# ---- motor_fault_supervisor ----
Fig. 1: motor_fault_supervisor, metal 2
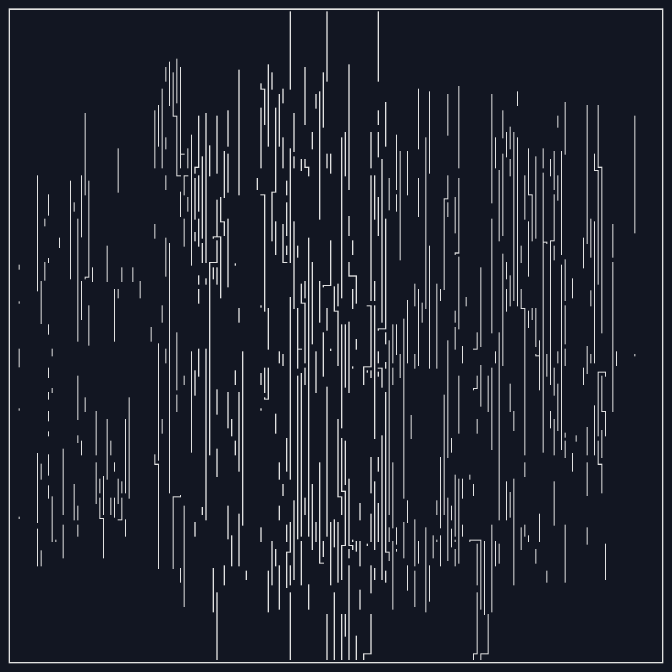
### config.mk
export PLATFORM = sky130hd
export DESIGN_NAME = motor_fault_supervisor
export DESIGN_NICKNAME = d
export VERILOG_FILES = /design/src/rtl/motor_fault_supervisor_pkg.sv /design/src/rtl/motor_fault_supervisor_fault_debounce.sv /design/src/rtl/motor_fault_supervisor.sv
export SDC_FILE = /design/constraint.sdc
export NUM_CORES = 1
export LEC_CHECK = 0
export ABC_CLOCK_PERIOD_IN_PS = 2400
export CORE_MARGIN = 3
export CORE_UTILIZATION = 40
export DETAILED_ROUTE_END_ITERATION = 7
export GPL_TIMING_DRIVEN = 0
export PLACE_DENSITY = 0.65
export SLEW_MARGIN = 30
export SYNTH_ARGS = -nofsm -noshare
export SYNTH_HDL_FRONTEND = slang
export SYNTH_SLANG_ARGS = --single-unit
### constraint.sdc
create_clock -name clk -period 2.4 [get_ports clk]
set_input_delay 0.48 -clock clk [delete_from_list [all_inputs] [get_ports clk]]
set_output_delay 0.48 -clock clk [all_outputs]
set_load 0.02 [all_outputs]
### src/rtl/motor_fault_supervisor_pkg.sv
// Shared types and helpers for the motor fault supervisor: FSM state
// encoding, fault-code values and small saturating/encoding functions.
`timescale 1ns/1ps
package motor_fault_supervisor_pkg;

  typedef enum logic [1:0] {
    ST_IDLE    = 2'd0,
    ST_RUN     = 2'd1,
    ST_TRIPPED = 2'd2,
    ST_LOCKOUT = 2'd3
  } state_e;

  localparam logic [1:0] FC_NONE  = 2'b00;
  localparam logic [1:0] FC_OC    = 2'b01;
  localparam logic [1:0] FC_STALL = 2'b10;
  localparam logic [1:0] FC_BOTH  = 2'b11;

  // Map the {stall, oc} flag pair of a sample onto the reported fault code.
  function automatic logic [1:0] fault_code_of(input logic [1:0] flags);
    logic [1:0] code;
    case (flags)
      2'b00:   code = FC_NONE;
      2'b01:   code = FC_OC;
      2'b10:   code = FC_STALL;
      2'b11:   code = FC_BOTH;
      default: code = FC_NONE;
    endcase
    return code;
  endfunction

  // 8-bit increment that sticks at 255 instead of wrapping.
  function automatic logic [7:0] sat_inc8(input logic [7:0] v);
    logic [7:0] r;
    if (v == 8'hFF) begin
      r = v;
    end else begin
      r = v + 8'd1;
    end
    return r;
  endfunction

endpackage

### src/rtl/motor_fault_supervisor_fault_debounce.sv
// Saturating consecutive-bad-sample counter. Any good sample or a clear
// returns the count to zero; hit is asserted while the count sits at DEBOUNCE.
`timescale 1ns/1ps
module fault_debounce #(
  parameter int unsigned DEBOUNCE = 8
) (
  input  logic clk,
  input  logic rst,
  input  logic bad,
  input  logic clr,
  output logic hit
);

  localparam int unsigned DW = $clog2(DEBOUNCE + 1);
  localparam logic [DW-1:0] CNT_MAX  = DW'(DEBOUNCE);
  localparam logic [DW-1:0] CNT_ONE  = DW'(1);
  localparam logic [DW-1:0] CNT_ZERO = DW'(0);

  logic [DW-1:0] cnt_q;
  logic [DW-1:0] cnt_d;

  // Next count: clear wins, bad samples climb to the ceiling, good samples reset.
  always_comb begin
    cnt_d = cnt_q;
    if (clr) begin
      cnt_d = CNT_ZERO;
    end else if (bad) begin
      if (cnt_q == CNT_MAX) begin
        cnt_d = cnt_q;
      end else begin
        cnt_d = cnt_q + CNT_ONE;
      end
    end else begin
      cnt_d = CNT_ZERO;
    end
  end

  // Count register.
  always_ff @(posedge clk or posedge rst) begin
    if (rst) begin
      cnt_q <= CNT_ZERO;
    end else begin
      cnt_q <= cnt_d;
    end
  end

  assign hit = (cnt_q == CNT_MAX);

endmodule

### src/rtl/motor_fault_supervisor.sv
// Motor enable sequencer: runs the motor, trips on debounced over-current or
// stall, cools down, retries a bounded number of times and then locks out
// until explicitly cleared. The trip acts on the registered debounce count,
// so motor_en falls DEBOUNCE+1 edges after the first bad sample is taken.
`timescale 1ns/1ps
module motor_fault_supervisor
  import motor_fault_supervisor_pkg::*;
#(
  parameter logic [15:0] OC_THRESH   = 16'd3000,
  parameter logic [15:0] STALL_SPEED = 16'd100,
  parameter int unsigned DEBOUNCE    = 8,
  parameter int unsigned BLANK_CYC   = 200,
  parameter int unsigned COOLDOWN    = 1000,
  parameter int unsigned MAX_RETRY   = 3
) (
  input  logic        clk,
  input  logic        rst,
  input  logic        start_cmd,
  input  logic        stop_cmd,
  input  logic        clear_lockout,
  input  logic [15:0] current_in,
  input  logic [15:0] speed_in,
  output logic        motor_en,
  output logic        fault_detected,
  output logic [1:0]  fault_code,
  output logic        lockout,
  output logic [7:0]  retry_cnt
);

  localparam int unsigned BW = (BLANK_CYC > 0) ? $clog2(BLANK_CYC + 1) : 1;
  localparam int unsigned CW = (COOLDOWN > 0) ? $clog2(COOLDOWN + 1) : 1;
  localparam logic [BW-1:0] BLANK_LOAD = BW'(BLANK_CYC);
  localparam logic [BW-1:0] BLANK_ONE  = BW'(1);
  localparam logic [BW-1:0] BLANK_ZERO = BW'(0);
  localparam logic [CW-1:0] COOL_LOAD  = CW'(COOLDOWN);
  localparam logic [CW-1:0] COOL_ONE   = CW'(1);
  localparam logic [CW-1:0] COOL_ZERO  = CW'(0);
  localparam logic [7:0]    RETRY_LIM  = 8'(MAX_RETRY);

  state_e        state_q, state_d;
  logic          motor_en_q, motor_en_d;
  logic          fault_detected_q, fault_detected_d;
  logic [1:0]    fault_code_q, fault_code_d;
  logic          lockout_q, lockout_d;
  logic [7:0]    retry_cnt_q, retry_cnt_d;
  logic [BW-1:0] blank_q, blank_d;
  logic [CW-1:0] cool_q, cool_d;
  logic [1:0]    sample_flags_q, sample_flags_d;

  logic oc_s;
  logic stall_s;
  logic bad_s;
  logic clr_s;
  logic hit_s;

  // Per-sample fault classification; stall is masked during spin-up blanking.
  always_comb begin
    oc_s           = (current_in > OC_THRESH);
    stall_s        = (state_q == ST_RUN) && (blank_q == BLANK_ZERO) && (speed_in < STALL_SPEED);
    bad_s          = (state_q == ST_RUN) && (oc_s || stall_s);
    clr_s          = (state_q != ST_RUN);
    sample_flags_d = {stall_s, oc_s};
  end

  fault_debounce #(
    .DEBOUNCE (DEBOUNCE)
  ) u_fault_debounce (
    .clk (clk),
    .rst (rst),
    .bad (bad_s),
    .clr (clr_s),
    .hit (hit_s)
  );

  // FSM next state and next values of every registered output and counter.
  always_comb begin
    state_d          = state_q;
    motor_en_d       = motor_en_q;
    fault_detected_d = fault_detected_q;
    fault_code_d     = fault_code_q;
    lockout_d        = lockout_q;
    retry_cnt_d      = retry_cnt_q;
    blank_d          = blank_q;
    cool_d           = cool_q;
    case (state_q)
      ST_IDLE: begin
        motor_en_d       = 1'b0;
        fault_detected_d = 1'b0;
        lockout_d        = 1'b0;
        if (stop_cmd) begin
          fault_code_d = FC_NONE;
        end else if (start_cmd) begin
          state_d      = ST_RUN;
          motor_en_d   = 1'b1;
          blank_d      = BLANK_LOAD;
          retry_cnt_d  = 8'd0;
          fault_code_d = FC_NONE;
        end else begin
          state_d = ST_IDLE;
        end
      end
      ST_RUN: begin
        if (stop_cmd) begin
          state_d          = ST_IDLE;
          motor_en_d       = 1'b0;
          fault_detected_d = 1'b0;
          fault_code_d     = FC_NONE;
          lockout_d        = 1'b0;
        end else if (hit_s) begin
          // Code comes from the sample that completed the debounce run.
          state_d          = ST_TRIPPED;
          motor_en_d       = 1'b0;
          fault_detected_d = 1'b1;
          fault_code_d     = fault_code_of(sample_flags_q);
          retry_cnt_d      = sat_inc8(retry_cnt_q);
          cool_d           = COOL_LOAD;
        end else if (blank_q != BLANK_ZERO) begin
          blank_d = blank_q - BLANK_ONE;
        end else begin
          blank_d = BLANK_ZERO;
        end
      end
      ST_TRIPPED: begin
        if (stop_cmd) begin
          state_d          = ST_IDLE;
          motor_en_d       = 1'b0;
          fault_detected_d = 1'b0;
          fault_code_d     = FC_NONE;
          lockout_d        = 1'b0;
          cool_d           = COOL_ZERO;
        end else if (cool_q <= COOL_ONE) begin
          cool_d = COOL_ZERO;
          if (retry_cnt_q > RETRY_LIM) begin
            state_d          = ST_LOCKOUT;
            motor_en_d       = 1'b0;
            fault_detected_d = 1'b1;
            lockout_d        = 1'b1;
          end else begin
            state_d          = ST_RUN;
            motor_en_d       = 1'b1;
            fault_detected_d = 1'b0;
            blank_d          = BLANK_LOAD;
          end
        end else begin
          cool_d = cool_q - COOL_ONE;
        end
      end
      ST_LOCKOUT: begin
        if (clear_lockout) begin
          state_d          = ST_IDLE;
          motor_en_d       = 1'b0;
          fault_detected_d = 1'b0;
          fault_code_d     = FC_NONE;
          lockout_d        = 1'b0;
          retry_cnt_d      = 8'd0;
        end else begin
          motor_en_d       = 1'b0;
          fault_detected_d = 1'b1;
          lockout_d        = 1'b1;
        end
      end
      default: begin
        state_d          = ST_IDLE;
        motor_en_d       = 1'b0;
        fault_detected_d = 1'b0;
        fault_code_d     = FC_NONE;
        lockout_d        = 1'b0;
        retry_cnt_d      = 8'd0;
        blank_d          = BLANK_ZERO;
        cool_d           = COOL_ZERO;
      end
    endcase
  end

  // State, counter and output registers; reset drops motor_en asynchronously.
  always_ff @(posedge clk or posedge rst) begin
    if (rst) begin
      state_q          <= ST_IDLE;
      motor_en_q       <= 1'b0;
      fault_detected_q <= 1'b0;
      fault_code_q     <= FC_NONE;
      lockout_q        <= 1'b0;
      retry_cnt_q      <= 8'd0;
      blank_q          <= BLANK_ZERO;
      cool_q           <= COOL_ZERO;
      sample_flags_q   <= 2'b00;
    end else begin
      state_q          <= state_d;
      motor_en_q       <= motor_en_d;
      fault_detected_q <= fault_detected_d;
      fault_code_q     <= fault_code_d;
      lockout_q        <= lockout_d;
      retry_cnt_q      <= retry_cnt_d;
      blank_q          <= blank_d;
      cool_q           <= cool_d;
      sample_flags_q   <= sample_flags_d;
    end
  end

  assign motor_en       = motor_en_q;
  assign fault_detected = fault_detected_q;
  assign fault_code     = fault_code_q;
  assign lockout        = lockout_q;
  assign retry_cnt      = retry_cnt_q;

endmodule

==> results_slide.txt <==
Run Summary

Outcome
  – Outcome: finished, final reports clean

Logic synthesis
  – Post-synthesis instance total: 262
  – Top cells by area: dfrtp_1 42%, nor2_1 4.4%, o21ai_0 3.9%, ha_1 3.8%, nand2_1 3.6%
  – Cell taking the most area after synthesis: dfrtp_1
  – Yosys aoi share: 22.02%
  – Dominant combinational family: simple AND/OR/NAND/NOR gates
  – Synth top cell by count: dfrtp_1
  – Adder Share, Synth: 3.806%
  – Post-synth top cells: 39 x dfrtp_1, 27 x nor2_1, 22 x nand2_1
  – Mapped cell area: approximately 2300 µm²

Hold path
  – Worst Min Path Start: sample_flags_q[1]
  – Hold Path Class: flip-flop to flip-flop
  – Min-Delay Endpoint: fault_code[1]

Global route
  – Initial antenna violation count: 0
  – Gr usage total: 18.33%
  – Met1 Use GR: between 20% and 30%
  – Met3 usage in global routing: 4.496%
  – Met2 Use GR: 32.07%
  – First-pass GRT wire length: roughly 9600 µm
  – Vias in the first global route: ~2,100

Final layout
  – Layout cells sized above 1: 6.329%
  – Logic area: 1246 µm²
  – CLK BUF: 6

Floorplan
  – FP Util: a little over two fifths
  – Std cell rows: 26

Routing
  – Routed Antenna Nets: 0
  – Met2 wire length: 2732 µm
  – Highest Signal Layer: met4
  – DR vias/cell: 5.630
  – Wirelength per Cell: 14.62 µm
  – DRC viols: 0
  – Routed wire length: 5643 µm

Clock network
  – H-tree depth: 2
  – Clk sink count: 39

Critical path
  – Reg2Reg Setup Slack: about 0.23 ns
  – Max incr delay on CP: 0.43 ns
  – Critical path's slowest cell: clkdlybuf4s50_1
  – CP Data Required Time: 2.57 ns

Placed design
  – Post-placement cell count: between 300 and 400

STA
  – Clock Skew: slightly above 0.006 ns

Flow run
  – Tool warning count: 31
## Picture notes: Fig. 1
nets with wire on the layer: 301
longest straight run: 37.4 µm
share of all routed wire: 48%
wire length on this layer: 2,730 µm
main direction: vertical

==> metrics by stage <==
stage	utilization, %	setup WS (ns)	total power (µW)	hold slack [ns]	cell area (µm²)
final	55.65	0.1712	2549	0.4840	2969
after global routing	55.65	0.002548	2769	0.5193	2969
after CTS	55.58	0.03887	2574	0.4936	2965
after detailed placement	54.10	-0.3087	2151	0.4736	2887
after global placement	53.59	-0.2808	2114	0.4685	2859
after floorplan	-	0.4628	1803	0.4489	2301
==> where the power goes <==
part	total [µW]	internal, µW	switching [µW]
Combinational	1130	491	638
Clock	409	194	215
Sequential	1010	837	175

# ---- quantum_scheduler_flat ----
==> config.mk <==
export PLATFORM = sky130hd
export DESIGN_NAME = quantum_scheduler_flat
export DESIGN_NICKNAME = d
export VERILOG_FILES = /design/src/rtl/quantum_scheduler_if.sv /design/src/rtl/quantum_scheduler.sv /design/src/flat_wrapper.sv
export SDC_FILE = /design/constraint.sdc
export NUM_CORES = 1
export LEC_CHECK = 0
export CORE_ASPECT_RATIO = 2
export CORE_MARGIN = 5
export CORE_UTILIZATION = 51
export DETAILED_ROUTE_END_ITERATION = 16
export PLACE_DENSITY = 0.77
export REMOVE_ABC_BUFFERS = 1
export SLEW_MARGIN = 10
export SYNTH_ARGS = -nofsm -noshare
export SYNTH_HDL_FRONTEND = slang
export SYNTH_SLANG_ARGS = --single-unit
==> constraint.sdc <==
create_clock -name clk -period 4.2 [get_ports clk]
set_clock_uncertainty 0.15 [all_clocks]
set_input_delay 0.63 -clock clk [delete_from_list [all_inputs] [get_ports clk]]
set_output_delay 0.63 -clock clk [all_outputs]
set_load 0.03 [all_outputs]
==> src/rtl/quantum_scheduler_if.sv <==
// Control-unit <-> quantum scheduler signal bundle.
// master: control unit / input device side; slave: the scheduler.
interface quantum_scheduler_if #(
    parameter int QNT_WIDTH = 16
);
    logic                 stopQnt;
    logic                 rstQnt;
    logic                 halt;
    logic                 ioDone;
    logic                 qntLoad;
    logic [QNT_WIDTH-1:0] qntValue;
    logic                 intSig;
    logic                 pcEnable;
    logic                 running;
    logic [QNT_WIDTH-1:0] qntCount;

    modport master (
        output stopQnt, rstQnt, halt, ioDone, qntLoad, qntValue,
        input  intSig, pcEnable, running, qntCount
    );

    modport slave (
        input  stopQnt, rstQnt, halt, ioDone, qntLoad, qntValue,
        output intSig, pcEnable, running, qntCount
    );
endinterface

==> src/rtl/quantum_scheduler.sv <==
// Preemption timer and fetch gating: counts cycles of the running process
// against a programmable quantum, raises a one-cycle intSig on expiry and
// freezes the PC while an input Halt is outstanding.
module quantum_scheduler #(
    parameter int QNT_WIDTH   = 16,
    parameter int DEFAULT_QNT = 1000
) (
    input  logic                      clk,
    input  logic                      rst_n,
    quantum_scheduler_if.slave        bus
);

    typedef enum logic [1:0] {
        ST_STOPPED,
        ST_RUN,
        ST_WAIT
    } state_t;

    state_t               state_q, state_d;
    state_t               ret_q, ret_d;
    state_t               after_ctl;
    logic                 pend_q, pend_d;
    logic                 int_q, int_d;
    logic                 pcen_q, pcen_d;
    logic                 fire;
    logic                 due;
    logic [QNT_WIDTH-1:0] cnt_q, cnt_d;
    logic [QNT_WIDTH-1:0] qnt_q;
    logic [QNT_WIDTH:0]   cnt_inc;

    // One extra bit so a quantum reloaded below the current count still
    // expires on the next counting edge instead of wrapping.
    assign cnt_inc = {1'b0, cnt_q} + (QNT_WIDTH+1)'(1);
    assign due     = (state_q == ST_RUN) && (cnt_inc >= {1'b0, qnt_q});

    // Next-state, counter and output decode.
    always_comb begin
        state_d   = state_q;
        ret_d     = ret_q;
        pend_d    = pend_q;
        cnt_d     = cnt_q;
        pcen_d    = pcen_q;
        int_d     = 1'b0;
        fire      = 1'b0;
        after_ctl = state_q;
        if (state_q == ST_WAIT) begin
            if (bus.ioDone) begin
                pcen_d = 1'b1;
                pend_d = 1'b0;
                if (pend_q) begin
                    int_d   = 1'b1;
                    state_d = ST_STOPPED;
                end else begin
                    state_d = ret_q;
                end
            end
        end else begin
            // Resolve stop/dispatch/expiry first, then decide whether the
            // halt redirects that outcome into WAIT as the return state.
            if (bus.stopQnt) begin
                after_ctl = ST_STOPPED;
                if (bus.rstQnt || due) cnt_d = '0;
            end else if (bus.rstQnt) begin
                after_ctl = ST_RUN;
                cnt_d     = '0;
            end else if (due) begin
                after_ctl = ST_STOPPED;
                cnt_d     = '0;
                fire      = 1'b1;
            end else if (state_q == ST_RUN && !bus.halt) begin
                cnt_d = cnt_inc[QNT_WIDTH-1:0];
            end
            if (bus.halt) begin
                state_d = ST_WAIT;
                ret_d   = after_ctl;
                pend_d  = fire;
                pcen_d  = 1'b0;
            end else begin
                state_d = after_ctl;
                int_d   = fire;
            end
        end
    end

    // Control state, counter and registered outputs.
    always_ff @(posedge clk or negedge rst_n) begin
        if (!rst_n) begin
            state_q <= ST_STOPPED;
            ret_q   <= ST_STOPPED;
            pend_q  <= 1'b0;
            cnt_q   <= '0;
            int_q   <= 1'b0;
            pcen_q  <= 1'b1;
        end else begin
            state_q <= state_d;
            ret_q   <= ret_d;
            pend_q  <= pend_d;
            cnt_q   <= cnt_d;
            int_q   <= int_d;
            pcen_q  <= pcen_d;
        end
    end

    // Quantum register; a zero load is rejected.
    always_ff @(posedge clk or negedge rst_n) begin
        if (!rst_n) begin
            qnt_q <= QNT_WIDTH'(DEFAULT_QNT);
        end else if (bus.qntLoad && bus.qntValue != '0) begin
            qnt_q <= bus.qntValue;
        end
    end

    assign bus.intSig   = int_q;
    assign bus.pcEnable = pcen_q;
    assign bus.running  = (state_q == ST_RUN);
    assign bus.qntCount = cnt_q;

endmodule
==> src/flat_wrapper.sv <==
// flat-port wrapper written by rule: the top's interface ports become plain ports
module quantum_scheduler_flat 
#(
    parameter int QNT_WIDTH   = 16,
    parameter int DEFAULT_QNT = 1000
)
  (clk, rst_n, bus_stopQnt, bus_rstQnt, bus_halt, bus_ioDone, bus_qntLoad, bus_qntValue, bus_intSig, bus_pcEnable, bus_running, bus_qntCount);
  quantum_scheduler_if #(.QNT_WIDTH(QNT_WIDTH)) bus_i ();
  input  logic clk;
  input  logic rst_n;
  input wire logic [$bits(bus_i.stopQnt)-1:0] bus_stopQnt;
  input wire logic [$bits(bus_i.rstQnt)-1:0] bus_rstQnt;
  input wire logic [$bits(bus_i.halt)-1:0] bus_halt;
  input wire logic [$bits(bus_i.ioDone)-1:0] bus_ioDone;
  input wire logic [$bits(bus_i.qntLoad)-1:0] bus_qntLoad;
  input wire logic [$bits(bus_i.qntValue)-1:0] bus_qntValue;
  output wire logic [$bits(bus_i.intSig)-1:0] bus_intSig;
  output wire logic [$bits(bus_i.pcEnable)-1:0] bus_pcEnable;
  output wire logic [$bits(bus_i.running)-1:0] bus_running;
  output wire logic [$bits(bus_i.qntCount)-1:0] bus_qntCount;
  assign bus_i.stopQnt = bus_stopQnt;
  assign bus_i.rstQnt = bus_rstQnt;
  assign bus_i.halt = bus_halt;
  assign bus_i.ioDone = bus_ioDone;
  assign bus_i.qntLoad = bus_qntLoad;
  assign bus_i.qntValue = bus_qntValue;
  assign bus_intSig = bus_i.intSig;
  assign bus_pcEnable = bus_i.pcEnable;
  assign bus_running = bus_i.running;
  assign bus_qntCount = bus_i.qntCount;
  quantum_scheduler #(.QNT_WIDTH(QNT_WIDTH), .DEFAULT_QNT(DEFAULT_QNT)) u_core (.clk(clk), .rst_n(rst_n), .bus(bus_i));
endmodule
Fig. 2: quantum_scheduler_flat, selected gate families
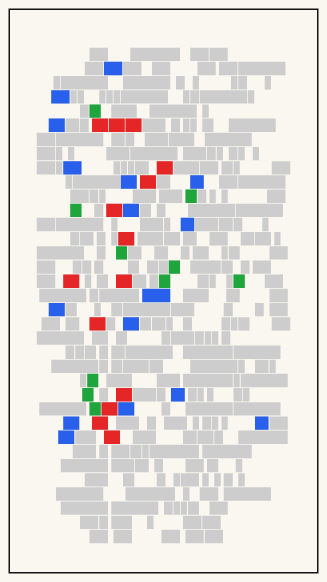
| colour | family | cells |
|---|---|---|
| red | xor and xnor cells | 14 |
| blue | non-inverting ao/oa cells | 16 |
| green | and/or cells | 10 |
fraction of area in multi-input gates: 44.45%
most used logic cell in the final layout: clkdlybuf4s50_1
Layout Cells excl Fill: 361

==> results_slide.txt <==
Run Summary

Outcome
  – Outcome: finished, final reports clean

Global route
  – First-pass GRT wire length: 10,260 µm
  – Gr usage total: a little over a fifth
  – Met2 Use GR: between 30% and 40%

Final layout
  – Flop area: 984.7 µm²
  – Final Cell Area: 2975 µm²
  – Non-clock buffer share of cell area: 14.38%
  – Top cell class by occupied area: logic gates

Clock network
  – Root Buffer: clkbuf_8
  – Num CTS Buffers: 5

Floorplan
  – Die X: around 59 µm
  – Tapcell count: 55

STA
  – Worst Tran Pin Value: 0.8724 ns
  – Slew Limit Fails: 0
  – RSZ-0062 raised after global routing: no

Power
  – Comb power frac: 24.3%

Logic synthesis
  – Synth unique cells: 46
  – Yosys Instances: 266
  – Register area share after synthesis: 40.38%
  – Ys flops: 39

Critical path
  – CP Class: flip-flop to flip-flop
  – CP bufs+invs: 0
  – Reg2Reg Setup Slack: 0.27 ns

Hold path
  – Hold Path Class: primary input to asynchronous set/reset pin

Flow run
  – Maxcap violations: 0
sequential cells by signal (all words and copies together), names as in the netlist:
register and count:
u_core.pend_q 1, u_core.ret_q 2, u_core.bus.qntCount 16, u_core.state_q 2
u_core.qnt_q 16, u_core.bus.pcEnable 1, u_core.bus.intSig 1
metrics by stage:
step	power [µW]	worst slack, ns	util (%)	std cells
CTS	979.1	0.3099	64.10	361
finish	972.0	0.2734	64.10	361
global placement	688.3	0.4276	61.86	353
detailed placement	692.6	0.3727	61.86	353
global route	1025	0.006459	64.10	361
floorplan	590.6	0.4160	-	254

# ---- mips_multicycle_control ----
===== src/rtl/mips_multicycle_control.sv =====
// Multi-cycle MIPS control FSM: sequences the shared datapath.
// Moore outputs per state; memory stalls gate IRWrite/PCWrite/instr_done.
module mips_multicycle_control #(
  parameter int CNT_W         = 16,
  parameter bit USE_MEM_READY = 1'b1
) (
  input  logic             clock,
  input  logic             reset_n,
  input  logic [5:0]       opcode,
  input  logic             zero,
  input  logic             mem_ready,
  output logic             RegDst,
  output logic             ALUSrcA,
  output logic [1:0]       ALUSrcB,
  output logic [1:0]       ALUOp,
  output logic             MemtoReg,
  output logic             RegWrite,
  output logic             MemRead,
  output logic             MemWrite,
  output logic             IRWrite,
  output logic             IorD,
  output logic [1:0]       PCSource,
  output logic             pc_en,
  output logic             instr_done,
  output logic             illegal_op,
  output logic [CNT_W-1:0] retired,
  output logic [3:0]       state
);

  typedef enum logic [3:0] {
    S_IDLE     = 4'd0,
    S_FETCH    = 4'd1,
    S_DECODE   = 4'd2,
    S_MEMADDR  = 4'd3,
    S_MEMREAD  = 4'd4,
    S_MEMWB    = 4'd5,
    S_MEMWRITE = 4'd6,
    S_EXECUTE  = 4'd7,
    S_RTYPE_WB = 4'd8,
    S_BRANCH   = 4'd9,
    S_JUMP     = 4'd10,
    S_ADDI_EX  = 4'd11,
    S_ADDI_WB  = 4'd12
  } state_e;

  localparam logic [5:0] OP_LW   = 6'b100011;
  localparam logic [5:0] OP_SW   = 6'b101011;
  localparam logic [5:0] OP_RT   = 6'b000000;
  localparam logic [5:0] OP_BEQ  = 6'b000100;
  localparam logic [5:0] OP_J    = 6'b000010;
  localparam logic [5:0] OP_ADDI = 6'b001000;

  state_e           state_q, state_d;
  logic [CNT_W-1:0] retired_q;
  logic             rdy;
  logic             pc_write;
  logic             pc_write_cond;

  assign rdy = USE_MEM_READY ? mem_ready : 1'b1;

  always_ff @(posedge clock) begin
    if (!reset_n) begin
      state_q   <= S_IDLE;
      retired_q <= '0;
    end else begin
      state_q <= state_d;
      if (instr_done)
        retired_q <= retired_q + CNT_W'(1);
    end
  end

  always_comb begin
    state_d       = S_IDLE;
    RegDst        = 1'b0;
    ALUSrcA       = 1'b0;
    ALUSrcB       = 2'b00;
    ALUOp         = 2'b00;
    MemtoReg      = 1'b0;
    RegWrite      = 1'b0;
    MemRead       = 1'b0;
    MemWrite      = 1'b0;
    IRWrite       = 1'b0;
    IorD          = 1'b0;
    PCSource      = 2'b00;
    pc_write      = 1'b0;
    pc_write_cond = 1'b0;
    instr_done    = 1'b0;
    illegal_op    = 1'b0;
    case (state_q)
      S_IDLE: state_d = S_FETCH;
      S_FETCH: begin
        MemRead  = 1'b1;
        ALUSrcB  = 2'b01;
        IRWrite  = rdy;
        pc_write = rdy;
        state_d  = rdy ? S_DECODE : S_FETCH;
      end
      S_DECODE: begin
        ALUSrcB = 2'b11;
        case (opcode)
          OP_LW, OP_SW: state_d = S_MEMADDR;
          OP_RT:        state_d = S_EXECUTE;
          OP_BEQ:       state_d = S_BRANCH;
          OP_J:         state_d = S_JUMP;
          OP_ADDI:      state_d = S_ADDI_EX;
          default: begin
            illegal_op = 1'b1;
            state_d    = S_FETCH;
          end
        endcase
      end
      S_MEMADDR: begin
        ALUSrcA = 1'b1;
        ALUSrcB = 2'b10;
        state_d = (opcode == OP_LW) ? S_MEMREAD : S_MEMWRITE;
      end
      S_MEMREAD: begin
        MemRead = 1'b1;
        IorD    = 1'b1;
        state_d = rdy ? S_MEMWB : S_MEMREAD;
      end
      S_MEMWB: begin
        MemtoReg   = 1'b1;
        RegWrite   = 1'b1;
        instr_done = 1'b1;
        state_d    = S_FETCH;
      end
      S_MEMWRITE: begin
        IorD       = 1'b1;
        MemWrite   = 1'b1;
        instr_done = rdy;
        state_d    = rdy ? S_FETCH : S_MEMWRITE;
      end
      S_EXECUTE: begin
        ALUSrcA = 1'b1;
        ALUOp   = 2'b10;
        state_d = S_RTYPE_WB;
      end
      S_RTYPE_WB: begin
        RegDst     = 1'b1;
        RegWrite   = 1'b1;
        instr_done = 1'b1;
        state_d    = S_FETCH;
      end
      S_BRANCH: begin
        ALUSrcA       = 1'b1;
        ALUOp         = 2'b01;
        PCSource      = 2'b01;
        pc_write_cond = 1'b1;
        instr_done    = 1'b1;
        state_d       = S_FETCH;
      end
      S_JUMP: begin
        PCSource   = 2'b10;
        pc_write   = 1'b1;
        instr_done = 1'b1;
        state_d    = S_FETCH;
      end
      S_ADDI_EX: begin
        ALUSrcA = 1'b1;
        ALUSrcB = 2'b10;
        state_d = S_ADDI_WB;
      end
      S_ADDI_WB: begin
        RegWrite   = 1'b1;
        instr_done = 1'b1;
        state_d    = S_FETCH;
      end
      default: state_d = S_IDLE;
    endcase
  end

  assign pc_en   = pc_write | (pc_write_cond & zero);
  assign retired = retired_q;
  assign state   = state_q;

endmodule


===== config.mk =====
export PLATFORM = sky130hd
export DESIGN_NAME = mips_multicycle_control
export DESIGN_NICKNAME = d
export VERILOG_FILES = /design/src/rtl/mips_multicycle_control.sv
export SDC_FILE = /design/constraint.sdc
export NUM_CORES = 1
export LEC_CHECK = 0
export ABC_AREA = 1
export CORE_MARGIN = 8
export CORE_UTILIZATION = 47
export CTS_BUF_LIST = sky130_fd_sc_hd__clkbuf_8
export DETAILED_ROUTE_END_ITERATION = 8
export GPL_TIMING_DRIVEN = 0
export HOLD_SLACK_MARGIN = 0.1
export PLACE_DENSITY = 0.86
export SKIP_CTS_REPAIR_TIMING = 1
export SKIP_LAST_GASP = 1
export SYNTH_ARGS = -nofsm -noshare
export SYNTH_HDL_FRONTEND = slang
export SYNTH_SLANG_ARGS = --single-unit
export TNS_END_PERCENT = 5

===== constraint.sdc =====
create_clock -name clock -period 2.1 [get_ports clock]
set_clock_uncertainty 0.2 [all_clocks]
set_input_delay 0.42 -clock clock [delete_from_list [all_inputs] [get_ports clock]]
set_output_delay 0.42 -clock clock [all_outputs]
set_load 0.03 [all_outputs]

Fig. 3: mips_multicycle_control, track usage over the die
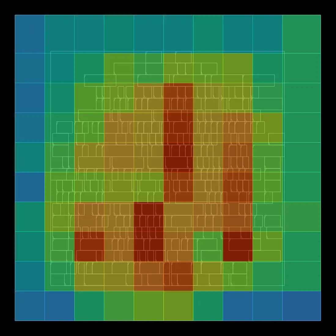
Wirelength per Cell: 12.80 µm
gr busiest metal: met2

==> results_slide.txt <==
Run Summary

Power
  – Worst-case vdd ir drop: ~0.28 mV
  – Leakage power: between 0.001 and 0.0015 µW

Placed design
  – HPWL Detailed: approximately 3200 µm

Routing
  – Met3 WL: around 210 µm
  – Drt first pass iters: 4

STA
  – Final setup margin: -0.3018 ns
  – Endpoints failing setup: 9
  – Worst Tran Pin Value: approximately 0.48 ns

Outcome
  – Outcome: finished, violations left
  – Failing checks: negative setup slack

Hold path
  – Hold depth: 2
  – Min-Delay Endpoint: retired[15]

Final layout
  – Final Cell Area: 2027 µm²
  – Layout Cells excl Fill: 321

Logic synthesis
  – Dominant combinational family: simple AND/OR/NAND/NOR gates
  – Syn_nets: 249
  – Mapped cell area: 1421 µm²
  – Register area share after synthesis: 28.17%
  – Yosys Instances: 238

Clock network
  – CTS tree: yes
  – Clk sink count: 20
  – Worst-path clk slew: 0.08 ns

Global route
  – Initial antenna violation count: 0

Critical path
  – Critical path's slowest cell: clkdlybuf4s50_1
  – CP Depth: 5

Floorplan
  – Die Size: 5040 µm²
layout make-up:
type | count | area share, %
multi-input combinational | 185 | 43.46
timing repair buffer | 46 | 23.83
sequential | 20 | 19.75
inverter | 27 | 5.000
buffer | 6 | 2.407
clock buffer | 3 | 2.037
tap | 33 | 2.037
clock inverter | 1 | 1.481
power breakdown:
part	internal (µW)	switching, µW
clock	255	134
combinational	68.1	107
sequential	384	9.23
total	707	250

# ---- fetch_ctrl_flat ----
**src/rtl/fetch_ctrl_if.sv**
```systemverilog
// ============================================================================
// Module   : fetch_ctrl_if
// Brief    : Bundles the imem, redirect and decode-side signals of fetch_ctrl.
// Revision : 1.0
// ============================================================================
`default_nettype none

interface fetch_ctrl_if;
    logic        imem_req;
    logic [31:0] imem_addr;
    logic        imem_ready;
    logic        imem_rvalid;
    logic [31:0] imem_rdata;
    logic        redirect_valid;
    logic [31:0] redirect_pc;
    logic        instr_valid;
    logic [31:0] instr;
    logic [31:0] instr_pc;
    logic        instr_ready;
    logic        misalign;
    logic [31:0] pc;

    modport master (
        output imem_req, imem_addr,
        input  imem_ready, imem_rvalid, imem_rdata,
        input  redirect_valid, redirect_pc,
        output instr_valid, instr, instr_pc,
        input  instr_ready,
        output misalign, pc
    );

    modport slave (
        input  imem_req, imem_addr,
        output imem_ready, imem_rvalid, imem_rdata,
        output redirect_valid, redirect_pc,
        input  instr_valid, instr, instr_pc,
        output instr_ready,
        input  misalign, pc
    );
endinterface

`default_nettype wire

```
**src/rtl/fetch_ctrl.sv**
```systemverilog
// ============================================================================
// Module   : fetch_ctrl
// Brief    : Single-outstanding instruction-fetch sequencer with redirect squash.
// Revision : 1.0
// ============================================================================
`default_nettype none

module fetch_ctrl #(
    parameter logic [31:0] RESET_PC = 32'h0000_0000
) (
    input  wire         clk,
    input  wire         rst,
    fetch_ctrl_if.master bus
);

    typedef enum logic [2:0] {
        IDLE    = 3'd0,
        REQ     = 3'd1,
        WAIT    = 3'd2,
        HOLD    = 3'd3,
        DISCARD = 3'd4
    } state_t;

    state_t      state_q, state_d;
    logic [31:0] pc_q, pc_d;
    logic        instr_valid_q, instr_valid_d;
    logic [31:0] instr_q, instr_d;
    logic [31:0] instr_pc_q, instr_pc_d;
    logic        misalign_q, misalign_d;

    always_ff @(posedge clk) begin
        if (!rst) begin
            state_q       <= IDLE;
            pc_q          <= RESET_PC;
            instr_valid_q <= 1'b0;
            instr_q       <= 32'h0;
            instr_pc_q    <= 32'h0;
            misalign_q    <= 1'b0;
        end else begin
            state_q       <= state_d;
            pc_q          <= pc_d;
            instr_valid_q <= instr_valid_d;
            instr_q       <= instr_d;
            instr_pc_q    <= instr_pc_d;
            misalign_q    <= misalign_d;
        end
    end

    always_comb begin
        state_d       = state_q;
        pc_d          = pc_q;
        instr_valid_d = instr_valid_q;
        instr_d       = instr_q;
        instr_pc_d    = instr_pc_q;
        misalign_d    = 1'b0;

        if (bus.redirect_valid) begin
            pc_d          = {bus.redirect_pc[31:2], 2'b00};
            instr_valid_d = 1'b0;
            misalign_d    = |bus.redirect_pc[1:0];
            // An accepted-but-unanswered old request must be drained in DISCARD.
            case (state_q)
                IDLE:    state_d = REQ;
                REQ:     state_d = bus.imem_ready  ? DISCARD : REQ;
                WAIT:    state_d = bus.imem_rvalid ? REQ : DISCARD;
                HOLD:    state_d = REQ;
                DISCARD: state_d = bus.imem_rvalid ? REQ : DISCARD;
                default: state_d = IDLE;
            endcase
        end else begin
            case (state_q)
                IDLE: state_d = REQ;
                REQ: begin
                    if (bus.imem_ready) begin
                        state_d = WAIT;
                    end
                end
                WAIT: begin
                    if (bus.imem_rvalid) begin
                        instr_d       = bus.imem_rdata;
                        instr_pc_d    = pc_q;
                        instr_valid_d = 1'b1;
                        state_d       = HOLD;
                    end
                end
                HOLD: begin
                    if (bus.instr_ready) begin
                        instr_valid_d = 1'b0;
                        pc_d          = pc_q + 32'd4;
                        state_d       = REQ;
                    end
                end
                DISCARD: begin
                    if (bus.imem_rvalid) begin
                        state_d = REQ;
                    end
                end
                default: state_d = IDLE;
            endcase
        end
    end

    assign bus.imem_req    = (state_q == REQ);
    assign bus.imem_addr   = pc_q;
    assign bus.instr_valid = instr_valid_q;
    assign bus.instr       = instr_q;
    assign bus.instr_pc    = instr_pc_q;
    assign bus.misalign    = misalign_q;
    assign bus.pc          = pc_q;

endmodule

`default_nettype wire

```
**src/flat_wrapper.sv**
```systemverilog
// flat-port wrapper written by rule: the top's interface ports become plain ports
module fetch_ctrl_flat 
#(
    parameter logic [31:0] RESET_PC = 32'h0000_0000
)
  (clk, rst, bus_imem_req, bus_imem_addr, bus_imem_ready, bus_imem_rvalid, bus_imem_rdata, bus_redirect_valid, bus_redirect_pc, bus_instr_valid, bus_instr, bus_instr_pc, bus_instr_ready, bus_misalign, bus_pc);
  fetch_ctrl_if bus_i ();
  input  wire clk;
  input  wire rst;
  output wire logic [$bits(bus_i.imem_req)-1:0] bus_imem_req;
  output wire logic [$bits(bus_i.imem_addr)-1:0] bus_imem_addr;
  input wire logic [$bits(bus_i.imem_ready)-1:0] bus_imem_ready;
  input wire logic [$bits(bus_i.imem_rvalid)-1:0] bus_imem_rvalid;
  input wire logic [$bits(bus_i.imem_rdata)-1:0] bus_imem_rdata;
  input wire logic [$bits(bus_i.redirect_valid)-1:0] bus_redirect_valid;
  input wire logic [$bits(bus_i.redirect_pc)-1:0] bus_redirect_pc;
  output wire logic [$bits(bus_i.instr_valid)-1:0] bus_instr_valid;
  output wire logic [$bits(bus_i.instr)-1:0] bus_instr;
  output wire logic [$bits(bus_i.instr_pc)-1:0] bus_instr_pc;
  input wire logic [$bits(bus_i.instr_ready)-1:0] bus_instr_ready;
  output wire logic [$bits(bus_i.misalign)-1:0] bus_misalign;
  output wire logic [$bits(bus_i.pc)-1:0] bus_pc;
  assign bus_imem_req = bus_i.imem_req;
  assign bus_imem_addr = bus_i.imem_addr;
  assign bus_i.imem_ready = bus_imem_ready;
  assign bus_i.imem_rvalid = bus_imem_rvalid;
  assign bus_i.imem_rdata = bus_imem_rdata;
  assign bus_i.redirect_valid = bus_redirect_valid;
  assign bus_i.redirect_pc = bus_redirect_pc;
  assign bus_instr_valid = bus_i.instr_valid;
  assign bus_instr = bus_i.instr;
  assign bus_instr_pc = bus_i.instr_pc;
  assign bus_i.instr_ready = bus_instr_ready;
  assign bus_misalign = bus_i.misalign;
  assign bus_pc = bus_i.pc;
  fetch_ctrl #(.RESET_PC(RESET_PC)) u_core (.clk(clk), .rst(rst), .bus(bus_i));
endmodule
```
**config.mk**
```make
export PLATFORM = sky130hd
export DESIGN_NAME = fetch_ctrl_flat
export DESIGN_NICKNAME = d
export VERILOG_FILES = /design/src/rtl/fetch_ctrl_if.sv /design/src/rtl/fetch_ctrl.sv /design/src/flat_wrapper.sv
export SDC_FILE = /design/constraint.sdc
export NUM_CORES = 1
export LEC_CHECK = 0
export CAP_MARGIN = 20
export CORE_MARGIN = 2
export CORE_UTILIZATION = 43
export CTS_CLUSTER_SIZE = 14
export DETAILED_ROUTE_END_ITERATION = 10
export GPL_TIMING_DRIVEN = 1
export PLACE_DENSITY = 0.81
export SLEW_MARGIN = 15
export SYNTH_ARGS = -nofsm -noshare
export SYNTH_HDL_FRONTEND = slang
export SYNTH_SLANG_ARGS = --single-unit
export TNS_END_PERCENT = 20
```
**constraint.sdc**
```tcl
create_clock -name clk -period 2.42 [get_ports clk]
set_clock_uncertainty 0.1 [all_clocks]
set_input_delay 0.726 -clock clk [delete_from_list [all_inputs] [get_ports clk]]
set_output_delay 0.726 -clock clk [all_outputs]
set_load 0.02 [all_outputs]
```
Fig. 4: fetch_ctrl_flat, selected gate families
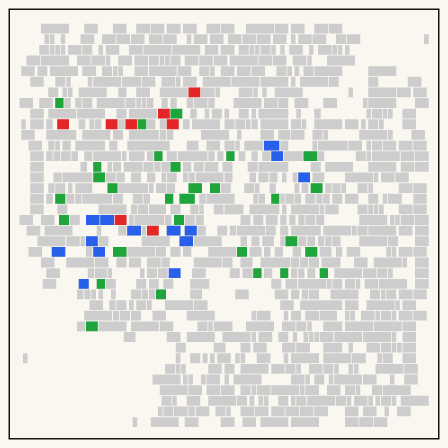
| colour | family | cells |
|---|---|---|
| blue | non-inverting ao/oa cells | 14 |
| green | and/or cells | 29 |
| red | xor and xnor cells | 8 |

==> results_slide.txt <==
Run Summary

Outcome
  – Outcome: finished, final reports clean

Routing
  – Wirelength per Cell: 16.57 µm
  – Routed length on met1: 5897 µm
  – DR iter-0 viols: 375

Power
  – Worst-case vdd ir drop: about 0.32 mV
  – Combinational power: 646 µW
  – Leakage power: 0.002429 µW
  – Sw Pwr: 980.2 µW
  – Overall power: 3591 µW
  – Clock power share: 33.6%
  – P_clk: 1210 µW
  – Seq pwr share: 48.4%
  – P_int: 2610 µW

Global route
  – Gr usage total: 24.31%
  – Gr busiest metal: met2
  – Congestion Overflow GR: 0
  – Initial antenna violation count: 0
  – Met2 Use GR: 41.84%
  – Met3 usage in global routing: 5.039%

STA
  – Rel. slew slack: 61.91%
  – Count of final hold-check violations: 0
  – Max frequency: 423.1 MHz

Critical path
  – Critical path arrival: ~1.5 ns
  – Critical path's slowest cell: clkdlybuf4s50_1
  – CP Class: flip-flop to primary output
  – Max incr delay on CP: 0.66 ns

Clock network
  – CTS Hold Bufs: 0
  – Worst-path clk slew: 0.10 ns
  – Clk sink count: 97

Logic synthesis
  – Synthesized area per cell: ~8.2 µm²
  – Chip area line of the yosys report: ~4800 µm²
  – Synth Warn #: 0
  – Synth unique cells: 61
  – Yosys aoi share: 20.64%
  – Ys flops: 97
  – Register area share after synthesis: 40.60%

Placed design
  – Final Wtd Congestion: 0.9241

Floorplan
  – Die X: ~110 µm
  – I/O pin cnt: ~200
  – Tapcell count: around 140
[path summary, 6_finish.rpt]
check	cells past startpoint	to	from	slack, ns
max reg2reg	4	u_core.bus.imem_addr[25]	u_core.bus.imem_addr[22]	0.28
min	2	u_core.bus.instr[10]	u_core.bus.instr[10]	0.37
max	1	bus_imem_addr[13]	u_core.bus.imem_addr[13]	0.06
min reg2reg	2	u_core.bus.instr[10]	u_core.bus.instr[10]	0.37
[registers in the layout (all words and copies together) (netlist names)]
register and count:
u_core.bus.instr_valid 1, u_core.bus.imem_addr 30, u_core.bus.misalign 1, u_core.bus.instr 32, u_core.state_q 3, u_core.bus.instr_pc 30

# ---- rx_vc_buf ----
Fig. 5: rx_vc_buf, metal 2
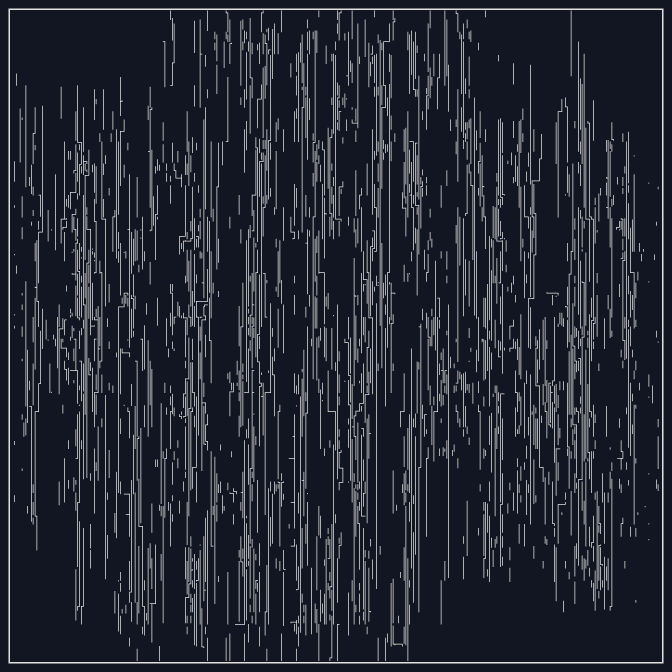
Fig. 6: rx_vc_buf, placement density heat map
The die is cut into 16 by 16 equal tiles; white is low, dark blue is high, 0 to 100% covered.
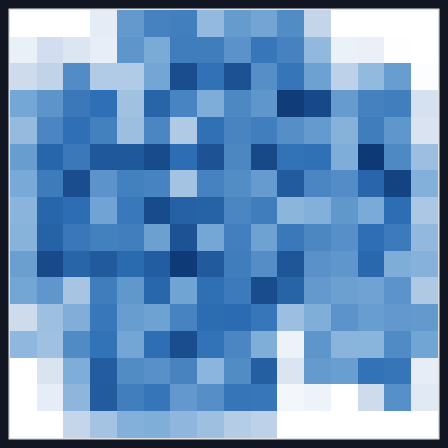
--- src/rtl/rx_vc_buf.sv ---
// rx_vc_buf: per-VC receive flit FIFOs with packet framing checks and complete-packet accounting
package rx_vc_buf_pkg;
    localparam logic [1:0] HEAD_FLIT = 2'd0;
    localparam logic [1:0] BODY_FLIT = 2'd1;
    localparam logic [1:0] TAIL_FLIT = 2'd2;
endpackage

module rx_vc_buf
    import rx_vc_buf_pkg::*;
#(
    parameter int NumVirtChn = 2,
    parameter int FlitDataWidth = 32,
    parameter int BufDepth = 4,
    localparam int VcW = (NumVirtChn > 1) ? $clog2(NumVirtChn) : 1
) (
    input  logic                     clk_axi,
    input  logic                     arst_axi,
    input  logic                     in_valid,
    input  logic [FlitDataWidth-1:0] in_flit_data,
    input  logic [VcW-1:0]           in_vc,
    input  logic [1:0]               in_ftype,
    output logic                     in_ready,
    input  logic [VcW-1:0]           rd_vc,
    input  logic                     rd_en,
    output logic [FlitDataWidth-1:0] rd_data,
    output logic [1:0]               rd_ftype,
    output logic                     rd_valid,
    output logic [NumVirtChn-1:0]    vc_empty,
    output logic [NumVirtChn-1:0]    vc_full,
    output logic [NumVirtChn-1:0]    vc_pkt_avail,
    output logic [NumVirtChn-1:0]    vc_err,
    input  logic [NumVirtChn-1:0]    err_clr
);
    localparam int AW = $clog2(BufDepth);
    localparam int PtrW = AW + 1;
    localparam int CntW = $clog2(BufDepth + 1);
    localparam int EW = FlitDataWidth + 2;

    typedef enum logic {IDLE, IN_PKT} state_t;

    logic [EW-1:0]         mem [NumVirtChn][BufDepth];
    logic [PtrW-1:0]       wr_ptr [NumVirtChn];
    logic [PtrW-1:0]       rd_ptr [NumVirtChn];
    logic [CntW-1:0]       pkt_cnt [NumVirtChn];
    state_t                state_q [NumVirtChn];
    state_t                state_d [NumVirtChn];
    logic [NumVirtChn-1:0] wr_fire, rd_fire, pop_tail, err_set, cnt_inc;
    logic [EW-1:0]         rd_entry;

    // FIFO status and packet availability come straight from registered pointers and counters
    always_comb begin
        vc_empty = '0;
        vc_full = '0;
        vc_pkt_avail = '0;
        for (int i = 0; i < NumVirtChn; i++) begin
            vc_empty[i] = wr_ptr[i] == rd_ptr[i];
            vc_full[i] = (wr_ptr[i][AW] != rd_ptr[i][AW]) && (wr_ptr[i][AW-1:0] == rd_ptr[i][AW-1:0]);
            vc_pkt_avail[i] = pkt_cnt[i] != '0;
        end
    end

    // Input/read steering; an out-of-range VC matches no FIFO, so writes are dropped and in_ready stays 1
    always_comb begin
        in_ready = 1'b1;
        rd_valid = 1'b0;
        rd_entry = '0;
        wr_fire = '0;
        rd_fire = '0;
        pop_tail = '0;
        for (int i = 0; i < NumVirtChn; i++) begin
            if (in_vc == VcW'(i)) in_ready = !vc_full[i];
            if (rd_vc == VcW'(i)) begin
                rd_valid = !vc_empty[i];
                rd_entry = mem[i][rd_ptr[i][AW-1:0]];
            end
            wr_fire[i] = in_valid && (in_vc == VcW'(i)) && !vc_full[i];
            rd_fire[i] = rd_en && (rd_vc == VcW'(i)) && !vc_empty[i];
            pop_tail[i] = rd_fire[i] && (mem[i][rd_ptr[i][AW-1:0]][EW-1 -: 2] == TAIL_FLIT);
        end
    end

    assign rd_data = rd_entry[FlitDataWidth-1:0];
    assign rd_ftype = rd_entry[EW-1 -: 2];

    // Framing next-state: a HEAD opens a packet; flits outside a packet or a HEAD inside one are errors
    always_comb begin
        err_set = '0;
        cnt_inc = '0;
        for (int i = 0; i < NumVirtChn; i++) begin
            state_d[i] = state_q[i];
            if (wr_fire[i] && state_q[i] == IDLE) begin
                state_d[i] = (in_ftype == HEAD_FLIT) ? IN_PKT : IDLE;
                err_set[i] = in_ftype != HEAD_FLIT;
            end else if (wr_fire[i]) begin
                state_d[i] = (in_ftype == TAIL_FLIT) ? IDLE : IN_PKT;
                err_set[i] = in_ftype == HEAD_FLIT;
                cnt_inc[i] = in_ftype != BODY_FLIT;
            end
        end
    end

    // Framing state register
    always_ff @(posedge clk_axi or negedge arst_axi) begin
        if (!arst_axi) begin
            for (int i = 0; i < NumVirtChn; i++) state_q[i] <= IDLE;
        end else begin
            for (int i = 0; i < NumVirtChn; i++) state_q[i] <= state_d[i];
        end
    end

    // Pointers, saturating packet counters and sticky errors (a new error beats err_clr)
    always_ff @(posedge clk_axi or negedge arst_axi) begin
        if (!arst_axi) begin
            for (int i = 0; i < NumVirtChn; i++) begin
                wr_ptr[i] <= '0;
                rd_ptr[i] <= '0;
                pkt_cnt[i] <= '0;
            end
            vc_err <= '0;
        end else begin
            for (int i = 0; i < NumVirtChn; i++) begin
                if (wr_fire[i]) wr_ptr[i] <= wr_ptr[i] + 1'b1;
                if (rd_fire[i]) rd_ptr[i] <= rd_ptr[i] + 1'b1;
                if (cnt_inc[i] && !pop_tail[i] && pkt_cnt[i] != CntW'(BufDepth)) pkt_cnt[i] <= pkt_cnt[i] + 1'b1;
                else if (pop_tail[i] && !cnt_inc[i] && pkt_cnt[i] != '0) pkt_cnt[i] <= pkt_cnt[i] - 1'b1;
            end
            vc_err <= err_set | (vc_err & ~err_clr);
        end
    end

    // Flit storage is not reset; contents are only observed while the FIFO is non-empty
    always_ff @(posedge clk_axi) begin
        for (int i = 0; i < NumVirtChn; i++)
            if (wr_fire[i]) mem[i][wr_ptr[i][AW-1:0]] <= {in_ftype, in_flit_data};
    end
endmodule

--- config.mk ---
export PLATFORM = sky130hd
export DESIGN_NAME = rx_vc_buf
export DESIGN_NICKNAME = d
export VERILOG_FILES = /design/src/rtl/rx_vc_buf.sv
export SDC_FILE = /design/constraint.sdc
export NUM_CORES = 1
export LEC_CHECK = 0
export ABC_AREA = 1
export CAP_MARGIN = 40
export CORE_MARGIN = 1
export CORE_UTILIZATION = 47
export DETAILED_ROUTE_END_ITERATION = 12
export PLACE_DENSITY_LB_ADDON = 0.2
export SKIP_LAST_GASP = 1
export SYNTH_ARGS = -nofsm -noshare
export SYNTH_HDL_FRONTEND = slang
export SYNTH_SLANG_ARGS = --single-unit
--- constraint.sdc ---
create_clock -name clk_axi -period 4.05 [get_ports clk_axi]
set_clock_uncertainty 0.15 [all_clocks]
set_input_delay 0.81 -clock clk_axi [delete_from_list [all_inputs] [get_ports clk_axi]]
set_output_delay 0.81 -clock clk_axi [all_outputs]
set_load 0.005 [all_outputs]
==> results_slide.txt <==
Run Summary

Final layout
  – Layout area overhead: 19.47%
  – Max reg flops: between 200 and 300
  – Layout Nets: 1,114

Outcome
  – Outcome: finished, final reports clean

Logic synthesis
  – Ys flops: approximately 290
  – Chip area line of the yosys report: 11,990 µm²
  – Post-synth top cells: 272 x edfxtp_1, 240 x nor2_1, 134 x o21ai_0

Clock network
  – CTS tree: yes
  – H-tree depth: 1

Floorplan
  – Std cell rows: a little under 60

Global route
  – Gr usage total: approximately 20%
  – First-pass GRT wire length: 39,120 µm

Routing
  – Wirelength per Cell: 17.83 µm
  – Drt first pass iters: 4

Critical path
  – Crit. End Element: primary output
  – CP Cell Sequence: inv_2 -> buf_4 -> o21ai_0 -> o22ai_1 -> nor2_1 -> a31oi_1 -> clkdlybuf4s50_1

Power
  – Cell Pwr Density: 705.6 nW/µm²
  – Clock power share: 27.9%
  – Main power group: sequential cells

Placed design
  – Port bufs: 85
  – Placed Instance Area: 13,300 µm²

Hold path
  – Hold depth: 2

STA
  – Final setup margin: approximately 0.27 ns
Notes on Fig. 5 above:
longest straight run: 70.7 µm
wire length on this layer: 12,100 µm
nets with wire on the layer: 822
share of all routed wire: 48%
main direction: vertical
DR vias: 7,425
met2 Use GR: 32.37%
routed wire length: 25,180 µm

Notes on Fig. 6 above:
nearly empty tiles: 8.2%
fullest tile: 97%
tiles over 75% full: 17%
mean over tiles: 53%

[logic make-up (layout without fill, tap and decap cells)]
group	count (synthesis)	after routing	synth area share, %
compound gates	207	207	9.362
xor+xnor	12	12	1.002
fa+ha+maj	12	12	1.378
buf+inv	101	211	3.768
flops	294	294	72.73
simple gates	346	346	11.76
[area by class of cell]
type,instances,area [µm²]
inverters,49,191.4
repair buffers,109,1101
clock inverters,23,290.3
multi-input cells,577,2875
clock buffers,30,729.5
flip-flops and latches,294,8721
well taps,330,412.9
fillers,2077,10790

# ---- rbus_muxnto1_flat ----
Fig. 7: rbus_muxnto1_flat, placement density heat map
The die is cut into 15 by 15 equal tiles; white is low, dark blue is high, 0 to 100% covered.
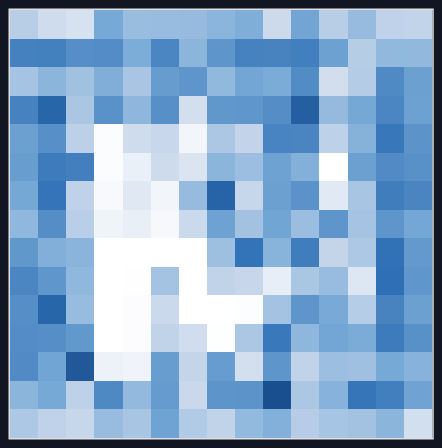
===== config.mk =====
export PLATFORM = sky130hd
export DESIGN_NAME = rbus_muxnto1_flat
export DESIGN_NICKNAME = d
export VERILOG_FILES = /design/src/rtl/rbus_muxnto1_if.sv /design/src/rtl/rbus_muxnto1.sv /design/src/flat_wrapper.sv
export SDC_FILE = /design/constraint.sdc
export NUM_CORES = 1
export LEC_CHECK = 0
export CAP_MARGIN = 0
export CORE_AREA = 2 2 146 148
export DETAILED_ROUTE_END_ITERATION = 10
export DIE_AREA = 0 0 148 150
export PLACE_DENSITY_LB_ADDON = 0.15
export SYNTH_ARGS = -nofsm -noshare
export SYNTH_HDL_FRONTEND = slang
export SYNTH_SLANG_ARGS = --single-unit
export TNS_END_PERCENT = 10

===== constraint.sdc =====
create_clock -name clk -period 5.8 [get_ports clk]
set_input_delay 0.87 -clock clk [delete_from_list [all_inputs] [get_ports clk]]
set_output_delay 0.87 -clock clk [all_outputs]
set_load 0.1 [all_outputs]

===== src/rtl/rbus_muxnto1_if.sv =====
// ---------------------------------------------------------------------------
// rbus_muxnto1_if
//   Bundles the N-source rbus inputs and the shared rbus output of the
//   N-to-1 packet multiplexer.
//
//   Source side (one lane per channel k, FIFO-head style):
//     i_stb[k]   head word valid
//     i_sof[k]   head word is a packet header
//     i_data     channel k head word in bits [72k+71:72k]
//     i_ack[k]   pop strobe, the head word is consumed while high
//   Link side:
//     o_stb      output word valid
//     o_sof      output word is a header
//     o_data     output word
//     o_rdy      downstream room: [0] short packet, [1] long packet
//     o_chn      source channel of the current output word
//     frm_err    sticky framing error
//
//   Modports: slave = multiplexer view, master = source/link environment.
// ---------------------------------------------------------------------------
interface rbus_muxnto1_if #(
   parameter int N = 4
);
   localparam int CW = (N > 1) ? $clog2(N) : 1;

   logic [N-1:0]      i_stb;
   logic [N-1:0]      i_sof;
   logic [N*72-1:0]   i_data;
   logic [N-1:0]      i_ack;
   logic              o_stb;
   logic              o_sof;
   logic [71:0]       o_data;
   logic [1:0]        o_rdy;
   logic [CW-1:0]     o_chn;
   logic              frm_err;

   modport slave (
      input  i_stb, i_sof, i_data, o_rdy,
      output i_ack, o_stb, o_sof, o_data, o_chn, frm_err
   );

   modport master (
      output i_stb, i_sof, i_data, o_rdy,
      input  i_ack, o_stb, o_sof, o_data, o_chn, frm_err
   );
endinterface


===== src/rtl/rbus_muxnto1.sv =====
// ---------------------------------------------------------------------------
// rbus_muxnto1
//   Parametrised N-input rbus packet multiplexer. Arbitrates between pending
//   packet headers at the FIFO heads (round-robin or fixed priority), then
//   pops and forwards one whole packet from the winner. A packet is only
//   started when the downstream link reports room for its length class.
//
//   Ports:
//     clk   clock, single domain
//     rst   synchronous active-high reset
//     bus   rbus_muxnto1_if.slave (sources, link output, o_chn, frm_err)
//
//   Parameters:
//     N          number of input channels (2..16)
//     ARB_MODE   0 = round-robin, 1 = fixed priority (lowest index wins)
//     LEN_BIT    header data bit selecting packet length (1 = long)
//     SHORT_LEN  words in a short packet, header included
//     LONG_LEN   words in a long packet, header included
// ---------------------------------------------------------------------------
module rbus_muxnto1 #(
   parameter int N         = 4,
   parameter int ARB_MODE  = 0,
   parameter int LEN_BIT   = 39,
   parameter int SHORT_LEN = 2,
   parameter int LONG_LEN  = 9
) (
   input  logic          clk,
   input  logic          rst,
   rbus_muxnto1_if.slave bus
);
   localparam int         CW        = (N > 1) ? $clog2(N) : 1;
   localparam logic [4:0] SHORT_CNT = 5'(SHORT_LEN);
   localparam logic [4:0] LONG_CNT  = 5'(LONG_LEN);

   typedef enum logic {
      IDLE = 1'b0,
      SEND = 1'b1
   } state_t;

   state_t         state, state_nxt;

   // Per-channel view of the flat head-word bus.
   logic [71:0]    word [N];
   logic [N-1:0]   eligible;

   // Combinational grant encoder outputs.
   logic           arb_found;
   logic [CW-1:0]  arb_idx;
   logic           arb_len;

   // Packet context, latched at grant.
   logic [CW-1:0]  grant;
   logic [CW-1:0]  ptr;
   logic [4:0]     cnt;
   logic           first;
   logic [N-1:0]   ack;

   // Registered link outputs.
   logic           o_stb_q;
   logic           o_sof_q;
   logic [71:0]    o_data_q;
   logic [CW-1:0]  o_chn_q;
   logic           frm_err_q;

   logic           bad_word;

   // A channel may start only with a header at its head and room downstream
   // for that header's length class.
   always_comb begin : split_heads
      for (int k = 0; k < N; k++) begin
         word[k]     = bus.i_data[72*k +: 72];
         eligible[k] = bus.i_stb[k] & bus.i_sof[k] &
                       (word[k][LEN_BIT] ? bus.o_rdy[1] : bus.o_rdy[0]);
      end
   end

   // NOTE: every always_comb output is given a default before any branch so
   // that no path leaves it unassigned, which would otherwise infer a latch.
   always_comb begin : grant_encoder
      arb_found = 1'b0;
      arb_idx   = '0;
      if (ARB_MODE == 1) begin
         // Scan high to low so the lowest eligible index is written last.
         for (int k = N - 1; k >= 0; k--) begin
            if (eligible[k]) begin
               arb_found = 1'b1;
               arb_idx   = CW'(k);
            end
         end
      end else begin
         // Scan from ptr+N down to ptr+1 so the channel right after the last
         // winner is written last and therefore has top priority.
         for (int i = N; i >= 1; i--) begin
            if (eligible[(int'(ptr) + i) % N]) begin
               arb_found = 1'b1;
               arb_idx   = CW'((int'(ptr) + i) % N);
            end
         end
      end
      arb_len = word[arb_idx][LEN_BIT];
   end

   // NOTE: sequential state uses non-blocking assignments so every register
   // samples pre-edge values regardless of statement or process order.
   always_ff @(posedge clk) begin : state_reg
      if (rst) begin
         state <= IDLE;
      end else begin
         state <= state_nxt;
      end
   end

   always_comb begin : next_state
      state_nxt = state;
      case (state)
         IDLE: if (arb_found)   state_nxt = SEND;
         SEND: if (cnt == 5'd1) state_nxt = IDLE;
      endcase
   end

   // A word is malformed if the granted source has no data for this pop, or
   // shows a header anywhere but at the start of the packet.
   assign bad_word = !bus.i_stb[grant] || (bus.i_sof[grant] && !first);

   always_ff @(posedge clk) begin : datapath
      if (rst) begin
         grant     <= '0;
         ptr       <= CW'(N - 1);
         cnt       <= '0;
         first     <= 1'b0;
         ack       <= '0;
         o_stb_q   <= 1'b0;
         o_sof_q   <= 1'b0;
         o_data_q  <= '0;
         o_chn_q   <= '0;
         frm_err_q <= 1'b0;
      end else begin
         o_stb_q <= 1'b0;
         o_sof_q <= 1'b0;
         case (state)
            IDLE: begin
               if (arb_found) begin
                  grant <= arb_idx;
                  cnt   <= arb_len ? LONG_CNT : SHORT_CNT;
                  first <= 1'b1;
                  ack   <= {{(N-1){1'b0}}, 1'b1} << arb_idx;
                  if (ARB_MODE == 0) ptr <= arb_idx;
               end
            end
            SEND: begin
               // Each ack cycle forwards the popped word one cycle later;
               // framing faults are flagged but never shorten the packet.
               cnt      <= cnt - 5'd1;
               first    <= 1'b0;
               o_stb_q  <= 1'b1;
               o_sof_q  <= first;
               o_data_q <= word[grant];
               o_chn_q  <= grant;
               if (bad_word)     frm_err_q <= 1'b1;
               if (cnt == 5'd1)  ack       <= '0;
            end
         endcase
      end
   end

   assign bus.i_ack   = ack;
   assign bus.o_stb   = o_stb_q;
   assign bus.o_sof   = o_sof_q;
   assign bus.o_data  = o_data_q;
   assign bus.o_chn   = o_chn_q;
   assign bus.frm_err = frm_err_q;
endmodule

===== src/flat_wrapper.sv =====
// flat-port wrapper written by rule: the top's interface ports become plain ports
module rbus_muxnto1_flat 
#(
   parameter int N         = 4,
   parameter int ARB_MODE  = 0,
   parameter int LEN_BIT   = 39,
   parameter int SHORT_LEN = 2,
   parameter int LONG_LEN  = 9
)
  (clk, rst, bus_i_stb, bus_i_sof, bus_i_data, bus_o_rdy, bus_i_ack, bus_o_stb, bus_o_sof, bus_o_data, bus_o_chn, bus_frm_err);
  rbus_muxnto1_if #(.N(N)) bus_i ();
  input  logic clk;
  input  logic rst;
  input wire logic [$bits(bus_i.i_stb)-1:0] bus_i_stb;
  input wire logic [$bits(bus_i.i_sof)-1:0] bus_i_sof;
  input wire logic [$bits(bus_i.i_data)-1:0] bus_i_data;
  input wire logic [$bits(bus_i.o_rdy)-1:0] bus_o_rdy;
  output wire logic [$bits(bus_i.i_ack)-1:0] bus_i_ack;
  output wire logic [$bits(bus_i.o_stb)-1:0] bus_o_stb;
  output wire logic [$bits(bus_i.o_sof)-1:0] bus_o_sof;
  output wire logic [$bits(bus_i.o_data)-1:0] bus_o_data;
  output wire logic [$bits(bus_i.o_chn)-1:0] bus_o_chn;
  output wire logic [$bits(bus_i.frm_err)-1:0] bus_frm_err;
  assign bus_i.i_stb = bus_i_stb;
  assign bus_i.i_sof = bus_i_sof;
  assign bus_i.i_data = bus_i_data;
  assign bus_i.o_rdy = bus_o_rdy;
  assign bus_i_ack = bus_i.i_ack;
  assign bus_o_stb = bus_i.o_stb;
  assign bus_o_sof = bus_i.o_sof;
  assign bus_o_data = bus_i.o_data;
  assign bus_o_chn = bus_i.o_chn;
  assign bus_frm_err = bus_i.frm_err;
  rbus_muxnto1 #(.N(N), .ARB_MODE(ARB_MODE), .LEN_BIT(LEN_BIT), .SHORT_LEN(SHORT_LEN), .LONG_LEN(LONG_LEN)) u_core (.clk(clk), .rst(rst), .bus(bus_i));
endmodule

==> results_slide.txt <==
Run Summary

Outcome
  – Outcome: finished, final reports clean

Critical path
  – CP Cell Sequence: clkdlybuf4s50_1 -> mux2i_1 -> o2bb2ai_2 -> a32o_1 -> or2_1 -> mux2_4 -> o211ai_2 -> a21oi_1
  – CP Class: primary input to flip-flop
  – CP startpoint: bus_i_data[39]
  – Reg2reg path depth: 4

Final layout
  – Max reg flops: between 70 and 80
  – Layout Nets: about 1,100
  – Clock-cell share of area: 3.320%
  – Number of non-clock buffers in the layout: about 380
  – Non-clock buffer share of cell area: 39.71%
  – Layout cells sized above 1: 13.29%
  – Layout area overhead: 81.80%
  – Mi-comb count: roughly 310
  – Flop area: 1853 µm²
  – Inverters: 7
  – Flop share of the area: approximately a fifth
  – Most used logic cell in the final layout: clkdlybuf4s50_1

Routing
  – Highest Signal Layer: met4
  – Routed Antenna Nets: 0
  – Drt first pass iters: 6

Logic synthesis
  – Synthesized area per cell: 11.83 µm²
  – Simple share: under 10%
  – Adder Share, Synth: 0.4734%
  – Syn_nets: 749
  – Top cells by area: dfxtp_1 35%, mux4_2 30%, mux2i_1 15%, nor2_1 6.2%, clkbuf_1 1.9%
  – Yosys Instances: approximately 450
  – Chip area line of the yosys report: around 5300 µm²
  – Synth top cell by count: dfxtp_1
  – Dominant combinational family: multiplexers
  – Synth Warn #: 0

Floorplan
  – Die Size: 22,200 µm²

STA
  – Period utilisation layout: 50.03%
  – Slew Limit Fails: 0

Clock network
  – Clk sink count: between 90 and 100
  – Root Buffer: clkbuf_16

Hold path
  – Min-Delay Endpoint: u_core.bus.o_data[34]

Global route
  – Congestion Overflow GR: 0
  – First-pass GRT wire length: 28,240 µm
  – Met1 Use GR: 17.55%
## Picture notes: Fig. 7
mean over tiles: 42%
nearly empty tiles: 7.6%
tiles over 75% full: 2.7%
Layout Utilization: 46.45%
Core ar.: 20,690 µm²
FP Util: 25.55%

==> stage by stage <==
step / setup WS (ns) / instance area [µm²] / hold WS, ns / instances
6_report: 2.898 / 9610 / 0.4925 / 1080
5_1_grt: 2.760 / 9610 / 0.5114 / 1080
4_1_cts: 2.911 / 9610 / 0.4975 / 1080
3_3_place_gp: 2.651 / 9291 / 0.4717 / 1064
3_5_place_dp: 2.562 / 9291 / 0.4807 / 1064
2_1_floorplan: 3.270 / 5286 / 0.4533 / 447
==> power breakdown <==
group	internal, µW	switching (µW)
Sequential	697	82.1
Clock	364	261
Combinational	474	595

# ---- lfsr_decrypt_engine_flat ----
Fig. 8: lfsr_decrypt_engine_flat, selected gate families
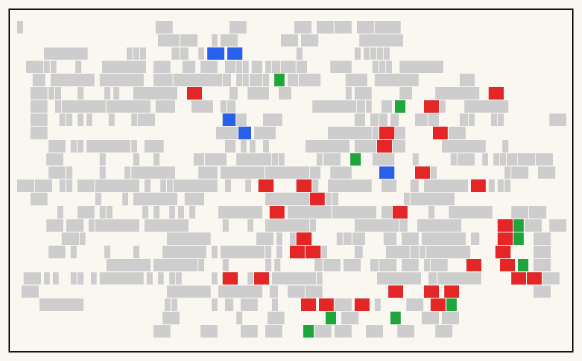
Fig. 9: lfsr_decrypt_engine_flat, track usage over the die
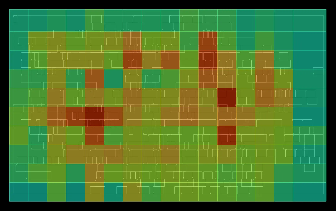
Fig. 10: lfsr_decrypt_engine_flat, metal layers overlaid
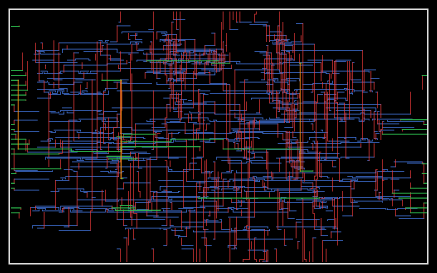
[config.mk]
export PLATFORM = sky130hd
export DESIGN_NAME = lfsr_decrypt_engine_flat
export DESIGN_NICKNAME = d
export VERILOG_FILES = /design/src/rtl/lfsr_decrypt_engine_if.sv /design/src/rtl/lfsr_decrypt_engine.sv /design/src/flat_wrapper.sv
export SDC_FILE = /design/constraint.sdc
export NUM_CORES = 1
export LEC_CHECK = 0
export CAP_MARGIN = 25
export CORE_ASPECT_RATIO = 0.6
export CORE_MARGIN = 1
export CORE_UTILIZATION = 35
export DETAILED_ROUTE_END_ITERATION = 12
export HOLD_SLACK_MARGIN = 0.1
export SETUP_SLACK_MARGIN = 0.05
export SLEW_MARGIN = 20
export SYNTH_ARGS = -nofsm -noshare
export SYNTH_HDL_FRONTEND = slang
export SYNTH_SLANG_ARGS = --single-unit
[constraint.sdc]
create_clock -name Clk -period 5.4 [get_ports Clk]
set_input_delay 1.08 -clock Clk [delete_from_list [all_inputs] [get_ports Clk]]
set_output_delay 1.08 -clock Clk [all_outputs]
set_load 0.01 [all_outputs]
[src/rtl/lfsr_decrypt_engine_if.sv]
// lfsr_decrypt_engine_if: byte-wide data-memory bus between the decrypt engine and its memory
// Ports (signals):
//   MemAddr   - byte address driven by the engine
//   MemRdEn   - read strobe; MemRdData answers one cycle later
//   MemRdData - read data returned by the memory
//   MemWrEn   - write enable, committed by the memory at the clock edge
//   MemWrData - write data driven by the engine
// Modports: master = engine side, slave = memory side.
interface lfsr_decrypt_engine_if;
    logic [7:0] MemAddr;
    logic       MemRdEn;
    logic [7:0] MemRdData;
    logic       MemWrEn;
    logic [7:0] MemWrData;
    modport master (output MemAddr, MemRdEn, MemWrEn, MemWrData, input MemRdData);
    modport slave  (input MemAddr, MemRdEn, MemWrEn, MemWrData, output MemRdData);
endinterface

[src/rtl/lfsr_decrypt_engine.sv]
// lfsr_decrypt_engine: decrypts a ciphertext buffer into a plaintext buffer with a 7-bit LFSR keystream
// Ports:
//   Clk       - clock, all state updates on its rising edge
//   Reset     - asynchronous active-low reset
//   Start     - level request; accepted only in IDLE or DONE
//   Ack       - high while in DONE, until the next accepted Start
//   Busy      - high while a message is being processed (RD/WR)
//   TapPtrn   - LFSR feedback tap mask, latched on accept
//   Seed      - initial LFSR state, latched on accept
//   SrcBase   - ciphertext start address, latched on accept
//   DstBase   - plaintext start address, latched on accept
//   Length    - byte count (0 legal), latched on accept
//   ParityErr - sticky flag: a ciphertext byte had odd 8-bit parity
//   mem       - data-memory bus (master side)
module lfsr_decrypt_engine #(
    parameter int LEN_W = 6
) (
    input  logic                  Clk,
    input  logic                  Reset,
    input  logic                  Start,
    output logic                  Ack,
    output logic                  Busy,
    input  logic [6:0]            TapPtrn,
    input  logic [6:0]            Seed,
    input  logic [7:0]            SrcBase,
    input  logic [7:0]            DstBase,
    input  logic [LEN_W-1:0]      Length,
    output logic                  ParityErr,
    lfsr_decrypt_engine_if.master mem
);
    typedef enum logic [1:0] {IDLE, RD, WR, DONE} state_t;

    state_t             st, st_nx;
    logic [6:0]         tap, key;
    logic [7:0]         src, dst;
    logic [LEN_W-1:0]   len, idx, idx_inc;
    logic               accept;

    assign idx_inc = idx + LEN_W'(1);

    always_ff @(posedge Clk or negedge Reset) begin
        if (!Reset) st <= IDLE;
        else        st <= st_nx;
    end

    // Outputs decode purely from the state so that reset zeroes them immediately.
    always_comb begin
        st_nx         = st;
        accept        = 1'b0;
        Ack           = 1'b0;
        Busy          = 1'b0;
        mem.MemRdEn   = 1'b0;
        mem.MemWrEn   = 1'b0;
        mem.MemAddr   = 8'h00;
        mem.MemWrData = 8'h00;
        case (st)
            IDLE, DONE: begin
                Ack = (st == DONE);
                if (Start) begin
                    accept = 1'b1;
                    st_nx  = (Length == '0) ? DONE : RD;
                end
            end
            RD: begin
                Busy        = 1'b1;
                mem.MemRdEn = 1'b1;
                mem.MemAddr = src + 8'(idx);
                st_nx       = WR;
            end
            default: begin
                Busy          = 1'b1;
                mem.MemWrEn   = 1'b1;
                mem.MemAddr   = dst + 8'(idx);
                mem.MemWrData = {1'b0, mem.MemRdData[6:0] ^ key};
                st_nx         = (idx_inc == len) ? DONE : RD;
            end
        endcase
    end

    // Every exit from WR consumes one byte: advance the keystream and the index.
    always_ff @(posedge Clk or negedge Reset) begin
        if (!Reset) begin
            tap       <= '0;
            key       <= '0;
            src       <= '0;
            dst       <= '0;
            len       <= '0;
            idx       <= '0;
            ParityErr <= 1'b0;
        end else if (accept) begin
            tap       <= TapPtrn;
            key       <= Seed;
            src       <= SrcBase;
            dst       <= DstBase;
            len       <= Length;
            idx       <= '0;
            ParityErr <= 1'b0;
        end else if (st == WR) begin
            key       <= {key[5:0], ^(key & tap)};
            idx       <= idx_inc;
            ParityErr <= ParityErr | (^mem.MemRdData);
        end
    end
endmodule

[src/flat_wrapper.sv]
// flat-port wrapper written by rule: the top's interface ports become plain ports
module lfsr_decrypt_engine_flat 
#(
    parameter int LEN_W = 6
)
  (Clk, Reset, Start, Ack, Busy, TapPtrn, Seed, SrcBase, DstBase, Length, ParityErr, mem_MemAddr, mem_MemRdEn, mem_MemWrEn, mem_MemWrData, mem_MemRdData);
  lfsr_decrypt_engine_if mem_i ();
  input  logic Clk;
  input  logic Reset;
  input  logic Start;
  output logic Ack;
  output logic Busy;
  input  logic [6:0] TapPtrn;
  input  logic [6:0] Seed;
  input  logic [7:0] SrcBase;
  input  logic [7:0] DstBase;
  input  logic [LEN_W-1:0] Length;
  output logic ParityErr;
  output wire logic [$bits(mem_i.MemAddr)-1:0] mem_MemAddr;
  output wire logic [$bits(mem_i.MemRdEn)-1:0] mem_MemRdEn;
  output wire logic [$bits(mem_i.MemWrEn)-1:0] mem_MemWrEn;
  output wire logic [$bits(mem_i.MemWrData)-1:0] mem_MemWrData;
  input wire logic [$bits(mem_i.MemRdData)-1:0] mem_MemRdData;
  assign mem_MemAddr = mem_i.MemAddr;
  assign mem_MemRdEn = mem_i.MemRdEn;
  assign mem_MemWrEn = mem_i.MemWrEn;
  assign mem_MemWrData = mem_i.MemWrData;
  assign mem_i.MemRdData = mem_MemRdData;
  lfsr_decrypt_engine #(.LEN_W(LEN_W)) u_core (.Clk(Clk), .Reset(Reset), .Start(Start), .Ack(Ack), .Busy(Busy), .TapPtrn(TapPtrn), .Seed(Seed), .SrcBase(SrcBase), .DstBase(DstBase), .Length(Length), .ParityErr(ParityErr), .mem(mem_i));
endmodule
==> results_slide.txt <==
Run Summary

Outcome
  – Outcome: finished, final reports clean

Critical path
  – Max incr delay on CP: 0.58 ns
  – Setup crit end: mem_MemAddr[6]
  – Critical path's slowest cell: clkdlybuf4s50_1

Logic synthesis
  – Ys flops: 45
  – Post-synth ARST share: 100.0%
  – Most common reg cell: dfrtp_1
  – Top cells by area: dfrtp_1 42%, nand2_1 15%, xor2_1 5.5%, ha_1 5.1%, xnor2_1 4.8%
  – Syn_nets: 373

STA
  – Final setup margin: 0.7695 ns
  – Setup TNS: 0 ns

Power
  – Worst-case vdd ir drop: 0.1851 mV
  – Sw Pwr: 812.4 µW
  – Overall power: 2026 µW
  – Flop+latch power: 614 µW
  – Main power group: combinational cells

Final layout
  – Flop Count: ~45
  – Top cell class by occupied area: logic gates
  – Final Cell Area: 3605 µm²
  – Mi-comb count: 244
  – Layout Nets: ~430
  – Non-clock buffer share of cell area: 19.09%

Placed design
  – HPWL Detailed: 4651 µm

Clock network
  – Post-CTS sizing: 0
  – H-tree depth: 2
  – CTS tree: yes

Routing
  – DRC viols: 0
  – Routed Antenna Nets: 0
  – Met3 WL: 355 µm

Hold path
  – Worst Min Path Start: u_core.tap[0]
  – Hold Path Class: flip-flop to flip-flop

Floorplan
  – Std cell rows: 24

Flow run
  – Tool warning count: 29
## Picture notes: Fig. 8
| colour | family | cells |
|---|---|---|
| red | xor and xnor cells | 32 |
| green | and/or cells | 10 |
| blue | non-inverting ao/oa cells | 5 |

## Picture notes: Fig. 9
gr usage total: 17.05%
met2 Use GR: 23.35%
met1 Use GR: 25.72%
Wirelength per Cell: 13.23 µm

## Picture notes: Fig. 10
| colour | layer | wire length |
|---|---|---|
| blue | M1 | 3,340 µm |
| red | M2 | 2,560 µm |
| orange | M4 | 76.2 µm |
| green | M3 | 356 µm |
routed wire length: 6325 µm
DR vias: 2,227

[state kept, by name, indices dropped and copies added (netlist names)]
signal            cells
u_core.len            6
u_core.ParityErr      1
u_core.src            8
u_core.st             2
u_core.dst            8
u_core.key            7
u_core.tap            7
u_core.idx            6
[worst max-delay path: cells and delay by family (launching register included)]
family	cells	cell delay [ns]
AOI/OAI and AO/OA	4	0.73
adders and majority gates	3	0.97
buffers and inverters	3	0.73
DFF	1	0.41
muxes	1	0.25
and+or+nand+nor	1	0.17

# ---- write_rw_flat ----
## config.mk

```make
export PLATFORM = sky130hd
export DESIGN_NAME = write_rw_flat
export DESIGN_NICKNAME = d
export VERILOG_FILES = /design/src/rtl/swarm_pkg.sv /design/src/rtl/reg_bus_t.sv /design/src/rtl/write_rw.sv /design/src/flat_wrapper.sv
export SDC_FILE = /design/constraint.sdc
export NUM_CORES = 1
export LEC_CHECK = 0
export CELL_PAD_IN_SITES_DETAIL_PLACEMENT = 1
export CELL_PAD_IN_SITES_GLOBAL_PLACEMENT = 2
export CORE_AREA = 5 5 330 332
export DETAILED_ROUTE_END_ITERATION = 8
export DIE_AREA = 0 0 335 337
export PLACE_DENSITY = 0.7
export SYNTH_ARGS = -nofsm -noshare
export SYNTH_HDL_FRONTEND = slang
export SYNTH_SLANG_ARGS = --single-unit
```

## constraint.sdc

```tcl
create_clock -name clk -period 4.34 [get_ports clk]
set_input_delay 0.651 -clock clk [delete_from_list [all_inputs] [get_ports clk]]
set_output_delay 0.651 -clock clk [all_outputs]
set_load 0.02 [all_outputs]
```

## src/rtl/swarm_pkg.sv

```systemverilog
// Shared tile-level types and constants for the read-write pipeline.
//   N_THREADS       : number of hardware threads per tile
//   RW_ARSIZE       : log2 of the RW object size in bytes
//   rw_write_t      : entry handed from the RW read stage / core to write-back
//   register map    : addresses decoded on the tile register bus
package swarm;

    localparam int N_THREADS = 8;
    localparam int THREAD_W  = $clog2(N_THREADS);
    localparam int RW_ARSIZE = 2;

    localparam logic [15:0] RW_BASE_ADDR    = 16'h0040;
    localparam logic [15:0] DEBUG_CAPACITY  = 16'h0044;
    localparam logic [15:0] CORE_N_DEQUEUES = 16'h0048;

    typedef logic [THREAD_W-1:0] thread_id_t;
    typedef logic [THREAD_W-1:0] id_t;
    typedef logic [3:0]          cq_slice_slot_t;

    typedef struct packed {
        logic [31:0] ts;
        logic [31:0] locale;
        logic        no_write;
    } task_t;

    typedef struct packed {
        task_t          task_desc;
        cq_slice_slot_t cq_slot;
        thread_id_t     thread;
        logic [31:0]    object;
        logic [31:0]    cache_addr;
    } rw_write_t;

endpackage

```

## src/rtl/reg_bus_t.sv

```systemverilog
// Tile register bus. Writes take effect on the cycle wvalid is sampled;
// a read request on arvalid is answered with rvalid/rdata one cycle later.
//   wvalid/waddr/wdata   : single-cycle register write
//   arvalid/araddr       : single-cycle read request
//   rvalid/rdata         : read response
interface reg_bus_t;
    logic        wvalid;
    logic [15:0] waddr;
    logic [31:0] wdata;
    logic        arvalid;
    logic [15:0] araddr;
    logic        rvalid;
    logic [31:0] rdata;

    modport slave  (input wvalid, waddr, wdata, arvalid, araddr, output rvalid, rdata);
    modport master (output wvalid, waddr, wdata, arvalid, araddr, input rvalid, rdata);
endinterface

```

## src/rtl/write_rw.sv

```systemverilog
// Write-back stage of the tile read-write pipeline.
// Accepts modified RW objects, writes each one back with a single-beat AXI
// write, and reports task completion once the write response returns.
// Tasks flagged no_write skip memory and complete through a bypass register.
//   clk, rstn           : clock, synchronous active-low reset
//   task_in_*           : entry from the core (valid/ready)
//   aw*, w*, b*         : AXI write channels towards RW memory
//   finish_*            : completion report to the task unit
//   reg_bus             : base address config, debug/statistics readback
module write_rw
    import swarm::*;
#(
    parameter int TILE_ID = 0
) (
    input  logic           clk,
    input  logic           rstn,
    input  logic           task_in_valid,
    output logic           task_in_ready,
    input  rw_write_t      task_in,
    output logic           awvalid,
    input  logic           awready,
    output logic [31:0]    awaddr,
    output id_t            awid,
    output logic           wvalid,
    input  logic           wready,
    output logic [511:0]   wdata,
    output logic [63:0]    wstrb,
    input  logic           bvalid,
    output logic           bready,
    input  id_t            bid,
    output logic           finish_valid,
    input  logic           finish_ready,
    output thread_id_t     finish_thread,
    output cq_slice_slot_t finish_cq_slot,
    reg_bus_t.slave        reg_bus
);

    // Wide enough to count past N_THREADS without wrapping.
    localparam int CNT_W = THREAD_W + 2;

    rw_write_t      cur_q;
    logic           cur_valid_q;
    logic           aw_done_q;
    logic           w_done_q;
    logic [31:0]    awaddr_q;

    logic           byp_valid_q;
    thread_id_t     byp_thread_q;
    cq_slice_slot_t byp_slot_q;

    logic [CNT_W-1:0] outstanding_q, outstanding_d;
    logic [31:0]      base_rw_addr_q;
    logic [31:0]      n_done_q;
    logic             rvalid_q;
    logic [31:0]      rdata_q, rdata_d;

    cq_slice_slot_t slot_tbl [N_THREADS];
    logic [31:0]    ts_tbl   [N_THREADS];

    logic aw_hs, w_hs, b_hs, fin_hs;
    logic cur_drain, cur_free, below_cap;
    logic byp_drain, byp_free;
    logic acc_write, acc_byp;

    assign awvalid = cur_valid_q & ~aw_done_q;
    assign wvalid  = cur_valid_q & ~w_done_q;
    assign aw_hs   = awvalid & awready;
    assign w_hs    = wvalid & wready;

    assign awaddr = awaddr_q;
    assign awid   = cur_q.thread;
    assign wdata  = {16{cur_q.object}};
    assign wstrb  = 64'hF << {cur_q.task_desc.locale[3:0], 2'b00};

    // The holding register frees up in the same cycle its last channel
    // handshakes, so back-to-back entries need no bubble.
    assign cur_drain = cur_valid_q & (aw_done_q | awready) & (w_done_q | wready);
    assign cur_free  = ~cur_valid_q | cur_drain;
    assign below_cap = outstanding_q < CNT_W'(N_THREADS);

    // B responses always win the finish port; bypass drains only when idle.
    assign bready    = finish_ready;
    assign b_hs      = bvalid & finish_ready;
    assign byp_drain = byp_valid_q & ~bvalid & finish_ready;
    assign byp_free  = ~byp_valid_q | byp_drain;

    assign task_in_ready = task_in.task_desc.no_write ? byp_free : (cur_free & below_cap);
    assign acc_write     = task_in_valid & task_in_ready & ~task_in.task_desc.no_write;
    assign acc_byp       = task_in_valid & task_in_ready & task_in.task_desc.no_write;

    assign finish_valid   = bvalid | byp_valid_q;
    assign finish_thread  = bvalid ? thread_id_t'(bid) : byp_thread_q;
    assign finish_cq_slot = bvalid ? slot_tbl[bid] : byp_slot_q;
    assign fin_hs         = finish_valid & finish_ready;

    assign reg_bus.rvalid = rvalid_q;
    assign reg_bus.rdata  = rdata_q;

    always_comb begin
        outstanding_d = outstanding_q;
        case ({aw_hs, b_hs})
            2'b10:   outstanding_d = outstanding_q + 1'b1;
            2'b01:   outstanding_d = outstanding_q - 1'b1;
            default: outstanding_d = outstanding_q;
        endcase
    end

    always_comb begin
        rdata_d = '0;
        case (reg_bus.araddr)
            DEBUG_CAPACITY:  rdata_d = 32'(outstanding_q);
            CORE_N_DEQUEUES: rdata_d = n_done_q;
            default:         rdata_d = '0;
        endcase
    end

    always_ff @(posedge clk) begin
        if (!rstn) begin
            cur_q          <= '0;
            cur_valid_q    <= 1'b0;
            aw_done_q      <= 1'b0;
            w_done_q       <= 1'b0;
            awaddr_q       <= '0;
            byp_valid_q    <= 1'b0;
            byp_thread_q   <= '0;
            byp_slot_q     <= '0;
            outstanding_q  <= '0;
            base_rw_addr_q <= '0;
            n_done_q       <= '0;
            rvalid_q       <= 1'b0;
            rdata_q        <= '0;
        end else begin
            if (acc_write) begin
                cur_q       <= task_in;
                cur_valid_q <= 1'b1;
                aw_done_q   <= 1'b0;
                w_done_q    <= 1'b0;
                // Address is frozen at accept so a base update cannot
                // disturb a pending AW.
                awaddr_q    <= base_rw_addr_q + (task_in.task_desc.locale << RW_ARSIZE);
            end else if (cur_drain) begin
                cur_valid_q <= 1'b0;
            end else begin
                if (aw_hs) aw_done_q <= 1'b1;
                if (w_hs)  w_done_q  <= 1'b1;
            end

            if (acc_byp) begin
                byp_valid_q  <= 1'b1;
                byp_thread_q <= task_in.thread;
                byp_slot_q   <= task_in.cq_slot;
            end else if (byp_drain) begin
                byp_valid_q <= 1'b0;
            end

            outstanding_q <= outstanding_d;
            if (fin_hs) n_done_q <= n_done_q + 32'd1;

            if (reg_bus.wvalid && reg_bus.waddr == RW_BASE_ADDR)
                base_rw_addr_q <= {reg_bus.wdata[29:0], 2'b00};
            rvalid_q <= reg_bus.arvalid;
            rdata_q  <= rdata_d;
        end
    end

    // Per-thread tables: one write port, asynchronous read of slot_tbl by bid.
    always_ff @(posedge clk) begin
        if (aw_hs) begin
            slot_tbl[cur_q.thread] <= cur_q.cq_slot;
            ts_tbl[cur_q.thread]   <= cur_q.task_desc.ts;
        end
    end

    // Fields carried along in the entry but not needed by this stage.
    logic unused_bits;
    assign unused_bits = ^{reg_bus.wdata[31:30], cur_q.task_desc.locale[31:4],
                           cur_q.task_desc.no_write, cur_q.cache_addr, ts_tbl[bid], TILE_ID};

endmodule

```

## src/flat_wrapper.sv

```systemverilog
// flat-port wrapper written by rule: the top's interface ports become plain ports
module write_rw_flat import swarm::*;
#(
    parameter int TILE_ID = 0
)
  (clk, rstn, task_in_valid, task_in_ready, task_in, awvalid, awready, awaddr, awid, wvalid, wready, wdata, wstrb, bvalid, bready, bid, finish_valid, finish_ready, finish_thread, finish_cq_slot, reg_bus_wvalid, reg_bus_waddr, reg_bus_wdata, reg_bus_arvalid, reg_bus_araddr, reg_bus_rvalid, reg_bus_rdata);
  reg_bus_t reg_bus_i ();
  input  logic clk;
  input  logic rstn;
  input  logic task_in_valid;
  output logic task_in_ready;
  input  rw_write_t task_in;
  output logic awvalid;
  input  logic awready;
  output logic [31:0] awaddr;
  output id_t awid;
  output logic wvalid;
  input  logic wready;
  output logic [511:0] wdata;
  output logic [63:0] wstrb;
  input  logic bvalid;
  output logic bready;
  input  id_t bid;
  output logic finish_valid;
  input  logic finish_ready;
  output thread_id_t finish_thread;
  output cq_slice_slot_t finish_cq_slot;
  input wire logic [$bits(reg_bus_i.wvalid)-1:0] reg_bus_wvalid;
  input wire logic [$bits(reg_bus_i.waddr)-1:0] reg_bus_waddr;
  input wire logic [$bits(reg_bus_i.wdata)-1:0] reg_bus_wdata;
  input wire logic [$bits(reg_bus_i.arvalid)-1:0] reg_bus_arvalid;
  input wire logic [$bits(reg_bus_i.araddr)-1:0] reg_bus_araddr;
  output wire logic [$bits(reg_bus_i.rvalid)-1:0] reg_bus_rvalid;
  output wire logic [$bits(reg_bus_i.rdata)-1:0] reg_bus_rdata;
  assign reg_bus_i.wvalid = reg_bus_wvalid;
  assign reg_bus_i.waddr = reg_bus_waddr;
  assign reg_bus_i.wdata = reg_bus_wdata;
  assign reg_bus_i.arvalid = reg_bus_arvalid;
  assign reg_bus_i.araddr = reg_bus_araddr;
  assign reg_bus_rvalid = reg_bus_i.rvalid;
  assign reg_bus_rdata = reg_bus_i.rdata;
  write_rw #(.TILE_ID(TILE_ID)) u_core (.clk(clk), .rstn(rstn), .task_in_valid(task_in_valid), .task_in_ready(task_in_ready), .task_in(task_in), .awvalid(awvalid), .awready(awready), .awaddr(awaddr), .awid(awid), .wvalid(wvalid), .wready(wready), .wdata(wdata), .wstrb(wstrb), .bvalid(bvalid), .bready(bready), .bid(bid), .finish_valid(finish_valid), .finish_ready(finish_ready), .finish_thread(finish_thread), .finish_cq_slot(finish_cq_slot), .reg_bus(reg_bus_i));
endmodule
```

Fig. 11: write_rw_flat, metal 2
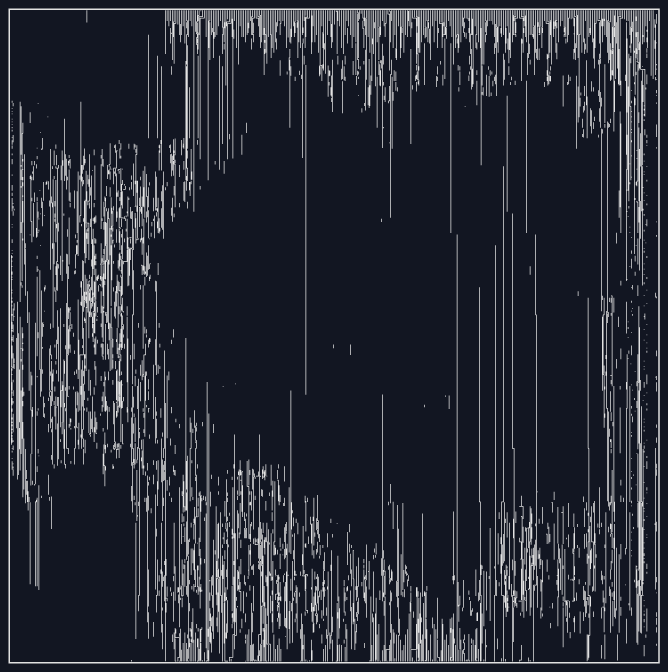
wire length on this layer: 30.6 mm
main direction: vertical
nets with wire on the layer: 1,876
longest straight run: 221 µm
share of all routed wire: 48%
routed wire length: 63,810 µm
DR vias: 11,520

Fig. 12: write_rw_flat, metal layers overlaid
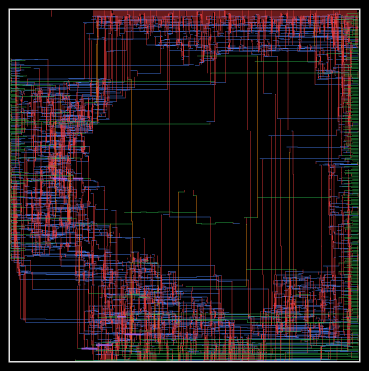
| colour | layer | wire length |
|---|---|---|
| green | M3 | 7,130 µm |
| orange | M4 | 1,580 µm |
| purple | M5 | 69.0 µm |
| blue | M1 | 24.4 mm |
| red | M2 | 30.6 mm |
Wirelength per Cell: 19.19 µm
gr usage total: 10.38%

metal layers:
| layer | share of wire (%) | track usage [%] | up-vias |
|---|---|---|---|
| met4 | 2.5 | 2.598 | 12 |
| li1 | - | - | 5468 |
| met5 | 0.11 | 0 | - |
| met2 | 48 | 17.90 | 480 |
| met1 | 38 | 11.58 | 5494 |
| met3 | 11 | 4.920 | 69 |
worst max-delay path, cell delays in order (launching register included):
cell	delay, ns
dfxtp_1	0.69
nand2b_1	0.43
nor3_1	0.68
clkdlybuf4s50_1	0.75
==> results_slide.txt <==
Run Summary

Power
  – Sw Pwr: 1968 µW
  – Leakage power: 0.007303 µW
  – Flop+latch power: 2210 µW
  – Comb power frac: between 20% and 30%
  – Seq pwr share: 33.4%

Critical path
  – FF-to-FF Start: u_core.base_rw_addr_q[2]
  – Reg2reg path depth: 10
  – CP startpoint: u_core.cur_q[73]
  – Crit path launch type: flip-flop

Outcome
  – Outcome: finished, final reports clean

Final layout
  – Most used logic cell in the final layout: clkdlybuf4s50_1
  – Flop area: 4644 µm²

Clock network
  – CTS Hold Bufs: 0

Logic synthesis
  – Top cells by area: buf_4 30%, dfxtp_1 26%, edfxtp_1 6.7%, nand2_1 5.6%, a21boi_0 4.4%
  – Ys flops: approximately 220
  – Post-synth top cells: 566 x buf_4, 214 x nand2_1, 184 x dfxtp_1
  – Yosys aoi share: 11.59%

Hold path
  – Hold Path Class: flip-flop to flip-flop

Floorplan
  – Die X: 335 µm

STA
  – Endpoints failing setup: 0
  – Max frequency: 262.0 MHz
  – RSZ-0062 raised after global routing: no

Routing
  – DR iter-0 viols: 358
  – DR vias/cell: 3.465
  – Routed Antenna Nets: 0

Placed design
  – Place WS: 0.7246 ns

# ---- line_scene_sequencer ----
Fig. 13: line_scene_sequencer, selected gate families
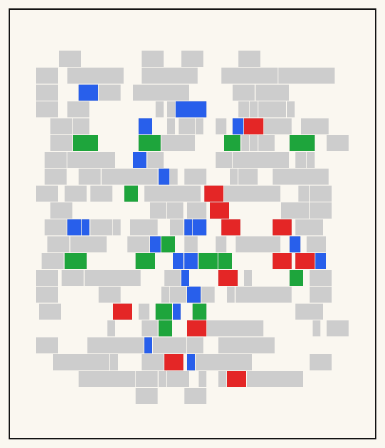
Fig. 14: line_scene_sequencer, metal layers overlaid
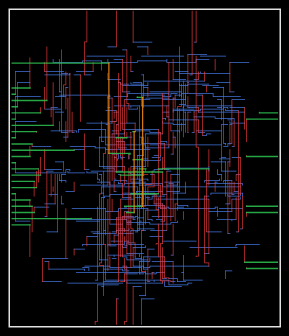
### src/rtl/line_render_pkg.sv
// Shared types, timing defaults and the per-scene length table for the line renderer.
package line_render_pkg;

  localparam logic [9:0] H_LAST_DEF     = 10'd799;
  localparam logic [9:0] V_LAST_DEF     = 10'd524;
  localparam int         NUM_SCENES_DEF = 4;

  typedef enum logic {RUN, PAUSED} seq_state_t;
  typedef logic [3:0] mode_t;
  typedef logic [9:0] frame_t;

  localparam frame_t FRAME_MAX = 10'd1023;

  // Frames each scene lasts before auto-advancing; 0 means the scene never ends on its own.
  function automatic frame_t scene_len(input mode_t m);
    case (m)
      4'd0:    scene_len = 10'd3;
      4'd1:    scene_len = 10'd5;
      4'd2:    scene_len = 10'd0;
      4'd3:    scene_len = 10'd2;
      default: scene_len = 10'd0;
    endcase
  endfunction

endpackage

### src/rtl/line_timing_strobes.sv
// Detects end-of-row / end-of-frame from the beam position and registers one-cycle strobes.
module line_timing_strobes
  import line_render_pkg::*;
#(
  parameter logic [9:0] H_LAST = H_LAST_DEF,
  parameter logic [9:0] V_LAST = V_LAST_DEF
) (
  input  logic       clk,
  input  logic       rst,
  input  logic [9:0] x_pos,
  input  logic [9:0] y_pos,
  output logic       frm_end,
  output logic       next_row,
  output logic       next_frame
);

  logic in_range;
  logic row_end;
  logic next_row_d, next_row_q;
  logic next_frame_d, next_frame_q;

  // Beam positions outside the visible+blanking raster never produce a boundary.
  always_comb begin
    in_range     = (x_pos <= H_LAST) && (y_pos <= V_LAST);
    row_end      = in_range && (x_pos == H_LAST);
    frm_end      = row_end && (y_pos == V_LAST);
    next_row_d   = row_end && !frm_end;
    next_frame_d = frm_end;
  end

  // Strobes are registered so they rise on the edge after the boundary pixel, for one cycle.
  always_ff @(posedge clk or posedge rst) begin
    if (rst) begin
      next_row_q   <= 1'b0;
      next_frame_q <= 1'b0;
    end else begin
      next_row_q   <= next_row_d;
      next_frame_q <= next_frame_d;
    end
  end

  assign next_row   = next_row_q;
  assign next_frame = next_frame_q;

endmodule

### src/rtl/line_scene_sequencer.sv
// Drives the renderer's scene (mode) and time-in-scene (frame), advancing on frame boundaries.
module line_scene_sequencer
  import line_render_pkg::*;
#(
  parameter logic [9:0] H_LAST     = H_LAST_DEF,
  parameter logic [9:0] V_LAST     = V_LAST_DEF,
  parameter int         NUM_SCENES = NUM_SCENES_DEF
) (
  input  logic       clk,
  input  logic       rst,
  input  logic [9:0] x_pos,
  input  logic [9:0] y_pos,
  input  logic       pause,
  input  logic       step,
  output logic       next_row,
  output logic       next_frame,
  output logic       scene_start,
  output logic [3:0] mode,
  output logic [9:0] frame
);

  localparam mode_t LAST_MODE = mode_t'(NUM_SCENES - 1);

  logic       frm_end;
  seq_state_t state_d, state_q;
  mode_t      mode_d, mode_q;
  frame_t     frame_d, frame_q;
  logic       scene_start_d, scene_start_q;
  logic       step_pend_d, step_pend_q;
  logic       hold;
  logic       adv;
  frame_t     cur_len;

  line_timing_strobes #(
    .H_LAST (H_LAST),
    .V_LAST (V_LAST)
  ) u_strobes (
    .clk        (clk),
    .rst        (rst),
    .x_pos      (x_pos),
    .y_pos      (y_pos),
    .frm_end    (frm_end),
    .next_row   (next_row),
    .next_frame (next_frame)
  );

  // Next-state logic: pause freezes counting at once; a pending or same-cycle step wins at the boundary.
  always_comb begin
    state_d       = state_q;
    mode_d        = mode_q;
    frame_d       = frame_q;
    scene_start_d = 1'b0;
    step_pend_d   = step_pend_q;
    hold          = 1'b0;
    adv           = 1'b0;
    cur_len       = scene_len(mode_q);

    case (state_q)
      RUN: begin
        if (pause) begin
          state_d = PAUSED;
          hold    = 1'b1;
        end
      end
      PAUSED: begin
        hold = 1'b1;
        if (!pause) state_d = RUN;
      end
      default: state_d = RUN;
    endcase

    if (frm_end) begin
      // The boundary consumes the request, including a step arriving on the boundary itself.
      step_pend_d = 1'b0;
      if (step_pend_q || step) begin
        adv = 1'b1;
      end else if (!hold) begin
        if ((cur_len != 10'd0) && (frame_q == cur_len - 10'd1)) begin
          adv = 1'b1;
        end else if (frame_q != FRAME_MAX) begin
          frame_d = frame_q + 10'd1;
        end
      end
    end else if (step) begin
      step_pend_d = 1'b1;
    end

    if (adv) begin
      mode_d        = (mode_q == LAST_MODE) ? 4'd0 : mode_q + 4'd1;
      frame_d       = 10'd0;
      scene_start_d = 1'b1;
    end
  end

  // Sequencer state; mode/frame change only on the edge that raises next_frame.
  always_ff @(posedge clk or posedge rst) begin
    if (rst) begin
      state_q       <= RUN;
      mode_q        <= 4'd0;
      frame_q       <= 10'd0;
      scene_start_q <= 1'b0;
      step_pend_q   <= 1'b0;
    end else begin
      state_q       <= state_d;
      mode_q        <= mode_d;
      frame_q       <= frame_d;
      scene_start_q <= scene_start_d;
      step_pend_q   <= step_pend_d;
    end
  end

  assign scene_start = scene_start_q;
  assign mode        = mode_q;
  assign frame       = frame_q;

endmodule

### config.mk
export PLATFORM = sky130hd
export DESIGN_NAME = line_scene_sequencer
export DESIGN_NICKNAME = d
export VERILOG_FILES = /design/src/rtl/line_render_pkg.sv /design/src/rtl/line_timing_strobes.sv /design/src/rtl/line_scene_sequencer.sv
export SDC_FILE = /design/constraint.sdc
export NUM_CORES = 1
export LEC_CHECK = 0
export CORE_ASPECT_RATIO = 1.2
export CORE_MARGIN = 4
export CORE_UTILIZATION = 40
export DETAILED_ROUTE_END_ITERATION = 10
export HOLD_SLACK_MARGIN = 0.05
export PLACE_DENSITY_LB_ADDON = 0.15
export SYNTH_ARGS = -nofsm -noshare
export SYNTH_HDL_FRONTEND = slang
export SYNTH_SLANG_ARGS = --single-unit
### constraint.sdc
create_clock -name clk -period 9 [get_ports clk]
set_input_delay 0.9 -clock clk [delete_from_list [all_inputs] [get_ports clk]]
set_output_delay 0.9 -clock clk [all_outputs]
set_load 0.01 [all_outputs]
==> results_slide.txt <==
Run Summary

Critical path
  – Crit path top cell by count: ha_1
  – Reg2reg path depth: 12
  – Reg2Reg Setup Slack: 5.77 ns
  – CP Cell Sequence: inv_1 -> ha_1 -> o21ai_0 -> ha_1 -> ha_1 -> or3_1 -> a22o_1 -> a211oi_4 -> a311oi_2 -> nand2b_4 -> inv_2 -> o21ai_0
  – Critical path's slowest cell: dfrtp_1

Clock network
  – Worst-path clk slew: 0.11 ns
  – Root Buffer: clkbuf_4
  – Late-Pin Clk Latency: 0.30 ns

STA
  – Period utilisation layout: around 36%
  – Clock Skew: roughly 0.0064 ns
  – Setup TNS: 0 ns
  – Slew Limit Fails: 0

Floorplan
  – Vertical die dimension: a little under 70 µm

Placed design
  – HPWL Detailed: about 2400 µm

Logic synthesis
  – Most common reg cell: dfrtp_1
  – Post-synthesis instance total: 122
  – Synth unique cells: 43
  – Synthesized area per cell: between 10 and 15 µm²
  – Synth Warn #: 0
  – Xor/xnor share: 8.451%

Final layout
  – Non-clock buffer share of cell area: 23.48%
  – Layout area overhead: 37.12%
  – Most frequent cells in the layout: 40 x clkdlybuf4s50_1, 19 x dfrtp_1, 12 x nor2_1, 9 x xnor2_1
  – Number of non-clock buffers in the layout: 40
  – Top cell class by occupied area: logic gates
  – Logic area: approximately 730 µm²
  – # fillers: approximately 270
  – Layout Nets: 197

Routing
  – DR iter-0 viols: 51
  – Highest Signal Layer: met4
  – Met3 WL: 230 µm

Hold path
  – Hold depth: 2

Flow run
  – Tool warning count: 29

Global route
  – Congestion Overflow GR: 0

Outcome
  – Outcome: finished, final reports clean

Power
  – Worst-case vdd ir drop: 0.06500 mV
About Fig. 13:
| colour | family | cells |
|---|---|---|
| blue | nand cells | 20 |
| red | xor and xnor cells | 12 |
| green | and/or cells | 14 |
fraction of area in multi-input gates: 42.85%
most used logic cell in the final layout: clkdlybuf4s50_1

About Fig. 14:
| colour | layer | wire length |
|---|---|---|
| orange | M4 | 61.2 µm |
| blue | M1 | 1,190 µm |
| green | M3 | 230 µm |
| red | M2 | 1,500 µm |

report_power, final:
part	internal [µW]	switching [µW]	total, µW
combinational	9.36	4.69	14.0
sequential	85.5	0.0538	85.6
clock	17.3	26.5	43.7
total	112	31.2	143
through the flow:
step                cells  util, %  total power [µW]  cell area, µm²  setup slack [ns]
floorplan             122        -             90.17            1244             6.056
global route          199    59.00             150.6            1705             5.495
finish                199    59.00             143.4            1705             5.774
global placement      195    58.10             101.3            1679             5.813
detailed placement    195    58.10             101.7            1679             5.751
CTS                   199    59.00             144.8            1705             5.747

# ---- rbm_vote_scheduler ----
**config.mk**
```make
export PLATFORM = sky130hd
export DESIGN_NAME = rbm_vote_scheduler
export DESIGN_NICKNAME = d
export VERILOG_FILES = /design/src/rtl/rbm_vote_scheduler.sv
export SDC_FILE = /design/constraint.sdc
export NUM_CORES = 1
export LEC_CHECK = 0
export CORE_ASPECT_RATIO = 1.1
export CORE_MARGIN = 1.5
export CORE_UTILIZATION = 55
export DETAILED_ROUTE_END_ITERATION = 16
export HOLD_SLACK_MARGIN = 0.06
export PLACE_DENSITY = 0.83
export SYNTH_ARGS = -nofsm -noshare
export SYNTH_HDL_FRONTEND = slang
export SYNTH_SLANG_ARGS = --single-unit
```
**constraint.sdc**
```tcl
create_clock -name clock -period 5.06 [get_ports clock]
set_input_delay 1.518 -clock clock [delete_from_list [all_inputs] [get_ports clock]]
set_output_delay 1.518 -clock clock [all_outputs]
set_load 0.02 [all_outputs]
```
**src/rtl/rbm_vote_scheduler.sv**
```systemverilog
// rbm_vote_scheduler: runs repeated stochastic passes of the RBM hidden/classify
// layer pair and accumulates per-class spike votes. After the last pass it runs a
// sequential argmax and hands the winning class out over a valid/ready handshake.
// A per-pass watchdog ends the classification early if the classify layer stalls.
module rbm_vote_scheduler #(
  parameter int output_dim      = 10,
  parameter int count_bitlength = 12,
  parameter int index_bitlength = 4,
  parameter int iteration_num   = 100,
  parameter int timeout_cycles  = 4096
) (
  input  logic                                  clock,
  input  logic                                  reset,
  input  logic                                  start,
  output logic                                  busy,
  output logic                                  layer_reset,
  input  logic                                  layer_finish,
  input  logic [output_dim-1:0]                 layer_spikes,
  output logic [output_dim*count_bitlength-1:0] votes,
  output logic [index_bitlength-1:0]            class_idx,
  output logic                                  result_valid,
  input  logic                                  result_ready,
  output logic                                  timeout
);

  // Counter widths; both are kept at least one bit wide so degenerate
  // parameter values still elaborate.
  localparam int ITW = (iteration_num < 1) ? 1 : $clog2(iteration_num + 1);
  localparam int WDW = (timeout_cycles < 2) ? 1 : $clog2(timeout_cycles);

  localparam logic [ITW-1:0]             ITER_LAST = ITW'(iteration_num);
  localparam logic [WDW-1:0]             WD_LAST   = WDW'(timeout_cycles - 1);
  localparam logic [index_bitlength-1:0] SCAN_LAST = index_bitlength'(output_dim - 1);
  localparam logic [count_bitlength-1:0] VOTE_SAT  = '1;

  typedef enum logic [2:0] {
    S_IDLE,
    S_CLEAR,
    S_RUN,
    S_ARGMAX,
    S_DONE
  } state_t;

  state_t                      r_state;
  state_t                      w_next;
  logic [count_bitlength-1:0]  r_votes [output_dim];
  logic [ITW-1:0]              r_iter;
  logic [WDW-1:0]              r_wdog;
  logic [index_bitlength-1:0]  r_scan;
  logic [index_bitlength-1:0]  r_best;
  logic [index_bitlength-1:0]  r_classIdx;
  logic                        r_timeout;

  logic [ITW-1:0]              w_iterNext;
  logic                        w_lastPass;
  logic                        w_expire;
  logic [index_bitlength-1:0]  w_candidate;

  // Pass bookkeeping, watchdog expiry and the running argmax candidate; ties keep the earlier (lower) index.
  always_comb begin
    w_iterNext  = r_iter + ITW'(1);
    w_lastPass  = (w_iterNext == ITER_LAST);
    w_expire    = (r_wdog == WD_LAST);
    w_candidate = (r_votes[r_scan] > r_votes[r_best]) ? r_scan : r_best;
  end

  // State register; reset wins over every other event.
  always_ff @(posedge clock) begin
    if (reset) begin
      r_state <= S_IDLE;
    end else begin
      r_state <= w_next;
    end
  end

  // Next-state logic and the Moore outputs; layers are held in reset outside RUN.
  always_comb begin
    w_next       = r_state;
    busy         = (r_state != S_IDLE);
    layer_reset  = 1'b1;
    result_valid = 1'b0;
    case (r_state)
      S_IDLE: begin
        if (start) begin
          w_next = (iteration_num == 0) ? S_ARGMAX : S_CLEAR;
        end
      end
      S_CLEAR: begin
        w_next = S_RUN;
      end
      S_RUN: begin
        layer_reset = 1'b0;
        if (layer_finish) begin
          w_next = w_lastPass ? S_ARGMAX : S_CLEAR;
        end else if (w_expire) begin
          w_next = S_ARGMAX;
        end
      end
      S_ARGMAX: begin
        if (r_scan == SCAN_LAST) begin
          w_next = S_DONE;
        end
      end
      S_DONE: begin
        result_valid = 1'b1;
        if (result_ready) begin
          w_next = S_IDLE;
        end
      end
      default: begin
        w_next = S_IDLE;
      end
    endcase
  end

  // Datapath: vote accumulation, pass/watchdog counters, argmax scan and sticky timeout.
  always_ff @(posedge clock) begin
    if (reset) begin
      for (int i = 0; i < output_dim; i++) begin
        r_votes[i] <= '0;
      end
      r_iter     <= '0;
      r_wdog     <= '0;
      r_scan     <= '0;
      r_best     <= '0;
      r_classIdx <= '0;
      r_timeout  <= 1'b0;
    end else begin
      case (r_state)
        S_IDLE: begin
          r_scan <= '0;
          r_best <= '0;
          if (start) begin
            for (int i = 0; i < output_dim; i++) begin
              r_votes[i] <= '0;
            end
            r_iter    <= '0;
            r_timeout <= 1'b0;
          end
        end
        S_CLEAR: begin
          r_wdog <= '0;
        end
        S_RUN: begin
          r_wdog <= r_wdog + WDW'(1);
          r_scan <= '0;
          r_best <= '0;
          if (layer_finish) begin
            for (int i = 0; i < output_dim; i++) begin
              if (layer_spikes[i] && (r_votes[i] != VOTE_SAT)) begin
                r_votes[i] <= r_votes[i] + count_bitlength'(1);
              end
            end
            r_iter <= w_iterNext;
          end else if (w_expire) begin
            r_timeout <= 1'b1;
          end
        end
        S_ARGMAX: begin
          r_best <= w_candidate;
          r_scan <= r_scan + index_bitlength'(1);
          if (r_scan == SCAN_LAST) begin
            r_classIdx <= w_candidate;
          end
        end
        default: begin
        end
      endcase
    end
  end

  // Flatten the vote array onto the output bus, class i at [i*count_bitlength +: count_bitlength].
  always_comb begin
    votes = '0;
    for (int i = 0; i < output_dim; i++) begin
      votes[i*count_bitlength +: count_bitlength] = r_votes[i];
    end
  end

  assign class_idx = r_classIdx;
  assign timeout   = r_timeout;

endmodule

```
==> results_slide.txt <==
Run Summary

Routing
  – Drt first pass iters: 5
  – DR iter-0 viols: ~1,100

Logic synthesis
  – Cell taking the most area after synthesis: edfxtp_1
  – Synth Warn #: 0
  – Post-synth EDFFs: 120
  – Top-area cell share: between 30% and 40%
  – Xor/xnor share: 8.471%
  – Register area share after synthesis: 44.06%
  – Synthesized area per cell: 10.51 µm²
  – Yosys aoi share: just under 7%

Final layout
  – Clock-cell share of area: about 4.7%
  – Largest reg by FF count: r_votes
  – Most used logic cell in the final layout: nor2_1
  – Number of non-clock buffers in the layout: 151

Placed design
  – Post-placement cell count: about 1,300
  – Place WS: 1.094 ns
  – HPWL Detailed: 19,380 µm

Clock network
  – Postcts setup bufs: 0
  – Root Buffer: clkbuf_16
  – Worst-path clk slew: 0.06 ns
  – Clk sink count: 163
  – Post-CTS sizing: 0

Critical path
  – CP top delay family: AND-OR/OR-AND gates
  – Crit path launch type: flip-flop
  – Crit. End Element: flip-flop
  – CP Depth: 11
  – CP Data Required Time: 5.41 ns

STA
  – Period utilisation layout: between 70% and 80%
  – Slew Limit Fails: 0
  – Rel. slew slack: 29.70%
  – Endpoints failing setup: 0
  – Clock Skew: 0.01096 ns
  – Max frequency: 251.3 MHz
  – Final setup margin: 1.081 ns
  – RSZ-0062 raised after global routing: no
  – Setup TNS: 0 ns

Flow run
  – Tool warning count: 27
  – Maxcap violations: 0

Power
  – Leakage power: 0.004174 µW
  – Overall power: between 3000 and 4000 µW
  – Cell Pwr Density: between 300 and 400 nW/µm²

Floorplan
  – I/O pin cnt: 143
  – Tapcell count: 238

Outcome
  – Outcome: finished, final reports clean
power by group:
| group | switching [µW] | internal, µW | total, µW | leakage, µW |
|---|---|---|---|---|
| logic | 454 | 410 | 863 | 0.00225 |
| clock network | 559 | 733 | 1290 | 0.000280 |
| registers | 255 | 1580 | 1830 | 0.00165 |
| total | 1270 | 2720 | 3990 | 0.00417 |
metal layers:
layer	share of wire, %	global-route usage, %
met1	38	36.62
met2	49	46.68
met3	8.9	5.085
met4	4.2	13.79
met5	0	0
Fig. 15: rbm_vote_scheduler, placement density heat map
The die is cut into 13 by 15 equal tiles; white is low, dark blue is high, 0 to 100% covered.
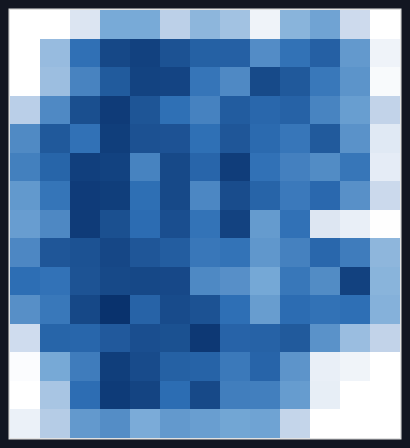
tiles over 75% full: 40%
fullest tile: 99%
nearly empty tiles: 7.2%
emptiest ninth of the die: lower right
mean over tiles: 62%
Layout Utilization: 68.56%
Core ar.: 17,870 µm²

Fig. 16: rbm_vote_scheduler, metal layers overlaid
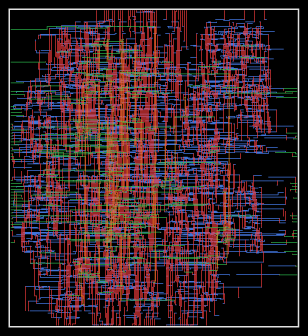
| colour | layer | wire length |
|---|---|---|
| red | M2 | 13,300 µm |
| green | M3 | 2,430 µm |
| orange | M4 | 1,160 µm |
| blue | M1 | 10,500 µm |


# ---- seq_gen_core_flat ----
Fig. 17: seq_gen_core_flat, selected gate families
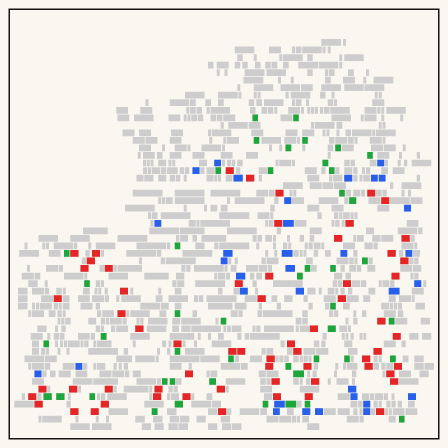
--- config.mk ---
export PLATFORM = sky130hd
export DESIGN_NAME = seq_gen_core_flat
export DESIGN_NICKNAME = d
export VERILOG_FILES = /design/src/rtl/seq_gen_if.sv /design/src/rtl/seq_gen_core.sv /design/src/flat_wrapper.sv
export SDC_FILE = /design/constraint.sdc
export NUM_CORES = 1
export LEC_CHECK = 0
export ABC_CLOCK_PERIOD_IN_PS = 11100
export CAP_MARGIN = 10
export CORE_UTILIZATION = 33
export CTS_CLUSTER_DIAMETER = 100
export DETAILED_ROUTE_END_ITERATION = 8
export HOLD_SLACK_MARGIN = 0.06
export PLACE_DENSITY = 0.51
export SYNTH_ARGS = -nofsm -noshare
export SYNTH_HDL_FRONTEND = slang
export SYNTH_SLANG_ARGS = --single-unit
--- constraint.sdc ---
create_clock -name clk -period 11.1 [get_ports clk]
set_clock_uncertainty 0.2 [all_clocks]
set_input_delay 2.775 -clock clk [delete_from_list [all_inputs] [get_ports clk]]
set_output_delay 2.775 -clock clk [all_outputs]
set_load 0.01 [all_outputs]
--- src/rtl/seq_gen_if.sv ---
// seq_gen_if: pin-side bundle of the sequence generator core.
// The master drives the controls; the slave is the core.
interface seq_gen_if #(
    parameter int WIDTH = 8
);
    logic [2:0]       mode_i;
    logic [3:0]       div_sel_i;
    logic             run_i;
    logic             step_i;
    logic             restart_i;
    logic [WIDTH-1:0] value_o;
    logic [WIDTH-1:0] index_o;
    logic             valid_o;
    logic             ovf_o;

    modport master (
        output mode_i, div_sel_i, run_i, step_i, restart_i,
        input  value_o, index_o, valid_o, ovf_o
    );

    modport slave (
        input  mode_i, div_sel_i, run_i, step_i, restart_i,
        output value_o, index_o, valid_o, ovf_o
    );
endinterface

--- src/rtl/seq_gen_core.sv ---
// seq_gen_core: eight integer sequences mod 2^WIDTH with term index,
// sticky overflow and update-valid pulse; divider or manual stepping.
module seq_gen_core #(
    parameter int WIDTH = 8,
    parameter int DIV_W = 18
) (
    input  logic     clk,
    input  logic     reset,
    seq_gen_if.slave sg
);
    localparam int FW = 2 * WIDTH + 2;

    localparam logic [2:0] M_SQ    = 3'd0;
    localparam logic [2:0] M_POW3  = 3'd1;
    localparam logic [2:0] M_TRI   = 3'd2;
    localparam logic [2:0] M_FIB   = 3'd3;
    localparam logic [2:0] M_PELL  = 3'd4;
    localparam logic [2:0] M_LUCAS = 3'd5;
    localparam logic [2:0] M_PAD   = 3'd6;
    localparam logic [2:0] M_SYL   = 3'd7;

    logic [2:0]       mode_q;
    logic [WIDTH-1:0] a_q, a_d, b_q, b_d, c_q, c_d;
    logic [WIDTH-1:0] idx_q, idx_d;
    logic             fb_q, fb_d, fc_q, fc_d;
    logic             ovf_q, ovf_d, valid_q, valid_d;
    logic [DIV_W-1:0] cnt_q, cnt_d, pm1;
    logic [WIDTH-1:0] i_a, i_b, i_c, bm1;
    logic [FW-1:0]    full;
    logic             carry, tick, adv, rst_seq;

    // Term-0 state of the requested mode (reset, restart, mode change)
    always_comb begin
        i_a = '0;
        i_b = '0;
        i_c = '0;
        case (sg.mode_i)
            M_POW3:  i_a = WIDTH'(1);
            M_FIB:   begin i_a = WIDTH'(1); i_b = WIDTH'(1); end
            M_PELL:  i_b = WIDTH'(1);
            M_LUCAS: begin i_a = WIDTH'(2); i_b = WIDTH'(1); end
            M_PAD:   begin
                i_a = WIDTH'(1);
                i_b = WIDTH'(1);
                i_c = WIDTH'(1);
            end
            M_SYL:   begin i_a = WIDTH'(2); i_b = WIDTH'(3); end
            default: ;
        endcase
    end

    // Advance period minus one for each div_sel code
    always_comb begin
        case (sg.div_sel_i)
            4'd0:    pm1 = DIV_W'(0);
            4'd1:    pm1 = DIV_W'(1);
            4'd2:    pm1 = DIV_W'(4);
            4'd3:    pm1 = DIV_W'(9);
            4'd4:    pm1 = DIV_W'(19);
            4'd5:    pm1 = DIV_W'(49);
            4'd6:    pm1 = DIV_W'(99);
            4'd7:    pm1 = DIV_W'(199);
            4'd8:    pm1 = DIV_W'(499);
            4'd9:    pm1 = DIV_W'(999);
            4'd10:   pm1 = DIV_W'(1999);
            4'd11:   pm1 = DIV_W'(4999);
            4'd12:   pm1 = DIV_W'(9999);
            4'd13:   pm1 = DIV_W'(19999);
            4'd14:   pm1 = DIV_W'(99999);
            default: pm1 = DIV_W'(199999);
        endcase
    end

    assign bm1     = b_q - WIDTH'(1);
    assign tick    = sg.run_i & (cnt_q >= pm1);
    assign adv     = sg.run_i ? tick : sg.step_i;
    assign rst_seq = sg.restart_i | (sg.mode_i != mode_q);

    // Full-precision next term from the held truncated operands
    always_comb begin
        full = '0;
        case (mode_q)
            M_SQ:   full = FW'(a_q) + (FW'(idx_q) << 1) + FW'(1);
            M_POW3: full = FW'(a_q) * FW'(3);
            M_TRI:  full = FW'(a_q) + FW'(idx_q) + FW'(1);
            M_PELL: full = (FW'(b_q) << 1) + FW'(a_q);
            M_SYL:  full = FW'(b_q) * FW'(bm1) + FW'(1);
            default: full = FW'(a_q) + FW'(b_q);
        endcase
    end

    assign carry = |full[FW-1:WIDTH];

    // Next state: restart, divider and sequence advance; each queued
    // term carries its overflow flag until it becomes the visible value
    always_comb begin
        a_d     = a_q;
        b_d     = b_q;
        c_d     = c_q;
        fb_d    = fb_q;
        fc_d    = fc_q;
        idx_d   = idx_q;
        ovf_d   = ovf_q;
        valid_d = 1'b0;
        cnt_d   = cnt_q;
        if (rst_seq) begin
            a_d   = i_a;
            b_d   = i_b;
            c_d   = i_c;
            fb_d  = 1'b0;
            fc_d  = 1'b0;
            idx_d = '0;
            ovf_d = 1'b0;
            cnt_d = '0;
        end else begin
            if (!sg.run_i || tick) cnt_d = '0;
            else                   cnt_d = cnt_q + DIV_W'(1);
            if (adv) begin
                valid_d = 1'b1;
                idx_d   = idx_q + WIDTH'(1);
                case (mode_q)
                    M_SQ, M_POW3, M_TRI: begin
                        a_d   = full[WIDTH-1:0];
                        ovf_d = ovf_q | carry;
                    end
                    M_PAD: begin
                        a_d   = b_q;
                        b_d   = c_q;
                        c_d   = full[WIDTH-1:0];
                        fb_d  = fc_q;
                        fc_d  = carry;
                        ovf_d = ovf_q | fb_q;
                    end
                    default: begin
                        a_d   = b_q;
                        b_d   = full[WIDTH-1:0];
                        fb_d  = carry;
                        ovf_d = ovf_q | fb_q;
                    end
                endcase
            end
        end
    end

    // State registers; reset loads term 0 of the mode on the pins
    always_ff @(posedge clk) begin
        mode_q <= sg.mode_i;
        if (reset) begin
            a_q     <= i_a;
            b_q     <= i_b;
            c_q     <= i_c;
            fb_q    <= 1'b0;
            fc_q    <= 1'b0;
            idx_q   <= '0;
            ovf_q   <= 1'b0;
            valid_q <= 1'b0;
            cnt_q   <= '0;
        end else begin
            a_q     <= a_d;
            b_q     <= b_d;
            c_q     <= c_d;
            fb_q    <= fb_d;
            fc_q    <= fc_d;
            idx_q   <= idx_d;
            ovf_q   <= ovf_d;
            valid_q <= valid_d;
            cnt_q   <= cnt_d;
        end
    end

    assign sg.value_o = a_q;
    assign sg.index_o = idx_q;
    assign sg.valid_o = valid_q;
    assign sg.ovf_o   = ovf_q;
endmodule

--- src/flat_wrapper.sv ---
// flat-port wrapper written by rule: the top's interface ports become plain ports
module seq_gen_core_flat 
#(
    parameter int WIDTH = 8,
    parameter int DIV_W = 18
)
  (clk, reset, sg_mode_i, sg_div_sel_i, sg_run_i, sg_step_i, sg_restart_i, sg_value_o, sg_index_o, sg_valid_o, sg_ovf_o);
  seq_gen_if #(.WIDTH(WIDTH)) sg_i ();
  input  logic clk;
  input  logic reset;
  input wire logic [$bits(sg_i.mode_i)-1:0] sg_mode_i;
  input wire logic [$bits(sg_i.div_sel_i)-1:0] sg_div_sel_i;
  input wire logic [$bits(sg_i.run_i)-1:0] sg_run_i;
  input wire logic [$bits(sg_i.step_i)-1:0] sg_step_i;
  input wire logic [$bits(sg_i.restart_i)-1:0] sg_restart_i;
  output wire logic [$bits(sg_i.value_o)-1:0] sg_value_o;
  output wire logic [$bits(sg_i.index_o)-1:0] sg_index_o;
  output wire logic [$bits(sg_i.valid_o)-1:0] sg_valid_o;
  output wire logic [$bits(sg_i.ovf_o)-1:0] sg_ovf_o;
  assign sg_i.mode_i = sg_mode_i;
  assign sg_i.div_sel_i = sg_div_sel_i;
  assign sg_i.run_i = sg_run_i;
  assign sg_i.step_i = sg_step_i;
  assign sg_i.restart_i = sg_restart_i;
  assign sg_value_o = sg_i.value_o;
  assign sg_index_o = sg_i.index_o;
  assign sg_valid_o = sg_i.valid_o;
  assign sg_ovf_o = sg_i.ovf_o;
  seq_gen_core #(.WIDTH(WIDTH), .DIV_W(DIV_W)) u_core (.clk(clk), .reset(reset), .sg(sg_i));
endmodule
==> results_slide.txt <==
Run Summary

STA
  – Minimum clock period: 7.334 ns
  – Slew Limit Fails: 0
  – Final setup margin: 3.766 ns
  – Worst Tran Pin Value: 1.136 ns
  – Endpoints failing setup: 0

Routing
  – Routed Antenna Nets: 0
  – Wirelength per Cell: 16.71 µm

Floorplan
  – Vertical die dimension: around 150 µm
  – FP Util: 33.80%
  – Core ar.: 22,710 µm²

Outcome
  – Outcome: finished, final reports clean

Placed design
  – Place WS: approximately 3.8 ns

Logic synthesis
  – Yosys Instances: 914
  – Synth unique cells: 67
  – Top cells by area: ha_1 18%, fa_1 11%, edfxtp_1 9.4%, dfxtp_1 8.6%, nor2_1 4.4%
  – Mux area share: ~1.4%
  – Xor/xnor share: 7.074%
  – Cell taking the most area after synthesis: ha_1
  – Ys flops: between 50 and 60
  – Synth top cell by count: ha_1

Critical path
  – Max incr delay on CP: ~0.54 ns
  – Reg2Reg Setup Slack: 3.77 ns

Power
  – P_clk: 318 µW

Final layout
  – Layout Nets: about 1,100
## Picture notes: Fig. 17
| colour | family | cells |
|---|---|---|
| red | xor and xnor cells | 62 |
| blue | non-inverting ao/oa cells | 33 |
| green | and/or cells | 46 |
fraction of area in multi-input gates: 68.05%
most used logic cell in the final layout: ha_1
Layout Cells excl Fill: 1,224

==> path summary, 6_finish.rpt <==
kind,start,endpoint,depth (start not counted)
worst max-delay path,u_core.b_q[0],u_core.fb_q,24
worst min-delay path,u_core.cnt_q[0],u_core.cnt_q[0],1
worst max register to register,u_core.b_q[0],u_core.fb_q,24
worst min register to register,u_core.cnt_q[0],u_core.cnt_q[0],1
==> layer usage <==
metal	part of all wire [%]	vias to the layer above
li1	-	3286
met1	52	3094
met2	44	99
met3	2.9	14
met4	1.0	0
met5	0	-

# ---- fetch_stage_flat ----
===== config.mk =====
export PLATFORM = sky130hd
export DESIGN_NAME = fetch_stage_flat
export DESIGN_NICKNAME = d
export VERILOG_FILES = /design/src/rtl/fetch_stage_if.sv /design/src/rtl/fetch_stage.sv /design/src/flat_wrapper.sv
export SDC_FILE = /design/constraint.sdc
export NUM_CORES = 1
export LEC_CHECK = 0
export CAP_MARGIN = 20
export CORE_AREA = 3 3 119 64
export CTS_CLUSTER_DIAMETER = 100
export DETAILED_ROUTE_END_ITERATION = 6
export DIE_AREA = 0 0 122 67
export SETUP_SLACK_MARGIN = 0.3
export SLEW_MARGIN = 20
export SYNTH_ARGS = -nofsm -noshare
export SYNTH_HDL_FRONTEND = slang
export SYNTH_SLANG_ARGS = --single-unit

===== constraint.sdc =====
create_clock -name clk -period 2.1 [get_ports clk]
set_input_delay 0.315 -clock clk [delete_from_list [all_inputs] [get_ports clk]]
set_output_delay 0.315 -clock clk [all_outputs]
set_load 0.02 [all_outputs]

===== src/rtl/fetch_stage_if.sv =====
// Bundle between the fetch stage, instruction memory and the decode stage.
// Decode handshake: instr_valid is the IF/ID valid, stall is the inverse of decode ready;
// an instruction is consumed on a rising edge where instr_valid=1 and stall=0.
interface fetch_stage_if #(
  parameter int n = 16,
  parameter int r = 5
);
  logic         stall;
  logic         redirect_valid;
  logic [r-1:0] redirect_pc;
  logic [r-1:0] imem_addr;
  logic [n-1:0] imem_readdata;
  logic [n-1:0] instr;
  logic [r-1:0] instr_pc;
  logic         instr_valid;

  modport master (
    input  stall,
    input  redirect_valid,
    input  redirect_pc,
    input  imem_readdata,
    output imem_addr,
    output instr,
    output instr_pc,
    output instr_valid
  );

  modport slave (
    output stall,
    output redirect_valid,
    output redirect_pc,
    output imem_readdata,
    input  imem_addr,
    input  instr,
    input  instr_pc,
    input  instr_valid
  );
endinterface


===== src/rtl/fetch_stage.sv =====
// Instruction fetch: owns the PC, drives the combinational imem port and
// fills the IF/ID register; stops on the halt word until a redirect.
module fetch_stage #(
  parameter int           n         = 16,
  parameter int           r         = 5,
  parameter logic [n-1:0] HALT_WORD = 16'hFFFF
) (
  input  logic          clk,
  input  logic          reset,
  fetch_stage_if.master bus,
  output logic          halted,
  output logic [15:0]   fetch_count,
  output logic          dbg_state
);

  typedef enum logic {
    RUN    = 1'b0,
    HALTED = 1'b1
  } state_t;

  localparam logic [r-1:0] PC_STEP   = {{(r-1){1'b0}}, 1'b1};
  localparam logic [15:0]  COUNT_MAX = 16'hFFFF;

  state_t       state_q, state_d;
  logic [r-1:0] pc_q, pc_d;
  logic [n-1:0] instr_q, instr_d;
  logic [r-1:0] instr_pc_q, instr_pc_d;
  logic         valid_q, valid_d;
  logic [15:0]  count_q, count_d;
  logic [15:0]  count_inc;

  assign count_inc = (count_q == COUNT_MAX) ? count_q : count_q + 16'd1;

  always_ff @(posedge clk or posedge reset) begin
    if (reset) begin
      state_q    <= RUN;
      pc_q       <= '0;
      instr_q    <= '0;
      instr_pc_q <= '0;
      valid_q    <= 1'b0;
      count_q    <= '0;
    end else begin
      state_q    <= state_d;
      pc_q       <= pc_d;
      instr_q    <= instr_d;
      instr_pc_q <= instr_pc_d;
      valid_q    <= valid_d;
      count_q    <= count_d;
    end
  end

  // Redirect beats stall in both states; a stalled halt keeps its word valid for decode.
  always_comb begin
    state_d    = state_q;
    pc_d       = pc_q;
    instr_d    = instr_q;
    instr_pc_d = instr_pc_q;
    valid_d    = valid_q;
    count_d    = count_q;
    if (bus.redirect_valid) begin
      pc_d    = bus.redirect_pc;
      valid_d = 1'b0;
      state_d = RUN;
    end else if (!bus.stall) begin
      case (state_q)
        RUN: begin
          instr_d    = bus.imem_readdata;
          instr_pc_d = pc_q;
          valid_d    = 1'b1;
          count_d    = count_inc;
          if (bus.imem_readdata == HALT_WORD) begin
            state_d = HALTED;
          end else begin
            pc_d = pc_q + PC_STEP;
          end
        end
        HALTED: begin
          valid_d = 1'b0;
        end
        default: begin
          state_d = RUN;
        end
      endcase
    end
  end

  assign bus.imem_addr   = pc_q;
  assign bus.instr       = instr_q;
  assign bus.instr_pc    = instr_pc_q;
  assign bus.instr_valid = valid_q;
  assign halted          = (state_q == HALTED);
  assign fetch_count     = count_q;
  assign dbg_state       = state_q;

endmodule


===== src/flat_wrapper.sv =====
// flat-port wrapper written by rule: the top's interface ports become plain ports
module fetch_stage_flat 
#(
  parameter int           n         = 16,
  parameter int           r         = 5,
  parameter logic [n-1:0] HALT_WORD = 16'hFFFF
)
  (clk, reset, halted, fetch_count, dbg_state, bus_stall, bus_redirect_valid, bus_redirect_pc, bus_imem_readdata, bus_imem_addr, bus_instr, bus_instr_pc, bus_instr_valid);
  fetch_stage_if #(.n(n), .r(r)) bus_i ();
  input  logic clk;
  input  logic reset;
  output logic halted;
  output logic [15:0] fetch_count;
  output logic dbg_state;
  input wire logic [$bits(bus_i.stall)-1:0] bus_stall;
  input wire logic [$bits(bus_i.redirect_valid)-1:0] bus_redirect_valid;
  input wire logic [$bits(bus_i.redirect_pc)-1:0] bus_redirect_pc;
  input wire logic [$bits(bus_i.imem_readdata)-1:0] bus_imem_readdata;
  output wire logic [$bits(bus_i.imem_addr)-1:0] bus_imem_addr;
  output wire logic [$bits(bus_i.instr)-1:0] bus_instr;
  output wire logic [$bits(bus_i.instr_pc)-1:0] bus_instr_pc;
  output wire logic [$bits(bus_i.instr_valid)-1:0] bus_instr_valid;
  assign bus_i.stall = bus_stall;
  assign bus_i.redirect_valid = bus_redirect_valid;
  assign bus_i.redirect_pc = bus_redirect_pc;
  assign bus_i.imem_readdata = bus_imem_readdata;
  assign bus_imem_addr = bus_i.imem_addr;
  assign bus_instr = bus_i.instr;
  assign bus_instr_pc = bus_i.instr_pc;
  assign bus_instr_valid = bus_i.instr_valid;
  fetch_stage #(.n(n), .r(r), .HALT_WORD(HALT_WORD)) u_core (.clk(clk), .reset(reset), .bus(bus_i), .halted(halted), .fetch_count(fetch_count), .dbg_state(dbg_state));
endmodule

Fig. 18: fetch_stage_flat, metal layers overlaid
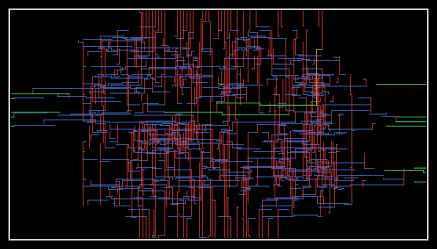
| colour | layer | wire length |
|---|---|---|
| orange | M4 | 16.3 µm |
| blue | M1 | 2,280 µm |
| red | M2 | 2,740 µm |
| green | M3 | 164 µm |

==> results_slide.txt <==
Run Summary

Clock network
  – CTS Hold Bufs: 0
  – Postcts setup bufs: 0
  – Post-CTS sizing: 5
  – Num CTS Buffers: 5

Power
  – Leakage power: 0.001385 µW

Critical path
  – Critical path arrival: 2.00 ns
  – Reg2Reg Setup Slack: 0.30 ns
  – CP Class: flip-flop to flip-flop
  – Setup crit end: u_core.fetch_count[13]
  – Reg2reg path depth: 4
  – Max incr delay on CP: 0.48 ns
  – CP bufs+invs: 0

Logic synthesis
  – Syn_nets: 237
  – Synth unique cells: 30
  – Synth Warn #: 0

Final layout
  – Layout Cells excl Fill: approximately 380
  – Number of non-clock buffers in the layout: 82
  – Logic area: 867.1 µm²

Outcome
  – Outcome: finished, final reports clean

STA
  – Max frequency: 555.5 MHz
  – Endpoints failing setup: 0
  – Count of final hold-check violations: 0

Global route
  – Gr usage total: 12.92%
  – Largest net degree at the start of global routing: 45
  – Gr busiest metal: met2

Routing
  – DR iter-0 viols: ~70
  – Drt first pass iters: 4
  – Wirelength per Cell: 13.55 µm

Flow run
  – Maxcap violations: 0
-- cells by family (layout without fill, tap and decap cells) --
logic type	count (synthesis)	after routing	share of synthesized area [%]
AND-OR/OR-AND	20	20	6.692
XOR/XNOR	16	16	7.071
adder cells (fa/ha/maj)	2	2	1.262
buffers and inverters	11	93	2.273
flip-flops	44	44	55.56
multiplexers	1	1	0.5681
AND/OR/NAND/NOR	116	116	26.58
-- registers in the layout (all words and copies together) (netlist names) --
signal and cells:
u_core.bus.instr 16, u_core.fetch_count 16, u_core.bus.imem_addr 5, u_core.bus.instr_pc 5, u_core.bus.instr_valid 1, u_core.dbg_state 1

# ---- i2c_cmd_seq ----
==> config.mk <==
export PLATFORM = sky130hd
export DESIGN_NAME = i2c_cmd_seq
export DESIGN_NICKNAME = d
export VERILOG_FILES = /design/src/rtl/i2c_cmd_seq.sv
export SDC_FILE = /design/constraint.sdc
export NUM_CORES = 1
export LEC_CHECK = 0
export ABC_AREA = 1
export ABC_CLOCK_PERIOD_IN_PS = 4600
export CAP_MARGIN = 20
export CELL_PAD_IN_SITES_DETAIL_PLACEMENT = 0
export CELL_PAD_IN_SITES_GLOBAL_PLACEMENT = 1
export CORE_UTILIZATION = 49
export DETAILED_ROUTE_END_ITERATION = 7
export GPL_TIMING_DRIVEN = 1
export PLACE_DENSITY = 0.84
export SYNTH_ARGS = -nofsm -noshare
export SYNTH_HDL_FRONTEND = slang
export SYNTH_SLANG_ARGS = --single-unit
export TNS_END_PERCENT = 20
==> constraint.sdc <==
create_clock -name clk -period 4.6 [get_ports clk]
set_input_delay 0.69 -clock clk [delete_from_list [all_inputs] [get_ports clk]]
set_output_delay 0.69 -clock clk [all_outputs]
set_load 0.03 [all_outputs]
==> src/rtl/i2c_cmd_seq.sv <==
// Byte-transfer command sequencer in front of an I2C master: queues host requests
// and feeds them to the master one at a time, aborting a transaction that stalls.
module i2c_cmd_seq #(
   parameter int         DEPTH     = 4,
   parameter int         TIMEOUT   = 1023,
   parameter logic [3:0] CMD_WRITE = 4'd1,
   parameter logic [3:0] CMD_READ  = 4'd2
) (
   input  logic                   clk,
   input  logic                   rst,
   input  logic                   req_valid,
   output logic                   req_ready,
   input  logic                   req_rw,
   input  logic [7:0]             req_addr,
   input  logic [7:0]             req_data,
   output logic [3:0]             command,
   output logic [7:0]             address,
   output logic [7:0]             data,
   input  logic                   ready,
   output logic                   busy,
   output logic                   done,
   output logic                   err,
   output logic [$clog2(DEPTH):0] fifo_count
);

   localparam int PTR_W = $clog2(DEPTH);
   localparam int CNT_W = PTR_W + 1;
   localparam int TMR_W = $clog2(TIMEOUT + 1);
   localparam logic [CNT_W-1:0] FULL_CNT = CNT_W'(DEPTH);
   localparam logic [TMR_W-1:0] TMR_MAX  = TMR_W'(TIMEOUT);

   typedef enum logic [1:0] {
      IDLE      = 2'd0,
      ISSUE     = 2'd1,
      WAIT_DONE = 2'd2,
      ABORT     = 2'd3
   } state_t;

   state_t           state_q, state_d;
   logic [PTR_W-1:0] wr_ptr_q, wr_ptr_d;
   logic [PTR_W-1:0] rd_ptr_q, rd_ptr_d;
   logic [CNT_W-1:0] count_q, count_d;
   logic [TMR_W-1:0] timer_q, timer_d;
   logic [3:0]       command_q, command_d;
   logic [7:0]       address_q, address_d;
   logic [7:0]       data_q, data_d;
   logic             busy_q, busy_d;
   logic             done_q, done_d;
   logic             err_q, err_d;

   // Entry layout: {rw, addr, data}
   logic [16:0]      fifo_mem [DEPTH];
   logic [16:0]      head;
   logic             push;
   logic             pop;
   logic             fifo_empty;

   assign req_ready  = (count_q != FULL_CNT);
   assign fifo_empty = (count_q == '0);
   assign push       = req_valid & req_ready;
   assign head       = fifo_mem[rd_ptr_q];

   // Storage carries no reset; emptiness is tracked by the pointers and count.
   always_ff @(posedge clk) begin
      if (push) begin
         fifo_mem[wr_ptr_q] <= {req_rw, req_addr, req_data};
      end
   end

   always_comb begin
      state_d   = state_q;
      timer_d   = timer_q;
      command_d = command_q;
      address_d = address_q;
      data_d    = data_q;
      done_d    = 1'b0;
      err_d     = 1'b0;
      pop       = 1'b0;

      case (state_q)
         IDLE: begin
            command_d = 4'd0;
            if (!fifo_empty && ready) begin
               pop       = 1'b1;
               address_d = head[15:8];
               data_d    = head[7:0];
               command_d = head[16] ? CMD_READ : CMD_WRITE;
               timer_d   = '0;
               state_d   = ISSUE;
            end
         end
         ISSUE: begin
            // Acceptance is checked before the timeout so a late accept still completes.
            if (!ready) begin
               command_d = 4'd0;
               timer_d   = '0;
               state_d   = WAIT_DONE;
            end else if (timer_q == TMR_MAX) begin
               command_d = 4'd0;
               err_d     = 1'b1;
               state_d   = ABORT;
            end else begin
               timer_d = timer_q + 1'b1;
            end
         end
         WAIT_DONE: begin
            command_d = 4'd0;
            if (ready) begin
               done_d  = 1'b1;
               state_d = IDLE;
            end else if (timer_q == TMR_MAX) begin
               err_d   = 1'b1;
               state_d = ABORT;
            end else begin
               timer_d = timer_q + 1'b1;
            end
         end
         ABORT: begin
            command_d = 4'd0;
            timer_d   = '0;
            state_d   = IDLE;
         end
         default: begin
            command_d = 4'd0;
            timer_d   = '0;
            state_d   = IDLE;
         end
      endcase

      busy_d = (state_d != IDLE);
   end

   always_comb begin
      wr_ptr_d = wr_ptr_q;
      rd_ptr_d = rd_ptr_q;
      count_d  = count_q;
      if (push) begin
         wr_ptr_d = wr_ptr_q + 1'b1;
      end
      if (pop) begin
         rd_ptr_d = rd_ptr_q + 1'b1;
      end
      case ({push, pop})
         2'b10:   count_d = count_q + 1'b1;
         2'b01:   count_d = count_q - 1'b1;
         default: count_d = count_q;
      endcase
   end

   always_ff @(posedge clk or negedge rst) begin
      if (!rst) begin
         state_q   <= IDLE;
         wr_ptr_q  <= '0;
         rd_ptr_q  <= '0;
         count_q   <= '0;
         timer_q   <= '0;
         command_q <= 4'd0;
         address_q <= 8'd0;
         data_q    <= 8'd0;
         busy_q    <= 1'b0;
         done_q    <= 1'b0;
         err_q     <= 1'b0;
      end else begin
         state_q   <= state_d;
         wr_ptr_q  <= wr_ptr_d;
         rd_ptr_q  <= rd_ptr_d;
         count_q   <= count_d;
         timer_q   <= timer_d;
         command_q <= command_d;
         address_q <= address_d;
         data_q    <= data_d;
         busy_q    <= busy_d;
         done_q    <= done_d;
         err_q     <= err_d;
      end
   end

   assign command    = command_q;
   assign address    = address_q;
   assign data       = data_q;
   assign busy       = busy_q;
   assign done       = done_q;
   assign err        = err_q;
   assign fifo_count = count_q;

endmodule

==> results_slide.txt <==
Run Summary

Final layout
  – Top cell class by occupied area: registers
  – Layout cells sized above 1: 12.42%
  – Fraction of area in multi-input gates: around a quarter
  – Non-clock buffer share of cell area: about 8.9%
  – Top Registers: fifo_mem (68), timer_q (10)
  – Layout Nets: 470
  – Number of non-clock buffers in the layout: roughly 50

Routing
  – Met3 WL: between 300 and 400 µm
  – Routed length on met1: 3898 µm

Logic synthesis
  – Mux area share: under 10%
  – Synth unique cells: 35
  – Top-area cell share: 44.06%
  – Mapped cell area: ~4600 µm²
  – Cell taking the most area after synthesis: edfxtp_1
  – Ys flops: 108
  – Synth top cell by count: edfxtp_1

STA
  – Rel. slew slack: 37.04%
  – Slew Limit Fails: 0
  – Period utilisation layout: 58.44%
  – RSZ-0062 raised after global routing: no
  – Count of final hold-check violations: 0

Flow run
  – Maxcap violations: 0
  – Tool warning count: 32

Floorplan
  – Vertical die dimension: around 99 µm
  – I/O pin cnt: approximately 48

Critical path
  – Max incr delay on CP: 0.65 ns
  – CP bufs+invs: 2
  – Setup crit end: fifo_count[2]
  – Critical path arrival: 2.95 ns
  – Crit-path max FO: 19
  – FF-to-FF Start: state_q[0]
  – Critical path's slowest cell: clkdlybuf4s50_1
  – Crit. End Element: flip-flop

Clock network
  – Worst-path clk slew: between 0.1 and 0.15 ns
  – Root Buffer: clkbuf_8
  – CTS tree: yes

Power
  – Worst-case vdd ir drop: approximately 0.37 mV

Placed design
  – Port bufs: 45
  – Final Wtd Congestion: roughly 0.81

Global route
  – First-pass GRT wire length: 14,280 µm
  – Gr busiest metal: met2
  – Vias in the first global route: about 2,900

Outcome
  – Outcome: finished, final reports clean
## through the flow
stage | util, % | hold slack [ns] | area [µm²] | total power [µW]
floorplan | - | 0.3944 | 4638 | 2438
global placement | 56.45 | 0.4937 | 5191 | 2876
detailed placement | 56.45 | 0.4932 | 5191 | 2909
CTS | 58.68 | 0.4992 | 5396 | 3500
global route | 58.68 | 0.5240 | 5396 | 3698
finish | 58.68 | 0.4509 | 5396 | 3466
## power breakdown
group,switching [µW],leakage [µW],internal (µW)
logic,872,0.000921,573
clock network,332,0.0000997,260
registers,130,0.00112,1300
Fig. 19: i2c_cmd_seq, track usage over the die
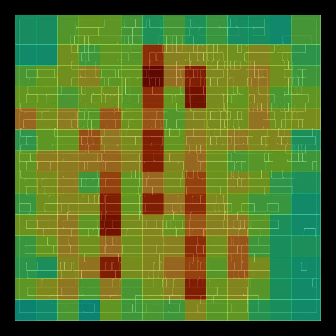
met3 usage in global routing: 3.373%
Wirelength per Cell: 15.33 µm
gr usage total: 19.22%


# ---- pipe_hazard_ctrl_flat ----
Fig. 20: pipe_hazard_ctrl_flat, metal 2
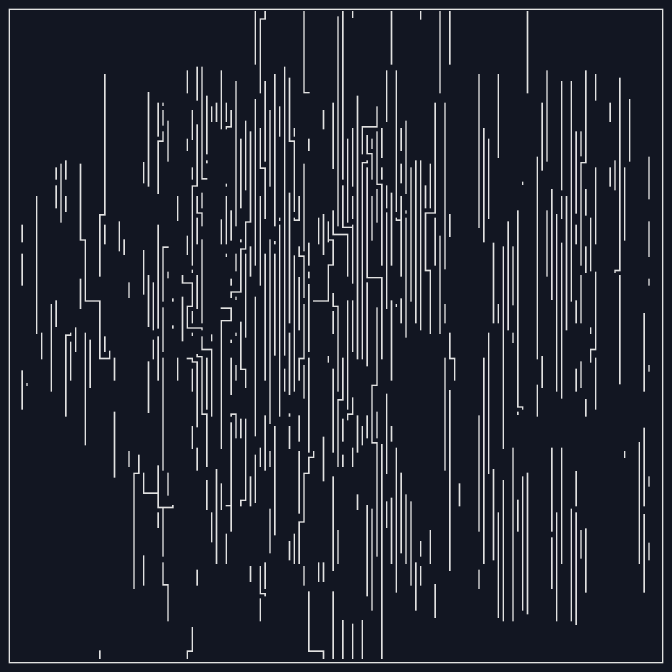
===== src/rtl/pipe_hazard_ctrl_pkg.sv =====
// Shared types and constants for the pipeline stall/flush controller.
package pipe_hazard_ctrl_pkg;

    typedef enum logic [1:0] {
        ST_RUN      = 2'd0,
        ST_MEM_WAIT = 2'd1,
        ST_ERR      = 2'd2
    } state_e;

    // Writes to register 0 are discarded, so it can never create a dependency.
    localparam int REG_ZERO = 0;

endpackage


===== src/rtl/pipe_hazard_ctrl_if.sv =====
// Hazard inputs from the pipeline stages and the control outputs that steer them.
interface pipe_hazard_ctrl_if #(
    parameter int REG_W = 5,
    parameter int CNT_W = 16
);
    logic [REG_W-1:0] Rs1;
    logic [REG_W-1:0] Rt1;
    logic             UseRt1;
    logic             MemRead2;
    logic [REG_W-1:0] Wreg_addr2;
    logic             MemRead4;
    logic             MemWrite4;
    logic             Branch4;
    logic             PCSrc4;
    logic             JtoPC4;
    logic             dmem_ready;

    logic             dmem_req;
    logic             PC_en;
    logic             IFID_en;
    logic             IDEX_en;
    logic             EXMEM_en;
    logic             MEMWB_en;
    logic             IFID_flush;
    logic             IDEX_flush;
    logic             EXMEM_flush;
    logic             MEMWB_bubble;
    logic             redirect;
    logic             mem_err;
    logic [CNT_W-1:0] stall_cycles;

    modport master (
        output Rs1, Rt1, UseRt1, MemRead2, Wreg_addr2, MemRead4, MemWrite4,
               Branch4, PCSrc4, JtoPC4, dmem_ready,
        input  dmem_req, PC_en, IFID_en, IDEX_en, EXMEM_en, MEMWB_en,
               IFID_flush, IDEX_flush, EXMEM_flush, MEMWB_bubble, redirect,
               mem_err, stall_cycles
    );

    modport slave (
        input  Rs1, Rt1, UseRt1, MemRead2, Wreg_addr2, MemRead4, MemWrite4,
               Branch4, PCSrc4, JtoPC4, dmem_ready,
        output dmem_req, PC_en, IFID_en, IDEX_en, EXMEM_en, MEMWB_en,
               IFID_flush, IDEX_flush, EXMEM_flush, MEMWB_bubble, redirect,
               mem_err, stall_cycles
    );
endinterface


===== src/rtl/pipe_hazard_ctrl_mem_wait_fsm.sv =====
// Data-memory wait sequencer: tracks outstanding access, counts wait cycles,
// and latches a sticky error when the memory never answers.
module mem_wait_fsm
    import pipe_hazard_ctrl_pkg::*;
#(
    parameter int MEM_TIMEOUT = 64
) (
    input  logic   clk,
    input  logic   srst,
    input  logic   mem_op_i,
    input  logic   dmem_ready_i,
    output state_e state_o,
    output logic   mem_err_o
);
    localparam int WAIT_W = $clog2(MEM_TIMEOUT + 1);
    localparam logic [WAIT_W-1:0] TIMEOUT_W = WAIT_W'(MEM_TIMEOUT);

    state_e            state_q, state_d;
    logic [WAIT_W-1:0] wait_cnt_q, wait_cnt_d;
    logic              mem_err_q, mem_err_d;

    always_ff @(posedge clk) begin
        if (srst) begin
            state_q    <= ST_RUN;
            wait_cnt_q <= '0;
            mem_err_q  <= 1'b0;
        end else begin
            state_q    <= state_d;
            wait_cnt_q <= wait_cnt_d;
            mem_err_q  <= mem_err_d;
        end
    end

    always_comb begin
        state_d    = state_q;
        wait_cnt_d = wait_cnt_q;
        case (state_q)
            ST_RUN: begin
                if (mem_op_i && !dmem_ready_i) begin
                    // The first frozen cycle already counts as one wait cycle.
                    wait_cnt_d = WAIT_W'(1);
                    state_d    = (wait_cnt_d >= TIMEOUT_W) ? ST_ERR : ST_MEM_WAIT;
                end
            end
            ST_MEM_WAIT: begin
                if (dmem_ready_i) begin
                    wait_cnt_d = '0;
                    state_d    = ST_RUN;
                end else begin
                    wait_cnt_d = wait_cnt_q + WAIT_W'(1);
                    if (wait_cnt_d >= TIMEOUT_W) begin
                        state_d = ST_ERR;
                    end
                end
            end
            default: state_d = ST_ERR;
        endcase
        mem_err_d = mem_err_q | (state_d == ST_ERR);
    end

    assign state_o   = state_q;
    assign mem_err_o = mem_err_q;

endmodule


===== src/rtl/pipe_hazard_ctrl.sv =====
// Stall/flush controller for the 5-stage pipeline: memory freeze has priority
// over branch/jump redirect, which has priority over the load-use bubble.
module pipe_hazard_ctrl
    import pipe_hazard_ctrl_pkg::*;
#(
    parameter int REG_W       = 5,
    parameter int MEM_TIMEOUT = 64,
    parameter int CNT_W       = 16
) (
    input  logic              CLK,
    input  logic              RST,
    pipe_hazard_ctrl_if.slave bus
);
    state_e           state;
    logic             mem_err;
    logic             mem_op, take, lu, busy, frozen;
    logic             pc_en, ifid_en, idex_en, exmem_en, memwb_en;
    logic             ifid_flush, idex_flush, exmem_flush, memwb_bubble;
    logic             dmem_req, redirect;
    logic [CNT_W-1:0] stall_q, stall_d;

    mem_wait_fsm #(.MEM_TIMEOUT(MEM_TIMEOUT)) u_mem_wait_fsm (
        .clk          (CLK),
        .srst         (RST),
        .mem_op_i     (mem_op),
        .dmem_ready_i (bus.dmem_ready),
        .state_o      (state),
        .mem_err_o    (mem_err)
    );

    assign mem_op = bus.MemRead4 | bus.MemWrite4;
    assign take   = (bus.Branch4 & bus.PCSrc4) | bus.JtoPC4;
    assign lu     = bus.MemRead2 & (bus.Wreg_addr2 != REG_W'(REG_ZERO))
                  & ((bus.Wreg_addr2 == bus.Rs1)
                     | (bus.UseRt1 & (bus.Wreg_addr2 == bus.Rt1)));
    assign busy   = (state == ST_MEM_WAIT) | ((state == ST_RUN) & mem_op);
    assign frozen = busy & ~bus.dmem_ready;

    always_comb begin
        pc_en        = 1'b1;
        ifid_en      = 1'b1;
        idex_en      = 1'b1;
        exmem_en     = 1'b1;
        memwb_en     = 1'b1;
        ifid_flush   = 1'b0;
        idex_flush   = 1'b0;
        exmem_flush  = 1'b0;
        memwb_bubble = 1'b0;
        dmem_req     = 1'b0;
        redirect     = 1'b0;
        if (RST) begin
            {pc_en, ifid_en, idex_en, exmem_en, memwb_en} = '0;
            {ifid_flush, idex_flush, exmem_flush, memwb_bubble} = '1;
        end else if (state == ST_ERR) begin
            {pc_en, ifid_en, idex_en, exmem_en, memwb_en} = '0;
        end else begin
            dmem_req = busy;
            if (frozen) begin
                // Hold everything upstream of MEM; WB keeps draining bubbles.
                {pc_en, ifid_en, idex_en, exmem_en} = '0;
                memwb_bubble = 1'b1;
            end else if (take) begin
                redirect    = 1'b1;
                ifid_flush  = 1'b1;
                idex_flush  = 1'b1;
                exmem_flush = 1'b1;
            end else if (lu) begin
                pc_en      = 1'b0;
                ifid_en    = 1'b0;
                idex_flush = 1'b1;
            end
        end
    end

    always_comb begin
        stall_d = stall_q;
        if (!pc_en && (stall_q != '1)) begin
            stall_d = stall_q + CNT_W'(1);
        end
    end

    always_ff @(posedge CLK) begin
        if (RST) begin
            stall_q <= '0;
        end else begin
            stall_q <= stall_d;
        end
    end

    assign bus.dmem_req     = dmem_req;
    assign bus.PC_en        = pc_en;
    assign bus.IFID_en      = ifid_en;
    assign bus.IDEX_en      = idex_en;
    assign bus.EXMEM_en     = exmem_en;
    assign bus.MEMWB_en     = memwb_en;
    assign bus.IFID_flush   = ifid_flush;
    assign bus.IDEX_flush   = idex_flush;
    assign bus.EXMEM_flush  = exmem_flush;
    assign bus.MEMWB_bubble = memwb_bubble;
    assign bus.redirect     = redirect;
    assign bus.mem_err      = mem_err;
    assign bus.stall_cycles = stall_q;

endmodule


===== src/flat_wrapper.sv =====
// flat-port wrapper written by rule: the top's interface ports become plain ports
module pipe_hazard_ctrl_flat import pipe_hazard_ctrl_pkg::*;
#(
    parameter int REG_W       = 5,
    parameter int MEM_TIMEOUT = 64,
    parameter int CNT_W       = 16
)
  (CLK, RST, bus_Rs1, bus_Rt1, bus_UseRt1, bus_MemRead2, bus_Wreg_addr2, bus_MemRead4, bus_MemWrite4, bus_Branch4, bus_PCSrc4, bus_JtoPC4, bus_dmem_ready, bus_dmem_req, bus_PC_en, bus_IFID_en, bus_IDEX_en, bus_EXMEM_en, bus_MEMWB_en, bus_IFID_flush, bus_IDEX_flush, bus_EXMEM_flush, bus_MEMWB_bubble, bus_redirect, bus_mem_err, bus_stall_cycles);
  pipe_hazard_ctrl_if #(.REG_W(REG_W), .CNT_W(CNT_W)) bus_i ();
  input  logic CLK;
  input  logic RST;
  input wire logic [$bits(bus_i.Rs1)-1:0] bus_Rs1;
  input wire logic [$bits(bus_i.Rt1)-1:0] bus_Rt1;
  input wire logic [$bits(bus_i.UseRt1)-1:0] bus_UseRt1;
  input wire logic [$bits(bus_i.MemRead2)-1:0] bus_MemRead2;
  input wire logic [$bits(bus_i.Wreg_addr2)-1:0] bus_Wreg_addr2;
  input wire logic [$bits(bus_i.MemRead4)-1:0] bus_MemRead4;
  input wire logic [$bits(bus_i.MemWrite4)-1:0] bus_MemWrite4;
  input wire logic [$bits(bus_i.Branch4)-1:0] bus_Branch4;
  input wire logic [$bits(bus_i.PCSrc4)-1:0] bus_PCSrc4;
  input wire logic [$bits(bus_i.JtoPC4)-1:0] bus_JtoPC4;
  input wire logic [$bits(bus_i.dmem_ready)-1:0] bus_dmem_ready;
  output wire logic [$bits(bus_i.dmem_req)-1:0] bus_dmem_req;
  output wire logic [$bits(bus_i.PC_en)-1:0] bus_PC_en;
  output wire logic [$bits(bus_i.IFID_en)-1:0] bus_IFID_en;
  output wire logic [$bits(bus_i.IDEX_en)-1:0] bus_IDEX_en;
  output wire logic [$bits(bus_i.EXMEM_en)-1:0] bus_EXMEM_en;
  output wire logic [$bits(bus_i.MEMWB_en)-1:0] bus_MEMWB_en;
  output wire logic [$bits(bus_i.IFID_flush)-1:0] bus_IFID_flush;
  output wire logic [$bits(bus_i.IDEX_flush)-1:0] bus_IDEX_flush;
  output wire logic [$bits(bus_i.EXMEM_flush)-1:0] bus_EXMEM_flush;
  output wire logic [$bits(bus_i.MEMWB_bubble)-1:0] bus_MEMWB_bubble;
  output wire logic [$bits(bus_i.redirect)-1:0] bus_redirect;
  output wire logic [$bits(bus_i.mem_err)-1:0] bus_mem_err;
  output wire logic [$bits(bus_i.stall_cycles)-1:0] bus_stall_cycles;
  assign bus_i.Rs1 = bus_Rs1;
  assign bus_i.Rt1 = bus_Rt1;
  assign bus_i.UseRt1 = bus_UseRt1;
  assign bus_i.MemRead2 = bus_MemRead2;
  assign bus_i.Wreg_addr2 = bus_Wreg_addr2;
  assign bus_i.MemRead4 = bus_MemRead4;
  assign bus_i.MemWrite4 = bus_MemWrite4;
  assign bus_i.Branch4 = bus_Branch4;
  assign bus_i.PCSrc4 = bus_PCSrc4;
  assign bus_i.JtoPC4 = bus_JtoPC4;
  assign bus_i.dmem_ready = bus_dmem_ready;
  assign bus_dmem_req = bus_i.dmem_req;
  assign bus_PC_en = bus_i.PC_en;
  assign bus_IFID_en = bus_i.IFID_en;
  assign bus_IDEX_en = bus_i.IDEX_en;
  assign bus_EXMEM_en = bus_i.EXMEM_en;
  assign bus_MEMWB_en = bus_i.MEMWB_en;
  assign bus_IFID_flush = bus_i.IFID_flush;
  assign bus_IDEX_flush = bus_i.IDEX_flush;
  assign bus_EXMEM_flush = bus_i.EXMEM_flush;
  assign bus_MEMWB_bubble = bus_i.MEMWB_bubble;
  assign bus_redirect = bus_i.redirect;
  assign bus_mem_err = bus_i.mem_err;
  assign bus_stall_cycles = bus_i.stall_cycles;
  pipe_hazard_ctrl #(.REG_W(REG_W), .MEM_TIMEOUT(MEM_TIMEOUT), .CNT_W(CNT_W)) u_core (.CLK(CLK), .RST(RST), .bus(bus_i));
endmodule

===== config.mk =====
export PLATFORM = sky130hd
export DESIGN_NAME = pipe_hazard_ctrl_flat
export DESIGN_NICKNAME = d
export VERILOG_FILES = /design/src/rtl/pipe_hazard_ctrl_pkg.sv /design/src/rtl/pipe_hazard_ctrl_if.sv /design/src/rtl/pipe_hazard_ctrl_mem_wait_fsm.sv /design/src/rtl/pipe_hazard_ctrl.sv /design/src/flat_wrapper.sv
export SDC_FILE = /design/constraint.sdc
export NUM_CORES = 1
export LEC_CHECK = 0
export ABC_CLOCK_PERIOD_IN_PS = 2600
export CAP_MARGIN = 5
export CORE_MARGIN = 2
export CORE_UTILIZATION = 45
export CTS_CLUSTER_SIZE = 24
export DETAILED_ROUTE_END_ITERATION = 10
export PLACE_DENSITY = 0.91
export SLEW_MARGIN = 5
export SYNTH_ARGS = -nofsm -noshare
export SYNTH_HDL_FRONTEND = slang
export SYNTH_SLANG_ARGS = --single-unit
export TNS_END_PERCENT = 20

===== constraint.sdc =====
create_clock -name CLK -period 2.6 [get_ports CLK]
set_clock_uncertainty 0.2 [all_clocks]
set_input_delay 0.52 -clock CLK [delete_from_list [all_inputs] [get_ports CLK]]
set_output_delay 0.52 -clock CLK [all_outputs]
set_load 0.05 [all_outputs]

==> results_slide.txt <==
Run Summary

Routing
  – DR iter-0 viols: around 54
  – Drt first pass iters: 4
  – Met3 WL: 314 µm

Final layout
  – Logic area: approximately 940 µm²
  – Antenna Cells: 0

Hold path
  – Worst Min Path Start: u_core.u_mem_wait_fsm.mem_err_o
  – Hold Path Class: flip-flop to flip-flop

Floorplan
  – Std cell rows: 20
  – Core ar.: between 3000 and 4000 µm²
  – Die X: 61.72 µm

Logic synthesis
  – Post-synth ARST share: 0%
  – Dominant combinational family: simple AND/OR/NAND/NOR gates
  – Synth Warn #: 0
  – Synth unique cells: 43

Global route
  – Met2 Use GR: 42.11%
  – Vias in the first global route: about 1,600

Critical path
  – Critical path arrival: 1.83 ns
  – Setup crit end: bus_PC_en
  – Crit. End Element: primary output
  – CP Depth: 6
  – Crit-path max FO: 3
  – Max incr delay on CP: between 0.4 and 0.5 ns
  – CP startpoint: bus_MemRead4

Power
  – Sw Pwr: roughly 270 µW
  – Main power group: sequential cells

STA
  – Minimum clock period: between 2 and 3 ns
  – Max frequency: 391.8 MHz

Outcome
  – Outcome: finished, final reports clean
Notes on Fig. 20 above:
share of all routed wire: 50%
longest straight run: 27.2 µm
DR vias: 1,649
routed wire length: 4265 µm

cell type report:
| cell class | count | share of cell area [%] |
|---|---|---|
| inverters | 9 | 1.461 |
| well taps | 44 | 2.381 |
| multi-input cells | 144 | 40.85 |
| clock buffers | 4 | 1.569 |
| repair buffers | 70 | 31.17 |
| flip-flops and latches | 26 | 22.56 |
flip-flops by register name, summed over array words and instances (netlist names):
register and flops:
u_core.bus.stall_cycles 16, u_core.u_mem_wait_fsm.mem_err_o 1, u_core.u_mem_wait_fsm.state_o 2, u_core.u_mem_wait_fsm.wait_cnt_q 7

# ---- booth_div_seq ----
File: src/rtl/booth_div_seq.sv
// Sequential signed divider: restoring shift-subtract on operand magnitudes,
// one quotient bit per clock, followed by a single sign fix-up cycle.
module booth_div_seq #(
  parameter int N  = 8,
  parameter int CW = $clog2(N) + 1
) (
  input  logic                clk,
  input  logic                reset,
  input  logic                start,
  input  logic signed [N-1:0] dividend,
  input  logic signed [N-1:0] divisor,
  output logic                busy,
  output logic                done,
  output logic signed [N-1:0] quotient,
  output logic signed [N-1:0] remainder,
  output logic                div_by_zero,
  output logic                overflow
);

  typedef enum logic [1:0] {S_IDLE, S_RUN, S_FIX, S_DONE} state_t;

  state_t                state_q, state_d;
  logic [N:0]            rem_q, rem_d;
  logic [N-1:0]          qreg_q, qreg_d;
  logic [N-1:0]          dvsr_q, dvsr_d;
  logic [CW-1:0]         cnt_q, cnt_d;
  logic                  sgnq_q, sgnq_d;
  logic                  sgnr_q, sgnr_d;
  logic signed [N-1:0]   quot_q, quot_d;
  logic signed [N-1:0]   remo_q, remo_d;
  logic                  dbz_q, dbz_d;
  logic                  ovf_q, ovf_d;

  logic                  accept;
  logic                  is_zero;
  logic                  is_ovf;
  logic [N:0]            shifted;
  logic [N:0]            trial;

  // Magnitude as N-bit unsigned, so the most negative value maps to 2^(N-1) exactly.
  function automatic logic [N-1:0] mag(input logic signed [N-1:0] v);
    logic [N-1:0] u;
    u = $unsigned(v);
    return v[N-1] ? (~u + 1'b1) : u;
  endfunction

  function automatic logic signed [N-1:0] apply_sign(input logic neg, input logic [N-1:0] m);
    return neg ? $signed(~m + 1'b1) : $signed(m);
  endfunction

  assign accept  = start && !busy;
  assign is_zero = (divisor == '0);
  assign is_ovf  = (dividend == $signed({1'b1, {(N-1){1'b0}}})) && (divisor == '1);
  assign shifted = {rem_q[N-1:0], qreg_q[N-1]};
  assign trial   = shifted - {1'b0, dvsr_q};

  always_ff @(posedge clk) begin
    if (reset) state_q <= S_IDLE;
    else       state_q <= state_d;
  end

  always_comb begin
    state_d = state_q;
    case (state_q)
      S_IDLE, S_DONE: begin
        if (accept)                state_d = (is_zero || is_ovf) ? S_DONE : S_RUN;
        else if (state_q == S_DONE) state_d = S_IDLE;
      end
      S_RUN:   if (cnt_q == CW'(N-1)) state_d = S_FIX;
      S_FIX:   state_d = S_DONE;
      default: state_d = S_IDLE;
    endcase
  end

  always_comb begin
    busy = (state_q == S_RUN) || (state_q == S_FIX);
    done = (state_q == S_DONE);
  end

  always_comb begin
    rem_d  = rem_q;
    qreg_d = qreg_q;
    dvsr_d = dvsr_q;
    cnt_d  = cnt_q;
    sgnq_d = sgnq_q;
    sgnr_d = sgnr_q;
    quot_d = quot_q;
    remo_d = remo_q;
    dbz_d  = dbz_q;
    ovf_d  = ovf_q;
    case (state_q)
      S_IDLE, S_DONE: begin
        if (accept) begin
          if (is_zero) begin
            quot_d = '1;
            remo_d = dividend;
            dbz_d  = 1'b1;
            ovf_d  = 1'b0;
          end else if (is_ovf) begin
            quot_d = dividend;
            remo_d = '0;
            dbz_d  = 1'b0;
            ovf_d  = 1'b1;
          end else begin
            rem_d  = '0;
            qreg_d = mag(dividend);
            dvsr_d = mag(divisor);
            cnt_d  = '0;
            sgnq_d = dividend[N-1] ^ divisor[N-1];
            sgnr_d = dividend[N-1];
          end
        end
      end
      S_RUN: begin
        // A negative trial difference means the divisor did not fit: restore.
        rem_d  = trial[N] ? shifted : trial;
        qreg_d = {qreg_q[N-2:0], ~trial[N]};
        cnt_d  = cnt_q + 1'b1;
      end
      S_FIX: begin
        quot_d = apply_sign(sgnq_q, qreg_q);
        remo_d = apply_sign(sgnr_q, rem_q[N-1:0]);
        dbz_d  = 1'b0;
        ovf_d  = 1'b0;
      end
      default: ;
    endcase
  end

  always_ff @(posedge clk) begin
    if (reset) begin
      cnt_q  <= '0;
      quot_q <= '0;
      remo_q <= '0;
      dbz_q  <= 1'b0;
      ovf_q  <= 1'b0;
    end else begin
      cnt_q  <= cnt_d;
      quot_q <= quot_d;
      remo_q <= remo_d;
      dbz_q  <= dbz_d;
      ovf_q  <= ovf_d;
    end
    rem_q  <= rem_d;
    qreg_q <= qreg_d;
    dvsr_q <= dvsr_d;
    sgnq_q <= sgnq_d;
    sgnr_q <= sgnr_d;
  end

  assign quotient    = quot_q;
  assign remainder   = remo_q;
  assign div_by_zero = dbz_q;
  assign overflow    = ovf_q;

endmodule

File: config.mk
export PLATFORM = sky130hd
export DESIGN_NAME = booth_div_seq
export DESIGN_NICKNAME = d
export VERILOG_FILES = /design/src/rtl/booth_div_seq.sv
export SDC_FILE = /design/constraint.sdc
export NUM_CORES = 1
export LEC_CHECK = 0
export CORE_UTILIZATION = 56
export DETAILED_ROUTE_END_ITERATION = 8
export PLACE_DENSITY = 0.8
export SYNTH_ARGS = -nofsm -noshare
export SYNTH_HDL_FRONTEND = slang
export SYNTH_SLANG_ARGS = --single-unit
File: constraint.sdc
create_clock -name clk -period 3.6 [get_ports clk]
set_clock_uncertainty 0.2 [all_clocks]
set_input_delay 0.54 -clock clk [delete_from_list [all_inputs] [get_ports clk]]
set_output_delay 0.54 -clock clk [all_outputs]
set_load 0.03 [all_outputs]
Fig. 21: booth_div_seq, metal 2
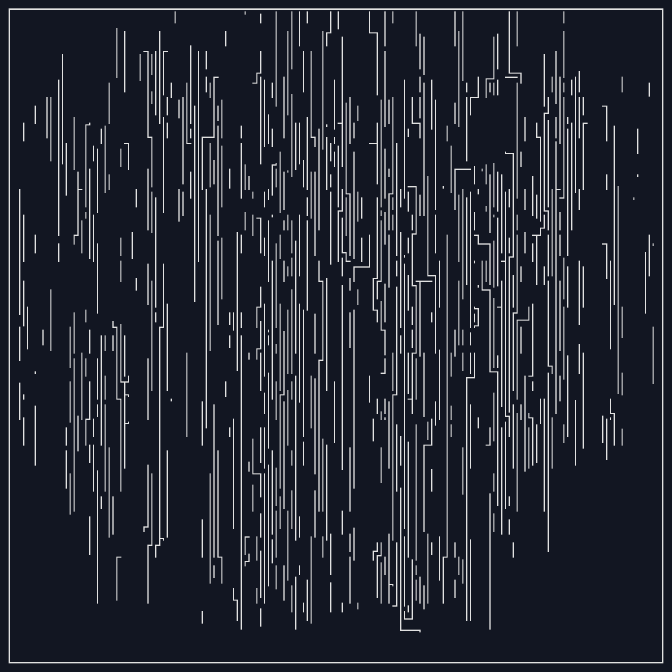
main direction: vertical
nets with wire on the layer: 363
share of all routed wire: 49%
wire length on this layer: 3,550 µm
longest straight run: 38.1 µm
met2 Use GR: 44.34%
routed wire length: 7200 µm
DR vias: 2,671

Fig. 22: booth_div_seq, track usage over the die
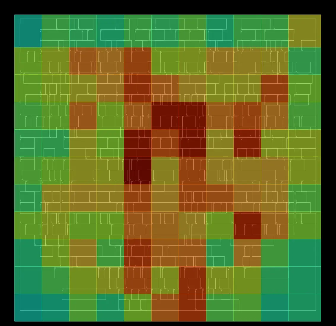
gr usage total: 25.96%
met3 usage in global routing: 5.238%

==> results_slide.txt <==
Run Summary

Outcome
  – Outcome: finished, final reports clean

Flow run
  – Tool warning count: 29
  – Maxcap violations: 0

Power
  – Combinational power: between 1500 and 2000 µW
  – Sw Pwr: roughly 1300 µW
  – Flop+latch power: a little over 1000 µW
  – Main power group: combinational cells

Clock network
  – Num CTS Buffers: 5
  – Clock Tree Buf Depth: 2
  – Worst-path clk slew: 0.10 ns

Floorplan
  – Die X: 77.17 µm
  – Std cell rows: 27
  – Die Size: 5955 µm²
  – Vertical die dimension: just under 80 µm

STA
  – Endpoints failing setup: 0
  – Worst Tran Pin Value: 0.9337 ns

Placed design
  – HPWL Detailed: 5329 µm

Critical path
  – CP top delay family: simple AND/OR/NAND/NOR gates

Global route
  – First-pass GRT wire length: 12,050 µm
  – Largest net degree at the start of global routing: 31

Routing
  – Met2 wire length: 3552 µm
  – Routed Antenna Nets: 0

Final layout
  – Flop area: 1261 µm²
  – Layout area overhead: 18.66%

Logic synthesis
  – Post-synth top cells: 44 x nand2_1, 26 x edfxtp_1, 26 x inv_1, 26 x nor2_1, 24 x dfxtp_1
  – Dominant combinational family: simple AND/OR/NAND/NOR gates
Fig. 23: booth_div_seq, selected gate families
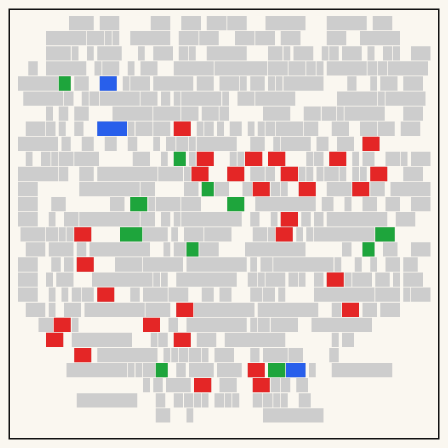
| colour | family | cells |
|---|---|---|
| blue | non-inverting ao/oa cells | 3 |
| red | xor and xnor cells | 29 |
| green | and/or cells | 11 |

==> area by class of cell <==
| class | instances | share of cell area [%] |
|---|---|---|
| Sequential cell | 50 | 33.59 |
| Tap cell | 72 | 2.399 |
| Inverter | 26 | 2.599 |
| Clock buffer | 6 | 2.199 |
| Multi-Input combinational cell | 256 | 46.18 |
| Clock inverter | 2 | 0.2999 |
| Timing Repair Buffer | 51 | 12.73 |
==> sequential cells by signal, indices dropped and copies added (netlist names), 2 cells and up <==
register   cells
state_q        2
dvsr_q         8
rem_q          8
cnt_q          4
qreg_q         8
quotient       8
remainder      8

# ---- fft_stage_feeder ----
### src/rtl/fft_stage_feeder_pkg.sv
// Shared types for the FFT stage feeder: controller state encoding.
package fft_stage_feeder_pkg;

   // FILL collects one frame of samples, ISSUE streams butterfly operand sets.
   typedef enum logic {
      ST_FILL  = 1'b0,
      ST_ISSUE = 1'b1
   } state_t;

endpackage

### src/rtl/fft_dual_read_buf.sv
// Stage sample buffer: DEPTH x DW register array, one write port and two
// registered read ports that hold their data while rd_en is low.
module fft_dual_read_buf #(
   parameter int DEPTH = 8,
   parameter int AW    = 3,
   parameter int DW    = 32
) (
   input  logic          clk,
   input  logic          rst_n,
   input  logic          wr_en,
   input  logic [AW-1:0] wr_addr,
   input  logic [DW-1:0] wr_data,
   input  logic          rd_en,
   input  logic [AW-1:0] rd_addr_a,
   input  logic [AW-1:0] rd_addr_b,
   output logic [DW-1:0] rd_data_a,
   output logic [DW-1:0] rd_data_b
);

   logic [DW-1:0] mem_q [DEPTH];
   logic [DW-1:0] rd_a_q;
   logic [DW-1:0] rd_b_q;

   // Sample write port.
   // NOTE: the storage array is deliberately not reset; every entry of a frame is
   // written before it is read, and a reset here would only add fan-out.
   always_ff @(posedge clk) begin
      if (wr_en) begin
         mem_q[wr_addr] <= wr_data;
      end
   end

   // Registered read ports; outputs hold between reads.
   // NOTE: state is updated with non-blocking assignments so all flops see the
   // pre-edge values regardless of statement order.
   always_ff @(posedge clk) begin
      if (!rst_n) begin
         rd_a_q <= '0;
         rd_b_q <= '0;
      end else if (rd_en) begin
         rd_a_q <= mem_q[rd_addr_a];
         rd_b_q <= mem_q[rd_addr_b];
      end
   end

   assign rd_data_a = rd_a_q;
   assign rd_data_b = rd_b_q;

endmodule

### src/rtl/fft_stage_feeder.sv
// Radix-2 DIT stage feeder: buffers N bit-reversed samples, then issues N/2
// butterfly operand sets {xa, xb, w, m_out}, one set every second clock.
module fft_stage_feeder
   import fft_stage_feeder_pkg::*;
#(
   parameter int N      = 8,
   parameter int LOG_N  = 3,
   parameter int X_WDTH = 16,
   parameter int STAGE  = 0
) (
   input  logic                  clk,
   input  logic                  rst_n,
   input  logic [2*X_WDTH-1:0]   in_x,
   input  logic                  in_nd,
   output logic                  in_rdy,
   output logic [LOG_N-2:0]      tw_addr,
   input  logic [2*X_WDTH-1:0]   tw_data,
   output logic [2*X_WDTH-1:0]   xa,
   output logic [2*X_WDTH-1:0]   xb,
   output logic [2*X_WDTH-1:0]   w,
   output logic [LOG_N-1:0]      m_out,
   output logic                  x_nd,
   output logic                  busy,
   output logic                  overflow
);

   localparam int HALF = 1 << STAGE;
   // Bit STAGE of ia is always zero, so ib is ia with that bit set.
   localparam logic [LOG_N-1:0] HALF_BIT  = LOG_N'(HALF);
   localparam logic [LOG_N-1:0] J_MASK    = LOG_N'(HALF - 1);
   localparam logic [LOG_N-2:0] J_MASK_TW = (LOG_N-1)'(HALF - 1);
   localparam int               TW_SHIFT  = LOG_N - 1 - STAGE;

   state_t           state_q,    state_d;
   logic [LOG_N-1:0] wr_cnt_q,   wr_cnt_d;
   logic [LOG_N-2:0] k_q,        k_d;
   logic             phase_q,    phase_d;
   logic             x_nd_q,     x_nd_d;
   logic [LOG_N-1:0] m_out_q,    m_out_d;
   logic             overflow_q, overflow_d;

   logic             wr_en;
   logic             rd_en;
   logic [LOG_N-1:0] k_ext;
   logic [LOG_N-1:0] ia;
   logic [LOG_N-1:0] ib;
   logic [LOG_N-2:0] tw_idx;

   // Butterfly indices for the current k: ia = (k/half)*2*half + (k mod half).
   assign k_ext  = {1'b0, k_q};
   assign ia     = ((k_ext >> STAGE) << (STAGE + 1)) | (k_ext & J_MASK);
   assign ib     = ia | HALF_BIT;
   assign tw_idx = (k_q & J_MASK_TW) << TW_SHIFT;

   assign wr_en  = in_nd && (state_q == ST_FILL);
   // Reads are launched on the first cycle of each two-cycle issue slot.
   assign rd_en  = (state_q == ST_ISSUE) && !phase_q;

   // Next-state, counters, issue strobe and sticky overflow.
   // NOTE: every _d gets a default first so no path through this block can
   // leave a signal unassigned and infer a latch.
   always_comb begin
      state_d    = state_q;
      wr_cnt_d   = wr_cnt_q;
      k_d        = k_q;
      phase_d    = phase_q;
      x_nd_d     = 1'b0;
      m_out_d    = m_out_q;
      overflow_d = overflow_q | (in_nd && (state_q != ST_FILL));

      unique case (state_q)
         ST_FILL: begin
            if (in_nd) begin
               wr_cnt_d = wr_cnt_q + 1'b1;
               if (wr_cnt_q == '1) begin
                  state_d = ST_ISSUE;
               end
            end
         end
         ST_ISSUE: begin
            phase_d = !phase_q;
            if (!phase_q) begin
               x_nd_d  = 1'b1;
               m_out_d = ia;
            end else begin
               k_d = k_q + 1'b1;
               if (k_q == '1) begin
                  state_d = ST_FILL;
               end
            end
         end
         default: state_d = ST_FILL;
      endcase
   end

   // State register with synchronous active-low reset.
   always_ff @(posedge clk) begin
      if (!rst_n) begin
         state_q    <= ST_FILL;
         wr_cnt_q   <= '0;
         k_q        <= '0;
         phase_q    <= 1'b0;
         x_nd_q     <= 1'b0;
         m_out_q    <= '0;
         overflow_q <= 1'b0;
      end else begin
         state_q    <= state_d;
         wr_cnt_q   <= wr_cnt_d;
         k_q        <= k_d;
         phase_q    <= phase_d;
         x_nd_q     <= x_nd_d;
         m_out_q    <= m_out_d;
         overflow_q <= overflow_d;
      end
   end

   fft_dual_read_buf #(
      .DEPTH (N),
      .AW    (LOG_N),
      .DW    (2*X_WDTH)
   ) u_buf (
      .clk       (clk),
      .rst_n     (rst_n),
      .wr_en     (wr_en),
      .wr_addr   (wr_cnt_q),
      .wr_data   (in_x),
      .rd_en     (rd_en),
      .rd_addr_a (ia),
      .rd_addr_b (ib),
      .rd_data_a (xa),
      .rd_data_b (xb)
   );

   // The ROM samples tw_addr on the read cycle; its data lines up with x_nd.
   assign tw_addr  = tw_idx;
   assign w        = tw_data;
   assign m_out    = m_out_q;
   assign x_nd     = x_nd_q;
   assign in_rdy   = (state_q == ST_FILL);
   assign busy     = (state_q == ST_ISSUE);
   assign overflow = overflow_q;

endmodule

### config.mk
export PLATFORM = sky130hd
export DESIGN_NAME = fft_stage_feeder
export DESIGN_NICKNAME = d
export VERILOG_FILES = /design/src/rtl/fft_stage_feeder_pkg.sv /design/src/rtl/fft_dual_read_buf.sv /design/src/rtl/fft_stage_feeder.sv
export SDC_FILE = /design/constraint.sdc
export NUM_CORES = 1
export LEC_CHECK = 0
export ABC_AREA = 1
export CORE_UTILIZATION = 55
export DETAILED_ROUTE_END_ITERATION = 16
export PLACE_DENSITY = 0.82
export SETUP_SLACK_MARGIN = 0.05
export SKIP_LAST_GASP = 1
export SYNTH_ARGS = -nofsm -noshare
export SYNTH_HDL_FRONTEND = slang
export SYNTH_SLANG_ARGS = --single-unit
### constraint.sdc
create_clock -name clk -period 3.45 [get_ports clk]
set_input_delay 0.5175 -clock clk [delete_from_list [all_inputs] [get_ports clk]]
set_output_delay 0.5175 -clock clk [all_outputs]
set_load 0.01 [all_outputs]
==> results_slide.txt <==
Run Summary

Global route
  – Vias in the first global route: around 8,000
  – Largest net degree at the start of global routing: roughly 80

Logic synthesis
  – Synth top cell by count: nand2_1
  – Mapped cell area: 12,640 µm²
  – Post-synthesis instance total: 1,070
  – Chip area line of the yosys report: 12,640 µm²
  – Top-area cell share: 60.84%

Placed design
  – HPWL Detailed: 16,440 µm
  – Final Wtd Congestion: between 0.7 and 0.8
  – Place WS: 0.7144 ns

Final layout
  – Mi-comb count: 633
  – Inverters: 10
  – Flop Count: 331

Flow run
  – Maxcap violations: 0

Outcome
  – Outcome: finished, final reports clean

Critical path
  – Crit. End Element: flip-flop
  – CP top delay family: simple AND/OR/NAND/NOR gates
  – Max incr delay on CP: 0.61 ns

Routing
  – DR vias: 8,147
  – Met3 WL: 2051 µm

Clock network
  – Num CTS Buffers: 30

Floorplan
  – Tapcell count: around 290
==> through the flow <==
| step | instances | area [µm²] | hold WS (ns) | util [%] |
|---|---|---|---|---|
| final | 1443 | 14790 | 0.4685 | 65.54 |
| after global routing | 1443 | 14790 | 0.5004 | 65.54 |
| after CTS | 1443 | 14790 | 0.4780 | 65.54 |
| after detailed placement | 1387 | 13720 | 0.4627 | 60.79 |
| after global placement | 1387 | 13720 | 0.4567 | 60.79 |
| after floorplan | 1072 | 12640 | 0.4627 | - |
Fig. 24: fft_stage_feeder, selected gate families
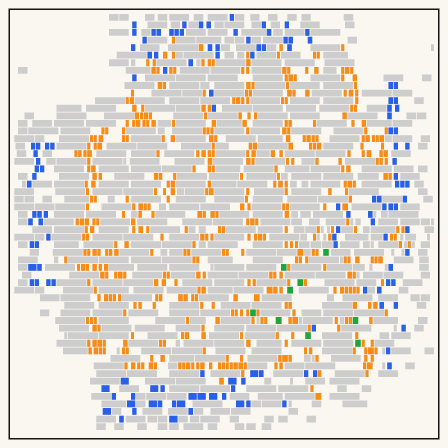
| colour | family | cells |
|---|---|---|
| orange | nand cells | 461 |
| blue | aoi and oai cells | 134 |
| green | and/or cells | 9 |
fraction of area in multi-input gates: 19.44%
Layout Cells excl Fill: 1,443
most used logic cell in the final layout: nand2_1


# ---- lcd_timing_drv ----
$ cat config.mk
export PLATFORM = sky130hd
export DESIGN_NAME = lcd_timing_drv
export DESIGN_NICKNAME = d
export VERILOG_FILES = /design/src/rtl/lcd_timing_pkg.sv /design/src/rtl/lcd_sync_delay.sv /design/src/rtl/lcd_timing_drv.sv
export SDC_FILE = /design/constraint.sdc
export NUM_CORES = 1
export LEC_CHECK = 0
export CAP_MARGIN = 15
export CORE_AREA = 2 2 114 116
export CTS_CLUSTER_DIAMETER = 50
export DETAILED_ROUTE_END_ITERATION = 12
export DIE_AREA = 0 0 116 118
export GPL_TIMING_DRIVEN = 0
export SLEW_MARGIN = 5
export SYNTH_ARGS = -nofsm -noshare
export SYNTH_HDL_FRONTEND = slang
export SYNTH_SLANG_ARGS = --single-unit
$ cat constraint.sdc
create_clock -name clk_in -period 2.95 [get_ports clk_in]
set_clock_uncertainty 0.15 [all_clocks]
set_input_delay 0.59 -clock clk_in [delete_from_list [all_inputs] [get_ports clk_in]]
set_output_delay 0.59 -clock clk_in [all_outputs]
set_load 0.02 [all_outputs]
$ cat src/rtl/lcd_timing_pkg.sv
// rtl/lcd_timing_pkg.sv - 800x480 panel timing constants and shared types for the LCD timing driver
package lcd_timing_pkg;

  localparam int unsigned LCD_H_SYNC  = 128;
  localparam int unsigned LCD_H_BACK  = 88;
  localparam int unsigned LCD_H_VALID = 800;
  localparam int unsigned LCD_H_FRONT = 40;
  localparam int unsigned LCD_H_TOTAL = LCD_H_SYNC + LCD_H_BACK + LCD_H_VALID + LCD_H_FRONT;

  localparam int unsigned LCD_V_SYNC  = 2;
  localparam int unsigned LCD_V_BACK  = 33;
  localparam int unsigned LCD_V_VALID = 480;
  localparam int unsigned LCD_V_FRONT = 10;
  localparam int unsigned LCD_V_TOTAL = LCD_V_SYNC + LCD_V_BACK + LCD_V_VALID + LCD_V_FRONT;

  localparam int unsigned RGB_W = 24;
  localparam int unsigned PIX_W = 10;
  localparam int unsigned H_W   = 11;
  localparam int unsigned V_W   = 10;

  // Coordinate value presented to the pattern source outside the active area
  localparam logic [PIX_W-1:0] PIX_NONE = 10'h3FF;

  typedef enum logic [1:0] {
    ST_IDLE = 2'd0,
    ST_RUN  = 2'd1,
    ST_STOP = 2'd2
  } lcd_state_t;

endpackage

$ cat src/rtl/lcd_sync_delay.sv
// rtl/lcd_sync_delay.sv - fixed-depth shift register that matches control flags to the pattern source latency
module lcd_sync_delay #(
  parameter int unsigned DEPTH = 1,
  parameter int unsigned WIDTH = 4
) (
  input  logic             clk_in,
  input  logic             sys_rst,
  input  logic [WIDTH-1:0] din,
  output logic [WIDTH-1:0] dout
);

  generate
    if (DEPTH == 0) begin : g_pass
      assign dout = din;
    end else begin : g_shift
      logic [WIDTH-1:0] sr [DEPTH];

      // Shift the flags one stage per clock; reset clears every stage so no stale pulse escapes
      always_ff @(posedge clk_in) begin
        if (sys_rst) begin
          for (int i = 0; i < DEPTH; i++) sr[i] <= '0;
        end else begin
          sr[0] <= din;
          for (int i = 1; i < DEPTH; i++) sr[i] <= sr[i-1];
        end
      end

      assign dout = sr[DEPTH-1];
    end
  endgenerate

endmodule

$ cat src/rtl/lcd_timing_drv.sv
// rtl/lcd_timing_drv.sv - parallel-RGB LCD timing driver: counters, sync/DE generation, pixel request and output stage
module lcd_timing_drv
  import lcd_timing_pkg::*;
#(
  parameter int unsigned H_SYNC   = LCD_H_SYNC,
  parameter int unsigned H_BACK   = LCD_H_BACK,
  parameter int unsigned H_VALID  = LCD_H_VALID,
  parameter int unsigned H_FRONT  = LCD_H_FRONT,
  parameter int unsigned V_SYNC   = LCD_V_SYNC,
  parameter int unsigned V_BACK   = LCD_V_BACK,
  parameter int unsigned V_VALID  = LCD_V_VALID,
  parameter int unsigned V_FRONT  = LCD_V_FRONT,
  parameter int unsigned PIC_LAT  = 1,
  parameter bit          SYNC_POL = 1'b0
) (
  input  logic             clk_in,
  input  logic             sys_rst,
  input  logic             lcd_en,
  input  logic [RGB_W-1:0] pix_data,
  output logic [PIX_W-1:0] pix_x,
  output logic [PIX_W-1:0] pix_y,
  output logic             lcd_hs,
  output logic             lcd_vs,
  output logic             lcd_de,
  output logic [RGB_W-1:0] lcd_rgb,
  output logic             frame_start,
  output logic             busy
);

  localparam logic [H_W-1:0] H_SYNC_END = H_W'(H_SYNC);
  localparam logic [H_W-1:0] H_ACT0     = H_W'(H_SYNC + H_BACK);
  localparam logic [H_W-1:0] H_ACT1     = H_W'(H_SYNC + H_BACK + H_VALID);
  localparam logic [H_W-1:0] H_LAST     = H_W'(H_SYNC + H_BACK + H_VALID + H_FRONT - 1);
  localparam logic [V_W-1:0] V_SYNC_END = V_W'(V_SYNC);
  localparam logic [V_W-1:0] V_ACT0     = V_W'(V_SYNC + V_BACK);
  localparam logic [V_W-1:0] V_ACT1     = V_W'(V_SYNC + V_BACK + V_VALID);
  localparam logic [V_W-1:0] V_LAST     = V_W'(V_SYNC + V_BACK + V_VALID + V_FRONT - 1);
  localparam logic           SYNC_IDLE  = ~SYNC_POL;

  lcd_state_t state, state_nxt;

  logic [H_W-1:0] h_cnt;
  logic [V_W-1:0] v_cnt;
  logic           h_last, v_last, frame_last, running;
  logic           hs_c, vs_c, act_c, fs_c;
  logic           act_1, hs_1, vs_1, fs_1;
  logic           act_d, hs_d, vs_d, fs_d;

  assign h_last     = (h_cnt == H_LAST);
  assign v_last     = (v_cnt == V_LAST);
  assign frame_last = h_last && v_last;
  assign running    = (state != ST_IDLE);
  assign busy       = running;

  // FSM state register
  always_ff @(posedge clk_in) begin
    if (sys_rst) state <= ST_IDLE;
    else         state <= state_nxt;
  end

  // Next state: start on request, stop only once the frame in flight has completed
  always_comb begin
    state_nxt = state;
    case (state)
      ST_IDLE: if (lcd_en) state_nxt = ST_RUN;
      ST_RUN:  if (!lcd_en) state_nxt = frame_last ? ST_IDLE : ST_STOP;
      ST_STOP: begin
        if (lcd_en)          state_nxt = ST_RUN;
        else if (frame_last) state_nxt = ST_IDLE;
      end
      default: state_nxt = ST_IDLE;
    endcase
  end

  // Raster counters; parked at 0 while idle so a new run begins at h = v = 0
  always_ff @(posedge clk_in) begin
    if (sys_rst || !running) begin
      h_cnt <= '0;
      v_cnt <= '0;
    end else if (h_last) begin
      h_cnt <= '0;
      v_cnt <= v_last ? '0 : v_cnt + 1'b1;
    end else begin
      h_cnt <= h_cnt + 1'b1;
    end
  end

  // Stage 0 decode; all flags are gated off while idle because the parked counters sit in the sync region
  always_comb begin
    hs_c  = running && (h_cnt < H_SYNC_END);
    vs_c  = running && (v_cnt < V_SYNC_END);
    act_c = running && (h_cnt >= H_ACT0) && (h_cnt < H_ACT1) &&
            (v_cnt >= V_ACT0) && (v_cnt < V_ACT1);
    fs_c  = running && (h_cnt == '0) && (v_cnt == '0);
  end

  // Stage 1: request coordinates for the pattern source plus the matching flags
  always_ff @(posedge clk_in) begin
    if (sys_rst) begin
      pix_x <= PIX_NONE;
      pix_y <= PIX_NONE;
      act_1 <= 1'b0;
      hs_1  <= 1'b0;
      vs_1  <= 1'b0;
      fs_1  <= 1'b0;
    end else begin
      pix_x <= act_c ? PIX_W'(h_cnt - H_ACT0) : PIX_NONE;
      pix_y <= act_c ? PIX_W'(v_cnt - V_ACT0) : PIX_NONE;
      act_1 <= act_c;
      hs_1  <= hs_c;
      vs_1  <= vs_c;
      fs_1  <= fs_c;
    end
  end

  lcd_sync_delay #(
    .DEPTH (PIC_LAT),
    .WIDTH (4)
  ) u_sync_delay (
    .clk_in  (clk_in),
    .sys_rst (sys_rst),
    .din     ({act_1, hs_1, vs_1, fs_1}),
    .dout    ({act_d, hs_d, vs_d, fs_d})
  );

  // Output stage: source pixel captured only inside the active window, syncs mapped to panel polarity
  always_ff @(posedge clk_in) begin
    if (sys_rst) begin
      lcd_rgb     <= '0;
      lcd_de      <= 1'b0;
      lcd_hs      <= SYNC_IDLE;
      lcd_vs      <= SYNC_IDLE;
      frame_start <= 1'b0;
    end else begin
      lcd_rgb     <= act_d ? pix_data : '0;
      lcd_de      <= act_d;
      lcd_hs      <= hs_d ? SYNC_POL : SYNC_IDLE;
      lcd_vs      <= vs_d ? SYNC_POL : SYNC_IDLE;
      frame_start <= fs_d;
    end
  end

endmodule

Fig. 25: lcd_timing_drv, track usage over the die
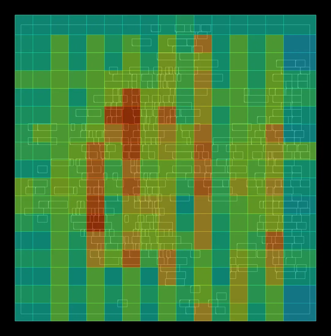
gr usage total: 9.606%
gr busiest metal: met2
met3 usage in global routing: 4.325%
Layout Utilization: 33.92%
met1 Use GR: 11.86%

Fig. 26: lcd_timing_drv, metal layers overlaid
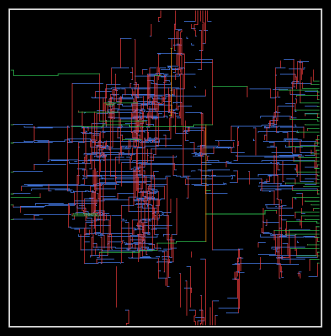
| colour | layer | wire length |
|---|---|---|
| red | M2 | 2,820 µm |
| orange | M4 | 68.7 µm |
| green | M3 | 546 µm |
| blue | M1 | 2,910 µm |

Fig. 27: lcd_timing_drv, metal 2
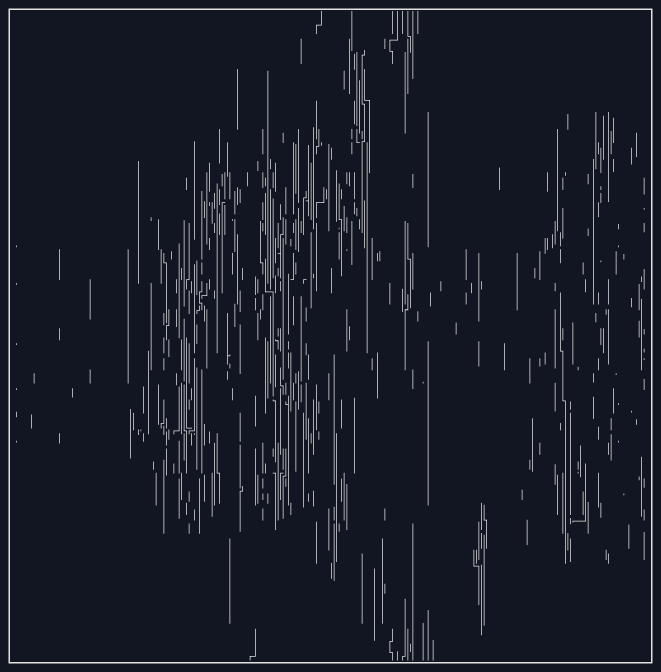
main direction: vertical
wire length on this layer: 2,820 µm
share of all routed wire: 44%

==> results_slide.txt <==
Run Summary

Outcome
  – Outcome: finished, final reports clean

Critical path
  – Max incr delay on CP: approximately 0.6 ns
  – Crit path launch type: flip-flop
  – Reg2Reg Setup Slack: ~0.62 ns
  – R2r endpoint: pix_y[7]
  – CP top delay family: AND-OR/OR-AND gates
  – Crit path top cell by count: nand2_1
  – Crit-path max FO: 10

Clock network
  – CTS tree: yes

Flow run
  – Maxcap violations: 0

Global route
  – Initial antenna violation count: 0
  – Congestion Overflow GR: 0

STA
  – RSZ-0062 raised after global routing: no
  – Worst Tran Pin Value: 0.7055 ns
  – Count of final hold-check violations: 0

Power
  – Sw Pwr: between 400 and 500 µW
  – Main power group: the clock network
  – Comb power frac: 2.6%
  – Combinational power: just over 60 µW

Placed design
  – Final Wtd Congestion: 0.7719
  – Placed Instance Area: 3890 µm²
  – Port bufs: 75

Floorplan
  – Core ar.: 12,410 µm²
  – Std cell rows: 41
  – I/O pin cnt: roughly 76

Logic synthesis
  – Syn_nets: about 320
  – Cell taking the most area after synthesis: dfxtp_1
  – Top cells by area: dfxtp_1 54%, and2_1 5.1%, xnor2_1 3.9%, nand2_1 3.6%, ha_1 2.1%
  – Mux area share: 0%
  – Dominant combinational family: simple AND/OR/NAND/NOR gates
  – Synth Warn #: 0
  – Yosys aoi share: 8.130%
  – Post-synth EDFFs: 0

Final layout
  – Layout area overhead: 44.03%
  – CLK BUF: 9
  – Antenna Cells: 0

Routing
  – Met3 WL: 545 µm
how the worst max path moves through the flow:
stage                  start  endpoint  slack [ns]  cells past startpoint
finish              v_cnt[1]  pix_y[7]        0.62                      8
global route        v_cnt[1]  pix_y[5]        0.49                      8
CTS                 v_cnt[1]  pix_y[7]        0.60                      8
detailed placement   sys_rst  pix_y[7]        0.50                      7
global placement     sys_rst  pix_y[3]        0.49                      7
floorplan           v_cnt[5]  pix_y[5]        1.02                      7

# ---- seq_frame_tx ----
Fig. 28: seq_frame_tx, metal 2
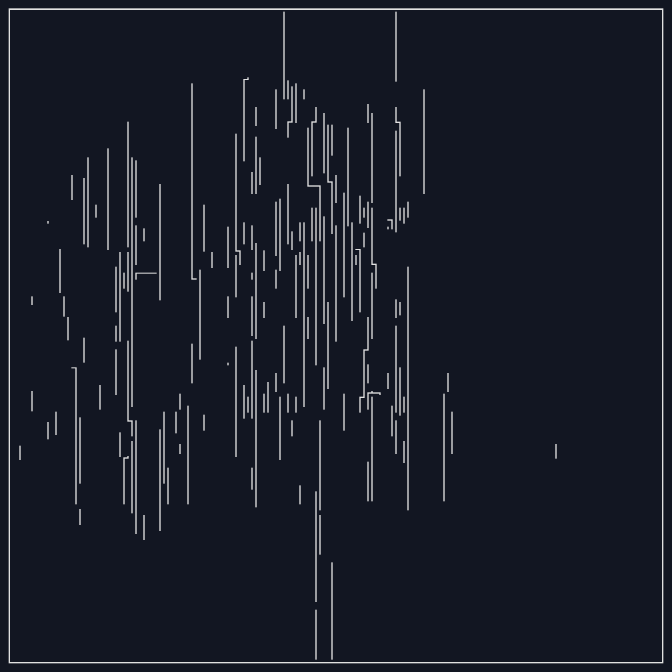
File: src/rtl/seq_frame_tx.sv
// seq_frame_tx: serial frame transmitter.
// A frame is sent MSB-first, one bit per clock, in this order: the sync pattern, the payload,
// and an even-parity bit over the payload. After the frame comes an idle gap of at least
// IDLE_BITS cycles.
//
// Ports:
//   clk_i        rising-edge clock
//   rst_ni       asynchronous active-low reset (0 resets, 1 runs)
//   start_i      frame request, only taken when ready_o is high
//   din_i        payload, sampled only when a start is accepted
//   ready_o      high when a start will be accepted
//   out_o        serial bit stream
//   out_valid_o  high while out_o carries a frame bit (sync, data or parity)
//   done_o       one-cycle pulse on the parity-bit cycle
//
// All outputs are registered. Payload bits that recreate SYNC_PAT are not escaped.
module seq_frame_tx #(
  parameter int unsigned       DATA_W    = 8,
  parameter int unsigned       SYNC_W    = 4,
  parameter logic [SYNC_W-1:0] SYNC_PAT  = 4'b1011,
  parameter int unsigned       IDLE_BITS = 2
) (
  input  logic              clk_i,
  input  logic              rst_ni,
  input  logic              start_i,
  input  logic [DATA_W-1:0] din_i,
  output logic              ready_o,
  output logic              out_o,
  output logic              out_valid_o,
  output logic              done_o
);

  localparam int unsigned MaxSd  = (SYNC_W > DATA_W) ? SYNC_W : DATA_W;
  localparam int unsigned MaxCnt = (MaxSd > IDLE_BITS) ? MaxSd : IDLE_BITS;
  // The counter only ever holds 0..N-1, so clog2(N) bits are enough.
  localparam int unsigned CntW   = (MaxCnt > 1) ? $clog2(MaxCnt) : 1;

  typedef enum logic [2:0] {
    StIdle,
    StSync,
    StData,
    StPar,
    StGap
  } state_e;

  state_e            state_q, state_d;
  logic [CntW-1:0]   cnt_q, cnt_d;
  logic [DATA_W-1:0] shreg_q, shreg_d;
  logic [SYNC_W-1:0] sync_q, sync_d;
  logic              par_q, par_d;
  logic              out_q, out_d;
  logic              valid_q, valid_d;
  logic              done_q, done_d;
  logic              ready_q, ready_d;

  // Outputs are computed for the state being entered, so each bit is registered at the edge
  // that starts its cycle.
  always_comb begin
    state_d = state_q;
    cnt_d   = cnt_q;
    shreg_d = shreg_q;
    sync_d  = sync_q;
    par_d   = par_q;
    out_d   = 1'b0;
    valid_d = 1'b0;
    done_d  = 1'b0;
    ready_d = 1'b0;

    unique case (state_q)
      StIdle: begin
        ready_d = 1'b1;
        if (start_i) begin
          state_d = StSync;
          cnt_d   = '0;
          shreg_d = din_i;
          par_d   = 1'b0;
          // The sync MSB goes out now; the remaining bits wait in sync_q.
          out_d   = SYNC_PAT[SYNC_W-1];
          sync_d  = SYNC_PAT << 1;
          valid_d = 1'b1;
          ready_d = 1'b0;
        end
      end

      StSync: begin
        valid_d = 1'b1;
        if (cnt_q == CntW'(SYNC_W - 1)) begin
          state_d = StData;
          cnt_d   = '0;
          out_d   = shreg_q[DATA_W-1];
          par_d   = par_q ^ shreg_q[DATA_W-1];
          shreg_d = shreg_q << 1;
        end else begin
          cnt_d   = cnt_q + CntW'(1);
          out_d   = sync_q[SYNC_W-1];
          sync_d  = sync_q << 1;
        end
      end

      StData: begin
        valid_d = 1'b1;
        if (cnt_q == CntW'(DATA_W - 1)) begin
          // par_q already covers every payload bit that has been sent.
          state_d = StPar;
          cnt_d   = '0;
          out_d   = par_q;
          done_d  = 1'b1;
        end else begin
          cnt_d   = cnt_q + CntW'(1);
          out_d   = shreg_q[DATA_W-1];
          par_d   = par_q ^ shreg_q[DATA_W-1];
          shreg_d = shreg_q << 1;
        end
      end

      StPar: begin
        cnt_d = '0;
        if (IDLE_BITS > 0) begin
          state_d = StGap;
        end else begin
          state_d = StIdle;
          ready_d = 1'b1;
        end
      end

      StGap: begin
        if (cnt_q == CntW'(IDLE_BITS - 1)) begin
          state_d = StIdle;
          cnt_d   = '0;
          ready_d = 1'b1;
        end else begin
          cnt_d   = cnt_q + CntW'(1);
        end
      end

      default: begin
        state_d = StIdle;
        cnt_d   = '0;
        ready_d = 1'b1;
      end
    endcase
  end

  always_ff @(posedge clk_i or negedge rst_ni) begin
    if (!rst_ni) begin
      state_q <= StIdle;
      cnt_q   <= '0;
      shreg_q <= '0;
      sync_q  <= '0;
      par_q   <= 1'b0;
      out_q   <= 1'b0;
      valid_q <= 1'b0;
      done_q  <= 1'b0;
      ready_q <= 1'b1;
    end else begin
      state_q <= state_d;
      cnt_q   <= cnt_d;
      shreg_q <= shreg_d;
      sync_q  <= sync_d;
      par_q   <= par_d;
      out_q   <= out_d;
      valid_q <= valid_d;
      done_q  <= done_d;
      ready_q <= ready_d;
    end
  end

  assign ready_o     = ready_q;
  assign out_o       = out_q;
  assign out_valid_o = valid_q;
  assign done_o      = done_q;

endmodule
File: config.mk
export PLATFORM = sky130hd
export DESIGN_NAME = seq_frame_tx
export DESIGN_NICKNAME = d
export VERILOG_FILES = /design/src/rtl/seq_frame_tx.sv
export SDC_FILE = /design/constraint.sdc
export NUM_CORES = 1
export LEC_CHECK = 0
export CORE_MARGIN = 2
export CORE_UTILIZATION = 23
export CTS_BUF_LIST = sky130_fd_sc_hd__clkbuf_4 sky130_fd_sc_hd__clkbuf_8
export DETAILED_ROUTE_END_ITERATION = 10
export GPL_TIMING_DRIVEN = 0
export SLEW_MARGIN = 20
export SYNTH_ARGS = -nofsm -noshare
export SYNTH_HDL_FRONTEND = slang
export SYNTH_SLANG_ARGS = --single-unit
File: constraint.sdc
create_clock -name clk_i -period 4.05 [get_ports clk_i]
set_clock_uncertainty 0.1 [all_clocks]
set_input_delay 1.0125 -clock clk_i [delete_from_list [all_inputs] [get_ports clk_i]]
set_output_delay 1.0125 -clock clk_i [all_outputs]
set_load 0.1 [all_outputs]
==> results_slide.txt <==
Run Summary

Outcome
  – Outcome: finished, final reports clean

Global route
  – Largest net degree at the start of global routing: 23
  – Gr busiest metal: met2
  – Gr usage total: 7.868%

Critical path
  – Crit path launch type: flip-flop
  – CP startpoint: ready_o
  – Reg2reg path depth: 6
  – CP Class: flip-flop to primary output
  – Reg2Reg Setup Slack: ~2.1 ns
  – Critical path arrival: 1.90 ns
  – Critical path's slowest cell: clkdlybuf4s50_1

Power
  – P_int: between 700 and 800 µW
  – Sw frac: around two fifths
  – Clock power share: 16.1%
  – Flop+latch power: roughly 380 µW
  – Comb power frac: 54.0%

Clock network
  – Clock Tree Buf Depth: 2
  – H-tree depth: 1
  – Worst-path clk slew: 0.08 ns

Final layout
  – Mi-comb count: 64
  – Flop Count: 22
  – Layout Nets: 134

Floorplan
  – Vertical die dimension: approximately 75 µm
  – Tapcell count: 67

Logic synthesis
  – Synth unique cells: 36
  – Register area share after synthesis: 47.62%
  – Ys flops: 22
  – Cell taking the most area after synthesis: dfrtp_1
  – Post-synth EDFFs: 0
  – Synth top cell by count: dfrtp_1
  – Mapped cell area: 1159 µm²
  – Synthesized area per cell: approximately 12 µm²

STA
  – Worst Tran Pin Value: 0.9672 ns
  – Period utilisation layout: between 70 and 80%
  – Endpoints failing setup: 0

Routing
  – Met3 WL: 86 µm
  – Routed Antenna Nets: 0
  – Wirelength per Cell: 11.25 µm
  – DR vias/cell: around 4.3
  – Highest Signal Layer: met4

Hold path
  – Worst Min Path Start: par_q

Placed design
  – Placed Instance Area: around 1400 µm²
## Picture notes: Fig. 28
main direction: vertical
wire length on this layer: 952 µm
share of all routed wire: 46%
longest straight run: 28.6 µm
nets with wire on the layer: 111
DR vias: 789
met2 Use GR: 13.26%
routed wire length: 2070 µm

[cells in the final DEF, fill, tap and decap left out, types with 2 or more instances in the layout]
cell	netlist	layout
a22oi_1	2	2
inv_1	9	9
nand2_1	7	7
nor2b_1	2	2
ha_1	5	5
clkbuf_8	0	3
clkdlybuf4s50_1	0	13
dfrtp_1	21	21
nor3_1	2	2
mux2_2	14	14
buf_2	3	4
mux2i_1	3	3
o22ai_1	2	2
o21ai_0	4	4
o31ai_1	2	2
[flip-flops by register name, indices dropped and copies added, names as in the netlist, 3 cells and up]
register / cells
state_q: 3
sync_q: 3
cnt_q: 3
shreg_q: 8

# ---- cc_collision_scanner ----
Fig. 29: cc_collision_scanner, placement density heat map
The die is cut into 15 by 15 equal tiles; white is low, dark blue is high, 0 to 100% covered.
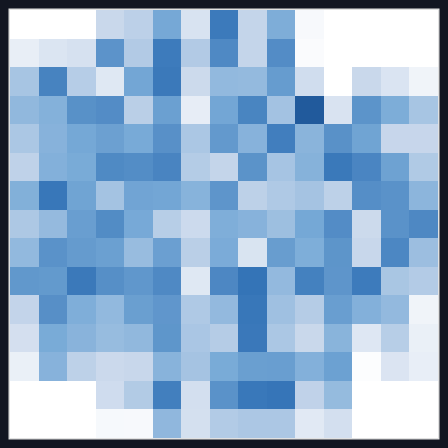
Fig. 30: cc_collision_scanner, metal layers overlaid
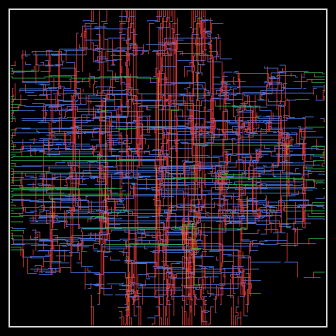
Fig. 31: cc_collision_scanner, track usage over the die
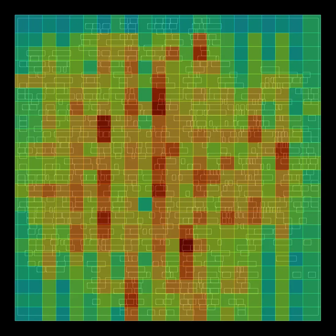
**config.mk**
```make
export PLATFORM = sky130hd
export DESIGN_NAME = cc_collision_scanner
export DESIGN_NICKNAME = d
export VERILOG_FILES = /design/src/rtl/cc_collision_pkg.sv /design/src/rtl/cc_row_and_reduce.sv /design/src/rtl/cc_collision_scanner.sv
export SDC_FILE = /design/constraint.sdc
export NUM_CORES = 1
export LEC_CHECK = 0
export ABC_CLOCK_PERIOD_IN_PS = 17100
export CAP_MARGIN = 10
export CORE_MARGIN = 1
export CORE_UTILIZATION = 30
export CTS_CLUSTER_DIAMETER = 80
export DETAILED_ROUTE_END_ITERATION = 10
export GPL_ROUTABILITY_DRIVEN = 0
export GPL_TIMING_DRIVEN = 0
export HOLD_SLACK_MARGIN = 0.05
export MAX_ROUTING_LAYER = met4
export PLACE_DENSITY = 0.48
export SYNTH_ARGS = -nofsm -noshare
export SYNTH_HDL_FRONTEND = slang
export SYNTH_SLANG_ARGS = --single-unit
```
**constraint.sdc**
```tcl
create_clock -name CC_COLLISION_SCANNER_CLOCK_50 -period 17.1 [get_ports CC_COLLISION_SCANNER_CLOCK_50]
set_clock_uncertainty 0.15 [all_clocks]
set_input_delay 5.13 -clock CC_COLLISION_SCANNER_CLOCK_50 [delete_from_list [all_inputs] [get_ports CC_COLLISION_SCANNER_CLOCK_50]]
set_output_delay 5.13 -clock CC_COLLISION_SCANNER_CLOCK_50 [all_outputs]
set_load 0.03 [all_outputs]
```
**src/rtl/cc_collision_pkg.sv**
```systemverilog
// Shared definitions for the collision scanner: FSM state encoding and default frame geometry.
package cc_collision_pkg;

    typedef enum logic [1:0] {
        ST_IDLE = 2'd0,
        ST_SCAN = 2'd1,
        ST_DONE = 2'd2
    } ccState_t;

    localparam int DEFAULT_DATAWIDTH = 8;
    localparam int DEFAULT_ROWS      = 8;

endpackage

```
**src/rtl/cc_row_and_reduce.sv**
```systemverilog
// Combinational per-row overlap: bitwise AND of player and obstacle words plus an OR-reduced hit flag.
module cc_row_and_reduce #(
    parameter int NUMBER_DATAWIDTH = 8
) (
    input  logic [NUMBER_DATAWIDTH-1:0] playerRow,
    input  logic [NUMBER_DATAWIDTH-1:0] obstacleRow,
    output logic [NUMBER_DATAWIDTH-1:0] andRow,
    output logic                        rowHit
);

    assign andRow = playerRow & obstacleRow;
    assign rowHit = |andRow;

endmodule

```
**src/rtl/cc_collision_scanner.sv**
```systemverilog
// Row-serial collision scanner: snapshots two frames on start, checks one row per cycle, reports on DONE.
// Optional sticky collision flag enabled by defining CC_COLLISION_SCANNER_STICKY_EN.
module cc_collision_scanner
    import cc_collision_pkg::*;
#(
    parameter int NUMBER_DATAWIDTH = DEFAULT_DATAWIDTH,
    parameter int NUMBER_ROWS      = DEFAULT_ROWS
) (
    input  logic                                    CC_COLLISION_SCANNER_CLOCK_50,
    input  logic                                    CC_COLLISION_SCANNER_RESET_InHigh,
    input  logic [NUMBER_ROWS*NUMBER_DATAWIDTH-1:0] CC_COLLISION_SCANNER_player_InBUS,
    input  logic [NUMBER_ROWS*NUMBER_DATAWIDTH-1:0] CC_COLLISION_SCANNER_obstacle_InBUS,
    input  logic                                    CC_COLLISION_SCANNER_start_In,
    input  logic                                    CC_COLLISION_SCANNER_clear_In,
    output logic                                    CC_COLLISION_SCANNER_busy_Out,
    output logic                                    CC_COLLISION_SCANNER_done_Out,
    output logic                                    CC_COLLISION_SCANNER_collision_Out,
    output logic [$clog2(NUMBER_ROWS)-1:0]          CC_COLLISION_SCANNER_row_OutBUS,
    output logic [$clog2(NUMBER_ROWS+1)-1:0]        CC_COLLISION_SCANNER_count_OutBUS,
    output logic [NUMBER_DATAWIDTH-1:0]             CC_COLLISION_SCANNER_mask_OutBUS,
    output ccState_t                                debugState
);

    localparam int RW = $clog2(NUMBER_ROWS);
    localparam int CW = $clog2(NUMBER_ROWS+1);
    localparam int FW = NUMBER_ROWS*NUMBER_DATAWIDTH;

    ccState_t                    state;
    logic [FW-1:0]               playerSnap;
    logic [FW-1:0]               obstacleSnap;
    logic [RW-1:0]               rowPtr;
    logic [RW-1:0]               accRow;
    logic                        accFound;
    logic [CW-1:0]               accCount;
    logic [NUMBER_DATAWIDTH-1:0] accMask;

    logic [NUMBER_DATAWIDTH-1:0] curPlayer;
    logic [NUMBER_DATAWIDTH-1:0] curObstacle;
    logic [NUMBER_DATAWIDTH-1:0] curAnd;
    logic                        curHit;
    logic [RW-1:0]               nextRow;
    logic [CW-1:0]               nextCount;
    logic [NUMBER_DATAWIDTH-1:0] nextMask;
    logic                        lastRow;

    assign curPlayer   = playerSnap[int'(rowPtr)*NUMBER_DATAWIDTH +: NUMBER_DATAWIDTH];
    assign curObstacle = obstacleSnap[int'(rowPtr)*NUMBER_DATAWIDTH +: NUMBER_DATAWIDTH];

    cc_row_and_reduce #(
        .NUMBER_DATAWIDTH(NUMBER_DATAWIDTH)
    ) rowReduce (
        .playerRow  (curPlayer),
        .obstacleRow(curObstacle),
        .andRow     (curAnd),
        .rowHit     (curHit)
    );

    // Accumulator values including the row being evaluated this cycle; the first hit fixes the row index.
    always_comb begin
        nextRow   = accRow;
        nextCount = accCount + CW'(curHit);
        nextMask  = accMask | curAnd;
        lastRow   = (rowPtr == RW'(NUMBER_ROWS-1));
        if (curHit && !accFound) begin
            nextRow = rowPtr;
        end
    end

    assign debugState = state;

    always_ff @(posedge CC_COLLISION_SCANNER_CLOCK_50 or posedge CC_COLLISION_SCANNER_RESET_InHigh) begin
        if (CC_COLLISION_SCANNER_RESET_InHigh) begin
            state                              <= ST_IDLE;
            playerSnap                         <= '0;
            obstacleSnap                       <= '0;
            rowPtr                             <= '0;
            accRow                             <= '0;
            accFound                           <= 1'b0;
            accCount                           <= '0;
            accMask                            <= '0;
            CC_COLLISION_SCANNER_busy_Out      <= 1'b0;
            CC_COLLISION_SCANNER_done_Out      <= 1'b0;
            CC_COLLISION_SCANNER_collision_Out <= 1'b0;
            CC_COLLISION_SCANNER_row_OutBUS    <= '0;
            CC_COLLISION_SCANNER_count_OutBUS  <= '0;
            CC_COLLISION_SCANNER_mask_OutBUS   <= '0;
        end else begin
`ifdef CC_COLLISION_SCANNER_STICKY_EN
            // A set on the DONE edge below overrides this clear.
            if (CC_COLLISION_SCANNER_clear_In) begin
                CC_COLLISION_SCANNER_collision_Out <= 1'b0;
            end
`endif
            case (state)
                ST_SCAN: begin
                    accRow   <= nextRow;
                    accFound <= accFound | curHit;
                    accCount <= nextCount;
                    accMask  <= nextMask;
                    if (lastRow) begin
                        state                             <= ST_DONE;
                        CC_COLLISION_SCANNER_busy_Out     <= 1'b0;
                        CC_COLLISION_SCANNER_done_Out     <= 1'b1;
                        CC_COLLISION_SCANNER_row_OutBUS   <= nextRow;
                        CC_COLLISION_SCANNER_count_OutBUS <= nextCount;
                        CC_COLLISION_SCANNER_mask_OutBUS  <= nextMask;
`ifdef CC_COLLISION_SCANNER_STICKY_EN
                        if (nextCount != '0) begin
                            CC_COLLISION_SCANNER_collision_Out <= 1'b1;
                        end
`else
                        CC_COLLISION_SCANNER_collision_Out <= (nextCount != '0);
`endif
                    end else begin
                        rowPtr <= rowPtr + 1'b1;
                    end
                end
                default: begin
                    CC_COLLISION_SCANNER_done_Out <= 1'b0;
                    if (CC_COLLISION_SCANNER_start_In) begin
                        state                         <= ST_SCAN;
                        playerSnap                    <= CC_COLLISION_SCANNER_player_InBUS;
                        obstacleSnap                  <= CC_COLLISION_SCANNER_obstacle_InBUS;
                        rowPtr                        <= '0;
                        accRow                        <= '0;
                        accFound                      <= 1'b0;
                        accCount                      <= '0;
                        accMask                       <= '0;
                        CC_COLLISION_SCANNER_busy_Out <= 1'b1;
                    end else begin
                        state                         <= ST_IDLE;
                        CC_COLLISION_SCANNER_busy_Out <= 1'b0;
                    end
                end
            endcase
        end
    end

endmodule

```
==> results_slide.txt <==
Run Summary

Final layout
  – Layout Cells excl Fill: 1,008
  – Top Registers: obstacleSnap (64), playerSnap (64)
  – Logic area: 2610 µm²

Flow run
  – Tool warning count: 29
  – Maxcap violations: 0

Clock network
  – CTS Hold Bufs: 0
  – Clk sink count: ~170
  – Postcts setup bufs: 0
  – Post-CTS sizing: 0
  – H-tree depth: 4

STA
  – Minimum clock period: 6.868 ns
  – Setup TNS: 0 ns
  – Final setup margin: about 10 ns

Power
  – Clock power share: 21.1%
  – Seq pwr share: between 40% and 50%
  – P_int: 1076 µW

Routing
  – DR iter-0 viols: 229
  – Routed Antenna Nets: 0

Critical path
  – Critical path's slowest cell: clkdlybuf4s50_1
  – Crit path launch type: primary input
  – Reg2Reg Setup Slack: between 10 and 15 ns
  – CP Class: primary input to flip-flop
  – CP top delay family: buffers and inverters
  – CP startpoint: CC_COLLISION_SCANNER_start_In
  – CP Cell Sequence: clkdlybuf4s50_1 -> nand2_1 -> clkbuf_1 -> buf_2 -> mux2_2
  – CP Data Required Time: 17.25 ns

Logic synthesis
  – Post-synth ARST share: 100.0%
  – Post-synth EDFFs: 0
  – Cell taking the most area after synthesis: dfrtp_1
  – Adder Share, Synth: 0.7231%
  – Ys flops: 165
  – Synth top cell by count: dfrtp_1
  – Synth Warn #: 0
  – Dominant combinational family: multiplexers
  – Mapped cell area: 6922 µm²

Placed design
  – HPWL Detailed: around 15,000 µm

Global route
  – Largest net degree at the start of global routing: 114

Outcome
  – Outcome: finished, final reports clean

Floorplan
  – Vertical die dimension: 153.9 µm
Notes on Fig. 29 above:
fullest tile: 83%
nearly empty tiles: 11%
mean over tiles: 38%

Notes on Fig. 30 above:
| colour | layer | wire length |
|---|---|---|
| blue | M1 | 9,020 µm |
| red | M2 | 8,900 µm |
| green | M3 | 1,210 µm |
| orange | M4 | 419 µm |
Wirelength per Cell: 19.39 µm
routed wire length: 19,540 µm
DR vias: 4,858
gr usage total: 18.07%

Notes on Fig. 31 above:
met1 Use GR: 22.70%
met2 Use GR: 27.27%
gr busiest metal: met2
met3 usage in global routing: 6.229%
Layout Utilization: 41.32%

[routing by layer]
metal | vias up | global-route usage, % | part of all wire (%)
met5 | - | - | 0
met4 | 0 | 5.714 | 2.1
met3 | 30 | 6.229 | 6.2
met2 | 141 | 27.27 | 46
met1 | 2434 | 22.70 | 46
li1 | 2253 | - | -
[layout make-up]
class	count	share of cell area [%]
tap	285	3.812
buffer	31	1.833
timing repair buffer	151	16.35
antenna	3	0.08026
sequential	165	44.14
clock inverter	9	0.5752
clock buffer	23	5.110
multi-input combinational	338	27.90
inverter	3	0.2006

# ---- piece_dispenser ----
Fig. 32: piece_dispenser, metal 2
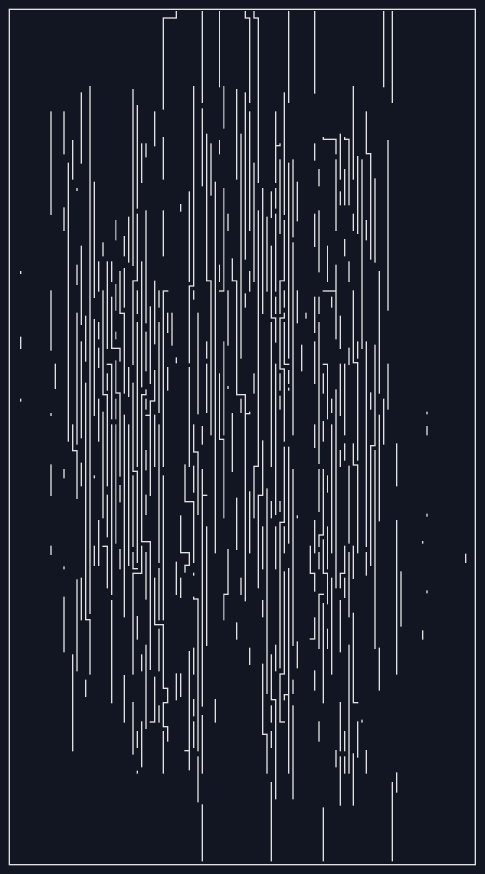
Fig. 33: piece_dispenser, selected gate families
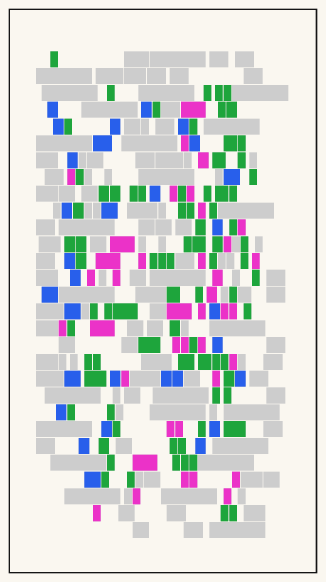
**src/rtl/piece_dispenser_pkg.sv**
```systemverilog
`default_nettype none
// ============================================================================
// Module      : piece_dispenser_pkg
// Description : Shared tile encoding and dispenser FSM state constants.
// Revision    : 1.0 - initial release
// ============================================================================
package piece_dispenser_pkg;

    typedef enum logic [2:0] {
        BLANK  = 3'd0,
        TILE_I = 3'd1,
        TILE_O = 3'd2,
        TILE_T = 3'd3,
        TILE_S = 3'd4,
        TILE_Z = 3'd5,
        TILE_J = 3'd6,
        TILE_L = 3'd7
    } tile_type_t;

    typedef logic [1:0] dispenser_state_t;

    localparam dispenser_state_t c_st_idle   = 2'd0;
    localparam dispenser_state_t c_st_fetch  = 2'd1;
    localparam dispenser_state_t c_st_spawn  = 2'd2;
    localparam dispenser_state_t c_st_active = 2'd3;

    // Cycles from a piece request to its spawn strobe.
    localparam int c_spawn_latency = 2;

    function automatic logic tile_present(input tile_type_t tile);
        return tile != BLANK;
    endfunction

endpackage
`default_nettype wire

```
**src/rtl/piece_dispenser.sv**
```systemverilog
`default_nettype none
// ============================================================================
// Module      : piece_dispenser
// Description : Pops the next-piece queue, drives spawn, and owns the hold slot.
// Revision    : 1.0 - initial release
// ============================================================================
module piece_dispenser
    import piece_dispenser_pkg::*;
#(
    parameter int CNT_W = 16
) (
    input  logic             clk,
    input  logic             rst_l,
    input  logic             game_clear,
    input  logic             new_piece_req,
    input  logic             hold_req,
    input  tile_type_t       queue_head,
    output logic             pieces_remove,
    output tile_type_t       active_piece,
    output logic             active_valid,
    output logic             spawn_pulse,
    output tile_type_t       hold_piece,
    output logic             hold_used,
    output logic [CNT_W-1:0] pieces_dispensed
);

    dispenser_state_t r_state;
    dispenser_state_t w_state_nxt;
    tile_type_t       r_active;
    tile_type_t       w_active_nxt;
    tile_type_t       r_hold;
    tile_type_t       w_hold_nxt;
    logic             r_hold_used;
    logic             w_hold_used_nxt;
    logic             r_active_valid;
    logic             w_active_valid_nxt;
    logic [CNT_W-1:0] r_count;
    logic [CNT_W-1:0] w_count_nxt;
    logic             w_pop;

    assign w_pop = (r_state == c_st_fetch) && tile_present(queue_head);

    always_comb begin
        w_state_nxt        = r_state;
        w_active_nxt       = r_active;
        w_hold_nxt         = r_hold;
        w_hold_used_nxt    = r_hold_used;
        w_active_valid_nxt = r_active_valid;
        w_count_nxt        = r_count;

        case (r_state)
            c_st_idle: begin
                if (new_piece_req) begin
                    w_state_nxt = c_st_fetch;
                end
            end

            c_st_fetch: begin
                // A BLANK head means the bag has not refilled yet; wait for it.
                if (w_pop) begin
                    w_active_nxt       = queue_head;
                    w_count_nxt        = r_count + CNT_W'(1);
                    w_active_valid_nxt = 1'b1;
                    w_state_nxt        = c_st_spawn;
                end
            end

            c_st_spawn: begin
                w_state_nxt = c_st_active;
            end

            c_st_active: begin
                if (new_piece_req) begin
                    w_hold_used_nxt    = 1'b0;
                    w_active_valid_nxt = 1'b0;
                    w_state_nxt        = c_st_fetch;
                end else if (hold_req && !r_hold_used) begin
                    w_hold_used_nxt = 1'b1;
                    w_hold_nxt      = r_active;
                    if (!tile_present(r_hold)) begin
                        // Empty slot: stash the piece and fetch a fresh one.
                        w_active_valid_nxt = 1'b0;
                        w_state_nxt        = c_st_fetch;
                    end else begin
                        w_active_nxt = r_hold;
                        w_state_nxt  = c_st_spawn;
                    end
                end
            end

            default: begin
                w_state_nxt = c_st_idle;
            end
        endcase
    end

    always_ff @(posedge clk or negedge rst_l) begin
        if (!rst_l) begin
            r_state        <= c_st_idle;
            r_active       <= BLANK;
            r_hold         <= BLANK;
            r_hold_used    <= 1'b0;
            r_active_valid <= 1'b0;
            r_count        <= '0;
        end else if (game_clear) begin
            r_state        <= c_st_idle;
            r_active       <= BLANK;
            r_hold         <= BLANK;
            r_hold_used    <= 1'b0;
            r_active_valid <= 1'b0;
            r_count        <= '0;
        end else begin
            r_state        <= w_state_nxt;
            r_active       <= w_active_nxt;
            r_hold         <= w_hold_nxt;
            r_hold_used    <= w_hold_used_nxt;
            r_active_valid <= w_active_valid_nxt;
            r_count        <= w_count_nxt;
        end
    end

    // Strobes are suppressed while a clear is pending so the bag never sees a stray pop.
    assign pieces_remove    = w_pop && !game_clear;
    assign spawn_pulse      = (r_state == c_st_spawn) && !game_clear;
    assign active_piece     = r_active;
    assign active_valid     = r_active_valid;
    assign hold_piece       = r_hold;
    assign hold_used        = r_hold_used;
    assign pieces_dispensed = r_count;

endmodule
`default_nettype wire

```
**config.mk**
```make
export PLATFORM = sky130hd
export DESIGN_NAME = piece_dispenser
export DESIGN_NICKNAME = d
export VERILOG_FILES = /design/src/rtl/piece_dispenser_pkg.sv /design/src/rtl/piece_dispenser.sv
export SDC_FILE = /design/constraint.sdc
export NUM_CORES = 1
export LEC_CHECK = 0
export ABC_AREA = 1
export CAP_MARGIN = 0
export CORE_ASPECT_RATIO = 2
export CORE_MARGIN = 4
export CORE_UTILIZATION = 45
export DETAILED_ROUTE_END_ITERATION = 12
export PLACE_DENSITY = 0.83
export SYNTH_ARGS = -nofsm -noshare
export SYNTH_HDL_FRONTEND = slang
export SYNTH_SLANG_ARGS = --single-unit
```
**constraint.sdc**
```tcl
create_clock -name clk -period 1.6 [get_ports clk]
set_input_delay 0.32 -clock clk [delete_from_list [all_inputs] [get_ports clk]]
set_output_delay 0.32 -clock clk [all_outputs]
set_load 0.02 [all_outputs]
```
==> results_slide.txt <==
Run Summary

Routing
  – Wirelength per Cell: 14.18 µm
  – DR iter-0 viols: 58
  – Routed Antenna Nets: 0
  – Highest Signal Layer: met4
  – DR vias/cell: 5.341

Clock network
  – Post-CTS sizing: 29
  – Postcts setup bufs: 0
  – Worst-path clk slew: 0.10 ns

Final layout
  – Max reg flops: 16
  – Logic area: a little under 800 µm²
  – Top cell class by occupied area: logic gates
  – Layout area overhead: 35.25%
  – # fillers: between 300 and 400

Flow run
  – Tool warning count: 28

Floorplan
  – Die X: ~49 µm
  – Std cell rows: 29

Power
  – Comb power frac: 42.0%
  – Leakage power: 0.001121 µW
  – P_int: 1361 µW
  – P_clk: approximately 430 µW

Outcome
  – Outcome: finished, final reports clean

Global route
  – Largest net degree at the start of global routing: 27
  – Initial antenna violation count: 0
  – Congestion Overflow GR: 0
  – Met3 usage in global routing: 2.459%

Logic synthesis
  – Most common reg cell: dfrtp_1
  – Adder Share, Synth: 0.8084%
  – Syn_nets: approximately 220
  – Mux area share: 0%
  – Dominant combinational family: simple AND/OR/NAND/NOR gates
  – Xor/xnor share: 1.132%
  – Register area share after synthesis: 42.04%

Critical path
  – Reg2Reg Setup Slack: 0.13 ns
  – CP Data Required Time: 1.28 ns

Placed design
  – Placed Instance Area: 2048 µm²
## Picture notes: Fig. 32
share of all routed wire: 58%
wire length on this layer: 2,460 µm
main direction: vertical
longest straight run: 56.1 µm

## Picture notes: Fig. 33
| colour | family | cells |
|---|---|---|
| magenta | nor cells | 39 |
| green | nand cells | 80 |
| blue | aoi and oai cells | 30 |
fraction of area in multi-input gates: 36.76%
Layout Cells excl Fill: 299
most used logic cell in the final layout: nand2_1

==> worst max-delay path: stages <==
cell and delay, ns:
clkdlybuf4s50_1 0.48, nor2_1 0.05, nand2_1 0.12, nand2_4 0.07, nor2_4 0.11, buf_6 0.13
==> cells in the mapped netlist (2+ instances only) <==
cell      instances  area [µm²]
a21oi_1           8       40.04
a22oi_1           3       22.52
dfrtp_1          26       650.6
inv_1            26       97.59
inv_2             5       18.77
nand2_1          57       214.0
nand3_1          12       60.06
nand3_2           3       30.03
nand4_1           5       31.28
nor2_1           31       116.4
nor2_4            5       56.30
nor3_1            3       15.01
o21ai_0          15       75.07
o21bai_1          2       15.01

# ---- iq_dispatch_flat ----
Fig. 34: iq_dispatch_flat, metal 2
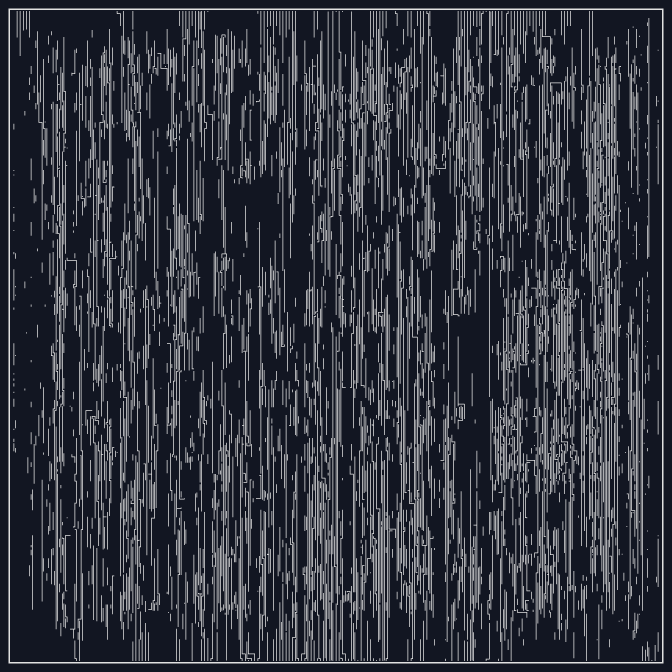
$ cat src/rtl/iq_dispatch_if.sv
// rtl/iq_dispatch_if.sv - issue-queue element types, shared decode and dispatch bus
package iq_dispatch_pkg;

  localparam int IQ_ADDR = 4;

  typedef enum logic [2:0] {
    FU_ALU = 3'd0,
    FU_MUL = 3'd1,
    FU_LSU = 3'd2,
    FU_BRU = 3'd3,
    FU_CSR = 3'd4,
    FU_ILL = 3'd5
  } fu_t;

  typedef struct packed {
    logic [31:0] pc;
    logic [31:0] inst;
    fu_t         fu;
    logic [4:0]  rd;
    logic [4:0]  rs1;
    logic [4:0]  rs2;
    logic        rd_we;
    logic        rs1_re;
    logic        rs2_re;
    logic [31:0] imm;
  } ISSUE_QUEUE_ELEMENT;

  // RV32IM-style field extraction; anything unrecognised is tagged FU_ILL
  function automatic ISSUE_QUEUE_ELEMENT decode_inst(input logic [31:0] pc,
                                                     input logic [31:0] inst);
    ISSUE_QUEUE_ELEMENT e;
    e        = '0;
    e.pc     = pc;
    e.inst   = inst;
    e.rd     = inst[11:7];
    e.rs1    = inst[19:15];
    e.rs2    = inst[24:20];
    e.fu     = FU_ILL;
    case (inst[6:0])
      7'b0110111, 7'b0010111: begin
        e.fu    = FU_ALU;
        e.rd_we = 1'b1;
        e.imm   = {inst[31:12], 12'b0};
      end
      7'b1101111: begin
        e.fu    = FU_BRU;
        e.rd_we = 1'b1;
        e.imm   = {{11{inst[31]}}, inst[31], inst[19:12], inst[20], inst[30:21], 1'b0};
      end
      7'b1100111: begin
        e.fu     = FU_BRU;
        e.rd_we  = 1'b1;
        e.rs1_re = 1'b1;
        e.imm    = {{20{inst[31]}}, inst[31:20]};
      end
      7'b1100011: begin
        e.fu     = FU_BRU;
        e.rs1_re = 1'b1;
        e.rs2_re = 1'b1;
        e.imm    = {{19{inst[31]}}, inst[31], inst[7], inst[30:25], inst[11:8], 1'b0};
      end
      7'b0000011: begin
        e.fu     = FU_LSU;
        e.rd_we  = 1'b1;
        e.rs1_re = 1'b1;
        e.imm    = {{20{inst[31]}}, inst[31:20]};
      end
      7'b0100011: begin
        e.fu     = FU_LSU;
        e.rs1_re = 1'b1;
        e.rs2_re = 1'b1;
        e.imm    = {{20{inst[31]}}, inst[31:25], inst[11:7]};
      end
      7'b0010011: begin
        e.fu     = FU_ALU;
        e.rd_we  = 1'b1;
        e.rs1_re = 1'b1;
        e.imm    = {{20{inst[31]}}, inst[31:20]};
      end
      7'b0110011: begin
        e.fu     = (inst[31:25] == 7'b0000001) ? FU_MUL : FU_ALU;
        e.rd_we  = 1'b1;
        e.rs1_re = 1'b1;
        e.rs2_re = 1'b1;
      end
      7'b1110011: begin
        e.fu     = FU_CSR;
        e.rd_we  = 1'b1;
        e.rs1_re = ~inst[14];
        e.imm    = {20'b0, inst[31:20]};
      end
      default: e.fu = FU_ILL;
    endcase
    // x0 is never a real destination
    if (e.rd == 5'd0) e.rd_we = 1'b0;
    return e;
  endfunction

endpackage

interface iq_dispatch_if #(parameter int BUF_DEPTH = 4);
  import iq_dispatch_pkg::*;

  logic [1:0]                  fetch_valid;
  logic [1:0][31:0]            fetch_inst;
  logic [1:0][31:0]            fetch_pc;
  logic                        fetch_ready;
  logic                        flush;
  logic [IQ_ADDR-1:0]          iq_size_left;
  ISSUE_QUEUE_ELEMENT [1:0]    in_data;
  logic [1:0]                  in_data_number;
  logic [$clog2(BUF_DEPTH):0]  buf_count;

  modport slave (
    input  fetch_valid, fetch_inst, fetch_pc, flush, iq_size_left,
    output fetch_ready, in_data, in_data_number, buf_count
  );

  modport master (
    output fetch_valid, fetch_inst, fetch_pc, flush, iq_size_left,
    input  fetch_ready, in_data, in_data_number, buf_count
  );

endinterface

$ cat src/rtl/iq_dispatch.sv
// rtl/iq_dispatch.sv - fetch buffer that decodes and pushes up to two instructions per cycle into the issue queue
module iq_dispatch
  import iq_dispatch_pkg::*;
#(
  parameter int BUF_DEPTH = 4
) (
  input  logic          clk,
  input  logic          rst,
  iq_dispatch_if.slave  bus
);

  localparam int PW = $clog2(BUF_DEPTH);
  localparam int CW = PW + 1;

  logic [31:0]   pc_mem   [BUF_DEPTH];
  logic [31:0]   inst_mem [BUF_DEPTH];
  logic [PW-1:0] head;
  logic [PW-1:0] tail;
  logic [CW-1:0] count;

  logic [PW-1:0] head1;
  logic [PW-1:0] tail1;
  logic          ready;
  logic [1:0]    acc_n;
  logic [1:0]    push_n;

  assign head1 = head + 1'b1;
  assign tail1 = tail + 1'b1;

  // Ready looks only at registered occupancy, so iq_size_left never reaches fetch_ready
  assign ready = (count <= CW'(BUF_DEPTH - 2));

  always_comb begin
    acc_n = 2'd0;
    if (!rst && !bus.flush && ready) begin
      case (bus.fetch_valid)
        2'b01:   acc_n = 2'd1;
        2'b11:   acc_n = 2'd2;
        default: acc_n = 2'd0;
      endcase
    end
  end

  always_comb begin
    push_n = 2'd0;
    if (!rst && !bus.flush) begin
      if (count >= CW'(2) && bus.iq_size_left >= IQ_ADDR'(2))
        push_n = 2'd2;
      else if (count != '0 && bus.iq_size_left != '0)
        push_n = 2'd1;
    end
  end

  always_comb begin
    bus.in_data = '0;
    if (push_n != 2'd0)
      bus.in_data[0] = decode_inst(pc_mem[head], inst_mem[head]);
    if (push_n == 2'd2)
      bus.in_data[1] = decode_inst(pc_mem[head1], inst_mem[head1]);
  end

  assign bus.in_data_number = push_n;
  assign bus.fetch_ready    = ready;
  assign bus.buf_count      = count;

  always_ff @(posedge clk) begin
    if (acc_n != 2'd0) begin
      pc_mem[tail]   <= bus.fetch_pc[0];
      inst_mem[tail] <= bus.fetch_inst[0];
    end
    if (acc_n == 2'd2) begin
      pc_mem[tail1]   <= bus.fetch_pc[1];
      inst_mem[tail1] <= bus.fetch_inst[1];
    end
  end

  always_ff @(posedge clk) begin
    if (rst || bus.flush) begin
      head  <= '0;
      tail  <= '0;
      count <= '0;
    end else begin
      head  <= head + PW'(push_n);
      tail  <= tail + PW'(acc_n);
      count <= count + CW'(acc_n) - CW'(push_n);
    end
  end

endmodule

$ cat src/flat_wrapper.sv
// flat-port wrapper written by rule: the top's interface ports become plain ports
module iq_dispatch_flat import iq_dispatch_pkg::*;
#(
  parameter int BUF_DEPTH = 4
)
  (clk, rst, bus_fetch_valid, bus_fetch_inst, bus_fetch_pc, bus_flush, bus_iq_size_left, bus_fetch_ready, bus_in_data, bus_in_data_number, bus_buf_count);
  iq_dispatch_if #(.BUF_DEPTH(BUF_DEPTH)) bus_i ();
  input  logic clk;
  input  logic rst;
  input wire logic [$bits(bus_i.fetch_valid)-1:0] bus_fetch_valid;
  input wire logic [$bits(bus_i.fetch_inst)-1:0] bus_fetch_inst;
  input wire logic [$bits(bus_i.fetch_pc)-1:0] bus_fetch_pc;
  input wire logic [$bits(bus_i.flush)-1:0] bus_flush;
  input wire logic [$bits(bus_i.iq_size_left)-1:0] bus_iq_size_left;
  output wire logic [$bits(bus_i.fetch_ready)-1:0] bus_fetch_ready;
  output wire logic [$bits(bus_i.in_data)-1:0] bus_in_data;
  output wire logic [$bits(bus_i.in_data_number)-1:0] bus_in_data_number;
  output wire logic [$bits(bus_i.buf_count)-1:0] bus_buf_count;
  assign bus_i.fetch_valid = bus_fetch_valid;
  assign bus_i.fetch_inst = bus_fetch_inst;
  assign bus_i.fetch_pc = bus_fetch_pc;
  assign bus_i.flush = bus_flush;
  assign bus_i.iq_size_left = bus_iq_size_left;
  assign bus_fetch_ready = bus_i.fetch_ready;
  assign bus_in_data = bus_i.in_data;
  assign bus_in_data_number = bus_i.in_data_number;
  assign bus_buf_count = bus_i.buf_count;
  iq_dispatch #(.BUF_DEPTH(BUF_DEPTH)) u_core (.clk(clk), .rst(rst), .bus(bus_i));
endmodule
$ cat config.mk
export PLATFORM = sky130hd
export DESIGN_NAME = iq_dispatch_flat
export DESIGN_NICKNAME = d
export VERILOG_FILES = /design/src/rtl/iq_dispatch_if.sv /design/src/rtl/iq_dispatch.sv /design/src/flat_wrapper.sv
export SDC_FILE = /design/constraint.sdc
export NUM_CORES = 1
export LEC_CHECK = 0
export ABC_CLOCK_PERIOD_IN_PS = 10170
export CAP_MARGIN = 20
export CORE_MARGIN = 4
export CORE_UTILIZATION = 50
export DETAILED_ROUTE_END_ITERATION = 7
export GPL_ROUTABILITY_DRIVEN = 1
export HOLD_SLACK_MARGIN = 0.02
export PLACE_DENSITY_LB_ADDON = 0.05
export SLEW_MARGIN = 15
export SYNTH_ARGS = -nofsm -noshare
export SYNTH_HDL_FRONTEND = slang
export SYNTH_SLANG_ARGS = --single-unit
$ cat constraint.sdc
create_clock -name clk -period 10.17 [get_ports clk]
set_clock_uncertainty 0.15 [all_clocks]
set_input_delay 2.5425 -clock clk [delete_from_list [all_inputs] [get_ports clk]]
set_output_delay 2.5425 -clock clk [all_outputs]
set_load 0.01 [all_outputs]
==> results_slide.txt <==
Run Summary

Logic synthesis
  – Mux area share: approximately a third
  – Xor/xnor share: less than 1%
  – Synth Warn #: 0
  – Post-synth EDFFs: 256
  – Register area share after synthesis: 46.35%

Power
  – Leakage power: 0.006882 µW

Final layout
  – Flop area: about 7800 µm²
  – Top cell class by occupied area: logic gates
  – Layout cells sized above 1: between 30 and 40%
  – Layout area overhead: 28.48%
  – Mi-comb count: 800
  – Layout Nets: about 1,600

Outcome
  – Outcome: finished, final reports clean

Routing
  – Met2 wire length: between 20,000 and 30,000 µm
  – Routed Antenna Nets: 0
  – DRC viols: 0

Floorplan
  – I/O pin cnt: approximately 380
  – Vertical die dimension: roughly 190 µm

Critical path
  – Reg2reg path depth: 6
  – Crit path launch type: primary input
  – CP bufs+invs: 3

STA
  – Minimum clock period: 8.472 ns
  – Endpoints failing setup: 0

Clock network
  – Worst-path clk slew: 0.06 ns
  – Late-Pin Clk Latency: about 0.54 ns
  – CTS tree: yes

Global route
  – Vias in the first global route: 12,510

Flow run
  – Tool warning count: 26
## Picture notes: Fig. 34
nets with wire on the layer: 1,486
wire length on this layer: 25.8 mm
share of all routed wire: 49%
main direction: vertical
met2 Use GR: 46.72%
DR vias: 12,340
routed wire length: 52,890 µm

through the flow:
stage	setup WS [ns]	util (%)
after floorplan	1.780	-
after global placement	1.758	62.04
after detailed placement	1.732	62.12
after CTS	1.725	64.67
after global routing	1.613	64.86
final	1.698	64.87
power by group:
| group | switching (µW) | total, µW | leakage [µW] | internal (µW) |
|---|---|---|---|---|
| clock | 410 | 976 | 0.000416 | 566 |
| combinational | 167 | 351 | 0.00409 | 183 |
| sequential | 12.0 | 1220 | 0.00238 | 1210 |
| total | 589 | 2550 | 0.00688 | 1960 |

# ---- mcp_control_unit ----
### src/rtl/mcp_control_unit.sv
`default_nettype none
// ============================================================================
//  Module   : mcp_control_unit
//  Brief    : Multicycle MIPS control FSM (Moore) with integrated ALU decoder.
//             Drives datapath enables and mux selects from the current state.
//             Optional macro MCP_CU_BNE_EN adds a BNE state (encoding 12).
//  Revision : 1.0 - initial release
// ============================================================================
module mcp_control_unit #(
    parameter int OP_W   = 6,
    parameter int ALUC_W = 3
) (
    input  logic              CLK,
    input  logic              RST,
    input  logic [OP_W-1:0]   Opcode,
    input  logic [OP_W-1:0]   Funct,
    input  logic              Zero,
    output logic              IorD,
    output logic              MemWrite,
    output logic              IRWrite,
    output logic              RegDst,
    output logic              MemtoReg,
    output logic              RegWrite,
    output logic              ALUSrcA,
    output logic [1:0]        ALUSrcB,
    output logic [1:0]        PCSrc,
    output logic              PCEn,
    output logic [ALUC_W-1:0] ALUControl,
    output logic [3:0]        State
);

    typedef enum logic [3:0] {
        S_FETCH   = 4'd0,
        S_DECODE  = 4'd1,
        S_MEMADR  = 4'd2,
        S_MEMRD   = 4'd3,
        S_MEMWB   = 4'd4,
        S_MEMWR   = 4'd5,
        S_EXECUTE = 4'd6,
        S_ALUWB   = 4'd7,
        S_BRANCH  = 4'd8,
        S_ADDIEX  = 4'd9,
        S_ADDIWB  = 4'd10,
        S_JUMP    = 4'd11
`ifdef MCP_CU_BNE_EN
       ,S_BNE     = 4'd12
`endif
    } state_t;

    localparam logic [OP_W-1:0] OP_RTYPE = OP_W'(6'b000000);
    localparam logic [OP_W-1:0] OP_LW    = OP_W'(6'b100011);
    localparam logic [OP_W-1:0] OP_SW    = OP_W'(6'b101011);
    localparam logic [OP_W-1:0] OP_BEQ   = OP_W'(6'b000100);
    localparam logic [OP_W-1:0] OP_ADDI  = OP_W'(6'b001000);
    localparam logic [OP_W-1:0] OP_J     = OP_W'(6'b000010);
`ifdef MCP_CU_BNE_EN
    localparam logic [OP_W-1:0] OP_BNE   = OP_W'(6'b000101);
`endif

    localparam logic [OP_W-1:0] FN_ADD = OP_W'(6'b100000);
    localparam logic [OP_W-1:0] FN_SUB = OP_W'(6'b100010);
    localparam logic [OP_W-1:0] FN_AND = OP_W'(6'b100100);
    localparam logic [OP_W-1:0] FN_OR  = OP_W'(6'b100101);
    localparam logic [OP_W-1:0] FN_SLT = OP_W'(6'b101010);

    localparam logic [ALUC_W-1:0] ALU_ADD = ALUC_W'(3'b010);
    localparam logic [ALUC_W-1:0] ALU_SUB = ALUC_W'(3'b110);
    localparam logic [ALUC_W-1:0] ALU_AND = ALUC_W'(3'b000);
    localparam logic [ALUC_W-1:0] ALU_OR  = ALUC_W'(3'b001);
    localparam logic [ALUC_W-1:0] ALU_SLT = ALUC_W'(3'b111);

    state_t     state_q;
    state_t     state_d;
    logic [1:0] alu_op;
    logic       pc_write;
    logic       branch;
    logic       ir_write_raw;
    logic       mem_write_raw;
    logic       reg_write_raw;
`ifdef MCP_CU_BNE_EN
    logic       branch_ne;
`endif

    // State register: reset always returns to FETCH, dropping any partial instruction.
    always_ff @(posedge CLK) begin
        if (RST) state_q <= S_FETCH;
        else     state_q <= state_d;
    end

    // Next-state logic and Moore outputs decoded from the current state.
    always_comb begin
        state_d       = S_FETCH;
        IorD          = 1'b0;
        RegDst        = 1'b0;
        MemtoReg      = 1'b0;
        ALUSrcA       = 1'b0;
        ALUSrcB       = 2'b00;
        PCSrc         = 2'b00;
        alu_op        = 2'b00;
        pc_write      = 1'b0;
        branch        = 1'b0;
        ir_write_raw  = 1'b0;
        mem_write_raw = 1'b0;
        reg_write_raw = 1'b0;
`ifdef MCP_CU_BNE_EN
        branch_ne     = 1'b0;
`endif
        case (state_q)
            S_FETCH: begin
                ALUSrcB      = 2'b01;
                ir_write_raw = 1'b1;
                pc_write     = 1'b1;
                state_d      = S_DECODE;
            end
            S_DECODE: begin
                ALUSrcB = 2'b11;
                case (Opcode)
                    OP_LW, OP_SW: state_d = S_MEMADR;
                    OP_RTYPE:     state_d = S_EXECUTE;
                    OP_BEQ:       state_d = S_BRANCH;
                    OP_ADDI:      state_d = S_ADDIEX;
                    OP_J:         state_d = S_JUMP;
`ifdef MCP_CU_BNE_EN
                    OP_BNE:       state_d = S_BNE;
`endif
                    default:      state_d = S_FETCH;
                endcase
            end
            S_MEMADR: begin
                ALUSrcA = 1'b1;
                ALUSrcB = 2'b10;
                state_d = (Opcode == OP_LW) ? S_MEMRD : S_MEMWR;
            end
            S_MEMRD: begin
                IorD    = 1'b1;
                state_d = S_MEMWB;
            end
            S_MEMWB: begin
                MemtoReg      = 1'b1;
                reg_write_raw = 1'b1;
            end
            S_MEMWR: begin
                IorD          = 1'b1;
                mem_write_raw = 1'b1;
            end
            S_EXECUTE: begin
                ALUSrcA = 1'b1;
                alu_op  = 2'b10;
                state_d = S_ALUWB;
            end
            S_ALUWB: begin
                RegDst        = 1'b1;
                reg_write_raw = 1'b1;
            end
            S_BRANCH: begin
                ALUSrcA = 1'b1;
                alu_op  = 2'b01;
                PCSrc   = 2'b01;
                branch  = 1'b1;
            end
            S_ADDIEX: begin
                ALUSrcA = 1'b1;
                ALUSrcB = 2'b10;
                state_d = S_ADDIWB;
            end
            S_ADDIWB: begin
                reg_write_raw = 1'b1;
            end
            S_JUMP: begin
                PCSrc    = 2'b10;
                pc_write = 1'b1;
            end
`ifdef MCP_CU_BNE_EN
            S_BNE: begin
                ALUSrcA   = 1'b1;
                alu_op    = 2'b01;
                PCSrc     = 2'b01;
                branch_ne = 1'b1;
            end
`endif
            default: state_d = S_FETCH;
        endcase
    end

    // ALU decoder: ALUOp selects add/sub directly, or defers to Funct for R-type.
    always_comb begin
        ALUControl = ALU_ADD;
        case (alu_op)
            2'b01: ALUControl = ALU_SUB;
            2'b10: begin
                case (Funct)
                    FN_ADD:  ALUControl = ALU_ADD;
                    FN_SUB:  ALUControl = ALU_SUB;
                    FN_AND:  ALUControl = ALU_AND;
                    FN_OR:   ALUControl = ALU_OR;
                    FN_SLT:  ALUControl = ALU_SLT;
                    default: ALUControl = ALU_ADD;
                endcase
            end
            default: ALUControl = ALU_ADD;
        endcase
    end

    // Write enables are masked while RST is high so the reset edge cannot corrupt state.
    assign IRWrite  = ir_write_raw  & ~RST;
    assign MemWrite = mem_write_raw & ~RST;
    assign RegWrite = reg_write_raw & ~RST;
`ifdef MCP_CU_BNE_EN
    assign PCEn     = (pc_write | (branch & Zero) | (branch_ne & ~Zero)) & ~RST;
`else
    assign PCEn     = (pc_write | (branch & Zero)) & ~RST;
`endif
    assign State    = state_q;

endmodule
`default_nettype wire

### config.mk
export PLATFORM = sky130hd
export DESIGN_NAME = mcp_control_unit
export DESIGN_NICKNAME = d
export VERILOG_FILES = /design/src/rtl/mcp_control_unit.sv
export SDC_FILE = /design/constraint.sdc
export NUM_CORES = 1
export LEC_CHECK = 0
export ABC_AREA = 1
export CORE_MARGIN = 2
export CORE_UTILIZATION = 30
export CTS_BUF_LIST = sky130_fd_sc_hd__clkbuf_16
export CTS_CLUSTER_SIZE = 8
export DETAILED_ROUTE_END_ITERATION = 16
export GPL_TIMING_DRIVEN = 0
export PLACE_DENSITY = 0.68
export SYNTH_ARGS = -nofsm -noshare
export SYNTH_HDL_FRONTEND = slang
export SYNTH_SLANG_ARGS = --single-unit
export TNS_END_PERCENT = 5
### constraint.sdc
create_clock -name CLK -period 1.25 [get_ports CLK]
set_input_delay 0.25 -clock CLK [delete_from_list [all_inputs] [get_ports CLK]]
set_output_delay 0.25 -clock CLK [all_outputs]
set_load 0.02 [all_outputs]
Fig. 35: mcp_control_unit, metal layers overlaid
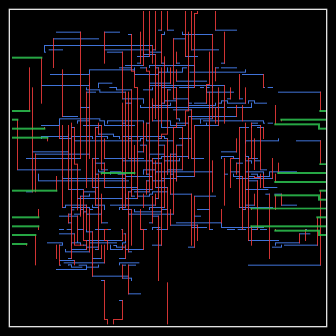
| colour | layer | wire length |
|---|---|---|
| blue | M1 | 775 µm |
| green | M3 | 115 µm |
| red | M2 | 980 µm |
gr usage total: 16.11%
Wirelength per Cell: 10.21 µm

Fig. 36: mcp_control_unit, metal 2
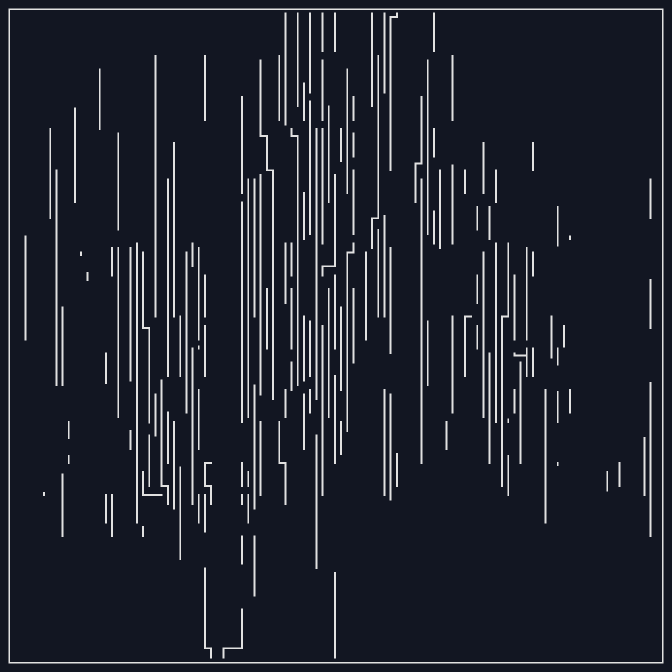
nets with wire on the layer: 144
share of all routed wire: 52%
met2 Use GR: 30.79%
DR vias: 796
routed wire length: 1869 µm

==> results_slide.txt <==
Run Summary

Outcome
  – Outcome: finished, violations left
  – Failing checks: negative setup slack

STA
  – RSZ-0062 raised after global routing: yes
  – Endpoints failing setup: 15
  – Minimum clock period: 1.736 ns
  – Final setup margin: -0.4863 ns

Routing
  – Routed length on met1: 774 µm

Flow run
  – Tool warning count: 31

Floorplan
  – Die Size: 2348 µm²
  – Std cell rows: 16

Final layout
  – Antenna Cells: 0
  – Final Cell Area: 1171 µm²

Logic synthesis
  – Yosys aoi share: ~8.6%
  – Post-synthesis instance total: 114
  – Synth Warn #: 0

Hold path
  – Hold depth: 4

Power
  – Sw Pwr: 194.1 µW
  – Main power group: the clock network
-- what timing repair did --
action / 4_1_cts / 5_1_grt
hold buffers: 0 / 0
resized: 95 / 18
pin swaps: 4 / 5
endpoints found under the setup margin: 21 / 19
setup buffers: 2 / 4
-- final cells by class --
class / count / area (µm²)
timing repair buffer: 39 / 345.3
sequential: 4 / 95.09
fill: 183 / 750.7
clock buffer: 3 / 75.07
multi-input combinational: 80 / 509.2
inverter: 30 / 112.6
tap: 27 / 33.78

# ---- fetch_queue ----
`config.mk`:
```
export PLATFORM = sky130hd
export DESIGN_NAME = fetch_queue
export DESIGN_NICKNAME = d
export VERILOG_FILES = /design/src/rtl/fetch_queue.sv
export SDC_FILE = /design/constraint.sdc
export NUM_CORES = 1
export LEC_CHECK = 0
export ABC_AREA = 1
export CAP_MARGIN = 10
export CORE_MARGIN = 2
export CORE_UTILIZATION = 51
export CTS_BUF_LIST = sky130_fd_sc_hd__clkbuf_4 sky130_fd_sc_hd__clkbuf_8
export DETAILED_ROUTE_END_ITERATION = 12
export PLACE_DENSITY_LB_ADDON = 0.05
export SETUP_SLACK_MARGIN = 0.1
export SYNTH_ARGS = -nofsm -noshare
export SYNTH_HDL_FRONTEND = slang
export SYNTH_SLANG_ARGS = --single-unit
```
`constraint.sdc`:
```
create_clock -name clk -period 3.83 [get_ports clk]
set_clock_uncertainty 0.2 [all_clocks]
set_input_delay 0.383 -clock clk [delete_from_list [all_inputs] [get_ports clk]]
set_output_delay 0.383 -clock clk [all_outputs]
set_load 0.05 [all_outputs]
```
`src/rtl/fetch_queue.sv`:
```
// Instruction prefetch queue: fetches words from instruction memory into a
// circular buffer tagged with their fetch address; flushable on branches.
module fetch_queue #(
    parameter int DEPTH = 4,
    parameter int AW    = 16,
    parameter int DW    = 32,
    localparam int PW   = $clog2(DEPTH),
    localparam int CW   = PW + 1
) (
    input  logic          clk,
    input  logic          rst_f,
    output logic [AW-1:0] im_addr,
    input  logic [DW-1:0] im_data,
    input  logic          fetch_en,
    input  logic          deq,
    input  logic          flush,
    input  logic [AW-1:0] flush_addr,
    output logic [DW-1:0] head_instr,
    output logic [AW-1:0] head_pc,
    output logic          valid,
    output logic          full,
    output logic [CW-1:0] count
);

    logic [AW-1:0] fpc_q, fpc_d;
    logic [PW-1:0] wr_ptr_q, wr_ptr_d;
    logic [PW-1:0] rd_ptr_q, rd_ptr_d;
    logic [CW-1:0] count_q, count_d;
    logic [DW-1:0] instr_q [DEPTH];
    logic [AW-1:0] pc_q [DEPTH];
    logic          enq;
    logic          deq_eff;

    assign valid   = (count_q != '0);
    assign full    = (count_q == CW'(DEPTH));
    assign count   = count_q;
    assign im_addr = fpc_q;

    assign deq_eff = deq & valid & ~flush;
    // A full queue can still accept a word when the head leaves this cycle.
    assign enq     = fetch_en & ~flush & (~full | deq_eff);

    assign head_instr = valid ? instr_q[rd_ptr_q] : '0;
    assign head_pc    = valid ? pc_q[rd_ptr_q] : '0;

    always_comb begin
        fpc_d    = fpc_q;
        wr_ptr_d = wr_ptr_q;
        rd_ptr_d = rd_ptr_q;
        count_d  = count_q;
        if (flush) begin
            fpc_d    = flush_addr;
            rd_ptr_d = wr_ptr_q;
            count_d  = '0;
        end else begin
            if (enq) begin
                fpc_d    = fpc_q + AW'(1);
                wr_ptr_d = wr_ptr_q + PW'(1);
            end
            if (deq_eff) begin
                rd_ptr_d = rd_ptr_q + PW'(1);
            end
            count_d = count_q + CW'(enq) - CW'(deq_eff);
        end
    end

    always_ff @(posedge clk) begin
        if (rst_f) begin
            fpc_q    <= '0;
            wr_ptr_q <= '0;
            rd_ptr_q <= '0;
            count_q  <= '0;
        end else begin
            fpc_q    <= fpc_d;
            wr_ptr_q <= wr_ptr_d;
            rd_ptr_q <= rd_ptr_d;
            count_q  <= count_d;
        end
    end

    // Storage is not reset; reads are gated by valid.
    always_ff @(posedge clk) begin
        if (!rst_f && enq) begin
            instr_q[wr_ptr_q] <= im_data;
            pc_q[wr_ptr_q]    <= fpc_q;
        end
    end

endmodule

```
Fig. 37: fetch_queue, selected gate families
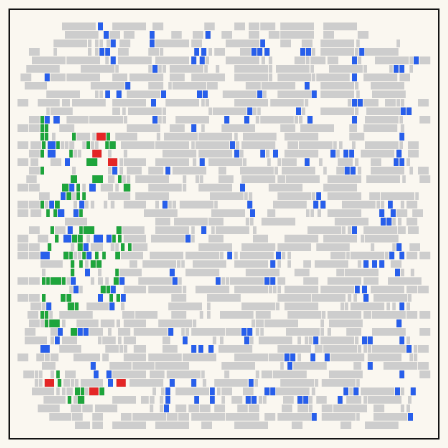
| colour | family | cells |
|---|---|---|
| red | xor and xnor cells | 6 |
| green | nand cells | 81 |
| blue | aoi and oai cells | 180 |
fraction of area in multi-input gates: 21.42%
most used logic cell in the final layout: nor2_1
Layout Cells excl Fill: 1,179

Fig. 38: fetch_queue, placement density heat map
The die is cut into 14 by 14 equal tiles; white is low, dark blue is high, 0 to 100% covered.
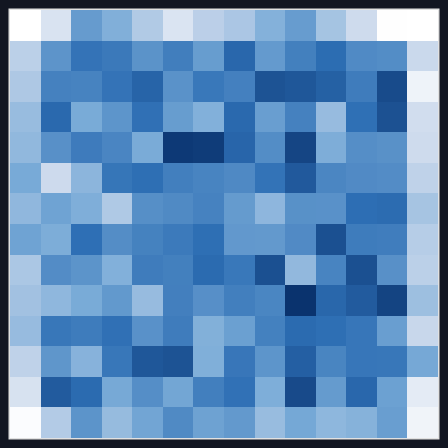
densest ninth of the die: centre
fullest tile: 99%
mean over tiles: 58%
nearly empty tiles: 2.0%
tiles over 75% full: 17%
Layout Utilization: 64.30%
FP Util: 52.29%
Core ar.: 17,300 µm²

Fig. 39: fetch_queue, track usage over the die
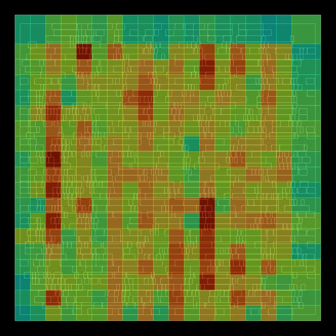
met3 usage in global routing: 4.185%
gr usage total: 21.64%
met2 Use GR: 34.99%
met1 Use GR: 29.41%

-- kinds of logic (layout without fill, tap and decap cells) --
family / after synthesis / count (layout)
buffers and inverters: 85 / 234
flip-flops: 217 / 217
AND/OR/NAND/NOR: 309 / 309
AND-OR/OR-AND: 181 / 181
XOR/XNOR: 6 / 6
adder cells (fa/ha/maj): 7 / 7
-- worst min-delay path, stage by stage --
cell and delay [ns]:
clkdlybuf4s50_1 0.40, nand2_1 0.06, a31oi_1 0.07
==> results_slide.txt <==
Run Summary

Outcome
  – Outcome: finished, final reports clean

STA
  – Period utilisation layout: 89.32%
  – Max frequency: 292.3 MHz
  – Setup TNS: 0 ns

Logic synthesis
  – Synth Warn #: 0
  – Post-synth EDFFs: 192
  – Mapped cell area: between 9000 and 10,000 µm²

Final layout
  – Most frequent cells in the layout: 214 x nor2_1, 192 x edfxtp_1, 120 x clkdlybuf4s50_1, 75 x o21ai_0, 57 x a21oi_1

Placed design
  – HPWL Detailed: approximately 11,000 µm
  – Post-placement cell count: 1,119

Flow run
  – Tool warning count: 30

Floorplan
  – Tapcell count: between 200 and 250

Power
  – P_clk: between 1500 and 2000 µW

Routing
  – Drt first pass iters: 5
  – Highest Signal Layer: met4
  – Routed length on met1: 8859 µm

Critical path
  – Crit-path max FO: 64
  – CP Cell Sequence: inv_4 -> buf_4 -> o21ai_0 -> a21oi_1 -> clkdlybuf4s50_1
  – Reg2Reg Setup Slack: 1.37 ns
  – Critical path arrival: 2.84 ns

Clock network
  – Clk sink count: roughly 220
  – CTS Hold Bufs: 0

Hold path
  – Hold depth: 3

# ---- seven_seg_count_display ----
Fig. 40: seven_seg_count_display, metal layers overlaid
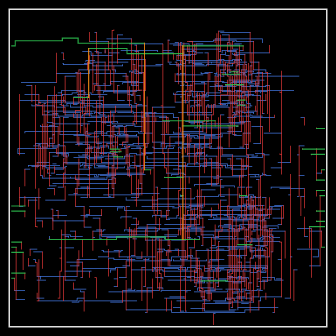
==> config.mk <==
export PLATFORM = sky130hd
export DESIGN_NAME = seven_seg_count_display
export DESIGN_NICKNAME = d
export VERILOG_FILES = /design/src/rtl/seven_seg_count_display.sv
export SDC_FILE = /design/constraint.sdc
export NUM_CORES = 1
export LEC_CHECK = 0
export CORE_MARGIN = 2
export CORE_UTILIZATION = 53
export CTS_CLUSTER_SIZE = 20
export DETAILED_ROUTE_END_ITERATION = 12
export PLACE_DENSITY = 0.75
export REMOVE_ABC_BUFFERS = 1
export SYNTH_ARGS = -nofsm -noshare
export SYNTH_HDL_FRONTEND = slang
export SYNTH_SLANG_ARGS = --single-unit
==> constraint.sdc <==
create_clock -name clk -period 2.9 [get_ports clk]
set_clock_uncertainty 0.1 [all_clocks]
set_input_delay 0.29 -clock clk [delete_from_list [all_inputs] [get_ports clk]]
set_output_delay 0.29 -clock clk [all_outputs]
set_load 0.005 [all_outputs]
==> src/rtl/seven_seg_count_display.sv <==
// Four-digit multiplexed 7-segment display stage for a 4-bit up/down counter.
// Shows the value in decimal, direction and pause status, and flashes dp0 on value changes.
module seven_seg_count_display #(
  parameter int unsigned REFRESH_DIV  = 100000,
  parameter int unsigned BLANK_CYCLES = 2000,
  parameter int unsigned FLASH_FRAMES = 64
) (
  input  logic       clk,
  input  logic       reset,
  input  logic [3:0] count,
  input  logic       dir,
  input  logic       stopped,
  output logic [6:0] seg,
  output logic       dp,
  output logic [3:0] an
);

  localparam int unsigned SlotW  = (REFRESH_DIV > 2) ? $clog2(REFRESH_DIV) : 1;
  localparam int unsigned FlashW = ($clog2(FLASH_FRAMES + 1) < 1) ? 1 : $clog2(FLASH_FRAMES + 1);

  localparam logic [SlotW-1:0]  SlotLast  = SlotW'(REFRESH_DIV - 1);
  localparam logic [SlotW-1:0]  BlankEnd  = SlotW'(BLANK_CYCLES);
  localparam logic [FlashW-1:0] FlashLoad = FlashW'(FLASH_FRAMES);

  localparam logic [6:0] SegBlank = 7'b1111111;
  localparam logic [6:0] SegUp    = 7'b1000001;
  localparam logic [6:0] SegDown  = 7'b0100001;
  localparam logic [6:0] SegPause = 7'b0001100;

  typedef enum logic [1:0] {StDig0, StDig1, StDig2, StDig3} state_e;

  function automatic logic [6:0] digit_seg(input logic [3:0] d);
    logic [6:0] s;
    case (d)
      4'd0:    s = 7'b1000000;
      4'd1:    s = 7'b1111001;
      4'd2:    s = 7'b0100100;
      4'd3:    s = 7'b0110000;
      4'd4:    s = 7'b0011001;
      4'd5:    s = 7'b0010010;
      4'd6:    s = 7'b0000010;
      4'd7:    s = 7'b1111000;
      4'd8:    s = 7'b0000000;
      4'd9:    s = 7'b0010000;
      default: s = SegBlank;
    endcase
    return s;
  endfunction

  // Sync vector layout: {count[3:0], dir, stopped}
  logic [5:0]        sync1_q, sync2_q, sync_prev_q;
  logic [SlotW-1:0]  slot_q, slot_d;
  state_e            state_q, state_d;
  logic [3:0]        disp_count_q, disp_count_d;
  logic              disp_dir_q, disp_dir_d;
  logic              disp_stopped_q, disp_stopped_d;
  logic [FlashW-1:0] flash_q, flash_d;
  logic [6:0]        seg_q, seg_d;
  logic              dp_q, dp_d;
  logic [3:0]        an_q, an_d;

  logic       slot_wrap;
  logic       dig0_entry;
  logic       sync_stable;
  logic       tens;
  logic [3:0] units;

  always_ff @(posedge clk or posedge reset) begin
    if (reset) begin
      sync1_q     <= '0;
      sync2_q     <= '0;
      sync_prev_q <= '0;
    end else begin
      sync1_q     <= {count, dir, stopped};
      sync2_q     <= sync1_q;
      sync_prev_q <= sync2_q;
    end
  end

  always_comb begin
    slot_wrap = (slot_q == SlotLast);
    slot_d    = slot_wrap ? '0 : slot_q + 1'b1;
    state_d   = state_q;
    if (slot_wrap) begin
      unique case (state_q)
        StDig0: state_d = StDig1;
        StDig1: state_d = StDig2;
        StDig2: state_d = StDig3;
        StDig3: state_d = StDig0;
      endcase
    end
    dig0_entry = slot_wrap && (state_q == StDig3);
  end

  // Values are only taken at frame start, and only if the synced vector held for a clk.
  always_comb begin
    sync_stable    = (sync2_q == sync_prev_q);
    disp_count_d   = disp_count_q;
    disp_dir_d     = disp_dir_q;
    disp_stopped_d = disp_stopped_q;
    flash_d        = flash_q;
    if (dig0_entry) begin
      if (sync_stable && (sync2_q[5:2] != disp_count_q)) begin
        flash_d = FlashLoad;
      end else if (flash_q != '0) begin
        flash_d = flash_q - 1'b1;
      end
      if (sync_stable) begin
        disp_count_d   = sync2_q[5:2];
        disp_dir_d     = sync2_q[1];
        disp_stopped_d = sync2_q[0];
      end
    end
  end

  // Outputs are computed from next-state so they line up with the registered slot.
  always_comb begin
    tens  = (disp_count_d >= 4'd10);
    units = tens ? (disp_count_d - 4'd10) : disp_count_d;
    an_d  = 4'b1111;
    seg_d = SegBlank;
    dp_d  = 1'b1;
    if (slot_d >= BlankEnd) begin
      unique case (state_d)
        StDig0: begin
          an_d  = 4'b1110;
          seg_d = digit_seg(units);
          dp_d  = (flash_d == '0);
        end
        StDig1: begin
          an_d  = 4'b1101;
          seg_d = tens ? digit_seg(4'd1) : SegBlank;
        end
        StDig2: begin
          an_d  = 4'b1011;
          seg_d = disp_stopped_d ? SegPause : SegBlank;
        end
        StDig3: begin
          an_d  = 4'b0111;
          seg_d = disp_dir_d ? SegDown : SegUp;
        end
      endcase
    end
  end

  always_ff @(posedge clk or posedge reset) begin
    if (reset) begin
      slot_q         <= '0;
      state_q        <= StDig0;
      disp_count_q   <= '0;
      disp_dir_q     <= 1'b0;
      disp_stopped_q <= 1'b0;
      flash_q        <= '0;
      seg_q          <= SegBlank;
      dp_q           <= 1'b1;
      an_q           <= 4'b1111;
    end else begin
      slot_q         <= slot_d;
      state_q        <= state_d;
      disp_count_q   <= disp_count_d;
      disp_dir_q     <= disp_dir_d;
      disp_stopped_q <= disp_stopped_d;
      flash_q        <= flash_d;
      seg_q          <= seg_d;
      dp_q           <= dp_d;
      an_q           <= an_d;
    end
  end

  assign seg = seg_q;
  assign dp  = dp_q;
  assign an  = an_q;

endmodule

==> results_slide.txt <==
Run Summary

Final layout
  – Inverters: 17
  – Top cell class by occupied area: logic gates
  – CLK BUF: 9
  – Number of non-clock buffers in the layout: 47
  – Non-clock buffer share of cell area: between 10 and 15%
  – Clock-cell share of area: under 10%
  – Fraction of area in multi-input gates: 41.13%
  – Layout Nets: 397

Critical path
  – CP bufs+invs: 2
  – Reg2reg path depth: 13

Global route
  – Gr busiest metal: met2
  – Congestion Overflow GR: 0

STA
  – Rel. slew slack: about 67%
  – Slew Limit Fails: 0
  – Worst Tran Pin Value: 0.4820 ns
  – Final hold slack: 0.2075 ns

Outcome
  – Outcome: finished, final reports clean

Logic synthesis
  – Post-synth top cells: 50 x dfrtp_1, 24 x nand2_1, 24 x nor2_1
  – Adder Share, Synth: 6.769%
  – Synth unique cells: 58
  – Mux area share: 3.460%
  – Dominant combinational family: simple AND/OR/NAND/NOR gates
  – Synthesized area per cell: 10.14 µm²

Floorplan
  – Die X: 83.23 µm

Routing
  – Routed wire length: 6490 µm
  – DRC viols: 0

Clock network
  – Worst-path clk slew: roughly 0.080 ns
  – CTS Hold Bufs: 0

Placed design
  – Placed Instance Area: between 3000 and 4000 µm²
  – Post-placement cell count: 431
About Fig. 40:
| colour | layer | wire length |
|---|---|---|
| blue | M1 | 3,120 µm |
| orange | M4 | 97.2 µm |
| green | M3 | 239 µm |
| red | M2 | 3,040 µm |

layer usage:
metal  vias up  share of wire (%)
li1       1249                  -
met1      1256                 48
met2        52                 47
met3        10                3.7
met4         0                1.5
met5         -                  0
where the power goes:
part	switching (µW)	internal, µW	leakage, µW	total (µW)
combinational	30.0	22.9	0.000945	53.0
sequential	6.05	878	0.000769	884
clock	382	406	0.000100	788
total	418	1310	0.00181	1720
state kept, by name (all words and copies together) (netlist names):
register        cells
slot_q             17
flash_q             7
seg                 7
sync1_q             6
sync2_q             6
sync_prev_q         6
an                  4
disp_count_q        4
state_q             2
disp_dir_q          1
disp_stopped_q      1
dp                  1


==> notes/layouts.md <==
Pictures saved along the way, in no particular order.

Placement density heat map.
panel A
The die is cut into 12 by 7 equal tiles; white is low, dark blue is high, 0 to 100% covered.
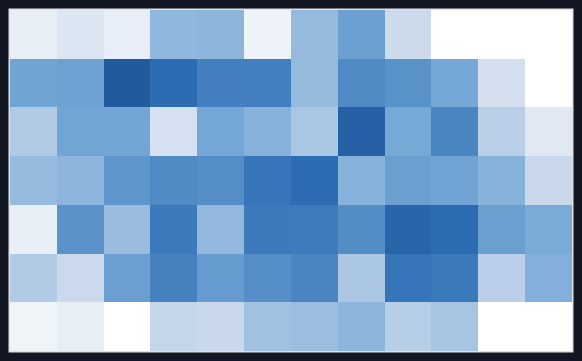
panel B
The die is cut into 7 by 7 equal tiles; white is low, dark blue is high, 0 to 100% covered.
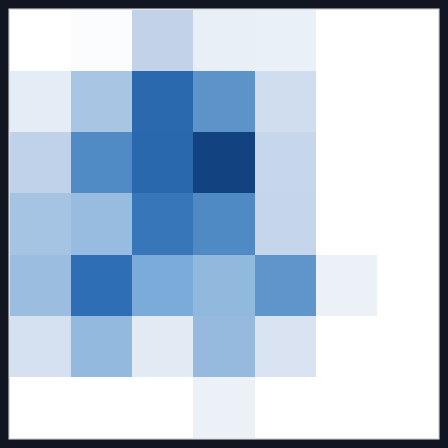
panel C
The die is cut into 12 by 7 equal tiles; white is low, dark blue is high, 0 to 100% covered.
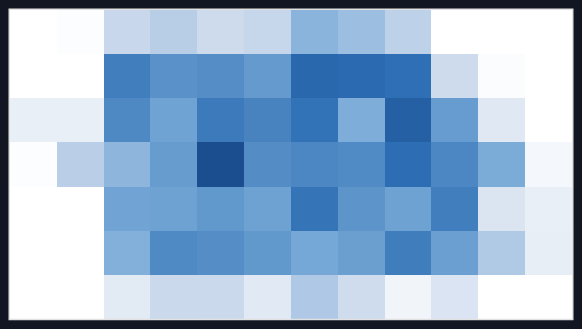
panel D
The die is cut into 6 by 7 equal tiles; white is low, dark blue is high, 0 to 100% covered.
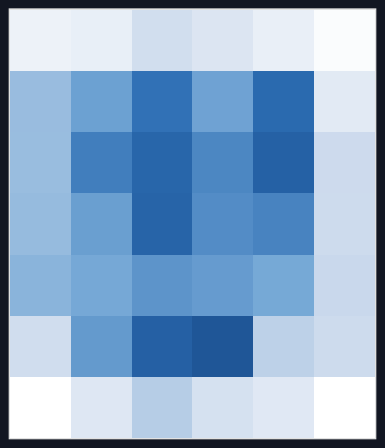
panel E
The die is cut into 5 by 9 equal tiles; white is low, dark blue is high, 0 to 100% covered.
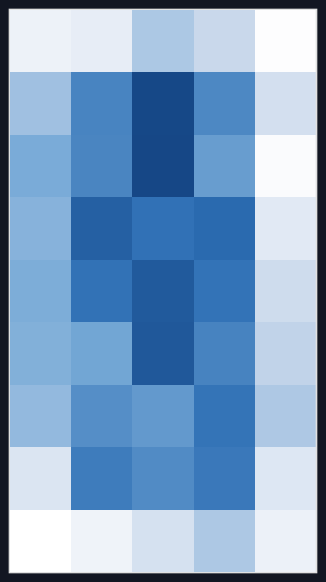
panel F
The die is cut into 34 by 34 equal tiles; white is low, dark blue is high, 0 to 100% covered.
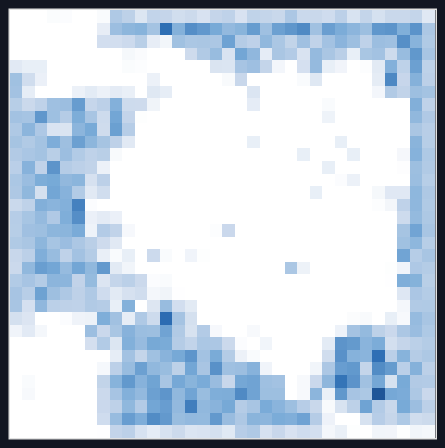
write_rw_flat -> panel F
seq_frame_tx -> panel B
fetch_stage_flat -> panel C
lfsr_decrypt_engine_flat -> panel A
line_scene_sequencer -> panel D
piece_dispenser -> panel E
- lowest utilization: panel F


==> notes/layouts.md <==
Pictures saved along the way, in no particular order.

Selected gate families.
(a)
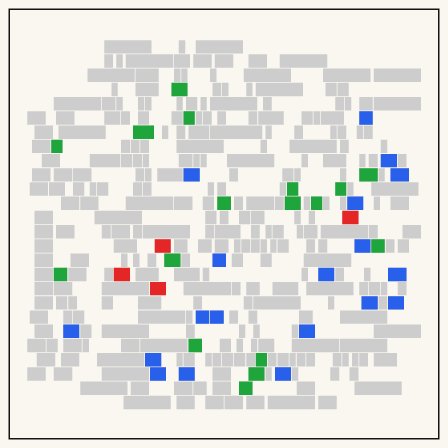
(b)
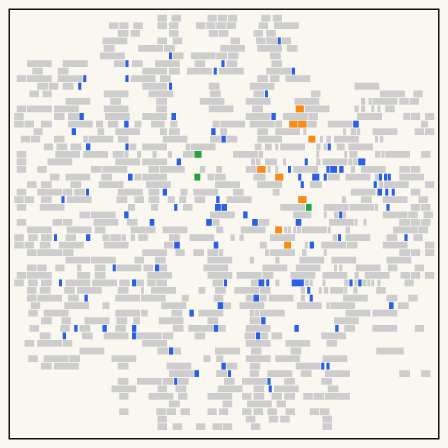
(c)
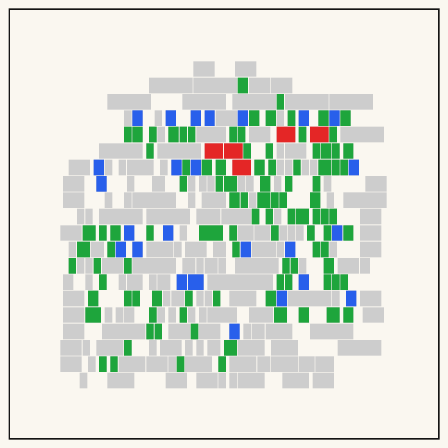
(d)
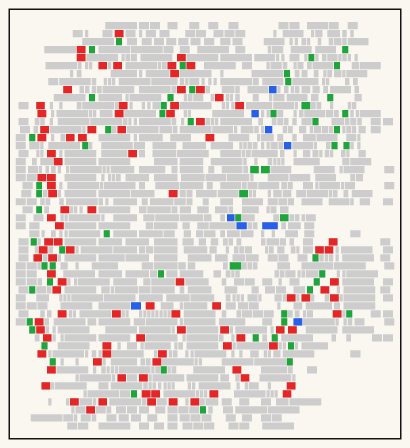
(e)
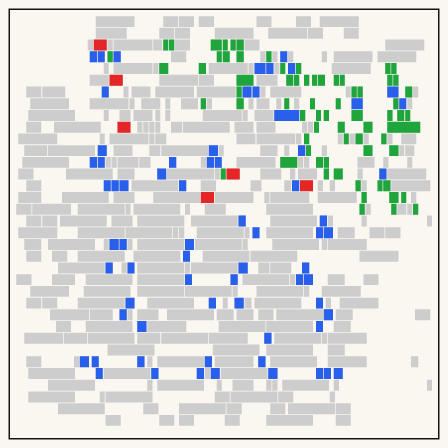
(f)
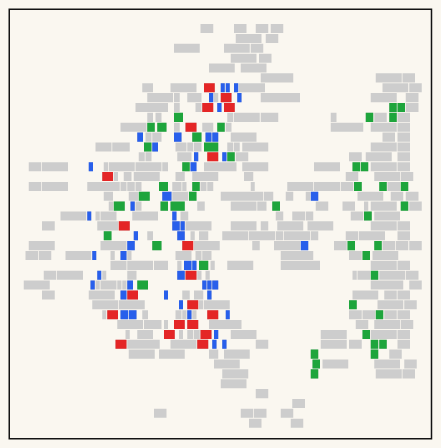
| from | picture |
|---|---|
| i2c_cmd_seq | (e) |
| cc_collision_scanner | (b) |
| rbm_vote_scheduler | (d) |
| lcd_timing_drv | (f) |
| motor_fault_supervisor | (a) |
| mips_multicycle_control | (c) |

Key to (e):
| colour | family | cells |
|---|---|---|
| green | nand cells | 70 |
| blue | aoi and oai cells | 68 |
| red | xor and xnor cells | 6 |

Power figures rest on the tool's default switching activity, not on a simulated workload.
